==================== block 1
### src/rtl/encoder_pkg.sv
// Shared types and default sizing for the serial encoder scheduler.
// The PARITY state exists only when ENCODER_PARITY_EN is defined.
package encoder_pkg;

   localparam int NUM_REQ_DEFAULT = 4;
   localparam int MSG_W_DEFAULT   = 8;

`ifdef ENCODER_PARITY_EN
   typedef enum logic [1:0] {
      IDLE   = 2'd0,
      SHIFT  = 2'd1,
      GAP    = 2'd2,
      PARITY = 2'd3
   } state_t;
`else
   typedef enum logic [1:0] {
      IDLE  = 2'd0,
      SHIFT = 2'd1,
      GAP   = 2'd2
   } state_t;
`endif

endpackage

### src/rtl/encoder_scheduler_piso.sv
// Parallel-in serial-out shifter, LSB first, with a bit counter.
// done flags the cycle presenting the last message bit.
module piso_shifter
   import encoder_pkg::*;
#(
   parameter int MSG_W = MSG_W_DEFAULT
) (
   input  logic             clock,
   input  logic             reset_n,
   input  logic             load,
   input  logic             shift_en,
   input  logic [MSG_W-1:0] data_in,
   output logic             bit_out,
   output logic             done
);

   localparam int CNT_W = (MSG_W > 1) ? $clog2(MSG_W) : 1;

   logic [MSG_W-1:0] shift_reg;
   logic [CNT_W-1:0] count_reg;

   always_ff @(posedge clock or negedge reset_n) begin
      if (!reset_n) begin
         shift_reg <= '0;
         count_reg <= '0;
      end else if (load) begin
         shift_reg <= data_in;
         count_reg <= '0;
      end else if (shift_en) begin
         shift_reg <= shift_reg >> 1;
         count_reg <= done ? '0 : count_reg + 1'b1;
      end
   end

   assign bit_out = shift_reg[0];
   assign done    = (count_reg == CNT_W'(MSG_W - 1));

endmodule

### src/rtl/encoder_scheduler.sv
// Round-robin arbiter feeding one serial encoder line: IDLE -> SHIFT -> [PARITY] -> GAP.
// Define ENCODER_PARITY_EN to append an even-parity bit to every frame.
module encoder_scheduler
   import encoder_pkg::*;
#(
   parameter int NUM_REQ = NUM_REQ_DEFAULT,
   parameter int MSG_W   = MSG_W_DEFAULT
) (
   input  logic                       clock,
   input  logic                       reset_n,
   input  logic [NUM_REQ-1:0]         req,
   input  logic [NUM_REQ*MSG_W-1:0]   msg_in,
   output logic [NUM_REQ-1:0]         grant,
   output logic                       serial_out,
   output logic                       frame_valid,
   output logic                       frame_start,
   output logic [$clog2(NUM_REQ)-1:0] src_id,
   output logic                       busy
);

   localparam int ID_W = $clog2(NUM_REQ);

   state_t            state_reg, state_next;
   logic [ID_W-1:0]   rr_ptr_reg, src_id_reg, winner;
   logic [NUM_REQ-1:0] grant_reg;
   logic              frame_start_reg;
   logic              load, shift_en, shift_done, shift_bit;
   logic [MSG_W-1:0]  msg_arr [NUM_REQ];
   logic [MSG_W-1:0]  winner_msg;
   int                arb_dist, arb_best;

   generate
      for (genvar gi = 0; gi < NUM_REQ; gi++) begin : g_unpack
         assign msg_arr[gi] = msg_in[gi*MSG_W +: MSG_W];
      end
   endgenerate

   assign winner_msg = msg_arr[winner];

   // Winner is the requester with the smallest circular distance from rr_ptr.
   always_comb begin
      winner   = '0;
      arb_best = NUM_REQ;
      arb_dist = 0;
      for (int i = 0; i < NUM_REQ; i++) begin
         arb_dist = i - int'(rr_ptr_reg);
         if (arb_dist < 0) arb_dist = arb_dist + NUM_REQ;
         if (req[i] && (arb_dist < arb_best)) begin
            arb_best = arb_dist;
            winner   = ID_W'(i);
         end
      end
   end

   always_comb begin
      state_next = state_reg;
      load       = 1'b0;
      shift_en   = 1'b0;
      case (state_reg)
         IDLE: begin
            if (|req) begin
               load       = 1'b1;
               state_next = SHIFT;
            end
         end
         SHIFT: begin
            shift_en = 1'b1;
            if (shift_done) begin
`ifdef ENCODER_PARITY_EN
               state_next = PARITY;
`else
               state_next = GAP;
`endif
            end
         end
`ifdef ENCODER_PARITY_EN
         PARITY: state_next = GAP;
`endif
         GAP:     state_next = IDLE;
         default: state_next = IDLE;
      endcase
   end

   always_ff @(posedge clock or negedge reset_n) begin
      if (!reset_n) state_reg <= IDLE;
      else          state_reg <= state_next;
   end

   always_ff @(posedge clock or negedge reset_n) begin
      if (!reset_n) begin
         rr_ptr_reg      <= '0;
         src_id_reg      <= '0;
         grant_reg       <= '0;
         frame_start_reg <= 1'b0;
      end else begin
         grant_reg       <= load ? (NUM_REQ'(1) << winner) : '0;
         frame_start_reg <= load;
         if (load) begin
            src_id_reg <= winner;
            rr_ptr_reg <= (winner == ID_W'(NUM_REQ - 1)) ? '0 : winner + 1'b1;
         end
      end
   end

`ifdef ENCODER_PARITY_EN
   logic parity_reg;

   always_ff @(posedge clock or negedge reset_n) begin
      if (!reset_n)  parity_reg <= 1'b0;
      else if (load) parity_reg <= ^winner_msg;
   end
`endif

   piso_shifter #(.MSG_W(MSG_W)) u_piso (
      .clock    (clock),
      .reset_n  (reset_n),
      .load     (load),
      .shift_en (shift_en),
      .data_in  (winner_msg),
      .bit_out  (shift_bit),
      .done     (shift_done)
   );

   // serial_out is forced low whenever no frame bit is on the line.
   always_comb begin
      frame_valid = 1'b0;
      serial_out  = 1'b0;
      case (state_reg)
         SHIFT: begin
            frame_valid = 1'b1;
            serial_out  = shift_bit;
         end
`ifdef ENCODER_PARITY_EN
         PARITY: begin
            frame_valid = 1'b1;
            serial_out  = parity_reg;
         end
`endif
         default: ;
      endcase
   end

   assign busy        = (state_reg != IDLE);
   assign grant       = grant_reg;
   assign frame_start = frame_start_reg;
   assign src_id      = busy ? src_id_reg : '0;

endmodule
### config.mk
export PLATFORM = sky130hd
export DESIGN_NAME = encoder_scheduler
export DESIGN_NICKNAME = d
export VERILOG_FILES = /design/src/rtl/encoder_pkg.sv /design/src/rtl/encoder_scheduler_piso.sv /design/src/rtl/encoder_scheduler.sv
export SDC_FILE = /design/constraint.sdc
export NUM_CORES = 1
export LEC_CHECK = 0
export CAP_MARGIN = 10
export CORE_UTILIZATION = 45
export CTS_CLUSTER_SIZE = 30
export DETAILED_ROUTE_END_ITERATION = 12
export GPL_TIMING_DRIVEN = 0
export PLACE_DENSITY = 0.84
export SYNTH_ARGS = -nofsm -noshare
export SYNTH_HDL_FRONTEND = slang
export SYNTH_HIERARCHICAL = 1
export SYNTH_SLANG_ARGS = --single-unit
### constraint.sdc
create_clock -name clock -period 4.6 [get_ports clock]
set_clock_uncertainty 0.2 [all_clocks]
set_input_delay 0.46 -clock clock [delete_from_list [all_inputs] [get_ports clock]]
set_output_delay 0.46 -clock clock [all_outputs]
set_load 0.02 [all_outputs]
==================== block 2
<file path="src/rtl/branch_ctrl_pkg.sv">
// Shared definitions for the branch controller: opcodes, FSM states,
// counter width default and the constant branch-offset table.
package branch_ctrl_pkg;

  localparam int CNT_W_DEF     = 16;
  localparam int LUT_DEPTH_DEF = 32;
  localparam int LUT_IDX_W     = 5;
  localparam int TGT_W         = 10;
  localparam int INSTR_W       = 9;

  localparam logic [2:0] OP_BR   = 3'b110;
  localparam logic [2:0] OP_HALT = 3'b111;

  typedef enum logic [1:0] {
    S_IDLE  = 2'd0,
    S_ARMED = 2'd1,
    S_RUN   = 2'd2,
    S_DONE  = 2'd3
  } state_e;

  // Two's-complement offsets; the fetch stage adds them modulo 2^10.
  localparam logic [TGT_W-1:0] BR_LUT [LUT_DEPTH_DEF] = '{
    10'sd0,    10'sd2,    -10'sd3,   10'sd4,    -10'sd5,   10'sd8,
    -10'sd8,   10'sd16,   -10'sd16,  10'sd32,   -10'sd32,  10'sd64,
    -10'sd64,  10'sd100,  -10'sd100, 10'sd128,  -10'sd128, 10'sd200,
    -10'sd200, 10'sd256,  -10'sd256, 10'sd300,  -10'sd300, 10'sd400,
    -10'sd400, 10'sd500,  -10'sd500, 10'sd511,  -10'sd512, 10'sd7,
    -10'sd7,   -10'sd1
  };

endpackage

</file>
<file path="src/rtl/branch_ctrl_if.sv">
// Harness-side bundle of the branch controller: launch control, instruction
// stream, branch request outputs, status and counters.
interface branch_ctrl_if
  import branch_ctrl_pkg::*;
#(
  parameter int CNT_W = CNT_W_DEF
);

  // No valid/ready pair here: Start is a level request sampled every posedge,
  // InstrIn/ALU_flag are valid every cycle, and the fetch stage must accept
  // BranchRelEn/Target in the same cycle they are presented.
  logic                 Start;
  logic [INSTR_W-1:0]   InstrIn;
  logic                 ALU_flag;
  logic                 BranchRelEn;
  logic [TGT_W-1:0]     Target;
  logic                 Done;
  logic                 Timeout;
  logic [CNT_W-1:0]     CycleCount;
  logic [CNT_W-1:0]     TakenCount;
  state_e               dbg_state;

  modport master (
    output Start, InstrIn, ALU_flag,
    input  BranchRelEn, Target, Done, Timeout, CycleCount, TakenCount, dbg_state
  );

  modport slave (
    input  Start, InstrIn, ALU_flag,
    output BranchRelEn, Target, Done, Timeout, CycleCount, TakenCount, dbg_state
  );

endinterface

</file>
<file path="src/rtl/branch_lut.sv">
// Combinational branch-offset lookup: 5-bit index to 10-bit signed offset.
module branch_lut
  import branch_ctrl_pkg::*;
#(
  parameter int DEPTH = LUT_DEPTH_DEF
) (
  input  logic [LUT_IDX_W-1:0] idx_i,
  output logic [TGT_W-1:0]     offset_o
);

  always_comb begin
    offset_o = '0;
    if (int'(idx_i) < DEPTH) offset_o = BR_LUT[idx_i];
  end

endmodule

</file>
<file path="src/rtl/branch_ctrl.sv">
// Program sequencer: launches on Start, raises relative-branch requests from
// decoded instructions, and counts run cycles and taken branches.
module branch_ctrl
  import branch_ctrl_pkg::*;
#(
  parameter int LUT_DEPTH = LUT_DEPTH_DEF,
  parameter int CNT_W     = CNT_W_DEF
) (
  input  logic          Clk,
  input  logic          Reset,
  branch_ctrl_if.slave  bus
);

  state_e           state_q, state_d;
  logic [CNT_W-1:0] cycle_q, cycle_d;
  logic [CNT_W-1:0] taken_q, taken_d;
  logic             timeout_q, timeout_d;
  logic             done_q;

  logic [2:0]       opcode;
  logic             is_br, is_halt;
  logic [TGT_W-1:0] lut_off;

  assign opcode  = bus.InstrIn[8:6];
  assign is_br   = (opcode == OP_BR);
  assign is_halt = (opcode == OP_HALT) && (bus.InstrIn[5:0] == '0);

  branch_lut #(.DEPTH(LUT_DEPTH)) u_lut (
    .idx_i    (bus.InstrIn[4:0]),
    .offset_o (lut_off)
  );

  // Target is held at 0 in IDLE so it also reads 0 while reset is asserted.
  assign bus.BranchRelEn = (state_q == S_RUN) && is_br;
  assign bus.Target      = (is_br && (state_q != S_IDLE)) ? lut_off : '0;
  assign bus.Done        = done_q;
  assign bus.Timeout     = timeout_q;
  assign bus.CycleCount  = cycle_q;
  assign bus.TakenCount  = taken_q;
  assign bus.dbg_state   = state_q;

  always_comb begin
    state_d   = state_q;
    cycle_d   = cycle_q;
    taken_d   = taken_q;
    timeout_d = timeout_q;
    unique case (state_q)
      S_IDLE:  if (bus.Start) state_d = S_ARMED;
      S_ARMED: if (!bus.Start) state_d = S_RUN;
      S_RUN: begin
        if (bus.Start) begin
          state_d = S_ARMED;
        end else begin
          if (cycle_q != '1) cycle_d = cycle_q + 1'b1;
          if (bus.BranchRelEn && bus.ALU_flag && (taken_q != '1))
            taken_d = taken_q + 1'b1;
          // Halt takes priority over saturation, so Timeout is only for runaways.
          if (is_halt) begin
            state_d = S_DONE;
          end else if (cycle_q == '1) begin
            state_d   = S_DONE;
            timeout_d = 1'b1;
          end
        end
      end
      S_DONE:  if (bus.Start) state_d = S_ARMED;
      default: state_d = S_IDLE;
    endcase
    if (state_d == S_ARMED) begin
      cycle_d   = '0;
      taken_d   = '0;
      timeout_d = 1'b0;
    end
  end

  always_ff @(posedge Clk or posedge Reset) begin
    if (Reset) begin
      state_q   <= S_IDLE;
      cycle_q   <= '0;
      taken_q   <= '0;
      timeout_q <= 1'b0;
      done_q    <= 1'b0;
    end else begin
      state_q   <= state_d;
      cycle_q   <= cycle_d;
      taken_q   <= taken_d;
      timeout_q <= timeout_d;
      done_q    <= (state_d == S_DONE);
    end
  end

endmodule

</file>
<file path="src/flat_wrapper.sv">
// flat-port wrapper written by rule: the top's interface ports become plain ports
module branch_ctrl_flat import branch_ctrl_pkg::*;
#(
  parameter int LUT_DEPTH = LUT_DEPTH_DEF,
  parameter int CNT_W     = CNT_W_DEF
)
  (Clk, Reset, bus_Start, bus_InstrIn, bus_ALU_flag, bus_BranchRelEn, bus_Target, bus_Done, bus_Timeout, bus_CycleCount, bus_TakenCount, bus_dbg_state);
  branch_ctrl_if #(.CNT_W(CNT_W)) bus_i ();
  input  logic Clk;
  input  logic Reset;
  input wire logic [$bits(bus_i.Start)-1:0] bus_Start;
  input wire logic [$bits(bus_i.InstrIn)-1:0] bus_InstrIn;
  input wire logic [$bits(bus_i.ALU_flag)-1:0] bus_ALU_flag;
  output wire logic [$bits(bus_i.BranchRelEn)-1:0] bus_BranchRelEn;
  output wire logic [$bits(bus_i.Target)-1:0] bus_Target;
  output wire logic [$bits(bus_i.Done)-1:0] bus_Done;
  output wire logic [$bits(bus_i.Timeout)-1:0] bus_Timeout;
  output wire logic [$bits(bus_i.CycleCount)-1:0] bus_CycleCount;
  output wire logic [$bits(bus_i.TakenCount)-1:0] bus_TakenCount;
  output wire logic [$bits(bus_i.dbg_state)-1:0] bus_dbg_state;
  assign bus_i.Start = bus_Start;
  assign bus_i.InstrIn = bus_InstrIn;
  assign bus_i.ALU_flag = bus_ALU_flag;
  assign bus_BranchRelEn = bus_i.BranchRelEn;
  assign bus_Target = bus_i.Target;
  assign bus_Done = bus_i.Done;
  assign bus_Timeout = bus_i.Timeout;
  assign bus_CycleCount = bus_i.CycleCount;
  assign bus_TakenCount = bus_i.TakenCount;
  assign bus_dbg_state = bus_i.dbg_state;
  branch_ctrl #(.LUT_DEPTH(LUT_DEPTH), .CNT_W(CNT_W)) u_core (.Clk(Clk), .Reset(Reset), .bus(bus_i));
endmodule
</file>
<file path="config.mk">
export PLATFORM = sky130hd
export DESIGN_NAME = branch_ctrl_flat
export DESIGN_NICKNAME = d
export VERILOG_FILES = /design/src/rtl/branch_ctrl_pkg.sv /design/src/rtl/branch_ctrl_if.sv /design/src/rtl/branch_lut.sv /design/src/rtl/branch_ctrl.sv /design/src/flat_wrapper.sv
export SDC_FILE = /design/constraint.sdc
export NUM_CORES = 1
export LEC_CHECK = 0
export CAP_MARGIN = 25
export CORE_MARGIN = 2
export CORE_UTILIZATION = 47
export CTS_CLUSTER_DIAMETER = 100
export CTS_CLUSTER_SIZE = 16
export DETAILED_ROUTE_END_ITERATION = 6
export PLACE_DENSITY_LB_ADDON = 0.15
export SLEW_MARGIN = 40
export SYNTH_ARGS = -nofsm -noshare
export SYNTH_HDL_FRONTEND = slang
export SYNTH_SLANG_ARGS = --single-unit
</file>
<file path="constraint.sdc">
create_clock -name Clk -period 4.6 [get_ports Clk]
set_clock_uncertainty 0.1 [all_clocks]
set_input_delay 0.92 -clock Clk [delete_from_list [all_inputs] [get_ports Clk]]
set_output_delay 0.92 -clock Clk [all_outputs]
set_load 0.02 [all_outputs]
</file>
==================== block 3
## config.mk

```make
export PLATFORM = sky130hd
export DESIGN_NAME = ntt_stage_sched
export DESIGN_NICKNAME = d
export VERILOG_FILES = /design/src/rtl/ntt_stage_sched.sv
export SDC_FILE = /design/constraint.sdc
export NUM_CORES = 1
export LEC_CHECK = 0
export CORE_AREA = 4 4 83 85
export DETAILED_ROUTE_END_ITERATION = 7
export DIE_AREA = 0 0 87 89
export PLACE_DENSITY = 0.71
export SYNTH_ARGS = -nofsm -noshare
export SYNTH_HDL_FRONTEND = slang
export SYNTH_SLANG_ARGS = --single-unit
```

## constraint.sdc

```tcl
create_clock -name clk -period 3.5 [get_ports clk]
set_clock_uncertainty 0.05 [all_clocks]
set_input_delay 0.35 -clock clk [delete_from_list [all_inputs] [get_ports clk]]
set_output_delay 0.35 -clock clk [all_outputs]
set_load 0.01 [all_outputs]
```

## src/rtl/ntt_stage_sched.sv

```systemverilog
// Butterfly issue sequencer for an in-place DIF NTT.
// Walks every stage, drains the pipeline between stages.
module ntt_stage_sched #(
    parameter int N = 256,
    localparam int AW = $clog2(N),
    localparam int SW = ($clog2(AW) < 1) ? 1 : $clog2(AW),
    localparam int CW = $clog2(N / 2 + 1)
) (
    input  logic          clk,
    input  logic          reset,
    input  logic          start,
    input  logic          issue_ready,
    input  logic          wb_valid,
    output logic          issue_valid,
    output logic [AW-1:0] addr_a,
    output logic [AW-1:0] addr_b,
    output logic [AW-2:0] tw_idx,
    output logic [SW-1:0] stage,
    output logic          busy,
    output logic          done,
    output logic          err
);

    typedef enum logic [1:0] {
        IDLE,
        ISSUE,
        DRAIN,
        DONE
    } state_t;

    localparam logic [SW-1:0] LAST_STAGE = SW'(AW - 1);
    localparam logic [AW-2:0] LAST_K = '1;

    state_t        state;
    logic [AW-2:0] k;
    logic [CW-1:0] outstanding;
    logic          xfer;
    logic [SW-1:0] ld_s;
    logic [AW-2:0] ld_k;

    // Butterfly span h = N >> (s+1)
    function automatic logic [AW-1:0] span(input logic [SW-1:0] s);
        return AW'(N / 2) >> s;
    endfunction

    // g*2h + j: low bits of k stay, high bits move up by one
    function automatic logic [AW-1:0] upper(input logic [SW-1:0] s,
                                            input logic [AW-2:0] kk);
        logic [AW-1:0] m;
        logic [AW-1:0] kx;
        m  = span(s) - AW'(1);
        kx = {1'b0, kk};
        return ((kx & ~m) << 1) | (kx & m);
    endfunction

    function automatic logic [AW-2:0] twiddle(input logic [SW-1:0] s,
                                              input logic [AW-2:0] kk);
        logic [AW-1:0] m;
        logic [AW-1:0] j;
        m = span(s) - AW'(1);
        j = {1'b0, kk} & m;
        return (AW-1)'(j << s);
    endfunction

    assign xfer = issue_valid & issue_ready;

    // Stage/index of the butterfly loaded on the next update
    always_comb begin
        ld_s = stage;
        ld_k = k + 1'b1;
        if (state == IDLE) begin
            ld_s = '0;
            ld_k = '0;
        end else if (state == DRAIN) begin
            ld_s = stage + 1'b1;
            ld_k = '0;
        end
    end

    always_ff @(posedge clk or posedge reset) begin
        if (reset) begin
            state       <= IDLE;
            k           <= '0;
            outstanding <= '0;
            issue_valid <= 1'b0;
            addr_a      <= '0;
            addr_b      <= '0;
            tw_idx      <= '0;
            stage       <= '0;
            busy        <= 1'b0;
            done        <= 1'b0;
            err         <= 1'b0;
        end else begin
            done <= 1'b0;

            if (xfer && !wb_valid) begin
                outstanding <= outstanding + 1'b1;
            end else if (wb_valid && !xfer && outstanding != '0) begin
                outstanding <= outstanding - 1'b1;
            end
            if (wb_valid && outstanding == '0) begin
                err <= 1'b1;
            end

            case (state)
                IDLE: begin
                    if (start) begin
                        state       <= ISSUE;
                        stage       <= ld_s;
                        k           <= ld_k;
                        issue_valid <= 1'b1;
                        addr_a      <= upper(ld_s, ld_k);
                        addr_b      <= upper(ld_s, ld_k) | span(ld_s);
                        tw_idx      <= twiddle(ld_s, ld_k);
                        busy        <= 1'b1;
                    end
                end
                ISSUE: begin
                    if (xfer) begin
                        if (k == LAST_K) begin
                            state       <= DRAIN;
                            issue_valid <= 1'b0;
                        end else begin
                            k      <= ld_k;
                            addr_a <= upper(ld_s, ld_k);
                            addr_b <= upper(ld_s, ld_k) | span(ld_s);
                            tw_idx <= twiddle(ld_s, ld_k);
                        end
                    end
                end
                DRAIN: begin
                    if (outstanding == '0) begin
                        if (stage < LAST_STAGE) begin
                            state       <= ISSUE;
                            stage       <= ld_s;
                            k           <= ld_k;
                            issue_valid <= 1'b1;
                            addr_a      <= upper(ld_s, ld_k);
                            addr_b      <= upper(ld_s, ld_k) | span(ld_s);
                            tw_idx      <= twiddle(ld_s, ld_k);
                        end else begin
                            state <= DONE;
                            done  <= 1'b1;
                        end
                    end
                end
                DONE: begin
                    state <= IDLE;
                    busy  <= 1'b0;
                end
                default: state <= IDLE;
            endcase
        end
    end

endmodule

```

Fig. 1: block 2, drive-strength map
The bar under the picture is 20 um long.
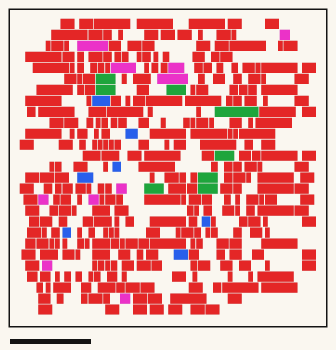
blue -> drive 2  # cells 7, share 1.9%
green -> drive 6 and up  # cells 8, share 2.2%
magenta -> drive 3 to 4  # cells 10, share 2.8%
red -> drive 1 or less  # cells 335, share 93%
Non-CTS buffers: 65
area delta synth->final: 29.79%
PnR worst setup slack: 309.5 ps
Design Area, Final: 3363 um^2

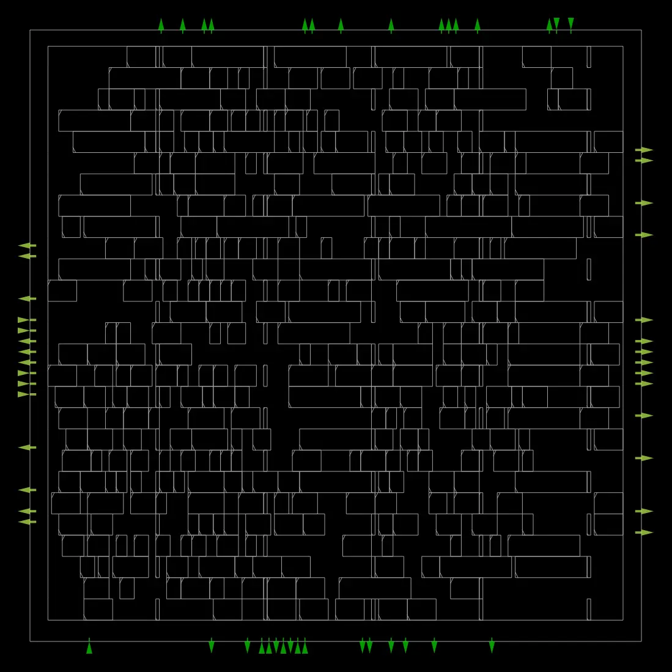
Fig. 2. Placement view (block 2).
sequential cell count: 36
fillcell total: 493
Seq area share: 26.79%
post-route insts no fill: 432

==> flow_metrics.env, block 2 <==
# yosys + openroad results
export IMPL_power_internal_uw=635.8
export IMPL_mux_share_pct=1.207
export IMPL_die_y_um=78.25
export IMPL_crit_chain="clkdlybuf4s50_1 -> ha_1 -> or2_2 -> and3_1 -> a2111oi_0 -> a211oi_1 -> clkdlybuf4s50_1"
export IMPL_powerClk_uw=305
export IMPL_pin_count=60
export IMPL_clk_share_pct=3.757
export IMPL_top_area_share_pct=34.77
export IMPL_status="complete, no violations"
export IMPL_cts_root_buffer="clkbuf_8"
export IMPL_die_width_um=78.25
export IMPL_seqPwrFrac_pct=36.0
export IMPL_antenna_found_initial=0
export IMPL_ys_area_um2=2591
export IMPL_port_buffers=59
export IMPL_first_global_vias=2149
export IMPL_cts_sinks=36
export IMPL_top_area_cell="dfrtp_1"
export IMPL_viasPerCell=5.488
export IMPL_dieArea_um2=6123
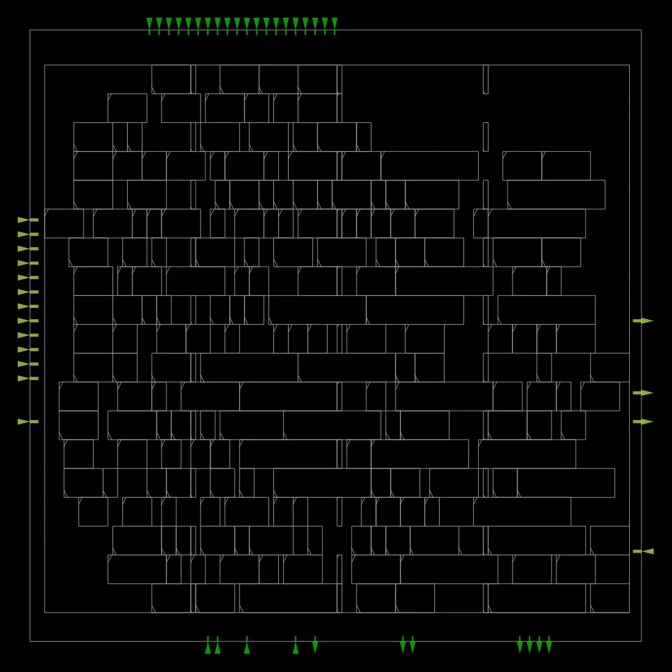
Fig. 3. Placement view (block 1).
fillcell total: 240
Core ar.: 2853 um^2
post-route insts no fill: 234
final design utilization: 67.72%

==> flow_metrics.env, block 1 <==
# yosys + openroad results
export IMPL_final_setup_tns_ps=0
export IMPL_end_kind="flip-flop"
export IMPL_r2r_start="rr_ptr_reg[1]"
export IMPL_fin_nets=250
export IMPL_common_cells="22 x dfrtp_1, 20 x nand2_1, 18 x nor2_1"
export IMPL_r2r_cells=19
export IMPL_grtUsageMet1_pct=25.79
export IMPL_synth_area_um2=1396
export IMPL_status="complete, no violations"
export IMPL_setup_viol=0
export IMPL_drv_cap=0
export IMPL_fin_area_um2=1932
export IMPL_top_cells_by_area="dfrtp_1 39%, ha_1 7.2%, mux2i_1 6.5%"
export IMPL_hold_depth=2
export IMPL_antennaDiodeCount=0
export IMPL_grt_met2_usage_pct=38.37
export IMPL_powerClk_uw=101
export IMPL_initCoreUtil_pct=48.95
export IMPL_layout_comb_gates_multi_input=116
export IMPL_crit_cells=18
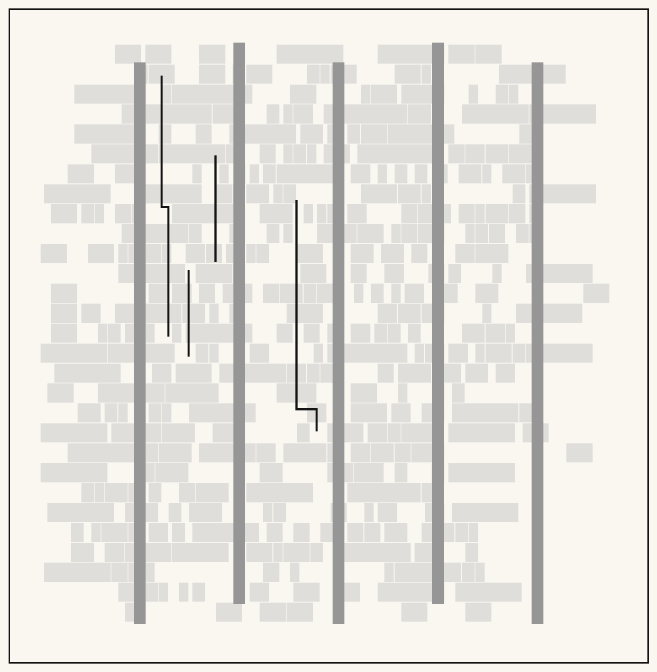
Fig. 4. Met4 routing (block 3).
Supply wires on this layer in gray. Cells faint in the background.
longest straight run = 28.4 um
nets with wire on the layer = 3
wire length on this layer = 96.2 um
final WL: 7612 um
vias after detailed routing: 2639

==> flow_metrics.env, block 3 <==
# yosys + openroad results
export IMPL_startpoint="stage[1]"
export IMPL_clkbuf_count=6
export IMPL_aoi_share_pct=24.95
export IMPL_lay_top_count="dfrtp_1"
export IMPL_seq_area_share_pct=33.35
export IMPL_p_comb_mw=1.43
export IMPL_critPathBufInv=1
export IMPL_synth_adder_area_share_pct=4.407
export IMPL_top_logic_kind="AND-OR/OR-AND gates"
export IMPL_wl_met3_um=351
export IMPL_ff_count=47
export IMPL_post_cts_buffers=0
export IMPL_critPathMaxStageDelay_ps=500
export IMPL_hpwl_um=5433
export IMPL_status="complete, no violations"
export IMPL_combPwrFrac_pct=50.1
export IMPL_reg2reg_slack_ps=470
export IMPL_most_common_cell="dfrtp_1"
export IMPL_drv_cap=0

==================== block 4
Fig. 5: block 4, pin placement
The bar under the picture is 20 um long. Pins as bars across the die edge, other pins in gray.
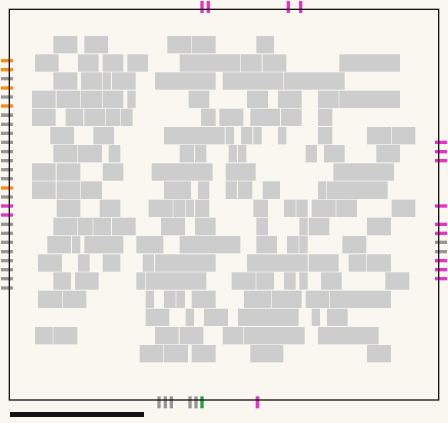

===== src/rtl/hazard_controller.sv =====
// Pipeline sequencer for the 5-stage MIPS core: resolves load-use, redirect,
// memory-wait and halt hazards and drives per-latch enable/flush plus pcEN.
module hazard_controller #(
  parameter int REG_W = 5,
  parameter int CNT_W = 16
) (
  input  logic             CLK,
  input  logic             nRST,
  input  logic             ihit,
  input  logic             dhit,
  input  logic             MMdREN,
  input  logic             MMdWEN,
  input  logic             MMhalt,
  input  logic             EXmemRead,
  input  logic [REG_W-1:0] EXrd,
  input  logic [REG_W-1:0] IDrs,
  input  logic [REG_W-1:0] IDrt,
  input  logic             EXpcSrc,
  output logic             pcEN,
  output logic             IFIDen,
  output logic             IFIDflush,
  output logic             IDEXen,
  output logic             IDEXflush,
  output logic             EXMMen,
  output logic             MMWBen,
  output logic             halt,
  output logic [CNT_W-1:0] stall_count
);

  typedef enum logic [1:0] {
    RUN    = 2'd0,
    DWAIT  = 2'd1,
    HALTED = 2'd2
  } state_t;

  state_t           state_q, state_d;
  logic [CNT_W-1:0] cnt_q, cnt_d;
  logic             memreq;
  logic             luse;
  logic             apply_rules;

  assign memreq = MMdREN | MMdWEN;
  assign luse   = EXmemRead && (EXrd != '0) && ((EXrd == IDrs) || (EXrd == IDrt));

  always_comb begin
    state_d     = state_q;
    apply_rules = 1'b0;
    pcEN        = 1'b0;
    IFIDen      = 1'b0;
    IFIDflush   = 1'b0;
    IDEXen      = 1'b0;
    IDEXflush   = 1'b0;
    EXMMen      = 1'b0;
    MMWBen      = 1'b0;

    case (state_q)
      RUN: begin
        if (memreq && !dhit) begin
          state_d = DWAIT;
        end else begin
          apply_rules = 1'b1;
        end
      end
      DWAIT: begin
        if (dhit) begin
          state_d     = RUN;
          apply_rules = 1'b1;
        end
      end
      default: begin
        state_d = HALTED;
      end
    endcase

    // Rules 2-6 are shared by RUN and the completing cycle of DWAIT.
    if (apply_rules) begin
      if (MMhalt) begin
        MMWBen  = 1'b1;
        state_d = HALTED;
      end else if (EXpcSrc) begin
        pcEN      = 1'b1;
        IFIDen    = 1'b1;
        IFIDflush = 1'b1;
        IDEXen    = 1'b1;
        IDEXflush = 1'b1;
        EXMMen    = 1'b1;
        MMWBen    = 1'b1;
      end else if (luse) begin
        IDEXen    = 1'b1;
        IDEXflush = 1'b1;
        EXMMen    = 1'b1;
        MMWBen    = 1'b1;
      end else if (!ihit) begin
        IFIDen    = 1'b1;
        IFIDflush = 1'b1;
        IDEXen    = 1'b1;
        EXMMen    = 1'b1;
        MMWBen    = 1'b1;
      end else begin
        pcEN   = 1'b1;
        IFIDen = 1'b1;
        IDEXen = 1'b1;
        EXMMen = 1'b1;
        MMWBen = 1'b1;
      end
    end

    if (!nRST) begin
      pcEN      = 1'b0;
      IFIDen    = 1'b0;
      IFIDflush = 1'b0;
      IDEXen    = 1'b0;
      IDEXflush = 1'b0;
      EXMMen    = 1'b0;
      MMWBen    = 1'b0;
    end
  end

  always_comb begin
    cnt_d = cnt_q;
    if (!pcEN && (cnt_q != '1)) begin
      cnt_d = cnt_q + CNT_W'(1);
    end
  end

  always_ff @(posedge CLK or negedge nRST) begin
    if (!nRST) begin
      state_q <= RUN;
      cnt_q   <= '0;
    end else begin
      state_q <= state_d;
      cnt_q   <= cnt_d;
    end
  end

  assign halt        = (state_q == HALTED);
  assign stall_count = cnt_q;

endmodule


===== config.mk =====
export PLATFORM = sky130hd
export DESIGN_NAME = hazard_controller
export DESIGN_NICKNAME = d
export VERILOG_FILES = /design/src/rtl/hazard_controller.sv
export SDC_FILE = /design/constraint.sdc
export NUM_CORES = 1
export LEC_CHECK = 0
export CAP_MARGIN = 20
export CORE_ASPECT_RATIO = 0.9
export CORE_MARGIN = 3
export CORE_UTILIZATION = 35
export CTS_CLUSTER_DIAMETER = 40
export CTS_CLUSTER_SIZE = 16
export DETAILED_ROUTE_END_ITERATION = 16
export PLACE_DENSITY = 0.69
export SYNTH_ARGS = -nofsm -noshare
export SYNTH_HDL_FRONTEND = slang
export SYNTH_SLANG_ARGS = --single-unit

===== constraint.sdc =====
create_clock -name CLK -period 4.7 [get_ports CLK]
set_input_delay 0.94 -clock CLK [delete_from_list [all_inputs] [get_ports CLK]]
set_output_delay 0.94 -clock CLK [all_outputs]
set_load 0.005 [all_outputs]

==================== block 5
[src/rtl/lcd_port_arbiter.sv]
// Shares one LCD write port between a CPU holding register and a keyboard scan-code FIFO.
// A round-robin sequencer emits one-cycle write pulses, each followed by an enforced hold gap.
module lcd_port_arbiter #(
    parameter int KEY_DEPTH   = 4,
    parameter int HOLD_CYCLES = 2
) (
    input  logic        clock,
    input  logic        reset,
    input  logic        cpu_write,
    input  logic [31:0] cpu_data,
    input  logic        ps2_key_pressed,
    input  logic [7:0]  ps2_out,
    input  logic        lcd_busy,
    output logic        lcd_write,
    output logic [31:0] lcd_data,
    output logic        cpu_stall,
    output logic        key_overflow
);
    localparam int PTR_W = (KEY_DEPTH > 1) ? $clog2(KEY_DEPTH) : 1;
    localparam int CNT_W = PTR_W + 1;
    localparam logic [3:0]       HOLD_INIT = 4'(HOLD_CYCLES);
    localparam logic [CNT_W-1:0] FIFO_FULL = CNT_W'(KEY_DEPTH);

    typedef enum logic [1:0] {IDLE, PULSE, HOLD} state_t;

    state_t           state;
    logic             hold_valid;
    logic [31:0]      hold_data;
    logic             key_sync;
    logic             key_prev;
    logic [7:0]       fifo_mem [KEY_DEPTH];
    logic [PTR_W-1:0] wr_ptr;
    logic [PTR_W-1:0] rd_ptr;
    logic [CNT_W-1:0] fifo_count;
    logic             last_grant_key;
    logic [3:0]       hold_cnt;

    logic key_rise;
    logic cpu_pending;
    logic key_pending;
    logic can_grant;
    logic grant_cpu;
    logic grant_key;
    logic fifo_full;
    logic push_ok;

    assign key_rise    = key_sync & ~key_prev;
    assign cpu_pending = hold_valid;
    assign key_pending = (fifo_count != '0);
    assign fifo_full   = (fifo_count == FIFO_FULL);
    assign can_grant   = (state == IDLE) && !lcd_busy && (cpu_pending || key_pending);
    // The CPU wins contention only when the keyboard was the previous grantee.
    assign grant_cpu   = can_grant && cpu_pending && (!key_pending || last_grant_key);
    assign grant_key   = can_grant && !grant_cpu;
    // A pop on the same edge frees the slot, so a push into a full FIFO still lands.
    assign push_ok     = key_rise && (!fifo_full || grant_key);

    assign cpu_stall = hold_valid;

    always_ff @(posedge clock or negedge reset) begin
        if (!reset) begin
            hold_valid <= 1'b0;
            hold_data  <= '0;
        end else if (grant_cpu) begin
            hold_valid <= 1'b0;
        end else if (cpu_write && !hold_valid) begin
            hold_valid <= 1'b1;
            hold_data  <= cpu_data;
        end
    end

    // Two registered copies of the key level; the rise is seen one cycle after sampling.
    always_ff @(posedge clock or negedge reset) begin
        if (!reset) begin
            key_sync <= 1'b0;
            key_prev <= 1'b0;
        end else begin
            key_sync <= ps2_key_pressed;
            key_prev <= key_sync;
        end
    end

    always_ff @(posedge clock) begin
        if (push_ok) begin
            fifo_mem[wr_ptr] <= ps2_out;
        end
    end

    always_ff @(posedge clock or negedge reset) begin
        if (!reset) begin
            wr_ptr       <= '0;
            rd_ptr       <= '0;
            fifo_count   <= '0;
            key_overflow <= 1'b0;
        end else begin
            if (push_ok) begin
                wr_ptr <= wr_ptr + 1'b1;
            end
            if (grant_key) begin
                rd_ptr <= rd_ptr + 1'b1;
            end
            case ({push_ok, grant_key})
                2'b10:   fifo_count <= fifo_count + 1'b1;
                2'b01:   fifo_count <= fifo_count - 1'b1;
                default: fifo_count <= fifo_count;
            endcase
            if (key_rise && !push_ok) begin
                key_overflow <= 1'b1;
            end
        end
    end

    // The hold counter saturates at zero and releases on the edge it would reach zero,
    // giving HOLD_CYCLES hold cycles plus one idle cycle between pulses.
    always_ff @(posedge clock or negedge reset) begin
        if (!reset) begin
            state          <= IDLE;
            lcd_write      <= 1'b0;
            lcd_data       <= '0;
            hold_cnt       <= '0;
            last_grant_key <= 1'b1;
        end else begin
            lcd_write <= 1'b0;
            case (state)
                IDLE: begin
                    if (can_grant) begin
                        state          <= PULSE;
                        lcd_write      <= 1'b1;
                        last_grant_key <= grant_key;
                        lcd_data       <= grant_cpu ? hold_data : {24'h0, fifo_mem[rd_ptr]};
                    end
                end
                PULSE: begin
                    state    <= HOLD;
                    hold_cnt <= HOLD_INIT;
                end
                HOLD: begin
                    if (hold_cnt != 4'd0) begin
                        hold_cnt <= hold_cnt - 4'd1;
                    end
                    if ((hold_cnt < 4'd2) && !lcd_busy) begin
                        state <= IDLE;
                    end
                end
                default: begin
                    state <= IDLE;
                end
            endcase
        end
    end
endmodule

[config.mk]
export PLATFORM = sky130hd
export DESIGN_NAME = lcd_port_arbiter
export DESIGN_NICKNAME = d
export VERILOG_FILES = /design/src/rtl/lcd_port_arbiter.sv
export SDC_FILE = /design/constraint.sdc
export NUM_CORES = 1
export LEC_CHECK = 0
export CELL_PAD_IN_SITES_DETAIL_PLACEMENT = 1
export CELL_PAD_IN_SITES_GLOBAL_PLACEMENT = 1
export CORE_ASPECT_RATIO = 1.5
export CORE_UTILIZATION = 45
export DETAILED_ROUTE_END_ITERATION = 8
export GPL_TIMING_DRIVEN = 0
export PLACE_DENSITY = 0.85
export SLEW_MARGIN = 5
export SYNTH_ARGS = -nofsm -noshare
export SYNTH_HDL_FRONTEND = slang
export SYNTH_SLANG_ARGS = --single-unit
[constraint.sdc]
create_clock -name clock -period 6.5 [get_ports clock]
set_clock_uncertainty 0.2 [all_clocks]
set_input_delay 0.65 -clock clock [delete_from_list [all_inputs] [get_ports clock]]
set_output_delay 0.65 -clock clock [all_outputs]
set_load 0.01 [all_outputs]
Fig. 6: block 4, metal 3
The bar under the picture is 20 um long.
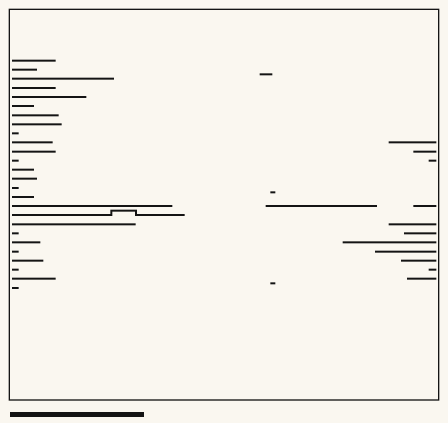
wire length on this layer = 244 um
share of all routed wire = 10%
vias after detailed routing: 933
GR Layer Usage met3: 4.457%

## Picture notes: Fig. 5
orange -> `EXrd`  # pins 5, direction input, edge left
green -> `MMdREN`  # pins 1, direction input, edge bottom
magenta -> `stall_count`  # pins 16, direction output, edge 9 right, 4 top, 2 left, 1 bottom
all pins by edge = 26 left, 11 right, 7 bottom, 4 top
Die Wd: 64.04 um
IO buf count: 47
height of the die: 58.24 um

==> flow_metrics.env, block 4 <==
# yosys + openroad results
export IMPL_setup_viol=0
export IMPL_maxSlewViolCount=0
export IMPL_r2r_cells=6
export IMPL_power_sequential_uw=155
export IMPL_status="complete, no violations"
export IMPL_antenna_found_initial=0
export IMPL_power_leakage_nw=0.6235
export IMPL_drive_gt1_share_pct=10.39
export IMPL_grt_first_pass_wirelength_um=3995
export IMPL_worstSkewPairLatency_ps=290
export IMPL_final_cell_count_no_fill=194
export IMPL_lay_top_count="clkdlybuf4s50_1"
export IMPL_layout_comb_gates_multi_input=81
export IMPL_syn_avg_cell_area_um2=10.20
export IMPL_rsz0062_at_grt="false"
export IMPL_top_cells_by_area="dfrtp_1 42%, xnor2_1 17%, nand3_1 3.8%"
export IMPL_area_growth_pct=51.41
export IMPL_ys_area_um2=1061
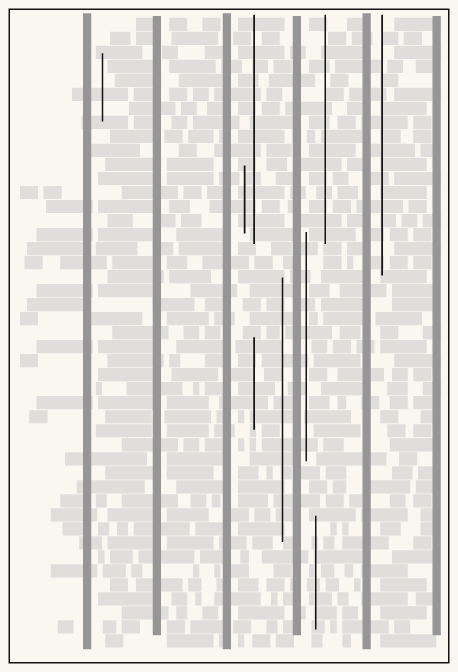
Fig. 7. Met4 routing (block 5).
Supply wires on this layer in gray. Cells faint in the background.
nets with wire on the layer = 7
longest straight run = 51.0 um
share of all routed wire = 2.6%
vias after detailed routing: 2941
final WL: 11690 um

==> flow_metrics.env, block 5 <==
# yosys + openroad results
export IMPL_cts_made_buffers=17
export IMPL_fill_cells=894
export IMPL_synthCells=285
export IMPL_seq_area_share_pct=48.39
export IMPL_critPathBufInv=2
export IMPL_wl_per_cell_um=22.70
export IMPL_ys_flops=115
export IMPL_relSlewSlack_pct=55.35
export IMPL_fin_area_um2=6281
export IMPL_hp_class="flip-flop to flip-flop"
export IMPL_h_tree_depth=4
export IMPL_grt_first_pass_wirelength_um=18750
export IMPL_power_leakage_nw=2.596
export IMPL_drc=0
export IMPL_place_inst=482
export IMPL_clkbuf_count=26
export IMPL_max_vdd_ir_drop_uv=221.2
export IMPL_cp_max_fo=4
export IMPL_die_width_um=85.03
export IMPL_swShare_pct=30.41
export IMPL_ys_cells=285
export IMPL_r2r_cells=7
export IMPL_signal_buffers=97
export IMPL_synth_simple_area_share_pct=3.361
export IMPL_r2r_end="fifo_count[1]"
export IMPL_detail_route_iter0_violations=173
export IMPL_comb_area_um2=1440
export IMPL_clkSlewWorstSetupHoldPaths_ps=60
export IMPL_cts_tree="done"
export IMPL_final_setup_tns_ps=0
export IMPL_async_reset_ff_share_pct=72.17
export IMPL_crit_type="input pin to flip-flop"
export IMPL_clk_share_pct=10.44
export IMPL_grtUsageMet1_pct=26.10
export IMPL_pin_count=80
export IMPL_dieArea_um2=10760
export IMPL_largestRegisters="fifo_mem x32, hold_data x32, lcd_data x32"
export IMPL_status="complete, no violations"
export IMPL_rsz0062_at_grt="false"
export IMPL_wirelength_met1_um=4216

==> layout pictures side by side <==
Drive-strength map.
The bar under the picture is 20 um long.
shot_01.png
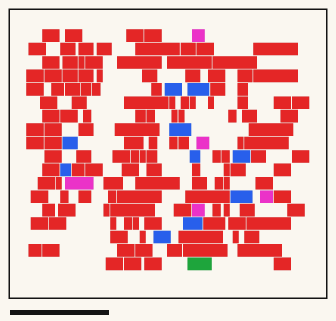
shot_02.png
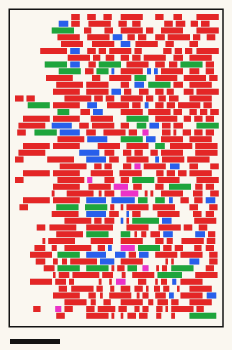
| from | picture |
|---|---|
| block 4 | shot_01.png |
| block 5 | shot_02.png |
The one with the largest die is shot_02.png.
The one with the most cells is shot_02.png.


==================== block 6
`src/rtl/button_event_ctrl.sv`:
```
// Turns debounced button levels into PRESS/RELEASE/LONG/REPEAT events, round-robin serialised onto one port.
// Two cycles from level change to evt_valid; a stalled port holds its event, and a newer event on a channel overwrites its older pending one (evt_drop).
module button_event_ctrl #(
  parameter int CLK_FREQ_HZ = 12000000,
  parameter int N_BTN       = 4,
  parameter int LONG_MS     = 1000,
  parameter int REPEAT_MS   = 200
) (
  input  logic                     clk,
  input  logic                     rst,
  input  logic [N_BTN-1:0]         btn_level,
  output logic                     evt_valid,
  input  logic                     evt_ready,
  output logic [$clog2(N_BTN)-1:0] evt_btn,
  output logic [1:0]               evt_type,
  output logic                     evt_drop
);
  localparam int DIV   = CLK_FREQ_HZ / 1000;
  localparam int PW    = (DIV > 1) ? $clog2(DIV) : 1;
  localparam int MAXMS = (LONG_MS > REPEAT_MS) ? LONG_MS : REPEAT_MS;
  localparam int CW    = $clog2(MAXMS);
  localparam int BW    = $clog2(N_BTN);

  localparam logic [1:0] IDLE = 2'd0, HELD = 2'd1, RPT = 2'd2;
  localparam logic [1:0] T_PRESS = 2'b00, T_RELEASE = 2'b01, T_LONG = 2'b10, T_REPEAT = 2'b11;

  logic [PW-1:0]    pre;
  logic             tick;
  logic [N_BTN-1:0] prev;
  logic [N_BTN-1:0] rise;
  logic [N_BTN-1:0] fall;
  logic [1:0]       st       [N_BTN];
  logic [1:0]       st_nxt   [N_BTN];
  logic [CW-1:0]    cnt      [N_BTN];
  logic [CW-1:0]    cnt_nxt  [N_BTN];
  logic [N_BTN-1:0] emit;
  logic [1:0]       emit_type[N_BTN];
  logic [N_BTN-1:0] pend_vld;
  logic [1:0]       pend_type[N_BTN];
  logic [N_BTN-1:0] grant;
  logic [N_BTN-1:0] drop;
  logic             free;
  logic             found;
  logic [BW-1:0]    win;
  logic [BW-1:0]    rr;
  int               idx;

  assign tick = (pre == PW'(DIV - 1));
  assign rise = btn_level & ~prev;
  assign fall = ~btn_level & prev;
  assign free = !evt_valid || evt_ready;

  always_ff @(posedge clk or posedge rst) begin
    if (rst) begin
      pre  <= '0;
      prev <= '0;
    end else begin
      pre  <= tick ? '0 : pre + 1'b1;
      prev <= btn_level;
    end
  end

  // Fall is tested first so it wins over a coincident tick.
  always_comb begin
    for (int i = 0; i < N_BTN; i++) begin
      st_nxt[i]    = st[i];
      cnt_nxt[i]   = cnt[i];
      emit[i]      = 1'b0;
      emit_type[i] = T_PRESS;
      case (st[i])
        IDLE: begin
          if (rise[i]) begin
            emit[i]    = 1'b1;
            cnt_nxt[i] = '0;
            st_nxt[i]  = HELD;
          end
        end
        HELD, RPT: begin
          if (fall[i]) begin
            emit[i]      = 1'b1;
            emit_type[i] = T_RELEASE;
            st_nxt[i]    = IDLE;
          end else if (tick) begin
            if ((st[i] == HELD) && (cnt[i] == CW'(LONG_MS - 1))) begin
              emit[i]      = 1'b1;
              emit_type[i] = T_LONG;
              cnt_nxt[i]   = '0;
              st_nxt[i]    = RPT;
            end else if ((st[i] == RPT) && (cnt[i] == CW'(REPEAT_MS - 1))) begin
              emit[i]      = 1'b1;
              emit_type[i] = T_REPEAT;
              cnt_nxt[i]   = '0;
            end else begin
              cnt_nxt[i] = cnt[i] + 1'b1;
            end
          end
        end
        default: st_nxt[i] = IDLE;
      endcase
    end
  end

  always_comb begin
    found = 1'b0;
    win   = '0;
    grant = '0;
    idx   = 0;
    for (int k = 0; k < N_BTN; k++) begin
      idx = int'(rr) + k;
      if (idx >= N_BTN) idx = idx - N_BTN;
      if (!found && pend_vld[idx]) begin
        found = 1'b1;
        win   = BW'(idx);
      end
    end
    if (free && found) grant[win] = 1'b1;
  end

  assign drop = emit & pend_vld & ~grant;

  always_ff @(posedge clk or posedge rst) begin
    if (rst) begin
      for (int i = 0; i < N_BTN; i++) begin
        st[i]        <= IDLE;
        cnt[i]       <= '0;
        pend_vld[i]  <= 1'b0;
        pend_type[i] <= T_PRESS;
      end
    end else begin
      for (int i = 0; i < N_BTN; i++) begin
        st[i]  <= st_nxt[i];
        cnt[i] <= cnt_nxt[i];
        if (emit[i]) begin
          pend_vld[i]  <= 1'b1;
          pend_type[i] <= emit_type[i];
        end else if (grant[i]) begin
          pend_vld[i]  <= 1'b0;
        end
      end
    end
  end

  always_ff @(posedge clk or posedge rst) begin
    if (rst) begin
      evt_valid <= 1'b0;
      evt_btn   <= '0;
      evt_type  <= T_PRESS;
      evt_drop  <= 1'b0;
      rr        <= '0;
    end else begin
      evt_drop <= |drop;
      if (free) begin
        if (found) begin
          evt_valid <= 1'b1;
          evt_btn   <= win;
          evt_type  <= pend_type[win];
          rr        <= (win == BW'(N_BTN - 1)) ? '0 : win + 1'b1;
        end else begin
          evt_valid <= 1'b0;
        end
      end
    end
  end
endmodule

```
`config.mk`:
```
export PLATFORM = sky130hd
export DESIGN_NAME = button_event_ctrl
export DESIGN_NICKNAME = d
export VERILOG_FILES = /design/src/rtl/button_event_ctrl.sv
export SDC_FILE = /design/constraint.sdc
export NUM_CORES = 1
export LEC_CHECK = 0
export CORE_MARGIN = 1.5
export CORE_UTILIZATION = 40
export CTS_BUF_LIST = sky130_fd_sc_hd__clkbuf_8
export DETAILED_ROUTE_END_ITERATION = 10
export DONT_BUFFER_PORTS = 1
export PLACE_DENSITY = 0.65
export SLEW_MARGIN = 25
export SYNTH_ARGS = -nofsm -noshare
export SYNTH_HDL_FRONTEND = slang
export SYNTH_SLANG_ARGS = --single-unit
```
`constraint.sdc`:
```
create_clock -name clk -period 3.9 [get_ports clk]
set_input_delay 0.78 -clock clk [delete_from_list [all_inputs] [get_ports clk]]
set_output_delay 0.78 -clock clk [all_outputs]
set_load 0.02 [all_outputs]
```
==================== block 7
`src/rtl/noise_excitation.sv`:
```
// noise_excitation: LFSR noise shaped by an ADSR envelope, one sample per clkdiv clocks.
module noise_excitation #(
  parameter int unsigned clkdiv = 1134
) (
  input  logic        clk,
  input  logic        reset,
  input  logic        gate,
  input  logic [7:0]  attack_rate,
  input  logic [7:0]  decay_rate,
  input  logic [7:0]  sustain_level,
  input  logic [7:0]  release_rate,
  output logic        ena,
  output logic [15:0] q,
  output logic        busy
);
  typedef enum logic [2:0] {IDLE, ATTACK, DECAY, SUSTAIN, RELEASE} state_t;
  localparam logic [15:0] LAST = 16'(clkdiv - 1);
  state_t             state_q, state_d;
  logic [15:0]        cnt_q, cnt_d, env_q, env_d, q_q, q_d, target;
  logic [15:0]        a_step, d_step, r_step;
  logic [16:0]        a_sum, d_floor;
  logic [22:0]        lfsr_q, lfsr_d;
  logic               ena_q, ena_d;
  logic signed [31:0] prod;
  always_comb begin
    target  = {sustain_level, sustain_level};
    a_step  = {4'b0, attack_rate, 4'b0};
    d_step  = {4'b0, decay_rate, 4'b0};
    r_step  = {4'b0, release_rate, 4'b0};
    a_sum   = {1'b0, env_q} + {1'b0, a_step};
    d_floor = {1'b0, target} + {1'b0, d_step};
    prod    = $signed(lfsr_q[22:7]) * $signed({1'b0, env_q});
    cnt_d   = (cnt_q == LAST) ? '0 : cnt_q + 16'd1;
    ena_d   = cnt_q == LAST;
    lfsr_d  = ena_q ? {lfsr_q[21:0], lfsr_q[22] ^ lfsr_q[17]} : lfsr_q;
    q_d     = ena_q ? 16'(prod >>> 16) : q_q;
    state_d = state_q;
    env_d   = env_q;
    if (ena_q) begin
      case (state_q)
        IDLE: begin
          env_d = '0;
          if (gate) state_d = ATTACK;
        end
        ATTACK:
          if (!gate) state_d = RELEASE;
          else if (a_sum >= 17'h0FFFF || attack_rate == 8'd0) begin
            env_d   = 16'hFFFF;
            state_d = DECAY;
          end else env_d = a_sum[15:0];
        DECAY:
          if (!gate) state_d = RELEASE;
          else if ({1'b0, env_q} <= d_floor || decay_rate == 8'd0) begin
            env_d   = target;
            state_d = SUSTAIN;
          end else env_d = env_q - d_step;
        SUSTAIN:
          if (!gate) state_d = RELEASE;
          else env_d = target;
        RELEASE:
          if (gate) state_d = ATTACK;
          else if (env_q <= r_step || release_rate == 8'd0) begin
            env_d   = '0;
            state_d = IDLE;
          end else env_d = env_q - r_step;
        default: state_d = IDLE;
      endcase
    end
  end
  always_ff @(posedge clk) begin
    if (reset) begin
      cnt_q   <= '0;
      ena_q   <= 1'b0;
      lfsr_q  <= 23'h7FFFFF;
      state_q <= IDLE;
      env_q   <= '0;
      q_q     <= '0;
    end else begin
      cnt_q   <= cnt_d;
      ena_q   <= ena_d;
      lfsr_q  <= lfsr_d;
      state_q <= state_d;
      env_q   <= env_d;
      q_q     <= q_d;
    end
  end
  assign ena  = ena_q;
  assign q    = q_q;
  assign busy = state_q != IDLE;
endmodule

```
`config.mk`:
```
export PLATFORM = sky130hd
export DESIGN_NAME = noise_excitation
export DESIGN_NICKNAME = d
export VERILOG_FILES = /design/src/rtl/noise_excitation.sv
export SDC_FILE = /design/constraint.sdc
export NUM_CORES = 1
export LEC_CHECK = 0
export CORE_ASPECT_RATIO = 1.75
export CORE_UTILIZATION = 53
export DETAILED_ROUTE_END_ITERATION = 10
export GPL_TIMING_DRIVEN = 0
export PLACE_DENSITY_LB_ADDON = 0.3
export SLEW_MARGIN = 10
export SYNTH_ARGS = -nofsm -noshare
export SYNTH_HDL_FRONTEND = slang
export SYNTH_SLANG_ARGS = --single-unit
export TNS_END_PERCENT = 50
```
`constraint.sdc`:
```
create_clock -name clk -period 6.1 [get_ports clk]
set_input_delay 1.525 -clock clk [delete_from_list [all_inputs] [get_ports clk]]
set_output_delay 1.525 -clock clk [all_outputs]
set_load 0.01 [all_outputs]
```
==================== block 8
`src/rtl/plm_bank_port_arbiter.sv`:
```
// Round-robin arbiter sharing one PLM bank port among NCONSUMERS requesters.
// Grants combinationally, issues a registered PLM command and routes read data back by consumer id.
module plm_bank_port_arbiter #(
    parameter int ADDR_WIDTH   = 4,
    parameter int VALUE_WIDTH  = 8,
    parameter int NCONSUMERS   = 2,
    parameter int NBANKS       = 1,
    parameter int BANK_ID      = 0,
    parameter int READ_LATENCY = 1,
    localparam int BANK_BITS       = $clog2(NBANKS),
    localparam int REQ_WIDTH       = ADDR_WIDTH + VALUE_WIDTH + 2,
    localparam int LADDR_WIDTH     = ADDR_WIDTH - BANK_BITS,
    localparam int PLM_INPUT_WIDTH = LADDR_WIDTH + VALUE_WIDTH + 1,
    localparam int ID_WIDTH        = (NCONSUMERS > 1) ? $clog2(NCONSUMERS) : 1
) (
    input  logic                            clk,
    input  logic                            reset,
    input  logic [NCONSUMERS*REQ_WIDTH-1:0] requests,
    output logic [NCONSUMERS-1:0]           grant,
    output logic                            plm_en,
    output logic [PLM_INPUT_WIDTH-1:0]      plm_in,
    input  logic [VALUE_WIDTH-1:0]          plm_rdata,
    output logic                            resp_valid,
    output logic [ID_WIDTH-1:0]             resp_id,
    output logic [VALUE_WIDTH-1:0]          resp_data
);

    // Low-order interleaving: the bank is the masked low address bits.
    localparam logic [ADDR_WIDTH-1:0] BANK_MASK = ADDR_WIDTH'(NBANKS - 1);
    localparam logic [ADDR_WIDTH-1:0] BANK_SEL  = ADDR_WIDTH'(BANK_ID);

    logic [NCONSUMERS-1:0][REQ_WIDTH-1:0] req_arr_s;
    logic [NCONSUMERS-1:0]                elig_s;
    logic [NCONSUMERS-1:0]                grant_s;
    logic                                 found_s;
    logic                                 hit_s;
    logic [ID_WIDTH-1:0]                  win_id_s;
    logic [PLM_INPUT_WIDTH-1:0]           cmd_s;

    logic [ID_WIDTH-1:0]        ptr_q, ptr_d;
    logic                       plm_en_q, plm_en_d;
    logic [PLM_INPUT_WIDTH-1:0] plm_in_q, plm_in_d;
    logic [ID_WIDTH-1:0]        cmd_id_q, cmd_id_d;
    logic [READ_LATENCY-1:0]    rd_v_q;
    logic [ID_WIDTH-1:0]        rd_id_q [READ_LATENCY];

    // Split the flat request bus and flag requests that target this bank.
    always_comb begin
        req_arr_s = requests;
        elig_s    = '0;
        for (int i = 0; i < NCONSUMERS; i++) begin
            elig_s[i] = req_arr_s[i][REQ_WIDTH-1] &
                        ((req_arr_s[i][VALUE_WIDTH +: ADDR_WIDTH] & BANK_MASK) == BANK_SEL);
        end
    end

    // Scan offsets ptr, ptr+1, ... and keep the first eligible consumer.
    always_comb begin
        grant_s  = '0;
        found_s  = 1'b0;
        hit_s    = 1'b0;
        win_id_s = '0;
        cmd_s    = '0;
        for (int k = 0; k < NCONSUMERS; k++) begin
            for (int i = 0; i < NCONSUMERS; i++) begin
                hit_s = ~found_s & elig_s[i] &
                        ((int'(ptr_q) + k == i) | (int'(ptr_q) + k == i + NCONSUMERS));
                found_s    = found_s | hit_s;
                grant_s[i] = grant_s[i] | hit_s;
                win_id_s   = hit_s ? ID_WIDTH'(i) : win_id_s;
                cmd_s      = hit_s ? {req_arr_s[i][REQ_WIDTH-2],
                                      LADDR_WIDTH'(req_arr_s[i][VALUE_WIDTH +: ADDR_WIDTH] >> BANK_BITS),
                                      req_arr_s[i][VALUE_WIDTH-1:0]}
                                   : cmd_s;
            end
        end
    end

    // Next-state for pointer and command register; both hold when nothing wins.
    always_comb begin
        ptr_d    = found_s ? ((win_id_s == ID_WIDTH'(NCONSUMERS - 1)) ? '0 : win_id_s + ID_WIDTH'(1))
                           : ptr_q;
        plm_en_d = found_s;
        plm_in_d = found_s ? cmd_s : plm_in_q;
        cmd_id_d = found_s ? win_id_s : cmd_id_q;
    end

    // Arbiter state, command register and read-tracking pipeline.
    always_ff @(posedge clk or posedge reset) begin
        if (reset) begin
            ptr_q    <= '0;
            plm_en_q <= 1'b0;
            plm_in_q <= '0;
            cmd_id_q <= '0;
            rd_v_q   <= '0;
            for (int i = 0; i < READ_LATENCY; i++) begin
                rd_id_q[i] <= '0;
            end
        end else begin
            ptr_q      <= ptr_d;
            plm_en_q   <= plm_en_d;
            plm_in_q   <= plm_in_d;
            cmd_id_q   <= cmd_id_d;
            rd_v_q[0]  <= plm_en_q & ~plm_in_q[PLM_INPUT_WIDTH-1];
            rd_id_q[0] <= cmd_id_q;
            for (int i = 1; i < READ_LATENCY; i++) begin
                rd_v_q[i]  <= rd_v_q[i-1];
                rd_id_q[i] <= rd_id_q[i-1];
            end
        end
    end

    assign grant      = reset ? '0 : grant_s;
    assign plm_en     = plm_en_q;
    assign plm_in     = plm_in_q;
    assign resp_valid = rd_v_q[READ_LATENCY-1];
    assign resp_id    = rd_id_q[READ_LATENCY-1];
    assign resp_data  = plm_rdata;

endmodule
```
`config.mk`:
```
export PLATFORM = sky130hd
export DESIGN_NAME = plm_bank_port_arbiter
export DESIGN_NICKNAME = d
export VERILOG_FILES = /design/src/rtl/plm_bank_port_arbiter.sv
export SDC_FILE = /design/constraint.sdc
export NUM_CORES = 1
export LEC_CHECK = 0
export CAP_MARGIN = 10
export CORE_ASPECT_RATIO = 1.1
export CORE_MARGIN = 5
export CORE_UTILIZATION = 32
export DETAILED_ROUTE_END_ITERATION = 12
export GPL_TIMING_DRIVEN = 0
export PLACE_DENSITY_LB_ADDON = 0.15
export SLEW_MARGIN = 20
export SYNTH_ARGS = -nofsm -noshare
export SYNTH_HDL_FRONTEND = slang
export SYNTH_SLANG_ARGS = --single-unit
```
`constraint.sdc`:
```
create_clock -name clk -period 1.1 [get_ports clk]
set_clock_uncertainty 0.15 [all_clocks]
set_input_delay 0.22 -clock clk [delete_from_list [all_inputs] [get_ports clk]]
set_output_delay 0.22 -clock clk [all_outputs]
set_load 0.005 [all_outputs]
```
==================== block 9
**src/rtl/ibex_trace_stream_ctrl.sv**
```systemverilog
// rtl/ibex_trace_stream_ctrl.sv - RVFI retirement capture, 4-beat trace serialiser and fetch throttle
//
// Ports:
//   clk_i, rst_ni             clock, asynchronous active-low reset
//   fetch_enable_i/_o         multi-bit fetch enable in from SoC, out to core (registered)
//   trace_en_i                enables capture and throttling
//   clr_i                     clears overflow_o and drop_cnt_o
//   rvfi_*                    core retirement record
//   trace_valid_o/ready_i     beat handshake towards the trace sink
//   trace_data_o/last_o       beat payload, last marks beat 3 of a record
//   overflow_o, drop_cnt_o    sticky drop flag and saturating drop counter
module ibex_trace_stream_ctrl #(
    parameter int unsigned Depth         = 4,
    parameter int unsigned ThrottleLevel = 2
) (
    input  logic        clk_i,
    input  logic        rst_ni,
    input  logic [3:0]  fetch_enable_i,
    output logic [3:0]  fetch_enable_o,
    input  logic        trace_en_i,
    input  logic        clr_i,
    input  logic        rvfi_valid,
    input  logic [63:0] rvfi_order,
    input  logic [31:0] rvfi_insn,
    input  logic        rvfi_trap,
    input  logic        rvfi_intr,
    input  logic [4:0]  rvfi_rd_addr,
    input  logic [31:0] rvfi_rd_wdata,
    input  logic [31:0] rvfi_pc_rdata,
    output logic        trace_valid_o,
    input  logic        trace_ready_i,
    output logic [31:0] trace_data_o,
    output logic        trace_last_o,
    output logic        overflow_o,
    output logic [15:0] drop_cnt_o
);

    localparam logic [3:0] IbexMuBiOn  = 4'b0101;
    localparam logic [3:0] IbexMuBiOff = 4'b1010;

    localparam int unsigned AW = (Depth > 1) ? $clog2(Depth) : 1;
    localparam int unsigned CW = AW + 1;
    localparam logic [CW-1:0] DepthC    = CW'(Depth);
    localparam logic [CW-1:0] ThrottleC = CW'(ThrottleLevel);

    typedef enum logic [2:0] {
        S_IDLE,
        S_B0,
        S_B1,
        S_B2,
        S_B3
    } state_e;

    state_e        state_q, state_d;
    logic          valid_q, valid_d;
    logic [31:0]   data_q, data_d;
    logic          last_q, last_d;
    logic [CW-1:0] count_q, count_d;
    logic [AW-1:0] wr_ptr_q, rd_ptr_q, rd_ptr_nxt;
    logic          overflow_q;
    logic [15:0]   drop_cnt_q;
    logic [3:0]    fetch_q, fetch_d;

    logic [31:0] mem_pc    [Depth];
    logic [31:0] mem_insn  [Depth];
    logic [31:0] mem_wdata [Depth];
    logic [31:0] mem_meta  [Depth];

    logic        push_req, push_ok, drop, hs, pop;
    logic [31:0] push_meta, next_pc;

    // Only the low 16 bits of the retirement order travel in the record.
    logic unused_order;
    assign unused_order = ^rvfi_order[63:16];

    assign push_meta = {rvfi_order[15:0], 8'h00, rvfi_trap, rvfi_intr, 1'b0, rvfi_rd_addr};

    assign hs       = valid_q & trace_ready_i;
    assign pop      = (state_q == S_B3) & hs;
    assign push_req = rvfi_valid & trace_en_i;
    // A full FIFO still accepts when the head record is freed on this edge.
    assign push_ok  = push_req & ((count_q < DepthC) | pop);
    assign drop     = push_req & ~push_ok;
    assign count_d  = count_q + CW'(push_ok) - CW'(pop);

    assign rd_ptr_nxt = rd_ptr_q + AW'(1);
    // With one record left, the only record after the pop is the one being
    // written this edge, so its PC is taken straight from the RVFI inputs.
    assign next_pc = (count_q == CW'(1)) ? rvfi_pc_rdata : mem_pc[rd_ptr_nxt];

    always_comb begin
        state_d = state_q;
        valid_d = valid_q;
        data_d  = data_q;
        last_d  = last_q;
        unique case (state_q)
            S_IDLE: begin
                if (count_q != '0) begin
                    state_d = S_B0;
                    valid_d = 1'b1;
                    data_d  = mem_pc[rd_ptr_q];
                    last_d  = 1'b0;
                end
            end
            S_B0: if (hs) begin
                state_d = S_B1;
                data_d  = mem_insn[rd_ptr_q];
            end
            S_B1: if (hs) begin
                state_d = S_B2;
                data_d  = mem_wdata[rd_ptr_q];
            end
            S_B2: if (hs) begin
                state_d = S_B3;
                data_d  = mem_meta[rd_ptr_q];
                last_d  = 1'b1;
            end
            S_B3: if (hs) begin
                last_d = 1'b0;
                if (count_d != '0) begin
                    state_d = S_B0;
                    data_d  = next_pc;
                end else begin
                    state_d = S_IDLE;
                    valid_d = 1'b0;
                    data_d  = '0;
                end
            end
            default: begin
                state_d = S_IDLE;
                valid_d = 1'b0;
                data_d  = '0;
                last_d  = 1'b0;
            end
        endcase
    end

    always_comb begin
        fetch_d = IbexMuBiOn;
        if ((fetch_enable_i != IbexMuBiOn) || (trace_en_i && (count_d >= ThrottleC))) begin
            fetch_d = IbexMuBiOff;
        end
    end

    always_ff @(posedge clk_i or negedge rst_ni) begin
        if (!rst_ni) begin
            state_q    <= S_IDLE;
            valid_q    <= 1'b0;
            data_q     <= '0;
            last_q     <= 1'b0;
            count_q    <= '0;
            wr_ptr_q   <= '0;
            rd_ptr_q   <= '0;
            overflow_q <= 1'b0;
            drop_cnt_q <= '0;
            fetch_q    <= IbexMuBiOff;
        end else begin
            state_q <= state_d;
            valid_q <= valid_d;
            data_q  <= data_d;
            last_q  <= last_d;
            count_q <= count_d;
            fetch_q <= fetch_d;
            if (push_ok) wr_ptr_q <= wr_ptr_q + AW'(1);
            if (pop)     rd_ptr_q <= rd_ptr_nxt;
            if (clr_i) begin
                overflow_q <= 1'b0;
                drop_cnt_q <= '0;
            end else if (drop) begin
                overflow_q <= 1'b1;
                if (drop_cnt_q != 16'hFFFF) drop_cnt_q <= drop_cnt_q + 16'd1;
            end
        end
    end

    always_ff @(posedge clk_i) begin
        if (push_ok) begin
            mem_pc[wr_ptr_q]    <= rvfi_pc_rdata;
            mem_insn[wr_ptr_q]  <= rvfi_insn;
            mem_wdata[wr_ptr_q] <= rvfi_rd_wdata;
            mem_meta[wr_ptr_q]  <= push_meta;
        end
    end

    assign fetch_enable_o = fetch_q;
    assign trace_valid_o  = valid_q;
    assign trace_data_o   = data_q;
    assign trace_last_o   = last_q;
    assign overflow_o     = overflow_q;
    assign drop_cnt_o     = drop_cnt_q;

endmodule

```
**config.mk**
```make
export PLATFORM = sky130hd
export DESIGN_NAME = ibex_trace_stream_ctrl
export DESIGN_NICKNAME = d
export VERILOG_FILES = /design/src/rtl/ibex_trace_stream_ctrl.sv
export SDC_FILE = /design/constraint.sdc
export NUM_CORES = 1
export LEC_CHECK = 0
export ABC_AREA = 1
export CORE_ASPECT_RATIO = 1.1
export CORE_MARGIN = 8
export CORE_UTILIZATION = 35
export CTS_CLUSTER_DIAMETER = 30
export DETAILED_ROUTE_END_ITERATION = 8
export GPL_TIMING_DRIVEN = 0
export PLACE_DENSITY_LB_ADDON = 0.12
export SLEW_MARGIN = 15
export SYNTH_ARGS = -nofsm -noshare
export SYNTH_HDL_FRONTEND = slang
export SYNTH_SLANG_ARGS = --single-unit
```
**constraint.sdc**
```tcl
create_clock -name clk_i -period 6.8 [get_ports clk_i]
set_input_delay 1.36 -clock clk_i [delete_from_list [all_inputs] [get_ports clk_i]]
set_output_delay 1.36 -clock clk_i [all_outputs]
set_load 0.005 [all_outputs]
```
==================== block 10
===== src/rtl/alu_issue.sv =====
// Operand-fetch / issue stage feeding the ALU: decodes one instruction per cycle,
// reads and forwards operands, and holds the issued bundle in a single pipeline register.
`timescale 1ns/1ps
module alu_issue #(
  parameter int NREG = 8
) (
  input  logic                    clk,
  input  logic                    rst,
  input  logic [31:0]             instr,
  input  logic                    in_valid,
  output logic                    in_ready,
  input  logic                    flush,
  output logic [$clog2(NREG)-1:0] rf_ra1,
  output logic [$clog2(NREG)-1:0] rf_ra2,
  input  logic [31:0]             rf_rd1,
  input  logic [31:0]             rf_rd2,
  input  logic                    wb_we,
  input  logic [$clog2(NREG)-1:0] wb_rd,
  input  logic [31:0]             wb_data,
  output logic                    out_valid,
  input  logic                    out_ready,
  output logic [31:0]             In1,
  output logic [31:0]             In2,
  output logic [3:0]              Opcode,
  output logic [3:0]              Cond,
  output logic                    S,
  output logic [2:0]              SR_Cont,
  output logic [4:0]              SR_Bit,
  output logic [15:0]             Immediate,
  output logic [2:0]              Rd,
  output logic                    rd_we
);

  localparam int RAW = $clog2(NREG);

  // R0 is hard zero; a same-cycle writeback overrides the register file.
  function automatic logic [31:0] fwd_operand(
    input logic [RAW-1:0] addr,
    input logic [31:0]    rf_data,
    input logic           we,
    input logic [RAW-1:0] wa,
    input logic [31:0]    wd
  );
    logic [31:0] v;
    if (addr == {RAW{1'b0}}) begin
      v = 32'd0;
    end else if (we && (wa == addr)) begin
      v = wd;
    end else begin
      v = rf_data;
    end
    return v;
  endfunction

  logic        w_imm_form;
  logic        w_squash;
  logic        w_accept;
  logic [31:0] w_in1;
  logic [31:0] w_in2;
  logic [2:0]  w_sr_cont;
  logic [4:0]  w_sr_bit;
  logic        w_rd_we;

  logic        r_out_valid;
  logic [31:0] r_in1;
  logic [31:0] r_in2;
  logic [3:0]  r_opcode;
  logic [3:0]  r_cond;
  logic        r_s;
  logic [2:0]  r_sr_cont;
  logic [4:0]  r_sr_bit;
  logic [15:0] r_immediate;
  logic [2:0]  r_rd;
  logic        r_rd_we;

  assign rf_ra1   = instr[16 +: RAW];
  assign rf_ra2   = instr[13 +: RAW];
  assign in_ready = !rst && (!r_out_valid || out_ready);
  assign w_accept = in_valid && in_ready;
  assign w_squash = (instr[31:28] == 4'b1111);

  // Decode the incoming word into the next bundle contents.
  always_comb begin
    w_imm_form = instr[22];
    w_in1      = fwd_operand(rf_ra1, rf_rd1, wb_we, wb_rd, wb_data);
    w_in2      = fwd_operand(rf_ra2, rf_rd2, wb_we, wb_rd, wb_data);
    w_sr_cont  = 3'b000;
    w_sr_bit   = 5'd0;
    if (w_imm_form) begin
      w_in2 = {{16{instr[15]}}, instr[15:0]};
    end else begin
      w_sr_cont = instr[12:10];
      w_sr_bit  = instr[9:5];
    end
    w_rd_we = !((instr[27:24] == 4'b1011) || (instr[21:19] == 3'd0));
  end

  // Bundle register: reset, then flush, then load on accept, then drain on consume.
  always_ff @(posedge clk) begin
    if (rst) begin
      r_out_valid <= 1'b0;
      r_in1       <= 32'd0;
      r_in2       <= 32'd0;
      r_opcode    <= 4'd0;
      r_cond      <= 4'd0;
      r_s         <= 1'b0;
      r_sr_cont   <= 3'd0;
      r_sr_bit    <= 5'd0;
      r_immediate <= 16'd0;
      r_rd        <= 3'd0;
      r_rd_we     <= 1'b0;
    end else if (flush) begin
      r_out_valid <= 1'b0;
    end else if (w_accept && !w_squash) begin
      r_out_valid <= 1'b1;
      r_in1       <= w_in1;
      r_in2       <= w_in2;
      r_opcode    <= instr[27:24];
      r_cond      <= instr[31:28];
      r_s         <= instr[23];
      r_sr_cont   <= w_sr_cont;
      r_sr_bit    <= w_sr_bit;
      r_immediate <= instr[15:0];
      r_rd        <= instr[21:19];
      r_rd_we     <= w_rd_we;
    end else if (out_ready) begin
      // A squashed accept lands here too: it only drains what was held.
      r_out_valid <= 1'b0;
    end else begin
      r_out_valid <= r_out_valid;
    end
  end

  assign out_valid = r_out_valid;
  assign In1       = r_in1;
  assign In2       = r_in2;
  assign Opcode    = r_opcode;
  assign Cond      = r_cond;
  assign S         = r_s;
  assign SR_Cont   = r_sr_cont;
  assign SR_Bit    = r_sr_bit;
  assign Immediate = r_immediate;
  assign Rd        = r_rd;
  assign rd_we     = r_rd_we;

endmodule


===== config.mk =====
export PLATFORM = sky130hd
export DESIGN_NAME = alu_issue
export DESIGN_NICKNAME = d
export VERILOG_FILES = /design/src/rtl/alu_issue.sv
export SDC_FILE = /design/constraint.sdc
export NUM_CORES = 1
export LEC_CHECK = 0
export CORE_UTILIZATION = 30
export CTS_CLUSTER_DIAMETER = 100
export DETAILED_ROUTE_END_ITERATION = 6
export PLACE_DENSITY = 0.75
export SLEW_MARGIN = 20
export SYNTH_ARGS = -nofsm -noshare
export SYNTH_HDL_FRONTEND = slang
export SYNTH_SLANG_ARGS = --single-unit

===== constraint.sdc =====
create_clock -name clk -period 4.7 [get_ports clk]
set_clock_uncertainty 0.15 [all_clocks]
set_input_delay 0.94 -clock clk [delete_from_list [all_inputs] [get_ports clk]]
set_output_delay 0.94 -clock clk [all_outputs]
set_load 0.005 [all_outputs]


==> screenshots <==
Signal wires by layer.
picture 1
The bar under the picture is 20 um long.
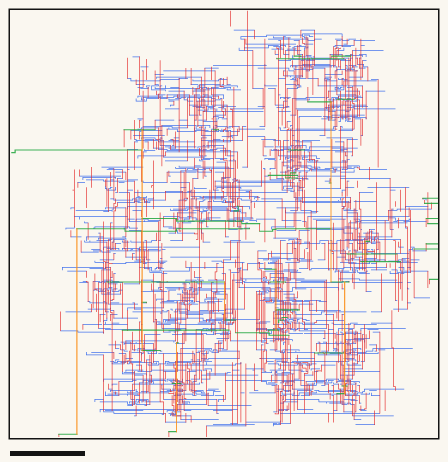
picture 2
The bar under the picture is 20 um long.
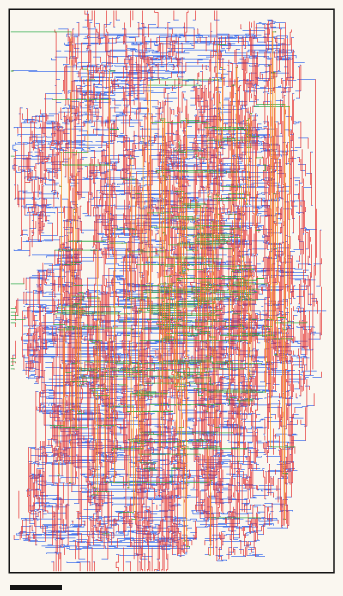
picture 3
The bar under the picture is 20 um long.
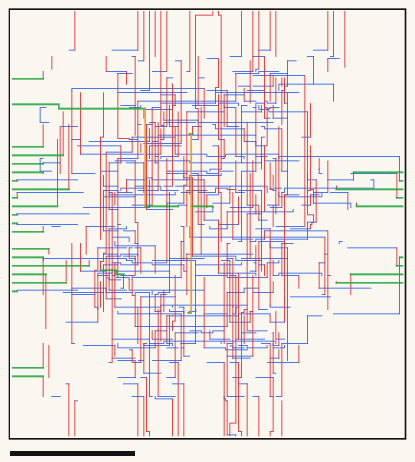
picture 4
The bar under the picture is 20 um long.
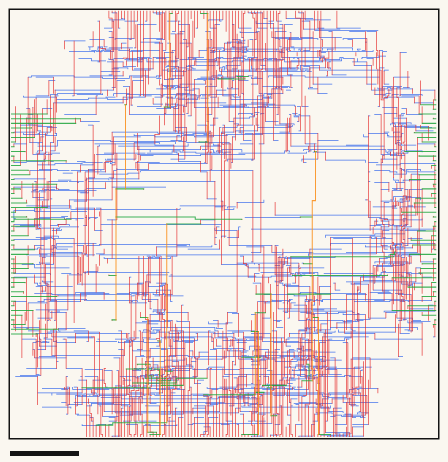
picture 5
The bar under the picture is 100 um long.
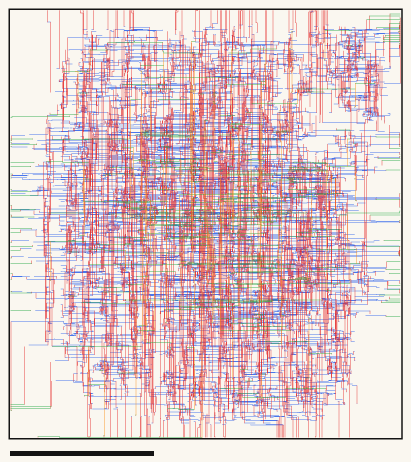
| from | picture |
|---|---|
| block 7 | picture 2 |
| block 9 | picture 5 |
| block 10 | picture 4 |
| block 6 | picture 1 |
| block 8 | picture 3 |
Of these, largest die: picture 5
Of these, most wire: picture 5

Fig. 8: block 10, met4 routing
Supply wires on this layer in gray. Cells faint in the background.
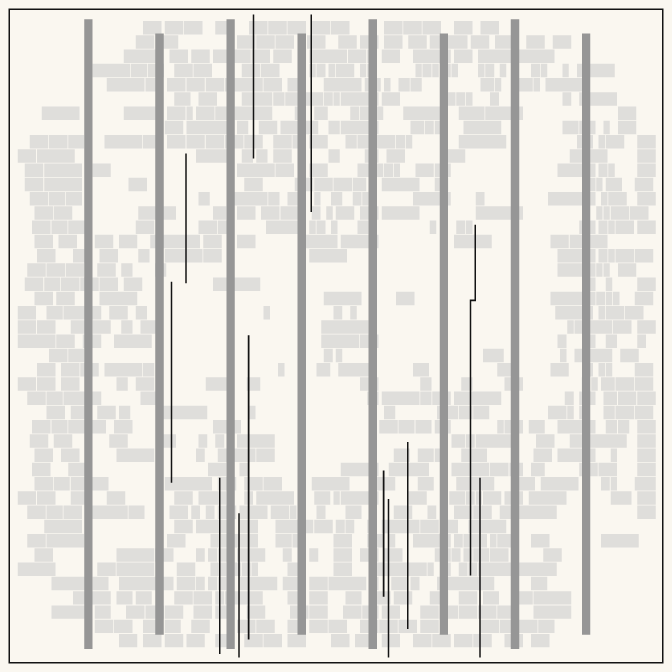
main direction = vertical
nets with wire on the layer = 10
share of all routed wire = 2.8%
final WL: 15450 um
vias after detailed routing: 4377

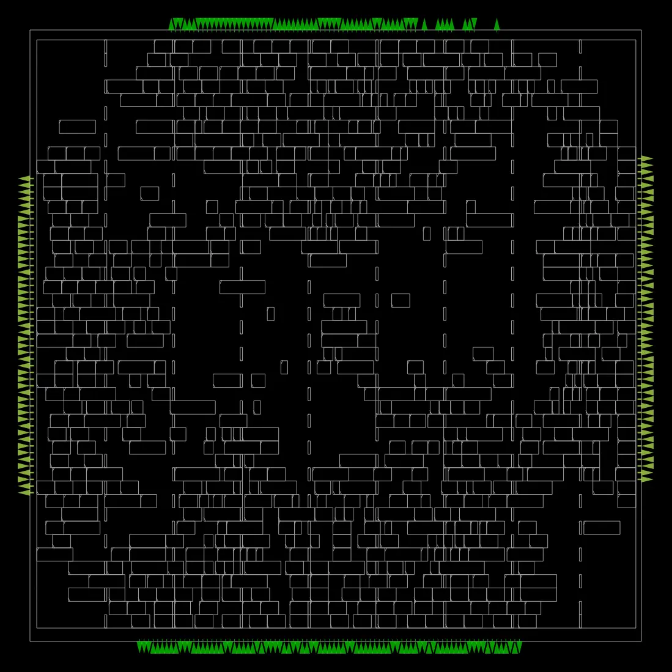
Fig. 9. Placement view (block 10).
Core ar.: 14590 um^2
Rows: 44
final design utilization: 49.76%
n_taps: 184

==> flow_metrics.env, block 10 <==
# yosys + openroad results
export IMPL_drc=0
export IMPL_relSlewSlack_pct=37.99
export IMPL_holdBufCountCts=0
export IMPL_combPwrFrac_pct=19.0
export IMPL_ys_area_um2=4496
export IMPL_drv_cap=0
export IMPL_status="complete, no violations"
export IMPL_holdPathEnd="Immediate[1]"
export IMPL_top_cells_by_area="dfxtp_1 45%, mux2i_1 14%, o2bb2ai_1 6.2%"
export IMPL_swShare_pct=25.24
export IMPL_grtUsageTotal_pct=19.34
export IMPL_gp_congestion=0.8259
export IMPL_crit_cells=4
export IMPL_signal_buffers=252
export IMPL_crit_chain="clkdlybuf4s50_1 -> nand2b_1 -> nor2b_1 -> clkdlybuf4s50_1"
export IMPL_drive_gt1_share_pct=4.878
export IMPL_comb_area_um2=2198
export IMPL_seqPwrFrac_pct=45.8
export IMPL_antennaDiodeCount=0
export IMPL_busiest_layer="met2"
export IMPL_syn_nets=613
export IMPL_ys_seq_share_pct=45.42
export IMPL_r2r_end="In2[13]"
export IMPL_p_total_mw=2.019
export IMPL_top_logic_kind="AND-OR/OR-AND gates"
export IMPL_cts_sinks=102
export IMPL_h_tree_depth=3
export IMPL_post_cts_buffers=0
export IMPL_critPathArrivalTime_ps=2210
export IMPL_power_internal_mw=1.510
export IMPL_period_minus_slack_ps=3304
export IMPL_maxPowerGroup="sequential cells"
export IMPL_aoi_share_pct=17.17
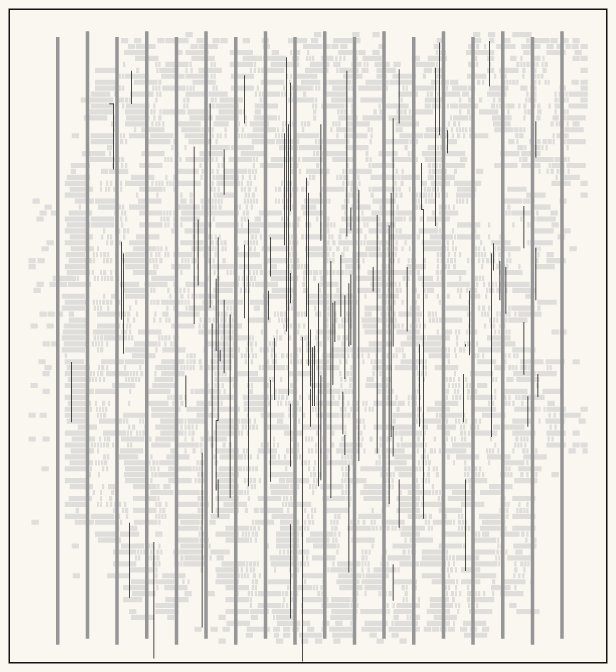
Fig. 10. Met4 routing (block 9).
Supply wires on this layer in gray. Cells faint in the background.
share of all routed wire = 4.6%
main direction = vertical
wire length on this layer = 4060 um
longest straight run = 148 um
vias after detailed routing: 20000
final WL: 87980 um

==> flow_metrics.env, block 9 <==
# yosys + openroad results
export IMPL_crit_cells=21
export IMPL_async_reset_ff_share_pct=11.69
export IMPL_max_vdd_ir_drop_uv=218.5
export IMPL_setup_viol=0
export IMPL_cp_max_fo=10
export IMPL_startpoint_type="input pin"
export IMPL_ant_nets=0
export IMPL_clkbuf_count=156
export IMPL_n_all_inverters=431
export IMPL_grt_max_degree=53
export IMPL_detail_route_iter0_violations=1520
export IMPL_wirelength_met1_um=35900
export IMPL_powerDensity_nw_per_um2=459.8
export IMPL_ys_warn_count=0
export IMPL_initCoreUtil_pct=35.31
export IMPL_final_setup_tns_ps=0
export IMPL_fill_cells=6748
export IMPL_buffer_area_share_pct=9.388
export IMPL_drive_gt1_share_pct=11.16
export IMPL_top_cells_by_area="edfxtp_1 56%, nand2_1 19%, inv_1 6.3%"
export IMPL_power_sequential_mw=4.13
export IMPL_dieArea_um2=81290
export IMPL_antenna_found_initial=3
export IMPL_synth_area_um2=25340
export IMPL_power_internal_mw=9.628
export IMPL_post_cts_buffers=0
export IMPL_wl_met3_um=5791
export IMPL_cts_made_buffers=121
export IMPL_endpoint="trace_data_o[30]"
export IMPL_worstHoldStart="trace_data_o[11]"
export IMPL_first_global_vias=20240
export IMPL_synth_simple_area_share_pct=26.05
export IMPL_period_minus_slack_ps=4735
export IMPL_common_cells="1294 x nand2_1, 476 x edfxtp_1, 422 x inv_1"
export IMPL_maxSlewViolCount=0
export IMPL_hp_class="flip-flop to flip-flop"
export IMPL_ys_seq_share_pct=62.62
export IMPL_holdBufCountCts=0
export IMPL_cts_sinks=539
export IMPL_die_width_um=272.6
export IMPL_largest_class="flip-flops and latches"
export IMPL_timing_fmax_ghz=0.2112
export IMPL_clkSlewWorstSetupHoldPaths_ps=50
export IMPL_grt_met2_usage_pct=36.02
export IMPL_tightestPinTransition_ps=987.5
export IMPL_edf_count=476
export IMPL_hpwl_um=62380
export IMPL_setup_ws_ps=2065
export IMPL_r2r_start="state_q[0]"
export IMPL_place_ws_ps=1406
export IMPL_top_logic_kind="simple AND/OR/NAND/NOR gates"
export IMPL_synth_adder_area_share_pct=0.4246
export IMPL_clk_path_buf_depth=3
export IMPL_syn_avg_cell_area_um2=8.918
export IMPL_fin_nets=3360
export IMPL_synthCells=2842
export IMPL_grt_overflow=0
export IMPL_r2r_cells=21
export IMPL_holdPathEnd="trace_data_o[11]"
export IMPL_r2r_end="trace_data_o[30]"
export IMPL_status="complete, no violations"
export IMPL_hold_depth=2
export IMPL_maxPowerGroup="the clock network"
export IMPL_power_leakage_nw=15.14
export IMPL_startpoint="trace_ready_i"
export IMPL_aoi_share_pct=1.580
export IMPL_slowest_stage="clkdlybuf4s50_1"
export IMPL_ctsResizeCount=0
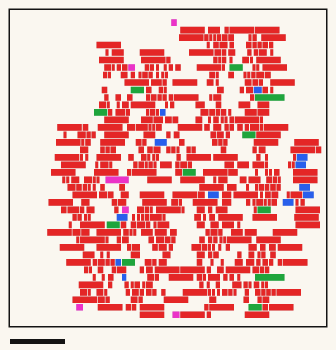
Fig. 11. Drive-strength map (block 6).
The bar under the picture is 20 um long.
red -> drive 1 or less  # cells 526, share 95%
green -> drive 6 and up  # cells 11, share 2.0%
blue -> drive 2  # cells 12, share 2.2%
magenta -> drive 3 to 4  # cells 6, share 1.1%
PnR worst setup slack: 1050 ps
area delta synth->final: 7.544%
Design Area, Final: 5369 um^2

==> flow_metrics.env, block 6 <==
# yosys + openroad results
export IMPL_drv_cap=0
export IMPL_comb_area_um2=2691
export IMPL_die_y_um=114.7
export IMPL_fill_cells=1187
export IMPL_synthCells=553
export IMPL_area_sequential_um2=2152
export IMPL_ys_seq_share_pct=43.11
export IMPL_rsz0062_at_grt="false"
export IMPL_switchingPower_uw=970.9
export IMPL_top_logic_kind="simple AND/OR/NAND/NOR gates"
export IMPL_lay_top_cells="86 x dfrtp_1, 60 x nand2_1, 48 x o21ai_0, 37 x nor2_1, 30 x nand3_1"
export IMPL_ff_type="dfrtp_1"
export IMPL_signal_buffers=3
export IMPL_r2r_end="cnt[23]"
export IMPL_clkbuf_count=9
export IMPL_drc=0
export IMPL_largest_class="logic gates"
export IMPL_detail_route_iter0_violations=254
export IMPL_cp_max_fo=12
export IMPL_top_cells_by_area="dfrtp_1 43%, ha_1 6.3%, o21ai_0 4.8%"
export IMPL_first_global_vias=3929
export IMPL_wl_met3_um=378
export IMPL_power_leakage_nw=2.273
export IMPL_grt_met2_usage_pct=26.99
export IMPL_top_area_cell="dfrtp_1"
export IMPL_crit_chain="ha_1 -> and4_1 -> nand4_1 -> a211oi_1 -> a41oi_1 -> or4_1 -> nand3_1"
export IMPL_period_minus_slack_ps=2850
export IMPL_regMostFlops="cnt"
export IMPL_antenna_found_initial=0
export IMPL_final_cell_count_no_fill=723
export IMPL_status="complete, no violations"
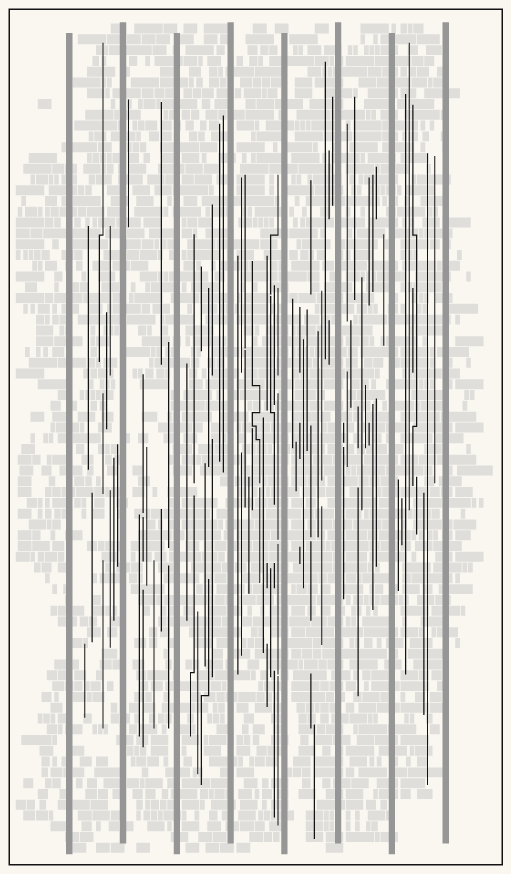
Fig. 12. Met4 routing (block 7).
Supply wires on this layer in gray. Cells faint in the background.
wire length on this layer = 4230 um
nets with wire on the layer = 87
share of all routed wire = 9.9%
longest straight run = 159 um
main direction = vertical
vias after detailed routing: 12180
final WL: 42950 um

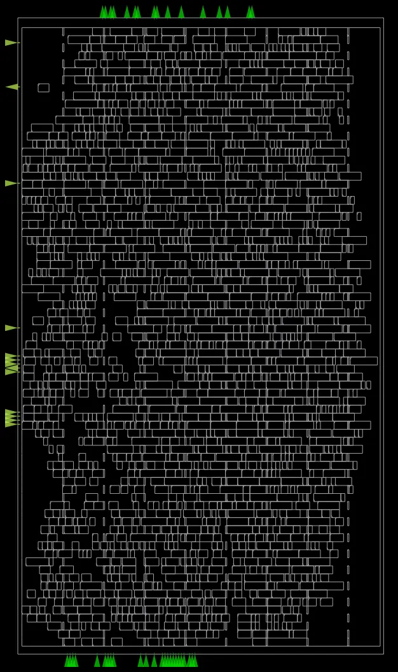
Fig. 13. Placement view (block 7).
fillcell total: 2093
Seq area share: 9.725%
post-route insts no fill: 2066

==> flow_metrics.env, block 7 <==
# yosys + openroad results
export IMPL_status="finished, violations left"
export IMPL_violations="negative setup slack"
export IMPL_setup_viol=2
export IMPL_lay_top_cells="254 x inv_1, 200 x nand2_1, 183 x fa_1, 156 x ha_1, 106 x and2_1"
export IMPL_clk_path_buf_depth=2
export IMPL_p_total_mw=1.192
export IMPL_ys_warn_count=0
export IMPL_synth_adder_area_share_pct=43.44
export IMPL_grt_first_pass_wirelength_um=67590
export IMPL_fin_area_um2=16400
export IMPL_most_common_cell="inv_1"
export IMPL_first_global_vias=13200
export IMPL_wirelength_met1_um=14410
export IMPL_relSlewSlack_pct=26.80
export IMPL_period_minus_slack_ps=6226
export IMPL_holdBufCountCts=0
export IMPL_max_vdd_ir_drop_uv=190.0
export IMPL_gp_congestion=0.9555
export IMPL_rows=77
export IMPL_required_ps=6330
export IMPL_ys_seq_share_pct=10.88
export IMPL_r2r_end="q[15]"
export IMPL_crit_chain="buf_8 -> and2_4 -> fa_1 -> inv_1 -> fa_2 -> inv_2 -> fa_1 -> fa_1 -> fa_1 -> inv_1 -> fa_1 -> inv_2 -> ha_4 -> and3_4 -> and3_4 -> a22oi_2 -> o31ai_4 -> a311o_2 -> a2111oi_4 -> mux2i_1 -> o31ai_2"
export IMPL_aoi_share_pct=12.55
export IMPL_hpwl_um=32810
export IMPL_common_cells="271 x inv_1, 201 x nand2_1, 197 x fa_1"
export IMPL_worstHoldStart="q[14]"
export IMPL_ctsResizeCount=188
export IMPL_hold_depth=2
export IMPL_timing_fmax_ghz=0.1606
export IMPL_finalClockPeriodUsage_pct=102.1
export IMPL_r2r_start="env_q[12]"
export IMPL_setup_ws_ps=-126.3
export IMPL_crit_family="adder cells"
export IMPL_comb_area_um2=11300
export IMPL_coreArea_um2=25430
export IMPL_pin_count=53
export IMPL_synth_simple_area_share_pct=18.23
export IMPL_wl_per_cell_um=20.79
export IMPL_maxSlewViolCount=0
export IMPL_layout_comb_gates_multi_input=1201
export IMPL_slowest_stage="fa_2"
export IMPL_top_logic_kind="adder cells"
export IMPL_power_leakage_nw=7.544
export IMPL_reg2reg_slack_ps=-130
export IMPL_skew_ps=9.067
export IMPL_firstDrtPassIters=6
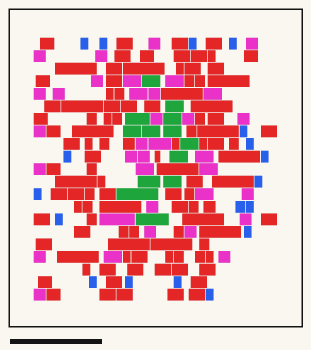
Fig. 14. Drive-strength map (block 8).
The bar under the picture is 20 um long.
blue -> drive 2  # cells 18, share 11%
magenta -> drive 3 to 4  # cells 35, share 20%
green -> drive 6 and up  # cells 13, share 7.6%
red -> drive 1 or less  # cells 105, share 61%
Design Area, Final: 1780 um^2
area delta synth->final: 78.99%
PnR worst setup slack: -506.2 ps
Non-CTS buffers: 87

==> flow_metrics.env, block 8 <==
# yosys + openroad results
export IMPL_grtUsageTotal_pct=15.16
export IMPL_synthCells=96
export IMPL_use_met3_pct=3.448
export IMPL_nWellTaps=34
export IMPL_wirelength_met1_um=1347
export IMPL_p_comb_uw=729
export IMPL_post_cts_buffers=11
export IMPL_ff_type="dfrtp_1"
export IMPL_violations="negative setup slack"
export IMPL_power_leakage_nw=0.8502
export IMPL_maxPowerGroup="sequential cells"
export IMPL_setup_viol=33
export IMPL_n_all_inverters=1
export IMPL_combPwrFrac_pct=37.6
export IMPL_fill_cells=272
export IMPL_routed_top_layer="met4"
export IMPL_syn_avg_cell_area_um2=10.36
export IMPL_rsz0062_at_grt="true"
export IMPL_tightestPinTransition_ps=474.8
export IMPL_crit_type="flip-flop to output port"
export IMPL_cts_sinks=18
export IMPL_status="finished, violations left"
export IMPL_ant_nets=0
export IMPL_cts_tree="done"
export IMPL_max_vdd_ir_drop_uv=525.2
export IMPL_setup_ws_ps=-506.2

==================== block 11
Fig. 15: block 11, placement view
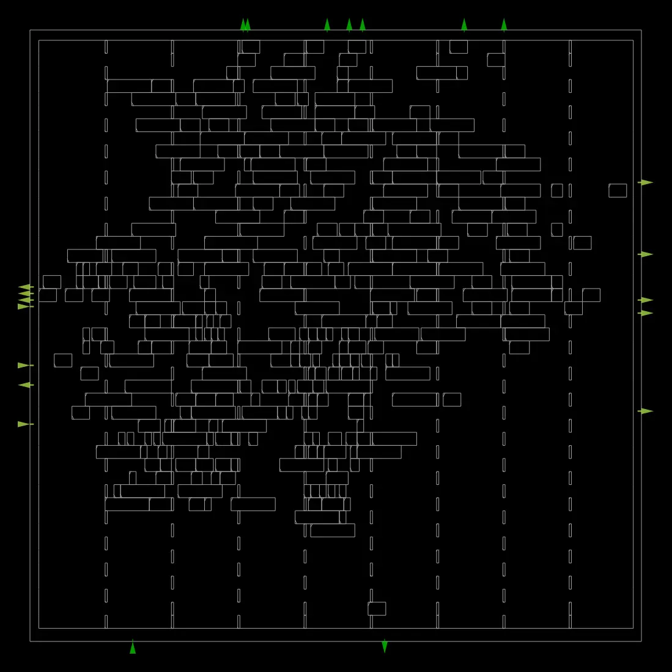

### config.mk
export PLATFORM = sky130hd
export DESIGN_NAME = uart_rx_framer
export DESIGN_NICKNAME = d
export VERILOG_FILES = /design/src/rtl/uart_pkg.sv /design/src/rtl/uart_rx_fifo.sv /design/src/rtl/uart_rx_framer.sv
export SDC_FILE = /design/constraint.sdc
export NUM_CORES = 1
export LEC_CHECK = 0
export CORE_MARGIN = 1.5
export CORE_UTILIZATION = 25
export CTS_BUF_LIST = sky130_fd_sc_hd__clkbuf_8 sky130_fd_sc_hd__clkbuf_16
export CTS_CLUSTER_SIZE = 16
export DETAILED_ROUTE_END_ITERATION = 8
export REMOVE_ABC_BUFFERS = 1
export SYNTH_ARGS = -nofsm -noshare
export SYNTH_HDL_FRONTEND = slang
export SYNTH_HIERARCHICAL = 1
export SYNTH_SLANG_ARGS = --single-unit
### constraint.sdc
create_clock -name clk -period 6.6 [get_ports clk]
set_input_delay 1.32 -clock clk [delete_from_list [all_inputs] [get_ports clk]]
set_output_delay 1.32 -clock clk [all_outputs]
set_load 0.05 [all_outputs]
### src/rtl/uart_pkg.sv
// Shared constants, FSM state encoding and a width helper for the UART receive path.
package uart_pkg;

  localparam int PARITY_NONE = 0;
  localparam int PARITY_ODD  = 1;
  localparam int PARITY_EVEN = 2;

  typedef enum logic [2:0] {
    ST_IDLE       = 3'd0,
    ST_START      = 3'd1,
    ST_DATA       = 3'd2,
    ST_PARITY     = 3'd3,
    ST_STOP       = 3'd4,
    ST_BREAK_WAIT = 3'd5
  } rx_state_e;

  // Ceiling log2, used to size pointers, counters and the bit timer.
  function automatic int clog2(input int value);
    int r;
    r = 0;
    while ((1 << r) < value) r = r + 1;
    return r;
  endfunction

endpackage

### src/rtl/uart_rx_fifo.sv
// First-word-fall-through FIFO holding received characters plus their error flags.
module uart_rx_fifo
  import uart_pkg::*;
#(
  parameter int WIDTH = 10,
  parameter int DEPTH = 4
) (
  input  logic                   clk,
  input  logic                   rst,
  input  logic                   push,
  input  logic [WIDTH-1:0]       wdata,
  input  logic                   rd_ready,
  output logic [WIDTH-1:0]       rdata,
  output logic                   valid,
  output logic [clog2(DEPTH):0]  count,
  output logic                   overflow
);
  localparam int AW = clog2(DEPTH);

  logic [WIDTH-1:0] mem_q [DEPTH];
  logic [WIDTH-1:0] mem_d [DEPTH];
  logic [AW-1:0]    wr_ptr_q, wr_ptr_d;
  logic [AW-1:0]    rd_ptr_q, rd_ptr_d;
  logic [AW:0]      count_q, count_d;
  logic             full, pop, wr_en;

  // Handshake decode: a full FIFO still accepts a write when the head leaves in the same cycle.
  always_comb begin
    full     = (count_q == (AW+1)'(DEPTH));
    valid    = (count_q != '0);
    pop      = valid & rd_ready;
    wr_en    = push & (~full | pop);
    overflow = push & full & ~pop;
    rdata    = valid ? mem_q[rd_ptr_q] : '0;
    count    = count_q;
  end

  // Storage write, pointer advance (natural wrap, depth is a power of two) and occupancy.
  always_comb begin
    mem_d    = mem_q;
    wr_ptr_d = wr_ptr_q;
    rd_ptr_d = rd_ptr_q;
    count_d  = count_q;
    if (wr_en) begin
      mem_d[wr_ptr_q] = wdata;
      wr_ptr_d        = wr_ptr_q + 1'b1;
    end
    if (pop) rd_ptr_d = rd_ptr_q + 1'b1;
    case ({wr_en, pop})
      2'b10:   count_d = count_q + 1'b1;
      2'b01:   count_d = count_q - 1'b1;
      default: count_d = count_q;
    endcase
  end

  // FIFO state registers.
  always_ff @(posedge clk or posedge rst) begin
    if (rst) begin
      for (int i = 0; i < DEPTH; i++) mem_q[i] <= '0;
      wr_ptr_q <= '0;
      rd_ptr_q <= '0;
      count_q  <= '0;
    end else begin
      mem_q    <= mem_d;
      wr_ptr_q <= wr_ptr_d;
      rd_ptr_q <= rd_ptr_d;
      count_q  <= count_d;
    end
  end

endmodule

### src/rtl/uart_rx_framer.sv
// UART receiver: rxd synchroniser, mid-bit 3-sample vote, framing FSM and character FIFO.
module uart_rx_framer
  import uart_pkg::*;
#(
  parameter int CLKS_PER_BIT = 104,
  parameter int DATA_BITS    = 8,
  parameter int PARITY       = 0,
  parameter int STOP_BITS    = 1,
  parameter int FIFO_DEPTH   = 4,
  parameter int SYNC_STAGES  = 2
) (
  input  logic                          clk,
  input  logic                          rst,
  input  logic                          rxd,
  output logic [DATA_BITS-1:0]          rx_data,
  output logic                          rx_frame_err,
  output logic                          rx_parity_err,
  output logic                          rx_valid,
  input  logic                          rx_ready,
  output logic [clog2(FIFO_DEPTH):0]    fifo_count,
  output logic                          overrun,
  output logic                          break_det,
  output logic                          busy
);
  localparam int TW  = clog2(CLKS_PER_BIT);
  localparam int BW  = clog2(DATA_BITS + 1);
  localparam int MID = CLKS_PER_BIT / 2;
  localparam int EW  = DATA_BITS + 2;

  logic [SYNC_STAGES-1:0] sync_q, sync_d;
  logic                   hist_q, hist_d;
  rx_state_e              state_q, state_d;
  logic [TW-1:0]          timer_q, timer_d;
  logic [BW-1:0]          bit_cnt_q, bit_cnt_d;
  logic [DATA_BITS-1:0]   shift_q, shift_d;
  logic                   s0_q, s0_d, s1_q, s1_d;
  logic                   par_err_q, par_err_d;
  logic                   frm_err_q, frm_err_d;
  logic                   zero_q, zero_d;
  logic                   brk_q, brk_d;
  logic                   ovr_q, ovr_d;
  logic                   synced, fall, dec, vote;
  logic                   last_stop, is_brk, push, fifo_ovf, exp_par;
  logic [EW-1:0]          push_word, head_word;

  // Synchroniser shift, falling-edge detect and majority of the three mid-bit samples.
  always_comb begin
    synced = sync_q[SYNC_STAGES-1];
    sync_d = {sync_q[SYNC_STAGES-2:0], rxd};
    hist_d = synced;
    fall   = hist_q & ~synced;
    s0_d   = (timer_q == TW'(MID - 1)) ? synced : s0_q;
    s1_d   = (timer_q == TW'(MID)) ? synced : s1_q;
    dec    = (timer_q == TW'(MID + 1)) &&
             (state_q inside {ST_START, ST_DATA, ST_PARITY, ST_STOP});
    vote   = (s0_q & s1_q) | (s0_q & synced) | (s1_q & synced);
  end

  // Next-state and frame accumulation; timer only restarts when leaving IDLE so bit decisions stay one bit apart.
  always_comb begin
    state_d   = state_q;
    bit_cnt_d = bit_cnt_q;
    shift_d   = shift_q;
    par_err_d = par_err_q;
    frm_err_d = frm_err_q;
    zero_d    = zero_q;
    if (state_q == ST_IDLE || state_q == ST_BREAK_WAIT) timer_d = '0;
    else if (timer_q == TW'(CLKS_PER_BIT - 1))         timer_d = '0;
    else                                                timer_d = timer_q + 1'b1;
    case (state_q)
      ST_IDLE: if (fall) state_d = ST_START;
      ST_START: begin
        if (dec) begin
          if (vote) state_d = ST_IDLE;
          else begin
            state_d   = ST_DATA;
            bit_cnt_d = '0;
            par_err_d = 1'b0;
            frm_err_d = 1'b0;
            zero_d    = 1'b1;
          end
        end
      end
      ST_DATA: begin
        if (dec) begin
          shift_d = {vote, shift_q[DATA_BITS-1:1]};
          zero_d  = zero_q & ~vote;
          if (bit_cnt_q == BW'(DATA_BITS - 1)) begin
            bit_cnt_d = '0;
            state_d   = (PARITY != PARITY_NONE) ? ST_PARITY : ST_STOP;
          end else begin
            bit_cnt_d = bit_cnt_q + 1'b1;
          end
        end
      end
      ST_PARITY: begin
        if (dec) begin
          par_err_d = (vote != exp_par);
          zero_d    = zero_q & ~vote;
          state_d   = ST_STOP;
        end
      end
      ST_STOP: begin
        if (dec) begin
          frm_err_d = frm_err_q | ~vote;
          zero_d    = zero_q & ~vote;
          if (last_stop) state_d = is_brk ? ST_BREAK_WAIT : ST_IDLE;
          else           bit_cnt_d = bit_cnt_q + 1'b1;
        end
      end
      ST_BREAK_WAIT: if (synced) state_d = ST_IDLE;
      default: state_d = ST_IDLE;
    endcase
  end

  // Outputs: busy, end-of-frame push versus break pulse, and the packed FIFO entry.
  always_comb begin
    busy          = (state_q != ST_IDLE);
    exp_par       = (PARITY == PARITY_EVEN) ? ^shift_q : ~^shift_q;
    last_stop     = (state_q == ST_STOP) && dec && (bit_cnt_q == BW'(STOP_BITS - 1));
    is_brk        = zero_q & ~vote;
    push          = last_stop & ~is_brk;
    brk_d         = last_stop & is_brk;
    ovr_d         = fifo_ovf;
    push_word     = {par_err_q, frm_err_q | ~vote, shift_q};
    rx_data       = head_word[DATA_BITS-1:0];
    rx_frame_err  = head_word[DATA_BITS];
    rx_parity_err = head_word[DATA_BITS+1];
    overrun       = ovr_q;
    break_det     = brk_q;
  end

  // State register for synchroniser, FSM, timer and frame accumulators.
  always_ff @(posedge clk or posedge rst) begin
    if (rst) begin
      sync_q    <= '1;
      hist_q    <= 1'b1;
      state_q   <= ST_IDLE;
      timer_q   <= '0;
      bit_cnt_q <= '0;
      shift_q   <= '0;
      s0_q      <= 1'b0;
      s1_q      <= 1'b0;
      par_err_q <= 1'b0;
      frm_err_q <= 1'b0;
      zero_q    <= 1'b0;
      brk_q     <= 1'b0;
      ovr_q     <= 1'b0;
    end else begin
      sync_q    <= sync_d;
      hist_q    <= hist_d;
      state_q   <= state_d;
      timer_q   <= timer_d;
      bit_cnt_q <= bit_cnt_d;
      shift_q   <= shift_d;
      s0_q      <= s0_d;
      s1_q      <= s1_d;
      par_err_q <= par_err_d;
      frm_err_q <= frm_err_d;
      zero_q    <= zero_d;
      brk_q     <= brk_d;
      ovr_q     <= ovr_d;
    end
  end

  uart_rx_fifo #(
    .WIDTH (EW),
    .DEPTH (FIFO_DEPTH)
  ) u_fifo (
    .clk      (clk),
    .rst      (rst),
    .push     (push),
    .wdata    (push_word),
    .rd_ready (rx_ready),
    .rdata    (head_word),
    .valid    (rx_valid),
    .count    (fifo_count),
    .overflow (fifo_ovf)
  );

endmodule

==================== block 12
[config.mk]
export PLATFORM = sky130hd
export DESIGN_NAME = vga_tile_display
export DESIGN_NICKNAME = d
export VERILOG_FILES = /design/src/rtl/vga_tile_display.sv
export SDC_FILE = /design/constraint.sdc
export NUM_CORES = 1
export LEC_CHECK = 0
export CORE_ASPECT_RATIO = 1.2
export CORE_UTILIZATION = 49
export DETAILED_ROUTE_END_ITERATION = 10
export HOLD_SLACK_MARGIN = 0.15
export PLACE_DENSITY_LB_ADDON = 0.3
export SLEW_MARGIN = 5
export SYNTH_ARGS = -nofsm -noshare
export SYNTH_HDL_FRONTEND = slang
export SYNTH_SLANG_ARGS = --single-unit
export TNS_END_PERCENT = 50
[constraint.sdc]
create_clock -name clk -period 6.6 [get_ports clk]
set_clock_uncertainty 0.05 [all_clocks]
set_input_delay 0.66 -clock clk [delete_from_list [all_inputs] [get_ports clk]]
set_output_delay 0.66 -clock clk [all_outputs]
set_load 0.02 [all_outputs]
[src/rtl/vga_tile_display.sv]
// -----------------------------------------------------------------------------
// vga_tile_display
//   This module generates VGA sync timing and draws a coloured tile map.
//   The default timing is 640x480 at 60 Hz. The pixel clock comes from the
//   system clock through a pixel-enable divider. The screen is split into a
//   GRID_W x GRID_H grid of cells, and each cell shows one RGB332 value from
//   the internal tile memory.
//
//   Ports
//     clk, rst_n          system clock and asynchronous active-low reset
//     wr_en/addr/data     tile write port, one write per clk.
//                         Writes to an address >= GRID_W*GRID_H are dropped.
//     commit              DOUBLE_BUF=1: request a back->front copy
//     commit_busy         a commit is pending and has not been applied yet
//     frame_start         one-clk pulse at the pixel where h=0,v=0
//     hsync, vsync        sync outputs; the asserted level is SYNC_POL
//     vga_r/g/b           colour {3,3,2} bits; 0 outside the active area
//
//   Commit handshake: a one-clk commit pulse is accepted at any time. It
//   raises commit_busy. The copy happens at the first pixel of vertical
//   blanking (h=0, v=V_ACTIVE). commit_busy drops on the clk after the copy,
//   unless another commit arrived during the copy clk. A commit that arrives
//   while commit_busy is already high is absorbed.
// -----------------------------------------------------------------------------
module vga_tile_display #(
    parameter int CLK_DIV    = 2,
    parameter int GRID_W     = 10,
    parameter int GRID_H     = 10,
    parameter int DOUBLE_BUF = 0,
    parameter bit SYNC_POL   = 1'b0,
    parameter int H_ACTIVE   = 640,
    parameter int H_FP       = 16,
    parameter int H_SYNC     = 96,
    parameter int H_BP       = 48,
    parameter int V_ACTIVE   = 480,
    parameter int V_FP       = 10,
    parameter int V_SYNC     = 2,
    parameter int V_BP       = 33,
    localparam int N_TILES   = GRID_W * GRID_H,
    localparam int AW        = (N_TILES > 1) ? $clog2(N_TILES) : 1
) (
    input  logic          clk,
    input  logic          rst_n,
    input  logic          wr_en,
    input  logic [AW-1:0] wr_addr,
    input  logic [7:0]    wr_data,
    input  logic          commit,
    output logic          commit_busy,
    output logic          frame_start,
    output logic          hsync,
    output logic          vsync,
    output logic [2:0]    vga_r,
    output logic [2:0]    vga_g,
    output logic [1:0]    vga_b
);

    localparam int H_TOTAL  = H_ACTIVE + H_FP + H_SYNC + H_BP;
    localparam int V_TOTAL  = V_ACTIVE + V_FP + V_SYNC + V_BP;
    localparam int HS_START = H_ACTIVE + H_FP;
    localparam int HS_END   = HS_START + H_SYNC;
    localparam int VS_START = V_ACTIVE + V_FP;
    localparam int VS_END   = VS_START + V_SYNC;
    localparam int CELL_W   = H_ACTIVE / GRID_W;
    localparam int CELL_H   = V_ACTIVE / GRID_H;
    localparam int HW       = $clog2(H_TOTAL);
    localparam int VW       = $clog2(V_TOTAL);
    localparam int DW       = (CLK_DIV > 1) ? $clog2(CLK_DIV) : 1;
    localparam int CXW      = (CELL_W > 1) ? $clog2(CELL_W) : 1;
    localparam int CYW      = (CELL_H > 1) ? $clog2(CELL_H) : 1;
    localparam int COLW     = (GRID_W > 1) ? $clog2(GRID_W) : 1;
    localparam int ROWW     = (GRID_H > 1) ? $clog2(GRID_H) : 1;

    // ---------------- S0: divider, beam counters, cell counters --------------
    logic [DW-1:0]   div_q, div_d;
    logic [HW-1:0]   h_q, h_d;
    logic [VW-1:0]   v_q, v_d;
    logic [CXW-1:0]  cx_q, cx_d;
    logic [CYW-1:0]  cy_q, cy_d;
    logic [COLW-1:0] col_q, col_d;
    logic [ROWW-1:0] row_q, row_d;
    logic [AW-1:0]   base_q, base_d;    // row_q * GRID_W, kept incrementally
    logic            pix_en;
    logic [AW-1:0]   tile_idx;

    assign pix_en   = (div_q == '0);
    assign tile_idx = base_q + AW'(col_q);

    always_comb begin
        div_d  = (div_q == DW'(CLK_DIV - 1)) ? '0 : div_q + DW'(1);
        h_d    = h_q;
        v_d    = v_q;
        cx_d   = cx_q;
        cy_d   = cy_q;
        col_d  = col_q;
        row_d  = row_q;
        base_d = base_q;
        if (pix_en) begin
            if (h_q == HW'(H_TOTAL - 1)) begin
                h_d   = '0;
                cx_d  = '0;
                col_d = '0;
                if (v_q == VW'(V_TOTAL - 1)) begin
                    v_d    = '0;
                    cy_d   = '0;
                    row_d  = '0;
                    base_d = '0;
                end else begin
                    v_d = v_q + VW'(1);
                    // The row counters wrap to 0 on the last active line, so
                    // they already sit at row 0 through vertical blanking.
                    if (v_q < VW'(V_ACTIVE)) begin
                        if (cy_q == CYW'(CELL_H - 1)) begin
                            cy_d = '0;
                            if (row_q == ROWW'(GRID_H - 1)) begin
                                row_d  = '0;
                                base_d = '0;
                            end else begin
                                row_d  = row_q + ROWW'(1);
                                base_d = base_q + AW'(GRID_W);
                            end
                        end else begin
                            cy_d = cy_q + CYW'(1);
                        end
                    end
                end
            end else begin
                h_d = h_q + HW'(1);
                // The column counters wrap on the last active pixel, so they
                // hold at column 0 through horizontal blanking.
                if (h_q < HW'(H_ACTIVE)) begin
                    if (cx_q == CXW'(CELL_W - 1)) begin
                        cx_d  = '0;
                        col_d = (col_q == COLW'(GRID_W - 1)) ? '0 : col_q + COLW'(1);
                    end else begin
                        cx_d = cx_q + CXW'(1);
                    end
                end
            end
        end
    end

    always_ff @(posedge clk or negedge rst_n) begin
        if (!rst_n) begin
            div_q  <= '0;
            h_q    <= '0;
            v_q    <= '0;
            cx_q   <= '0;
            cy_q   <= '0;
            col_q  <= '0;
            row_q  <= '0;
            base_q <= '0;
        end else begin
            div_q  <= div_d;
            h_q    <= h_d;
            v_q    <= v_d;
            cx_q   <= cx_d;
            cy_q   <= cy_d;
            col_q  <= col_d;
            row_q  <= row_d;
            base_q <= base_d;
        end
    end

    // ---------------- tile memory ------------------------------------------
    logic [7:0] front_q [N_TILES];
    logic       wr_ok;

    assign wr_ok = wr_en && ({1'b0, wr_addr} < (AW + 1)'(N_TILES));

    if (DOUBLE_BUF == 0) begin : g_single
        logic unused_commit;
        assign unused_commit = commit;
        assign commit_busy   = 1'b0;

        always_ff @(posedge clk or negedge rst_n) begin
            if (!rst_n) begin
                for (int i = 0; i < N_TILES; i++) front_q[i] <= '0;
            end else if (wr_ok) begin
                front_q[wr_addr] <= wr_data;
            end
        end
    end else begin : g_double
        typedef enum logic {CM_IDLE = 1'b0, CM_PENDING = 1'b1} cm_state_e;
        cm_state_e  state_q, state_d;
        logic       copy;
        logic [7:0] back_q [N_TILES];

        assign copy = pix_en && (h_q == '0) && (v_q == VW'(V_ACTIVE)) &&
                      (state_q == CM_PENDING);

        always_comb begin
            state_d = state_q;
            case (state_q)
                CM_IDLE:    if (commit) state_d = CM_PENDING;
                // A commit that arrives during the copy clk stays pending
                // for the next frame.
                CM_PENDING: if (copy && !commit) state_d = CM_IDLE;
                default:    state_d = CM_IDLE;
            endcase
        end

        always_ff @(posedge clk or negedge rst_n) begin
            if (!rst_n) state_q <= CM_IDLE;
            else        state_q <= state_d;
        end

        assign commit_busy = (state_q == CM_PENDING);

        // A write during the copy clk goes into back only. Because of the
        // non-blocking update, the copy takes the pre-write back contents.
        always_ff @(posedge clk or negedge rst_n) begin
            if (!rst_n) begin
                for (int i = 0; i < N_TILES; i++) back_q[i] <= '0;
            end else if (wr_ok) begin
                back_q[wr_addr] <= wr_data;
            end
        end

        always_ff @(posedge clk or negedge rst_n) begin
            if (!rst_n) begin
                for (int i = 0; i < N_TILES; i++) front_q[i] <= '0;
            end else if (copy) begin
                front_q <= back_q;
            end
        end
    end

    // ---------------- S1: tile read and flags; S2: output registers ---------
    logic [7:0] s1_rgb_q, rgb_q;
    logic       s1_act_q, s1_hs_q, s1_vs_q;
    logic       hsync_q, vsync_q, frame_start_q;

    always_ff @(posedge clk or negedge rst_n) begin
        if (!rst_n) begin
            s1_rgb_q      <= '0;
            s1_act_q      <= 1'b0;
            s1_hs_q       <= 1'b0;
            s1_vs_q       <= 1'b0;
            rgb_q         <= '0;
            hsync_q       <= ~SYNC_POL;
            vsync_q       <= ~SYNC_POL;
            frame_start_q <= 1'b0;
        end else begin
            frame_start_q <= pix_en && (h_q == '0) && (v_q == '0);
            if (pix_en) begin
                s1_rgb_q <= front_q[tile_idx];
                s1_act_q <= (h_q < HW'(H_ACTIVE)) && (v_q < VW'(V_ACTIVE));
                s1_hs_q  <= (h_q >= HW'(HS_START)) && (h_q < HW'(HS_END));
                s1_vs_q  <= (v_q >= VW'(VS_START)) && (v_q < VW'(VS_END));
                rgb_q    <= s1_act_q ? s1_rgb_q : 8'h00;
                hsync_q  <= s1_hs_q ? SYNC_POL : ~SYNC_POL;
                vsync_q  <= s1_vs_q ? SYNC_POL : ~SYNC_POL;
            end
        end
    end

    assign frame_start = frame_start_q;
    assign hsync       = hsync_q;
    assign vsync       = vsync_q;
    assign vga_r       = rgb_q[7:5];
    assign vga_g       = rgb_q[4:2];
    assign vga_b       = rgb_q[1:0];

endmodule
==================== block 13
File: src/rtl/sram_arbiter.sv
// Two-requester arbiter for a single-port SRAM; each transaction runs IDLE -> ACCESS -> DONE.
// Define SRAM_ARB_RR_EN for round-robin on contention; the default build gives requester 0 priority.
module sram_arbiter #(
  parameter int ADDR_W = 2,
  parameter int DATA_W = 1
) (
  input  logic              clk,
  input  logic              rst_n,
  input  logic              req0,
  input  logic              req1,
  input  logic              we0,
  input  logic              we1,
  input  logic [ADDR_W-1:0] addr0,
  input  logic [ADDR_W-1:0] addr1,
  input  logic [DATA_W-1:0] wdata0,
  input  logic [DATA_W-1:0] wdata1,
  output logic              ack0,
  output logic              ack1,
  output logic [DATA_W-1:0] rdata,
  output logic              busy,
  output logic [ADDR_W-1:0] sram_addr,
  output logic              sram_we,
  output logic [DATA_W-1:0] sram_din,
  input  logic [DATA_W-1:0] sram_dout
);

  typedef enum logic [1:0] {
    IDLE   = 2'd0,
    ACCESS = 2'd1,
    DONE   = 2'd2
  } state_t;

  state_t              state_q, state_d;
  logic                gnt_q, gnt_d;
  logic                we_q, we_d;
  logic [ADDR_W-1:0]   addr_q, addr_d;
  logic [DATA_W-1:0]   wdata_q, wdata_d;
  logic [DATA_W-1:0]   rdata_q, rdata_d;
  logic                sel;

`ifdef SRAM_ARB_RR_EN
  logic last_q, last_d;

  // On contention the requester that did not win last time goes next.
  assign sel = (req0 && req1) ? ~last_q : req1;

  always_comb begin
    last_d = last_q;
    if (state_q == IDLE && (req0 || req1)) last_d = sel;
  end

  always_ff @(posedge clk) begin
    if (!rst_n) last_q <= 1'b1;
    else        last_q <= last_d;
  end
`else
  assign sel = ~req0;
`endif

  always_comb begin
    state_d = state_q;
    gnt_d   = gnt_q;
    we_d    = we_q;
    addr_d  = addr_q;
    wdata_d = wdata_q;
    rdata_d = rdata_q;
    case (state_q)
      IDLE: begin
        if (req0 || req1) begin
          state_d = ACCESS;
          gnt_d   = sel;
          we_d    = sel ? we1 : we0;
          addr_d  = sel ? addr1 : addr0;
          wdata_d = sel ? wdata1 : wdata0;
        end
      end
      ACCESS: begin
        state_d = DONE;
        if (!we_q) rdata_d = sram_dout;
      end
      DONE:    state_d = IDLE;
      default: state_d = IDLE;
    endcase
  end

  always_ff @(posedge clk) begin
    if (!rst_n) begin
      state_q <= IDLE;
      gnt_q   <= 1'b0;
      we_q    <= 1'b0;
      addr_q  <= '0;
      wdata_q <= '0;
      rdata_q <= '0;
    end else begin
      state_q <= state_d;
      gnt_q   <= gnt_d;
      we_q    <= we_d;
      addr_q  <= addr_d;
      wdata_q <= wdata_d;
      rdata_q <= rdata_d;
    end
  end

  // Captured address/data only change on entry to ACCESS, so they hold their last value elsewhere.
  assign sram_addr = addr_q;
  assign sram_din  = wdata_q;
  assign sram_we   = (state_q == ACCESS) && we_q;
  assign ack0      = (state_q == DONE) && !gnt_q;
  assign ack1      = (state_q == DONE) && gnt_q;
  assign busy      = (state_q != IDLE);
  assign rdata     = rdata_q;

endmodule

File: config.mk
export PLATFORM = sky130hd
export DESIGN_NAME = sram_arbiter
export DESIGN_NICKNAME = d
export VERILOG_FILES = /design/src/rtl/sram_arbiter.sv
export SDC_FILE = /design/constraint.sdc
export NUM_CORES = 1
export LEC_CHECK = 0
export ABC_AREA = 1
export CAP_MARGIN = 20
export CORE_UTILIZATION = 25
export DETAILED_ROUTE_END_ITERATION = 10
export GPL_TIMING_DRIVEN = 0
export PLACE_DENSITY = 0.6
export SLEW_MARGIN = 20
export SYNTH_ARGS = -nofsm -noshare
export SYNTH_HDL_FRONTEND = slang
export SYNTH_SLANG_ARGS = --single-unit
File: constraint.sdc
create_clock -name clk -period 2.1 [get_ports clk]
set_input_delay 0.315 -clock clk [delete_from_list [all_inputs] [get_ports clk]]
set_output_delay 0.315 -clock clk [all_outputs]
set_load 0.1 [all_outputs]
==================== block 14
## src/rtl/crypto_stream_tx.sv

```systemverilog
// Keyed XOR-rotate stream cipher feeding a ciphertext FIFO that is drained by an 8N1 UART
// transmitter. Optional chaining mixes the previous ciphertext into each new word.
module crypto_stream_tx #(
  parameter int unsigned     DBITS        = 8,
  parameter int unsigned     DEPTH        = 8,
  parameter int unsigned     ROT          = 1,
  parameter int unsigned     CLKS_PER_BIT = 5208,
  parameter logic [DBITS-1:0] IV          = '0
) (
  input  logic                     clk,
  input  logic                     rst,
  input  logic                     in_valid,
  input  logic [DBITS-1:0]         in_data,
  input  logic [DBITS-1:0]         key,
  input  logic                     mode,
  input  logic                     chain_clr,
  input  logic                     select,
  output logic                     in_ready,
  output logic                     tx,
  output logic                     tx_done_tick,
  output logic                     busy,
  output logic [$clog2(DEPTH):0]   fifo_count,
  output logic                     drop_err,
  output logic [DBITS-1:0]         led_out
);

  localparam int unsigned PW = $clog2(DEPTH);
  localparam int unsigned CW = PW + 1;
  localparam int unsigned BW = $clog2(CLKS_PER_BIT);
  localparam int unsigned IW = (DBITS > 1) ? $clog2(DBITS) : 1;

  localparam logic [BW-1:0] BaudLast  = BW'(CLKS_PER_BIT - 1);
  localparam logic [IW-1:0] IdxLast   = IW'(DBITS - 1);
  localparam logic [CW-1:0] FullCount = CW'(DEPTH);

  typedef enum logic [1:0] {StIdle, StStart, StData, StStop} state_e;

  state_e             state_q, state_d;
  logic [BW-1:0]      baud_q, baud_d;
  logic [IW-1:0]      idx_q, idx_d;
  logic [DBITS-1:0]   shift_q, shift_d;
  logic               tx_q, tx_d;
  logic               tick_q, tick_d;

  logic [DBITS-1:0]   mem_q [DEPTH];
  logic [PW-1:0]      wr_ptr_q, wr_ptr_d;
  logic [PW-1:0]      rd_ptr_q, rd_ptr_d;
  logic [CW-1:0]      count_q, count_d;

  logic [DBITS-1:0]   chain_q, chain_d;
  logic [DBITS-1:0]   last_plain_q, last_plain_d;
  logic [DBITS-1:0]   last_cipher_q, last_cipher_d;
  logic               drop_q, drop_d;

  logic               full, empty, push, pop, baud_last;
  logic [DBITS-1:0]   mix;
  logic [2*DBITS-1:0] mix_dbl;
  logic [DBITS-1:0]   cipher;

  assign full  = (count_q == FullCount);
  assign empty = (count_q == '0);
  assign push  = in_valid && !full;
  assign pop   = (state_q == StIdle) && !empty;

  // Rotate-left: the upper half of {x, x} << ROT wraps the high bits around.
  always_comb begin
    mix     = in_data ^ key ^ (mode ? chain_q : '0);
    mix_dbl = {mix, mix} << ROT;
    cipher  = mix_dbl[2*DBITS-1:DBITS];
  end

  always_comb begin
    wr_ptr_d      = push ? wr_ptr_q + 1'b1 : wr_ptr_q;
    rd_ptr_d      = pop ? rd_ptr_q + 1'b1 : rd_ptr_q;
    count_d       = count_q;
    if (push && !pop) begin
      count_d = count_q + 1'b1;
    end else if (pop && !push) begin
      count_d = count_q - 1'b1;
    end
    last_plain_d  = push ? in_data : last_plain_q;
    last_cipher_d = push ? cipher : last_cipher_q;
    // A clear wins over the update from a word accepted in the same cycle.
    if (chain_clr) begin
      chain_d = IV;
    end else if (push) begin
      chain_d = cipher;
    end else begin
      chain_d = chain_q;
    end
    if (chain_clr) begin
      drop_d = 1'b0;
    end else if (in_valid && full) begin
      drop_d = 1'b1;
    end else begin
      drop_d = drop_q;
    end
  end

  always_comb begin
    state_d   = state_q;
    baud_d    = baud_q;
    idx_d     = idx_q;
    shift_d   = shift_q;
    tx_d      = 1'b1;
    tick_d    = 1'b0;
    baud_last = (baud_q == BaudLast);
    unique case (state_q)
      StIdle: begin
        if (!empty) begin
          shift_d = mem_q[rd_ptr_q];
          baud_d  = '0;
          state_d = StStart;
        end
      end
      StStart: begin
        tx_d = 1'b0;
        if (baud_last) begin
          baud_d  = '0;
          idx_d   = '0;
          state_d = StData;
        end else begin
          baud_d = baud_q + 1'b1;
        end
      end
      StData: begin
        tx_d = shift_q[0];
        if (baud_last) begin
          baud_d  = '0;
          shift_d = shift_q >> 1;
          idx_d   = idx_q + 1'b1;
          if (idx_q == IdxLast) begin
            state_d = StStop;
          end
        end else begin
          baud_d = baud_q + 1'b1;
        end
      end
      StStop: begin
        tx_d = 1'b1;
        if (baud_last) begin
          baud_d  = '0;
          tick_d  = 1'b1;
          state_d = StIdle;
        end else begin
          baud_d = baud_q + 1'b1;
        end
      end
      default: state_d = StIdle;
    endcase
  end

  // Storage is not reset; emptying the pointers discards the contents.
  always_ff @(posedge clk) begin
    if (push) begin
      mem_q[wr_ptr_q] <= cipher;
    end
  end

  always_ff @(posedge clk) begin
    if (rst) begin
      state_q       <= StIdle;
      baud_q        <= '0;
      idx_q         <= '0;
      shift_q       <= '0;
      tx_q          <= 1'b1;
      tick_q        <= 1'b0;
      wr_ptr_q      <= '0;
      rd_ptr_q      <= '0;
      count_q       <= '0;
      chain_q       <= IV;
      last_plain_q  <= '0;
      last_cipher_q <= '0;
      drop_q        <= 1'b0;
    end else begin
      state_q       <= state_d;
      baud_q        <= baud_d;
      idx_q         <= idx_d;
      shift_q       <= shift_d;
      tx_q          <= tx_d;
      tick_q        <= tick_d;
      wr_ptr_q      <= wr_ptr_d;
      rd_ptr_q      <= rd_ptr_d;
      count_q       <= count_d;
      chain_q       <= chain_d;
      last_plain_q  <= last_plain_d;
      last_cipher_q <= last_cipher_d;
      drop_q        <= drop_d;
    end
  end

  assign in_ready     = !full;
  assign tx           = tx_q;
  assign tx_done_tick = tick_q;
  assign busy         = !empty || (state_q != StIdle);
  assign fifo_count   = count_q;
  assign drop_err     = drop_q;
  assign led_out      = select ? last_cipher_q : last_plain_q;

endmodule

```

## config.mk

```make
export PLATFORM = sky130hd
export DESIGN_NAME = crypto_stream_tx
export DESIGN_NICKNAME = d
export VERILOG_FILES = /design/src/rtl/crypto_stream_tx.sv
export SDC_FILE = /design/constraint.sdc
export NUM_CORES = 1
export LEC_CHECK = 0
export ABC_AREA = 0
export CORE_ASPECT_RATIO = 1.2
export CORE_MARGIN = 5
export CORE_UTILIZATION = 49
export DETAILED_ROUTE_END_ITERATION = 8
export HOLD_SLACK_MARGIN = 0.1
export PLACE_DENSITY = 0.68
export SKIP_CTS_REPAIR_TIMING = 1
export SYNTH_ARGS = -nofsm -noshare
export SYNTH_HDL_FRONTEND = slang
export SYNTH_SLANG_ARGS = --single-unit
```

## constraint.sdc

```tcl
create_clock -name clk -period 6.1 [get_ports clk]
set_input_delay 1.22 -clock clk [delete_from_list [all_inputs] [get_ports clk]]
set_output_delay 1.22 -clock clk [all_outputs]
set_load 0.02 [all_outputs]
```


==> gallery <==
Metal 3.
(a)
The bar under the picture is 20 um long.
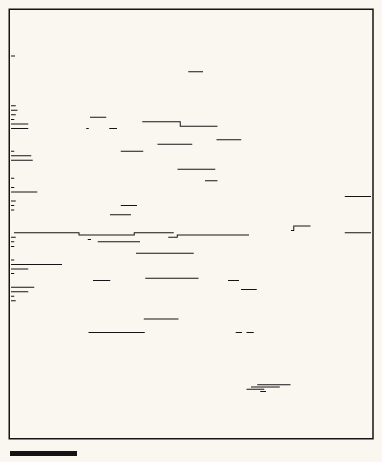
(b)
The bar under the picture is 50 um long.
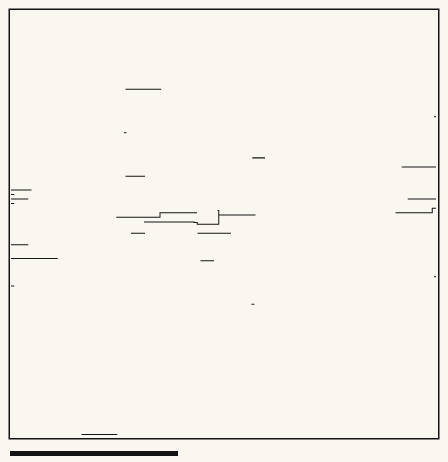
(c)
The bar under the picture is 10 um long.
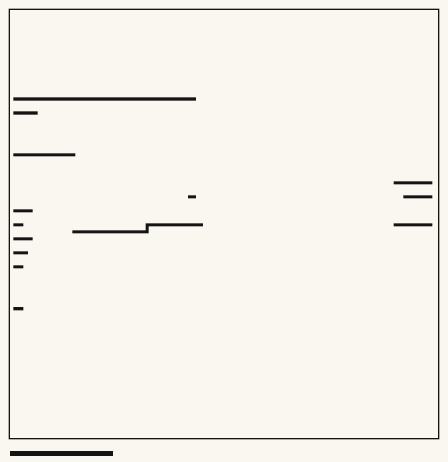
(d)
The bar under the picture is 100 um long.
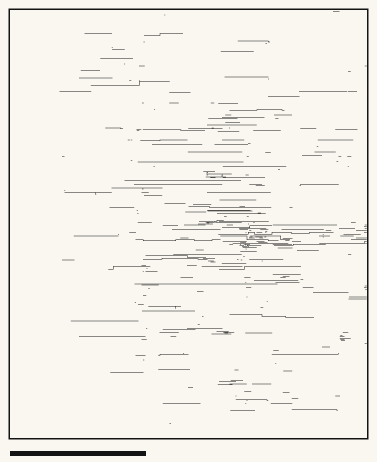
(a): block 14
(b): block 11
(d): block 12
(c): block 13
- smallest die: (c)

Fig. 16: block 12, signal wires by layer
The bar under the picture is 100 um long.
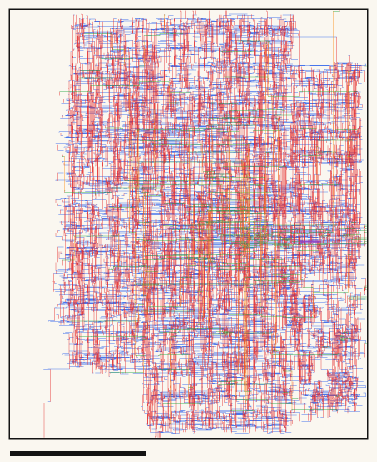
orange -> met4  # wire length 3390 um
purple -> met5  # wire length 13.8 um
blue -> met1  # wire length 39.1 mm
red -> met2  # wire length 48.9 mm
green -> met3  # wire length 4060 um
Avg WL per Cell: 25.66 um
final WL: 95470 um
Total Routing Usage GR: 23.76%
vias after detailed routing: 22710

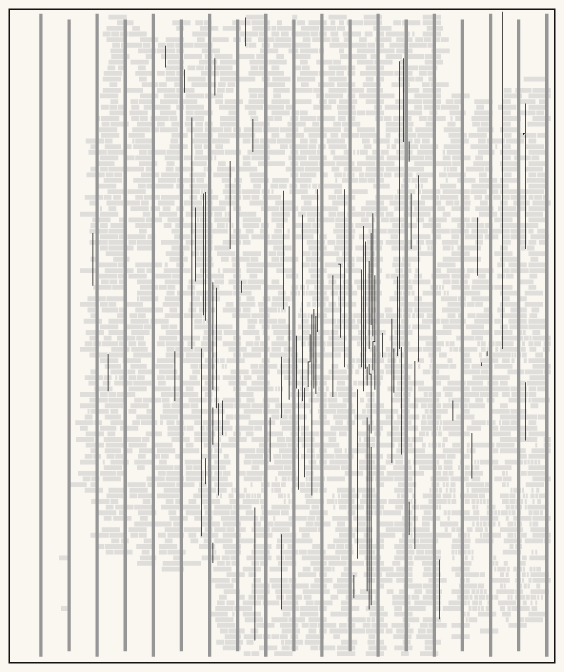
Fig. 17. Met4 routing (block 12).
Supply wires on this layer in gray. Cells faint in the background.
main direction = vertical
nets with wire on the layer = 49
share of all routed wire = 3.6%
wire length on this layer = 3390 um

==> flow_metrics.env, block 12 <==
# yosys + openroad results
export IMPL_crit_cells=7
export IMPL_timing_fmax_ghz=0.2602
export IMPL_lay_top_count="dfrtp_1"
export IMPL_drv_cap=0
export IMPL_top_logic_kind="multiplexers"
export IMPL_grt_first_pass_wirelength_um=149900
export IMPL_buffer_area_share_pct=1.225
export IMPL_place_inst=3567
export IMPL_ys_flops=869
export IMPL_grtUsageMet1_pct=30.56
export IMPL_clkPwrFrac_pct=42.6
export IMPL_initCoreUtil_pct=49.60
export IMPL_holdBufCountCts=1
export IMPL_tightestPinTransition_ps=1195
export IMPL_maxPowerGroup="sequential cells"
export IMPL_clk_path_buf_depth=3
export IMPL_rsz0062_at_grt="false"
export IMPL_gp_congestion=0.8825
export IMPL_place_ws_ps=2171
export IMPL_drc=0
export IMPL_drive_gt1_share_pct=45.59
export IMPL_layout_comb_gates_multi_input=1590
export IMPL_die_y_um=314.9
export IMPL_aoi_share_pct=3.011
export IMPL_final_core_util_pct=54.48
export IMPL_busiest_layer="met2"
export IMPL_synth_cell_types=70
export IMPL_fin_area_um2=43900
export IMPL_die_width_um=262.7
export IMPL_status="complete, no violations"
export IMPL_pin_count=31
export IMPL_n_all_inverters=11
export IMPL_fill_cells=6286
export IMPL_grt_max_degree=183
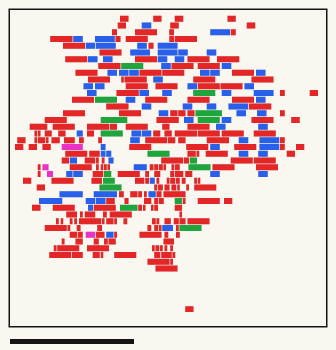
Fig. 18. Drive-strength map (block 11).
The bar under the picture is 50 um long.
green -> drive 6 and up  # cells 16, share 4.8%
blue -> drive 2  # cells 77, share 23%
red -> drive 1 or less  # cells 237, share 71%
magenta -> drive 3 to 4  # cells 4, share 1.2%
Design Area, Final: 4609 um^2
area delta synth->final: 19.38%

About Fig. 15:
post-route insts no fill: 522
Core ar.: 15150 um^2
Rows: 45

==> flow_metrics.env, block 11 <==
# yosys + openroad results
export IMPL_required_ps=5280
export IMPL_cts_root_buffer="clkbuf_16"
export IMPL_fin_nets=344
export IMPL_place_inst=506
export IMPL_cp_max_fo=12
export IMPL_buffer_area_share_pct=4.669
export IMPL_lay_top_count="dfrtp_1"
export IMPL_top_cells_by_area="dfrtp_1 49%, mux2_2 15%, mux4_2 5.8%"
export IMPL_detail_route_iter0_violations=89
export IMPL_dieArea_um2=16200
export IMPL_p_comb_uw=286
export IMPL_drv_cap=0
export IMPL_grtUsageMet1_pct=13.23
export IMPL_ant_nets=0
export IMPL_use_met3_pct=1.801
export IMPL_antenna_found_initial=0
export IMPL_holdPathEnd="sync_q[1]"
export IMPL_maxSlewViolCount=0
export IMPL_ff_count=79
export IMPL_r2r_cells=11
export IMPL_final_core_util_pct=30.43
export IMPL_place_ws_ps=2981
export IMPL_nWellTaps=188
export IMPL_grt_overflow=0
export IMPL_async_reset_ff_share_pct=100.0
export IMPL_synth_cell_types=49
export IMPL_skew_ps=9.737
export IMPL_power_internal_uw=981.9
export IMPL_comb_area_um2=1793
export IMPL_clk_share_pct=7.139
export IMPL_rsz0062_at_grt="false"
export IMPL_grt_max_degree=48
export IMPL_wirelength_met1_um=3633
export IMPL_startpoint="u_fifo/rd_ptr_q[0]"
export IMPL_placed_area_um2=4280
export IMPL_comb_area_share_pct=38.90
export IMPL_grtUsageTotal_pct=9.739
export IMPL_antennaDiodeCount=0
export IMPL_status="complete, no violations"
export IMPL_r2r_end="u_fifo/count[2]"
export IMPL_ys_cells=303
export IMPL_cts_tree="done"
export IMPL_setup_viol=0
export IMPL_initCoreUtil_pct=25.49
export IMPL_ys_area_um2=3861
export IMPL_fill_cells=1512
export IMPL_xor_area_share_pct=4.537
export IMPL_hpwl_um=4945
export IMPL_largest_reg_flops=40
export IMPL_num_vias=2350
export IMPL_synthCells=303
export IMPL_end_kind="output port"
export IMPL_first_global_vias=2442
export IMPL_layout_comb_gates_multi_input=202
export IMPL_period_minus_slack_ps=3916
export IMPL_most_common_cell="dfrtp_1"
export IMPL_wl_per_cell_um=13.89
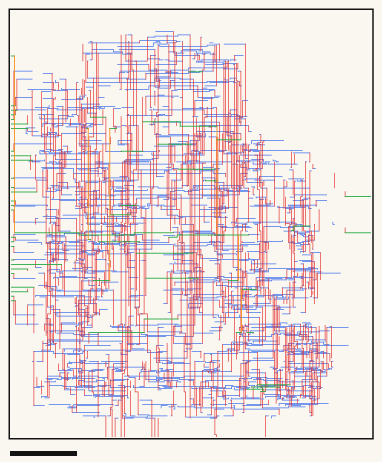
Fig. 19. Signal wires by layer (block 14).
The bar under the picture is 20 um long.
red -> met2  # wire length 6010 um
blue -> met1  # wire length 5050 um
orange -> met4  # wire length 191 um
green -> met3  # wire length 368 um
Total Routing Usage GR: 17.83%
vias after detailed routing: 3778

==> flow_metrics.env, block 14 <==
# yosys + openroad results
export IMPL_ys_flops=130
export IMPL_critPathMaxStageDelay_ps=680
export IMPL_common_cells="73 x nand2_1, 66 x dfxtp_1, 64 x edfxtp_1"
export IMPL_grt_met2_usage_pct=31.36
export IMPL_layout_comb_gates_multi_input=332
export IMPL_power_sequential_mw=1.10
export IMPL_drc=0
export IMPL_placed_area_um2=6213
export IMPL_ff_count=130
export IMPL_ys_area_um2=5719
export IMPL_status="complete, no violations"
export IMPL_wl_met2_um=6014
export IMPL_final_core_util_pct=58.82
export IMPL_period_minus_slack_ps=4044
export IMPL_h_tree_depth=4
export IMPL_antenna_found_initial=0
export IMPL_firstDrtPassIters=4
export IMPL_most_common_cell="nand2_1"
export IMPL_area_sequential_um2=3243
export IMPL_setup_viol=0
export IMPL_antennaDiodeCount=0
export IMPL_routed_top_layer="met4"
export IMPL_switchingPower_uw=905.1
export IMPL_warnings=30
export IMPL_coreArea_um2=11510
export IMPL_cp_max_fo=8
export IMPL_largestRegisters="mem_q x64, baud_q x13"
export IMPL_wl_met3_um=367
export IMPL_slowest_stage="clkdlybuf4s50_1"
export IMPL_buffer_area_share_pct=6.318
export IMPL_fin_nets=571
export IMPL_ys_cells=496
export IMPL_max_vdd_ir_drop_uv=235.5
export IMPL_tightestPinTransition_ps=1214
export IMPL_top_area_cell="edfxtp_1"
export IMPL_required_ps=4880
export IMPL_crit_type="input pin to output port"
export IMPL_synthCells=496
export IMPL_n_all_inverters=9
export IMPL_cts_tree="done"
export IMPL_clkSlewWorstSetupHoldPaths_ps=60
export IMPL_hold_depth=2
export IMPL_regMostFlops="mem_q"
export IMPL_powerClk_uw=951
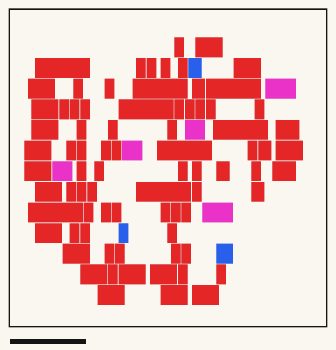
Fig. 20. Drive-strength map (block 13).
The bar under the picture is 10 um long.
magenta -> drive 3 to 4  # cells 5, share 5.7%
blue -> drive 2  # cells 3, share 3.4%
red -> drive 1 or less  # cells 79, share 91%
PnR worst setup slack: 59.71 ps
Non-CTS buffers: 20
area delta synth->final: 59.55%

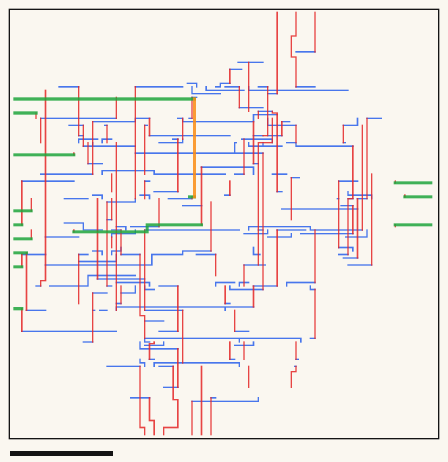
Fig. 21. Signal wires by layer (block 13).
The bar under the picture is 10 um long.
green -> met3  # wire length 54.5 um
orange -> met4  # wire length 9.50 um
red -> met2  # wire length 390 um
blue -> met1  # wire length 411 um
vias after detailed routing: 427
final WL: 864 um

==> flow_metrics.env, block 13 <==
# yosys + openroad results
export IMPL_status="complete, no violations"
export IMPL_clk_path_buf_depth=2
export IMPL_ys_area_um2=392.9
export IMPL_most_common_cell="nand2_1"
export IMPL_buffer_area_share_pct=30.74
export IMPL_cts_made_buffers=3
export IMPL_tightestPinTransition_ps=971.4
export IMPL_lay_top_count="nand2_1"
export IMPL_synth_cell_types=11
export IMPL_syn_nets=77
export IMPL_use_met3_pct=6.522
export IMPL_area_sequential_um2=160.2
export IMPL_clkSlewWorstSetupHoldPaths_ps=50
export IMPL_fin_area_um2=626.9
export IMPL_xor_area_share_pct=0
export IMPL_top_logic_kind="simple AND/OR/NAND/NOR gates"
export IMPL_worstSkewPairLatency_ps=250
export IMPL_ff_type="dfxtp_1"
export IMPL_antenna_found_initial=0
export IMPL_switchingPower_uw=199.9
export IMPL_fill_cells=152
export IMPL_max_vdd_ir_drop_uv=398.9
export IMPL_die_width_um=41.64
export IMPL_power_sequential_uw=177
export IMPL_synth_area_um2=392.9
export IMPL_wl_met3_um=54
export IMPL_required_ps=1780
export IMPL_routed_top_layer="met4"
export IMPL_drc=0
export IMPL_lay_top_cells="25 x nand2_1, 16 x clkdlybuf4s50_1, 13 x nor2_1, 10 x inv_1, 8 x dfxtp_1"
export IMPL_timing_fmax_ghz=0.4901
export IMPL_placed_area_um2=611.8
export IMPL_startpoint="sram_din"
export IMPL_clkbuf_count=3
export IMPL_busiest_layer="met2"
export IMPL_finalHoldViolations=0
export IMPL_place_inst=99
export IMPL_crit_family="buffers and inverters"
export IMPL_rsz0062_at_grt="false"
export IMPL_relSlewSlack_pct=35.04
export IMPL_worstHoldStart="gnt_q"
export IMPL_ctsResizeCount=4
export IMPL_grt_max_degree=11
export IMPL_swShare_pct=40.81
export IMPL_mux_share_pct=0
export IMPL_grt_first_pass_wirelength_um=1531
export IMPL_holdPathEnd="gnt_q"
export IMPL_p_total_uw=489.8
export IMPL_common_cells="25 x nand2_1, 13 x nor2_1, 10 x inv_1"
export IMPL_critPathMaxStageDelay_ps=1140
export IMPL_ys_cells=64
export IMPL_grt_met2_usage_pct=18.13
export IMPL_ant_nets=0


## Gallery

Pin placement.
Plate I
The bar under the picture is 20 um long. Pins as bars across the die edge, other pins in gray.
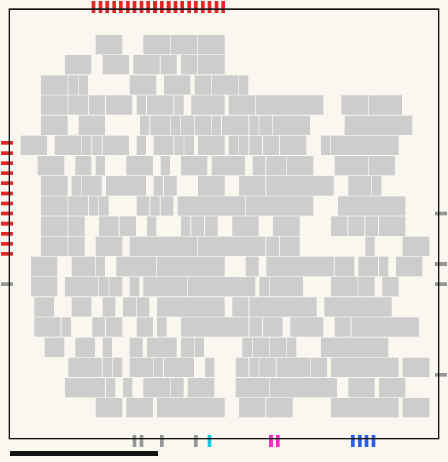
Plate II
The bar under the picture is 50 um long. Pins as bars across the die edge, other pins in gray.
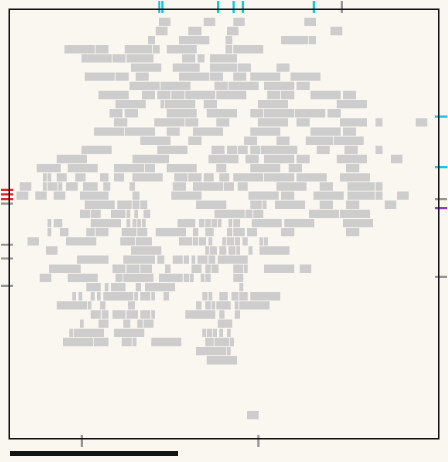
Plate III
The bar under the picture is 10 um long. Pins as bars across the die edge, other pins in gray.
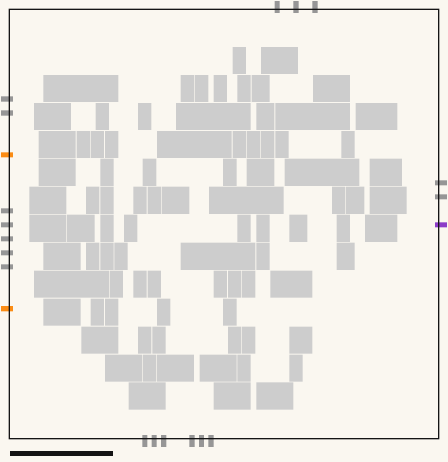
Plate IV
The bar under the picture is 20 um long. Pins as bars across the die edge, other pins in gray.
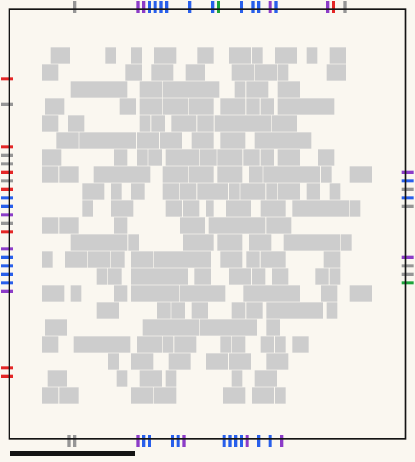
Plate V
The bar under the picture is 20 um long. Pins as bars across the die edge, other pins in gray.
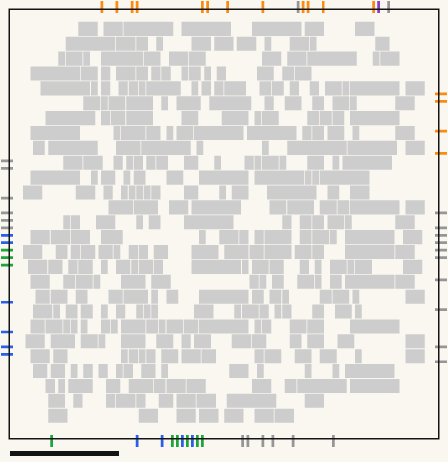
The one with the largest die is Plate II.
| picture | from |
|---|---|
| Plate III | block 13 |
| Plate I | block 1 |
| Plate IV | block 8 |
| Plate V | block 2 |
| Plate II | block 11 |

Key to Plate I:
blue -> `grant`  # pins 4, direction output, edge bottom
magenta -> `src_id`  # pins 2, direction output, edge bottom
cyan -> `busy`  # pins 1, direction output, edge bottom
red -> `msg_in`  # pins 32, direction input, edge 20 top, 12 left


==> layout pictures side by side <==
Drive-strength map.
The bar under the picture is 20 um long.
image #1
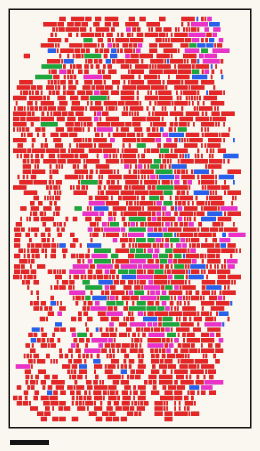
image #2
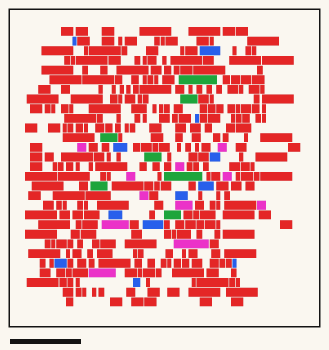
image #3
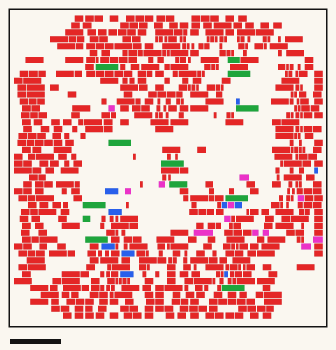
image #4
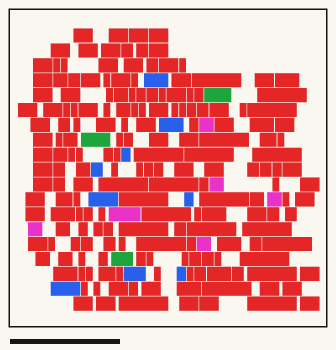
image #5
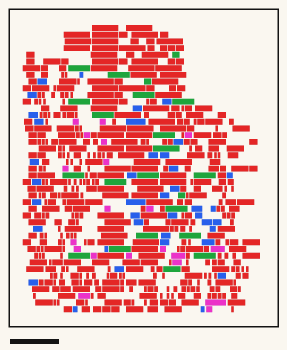
image #4 -> block 1
image #2 -> block 3
image #5 -> block 14
image #3 -> block 10
image #1 -> block 7
Of these, largest die: image #1
Of these, most cells: image #1

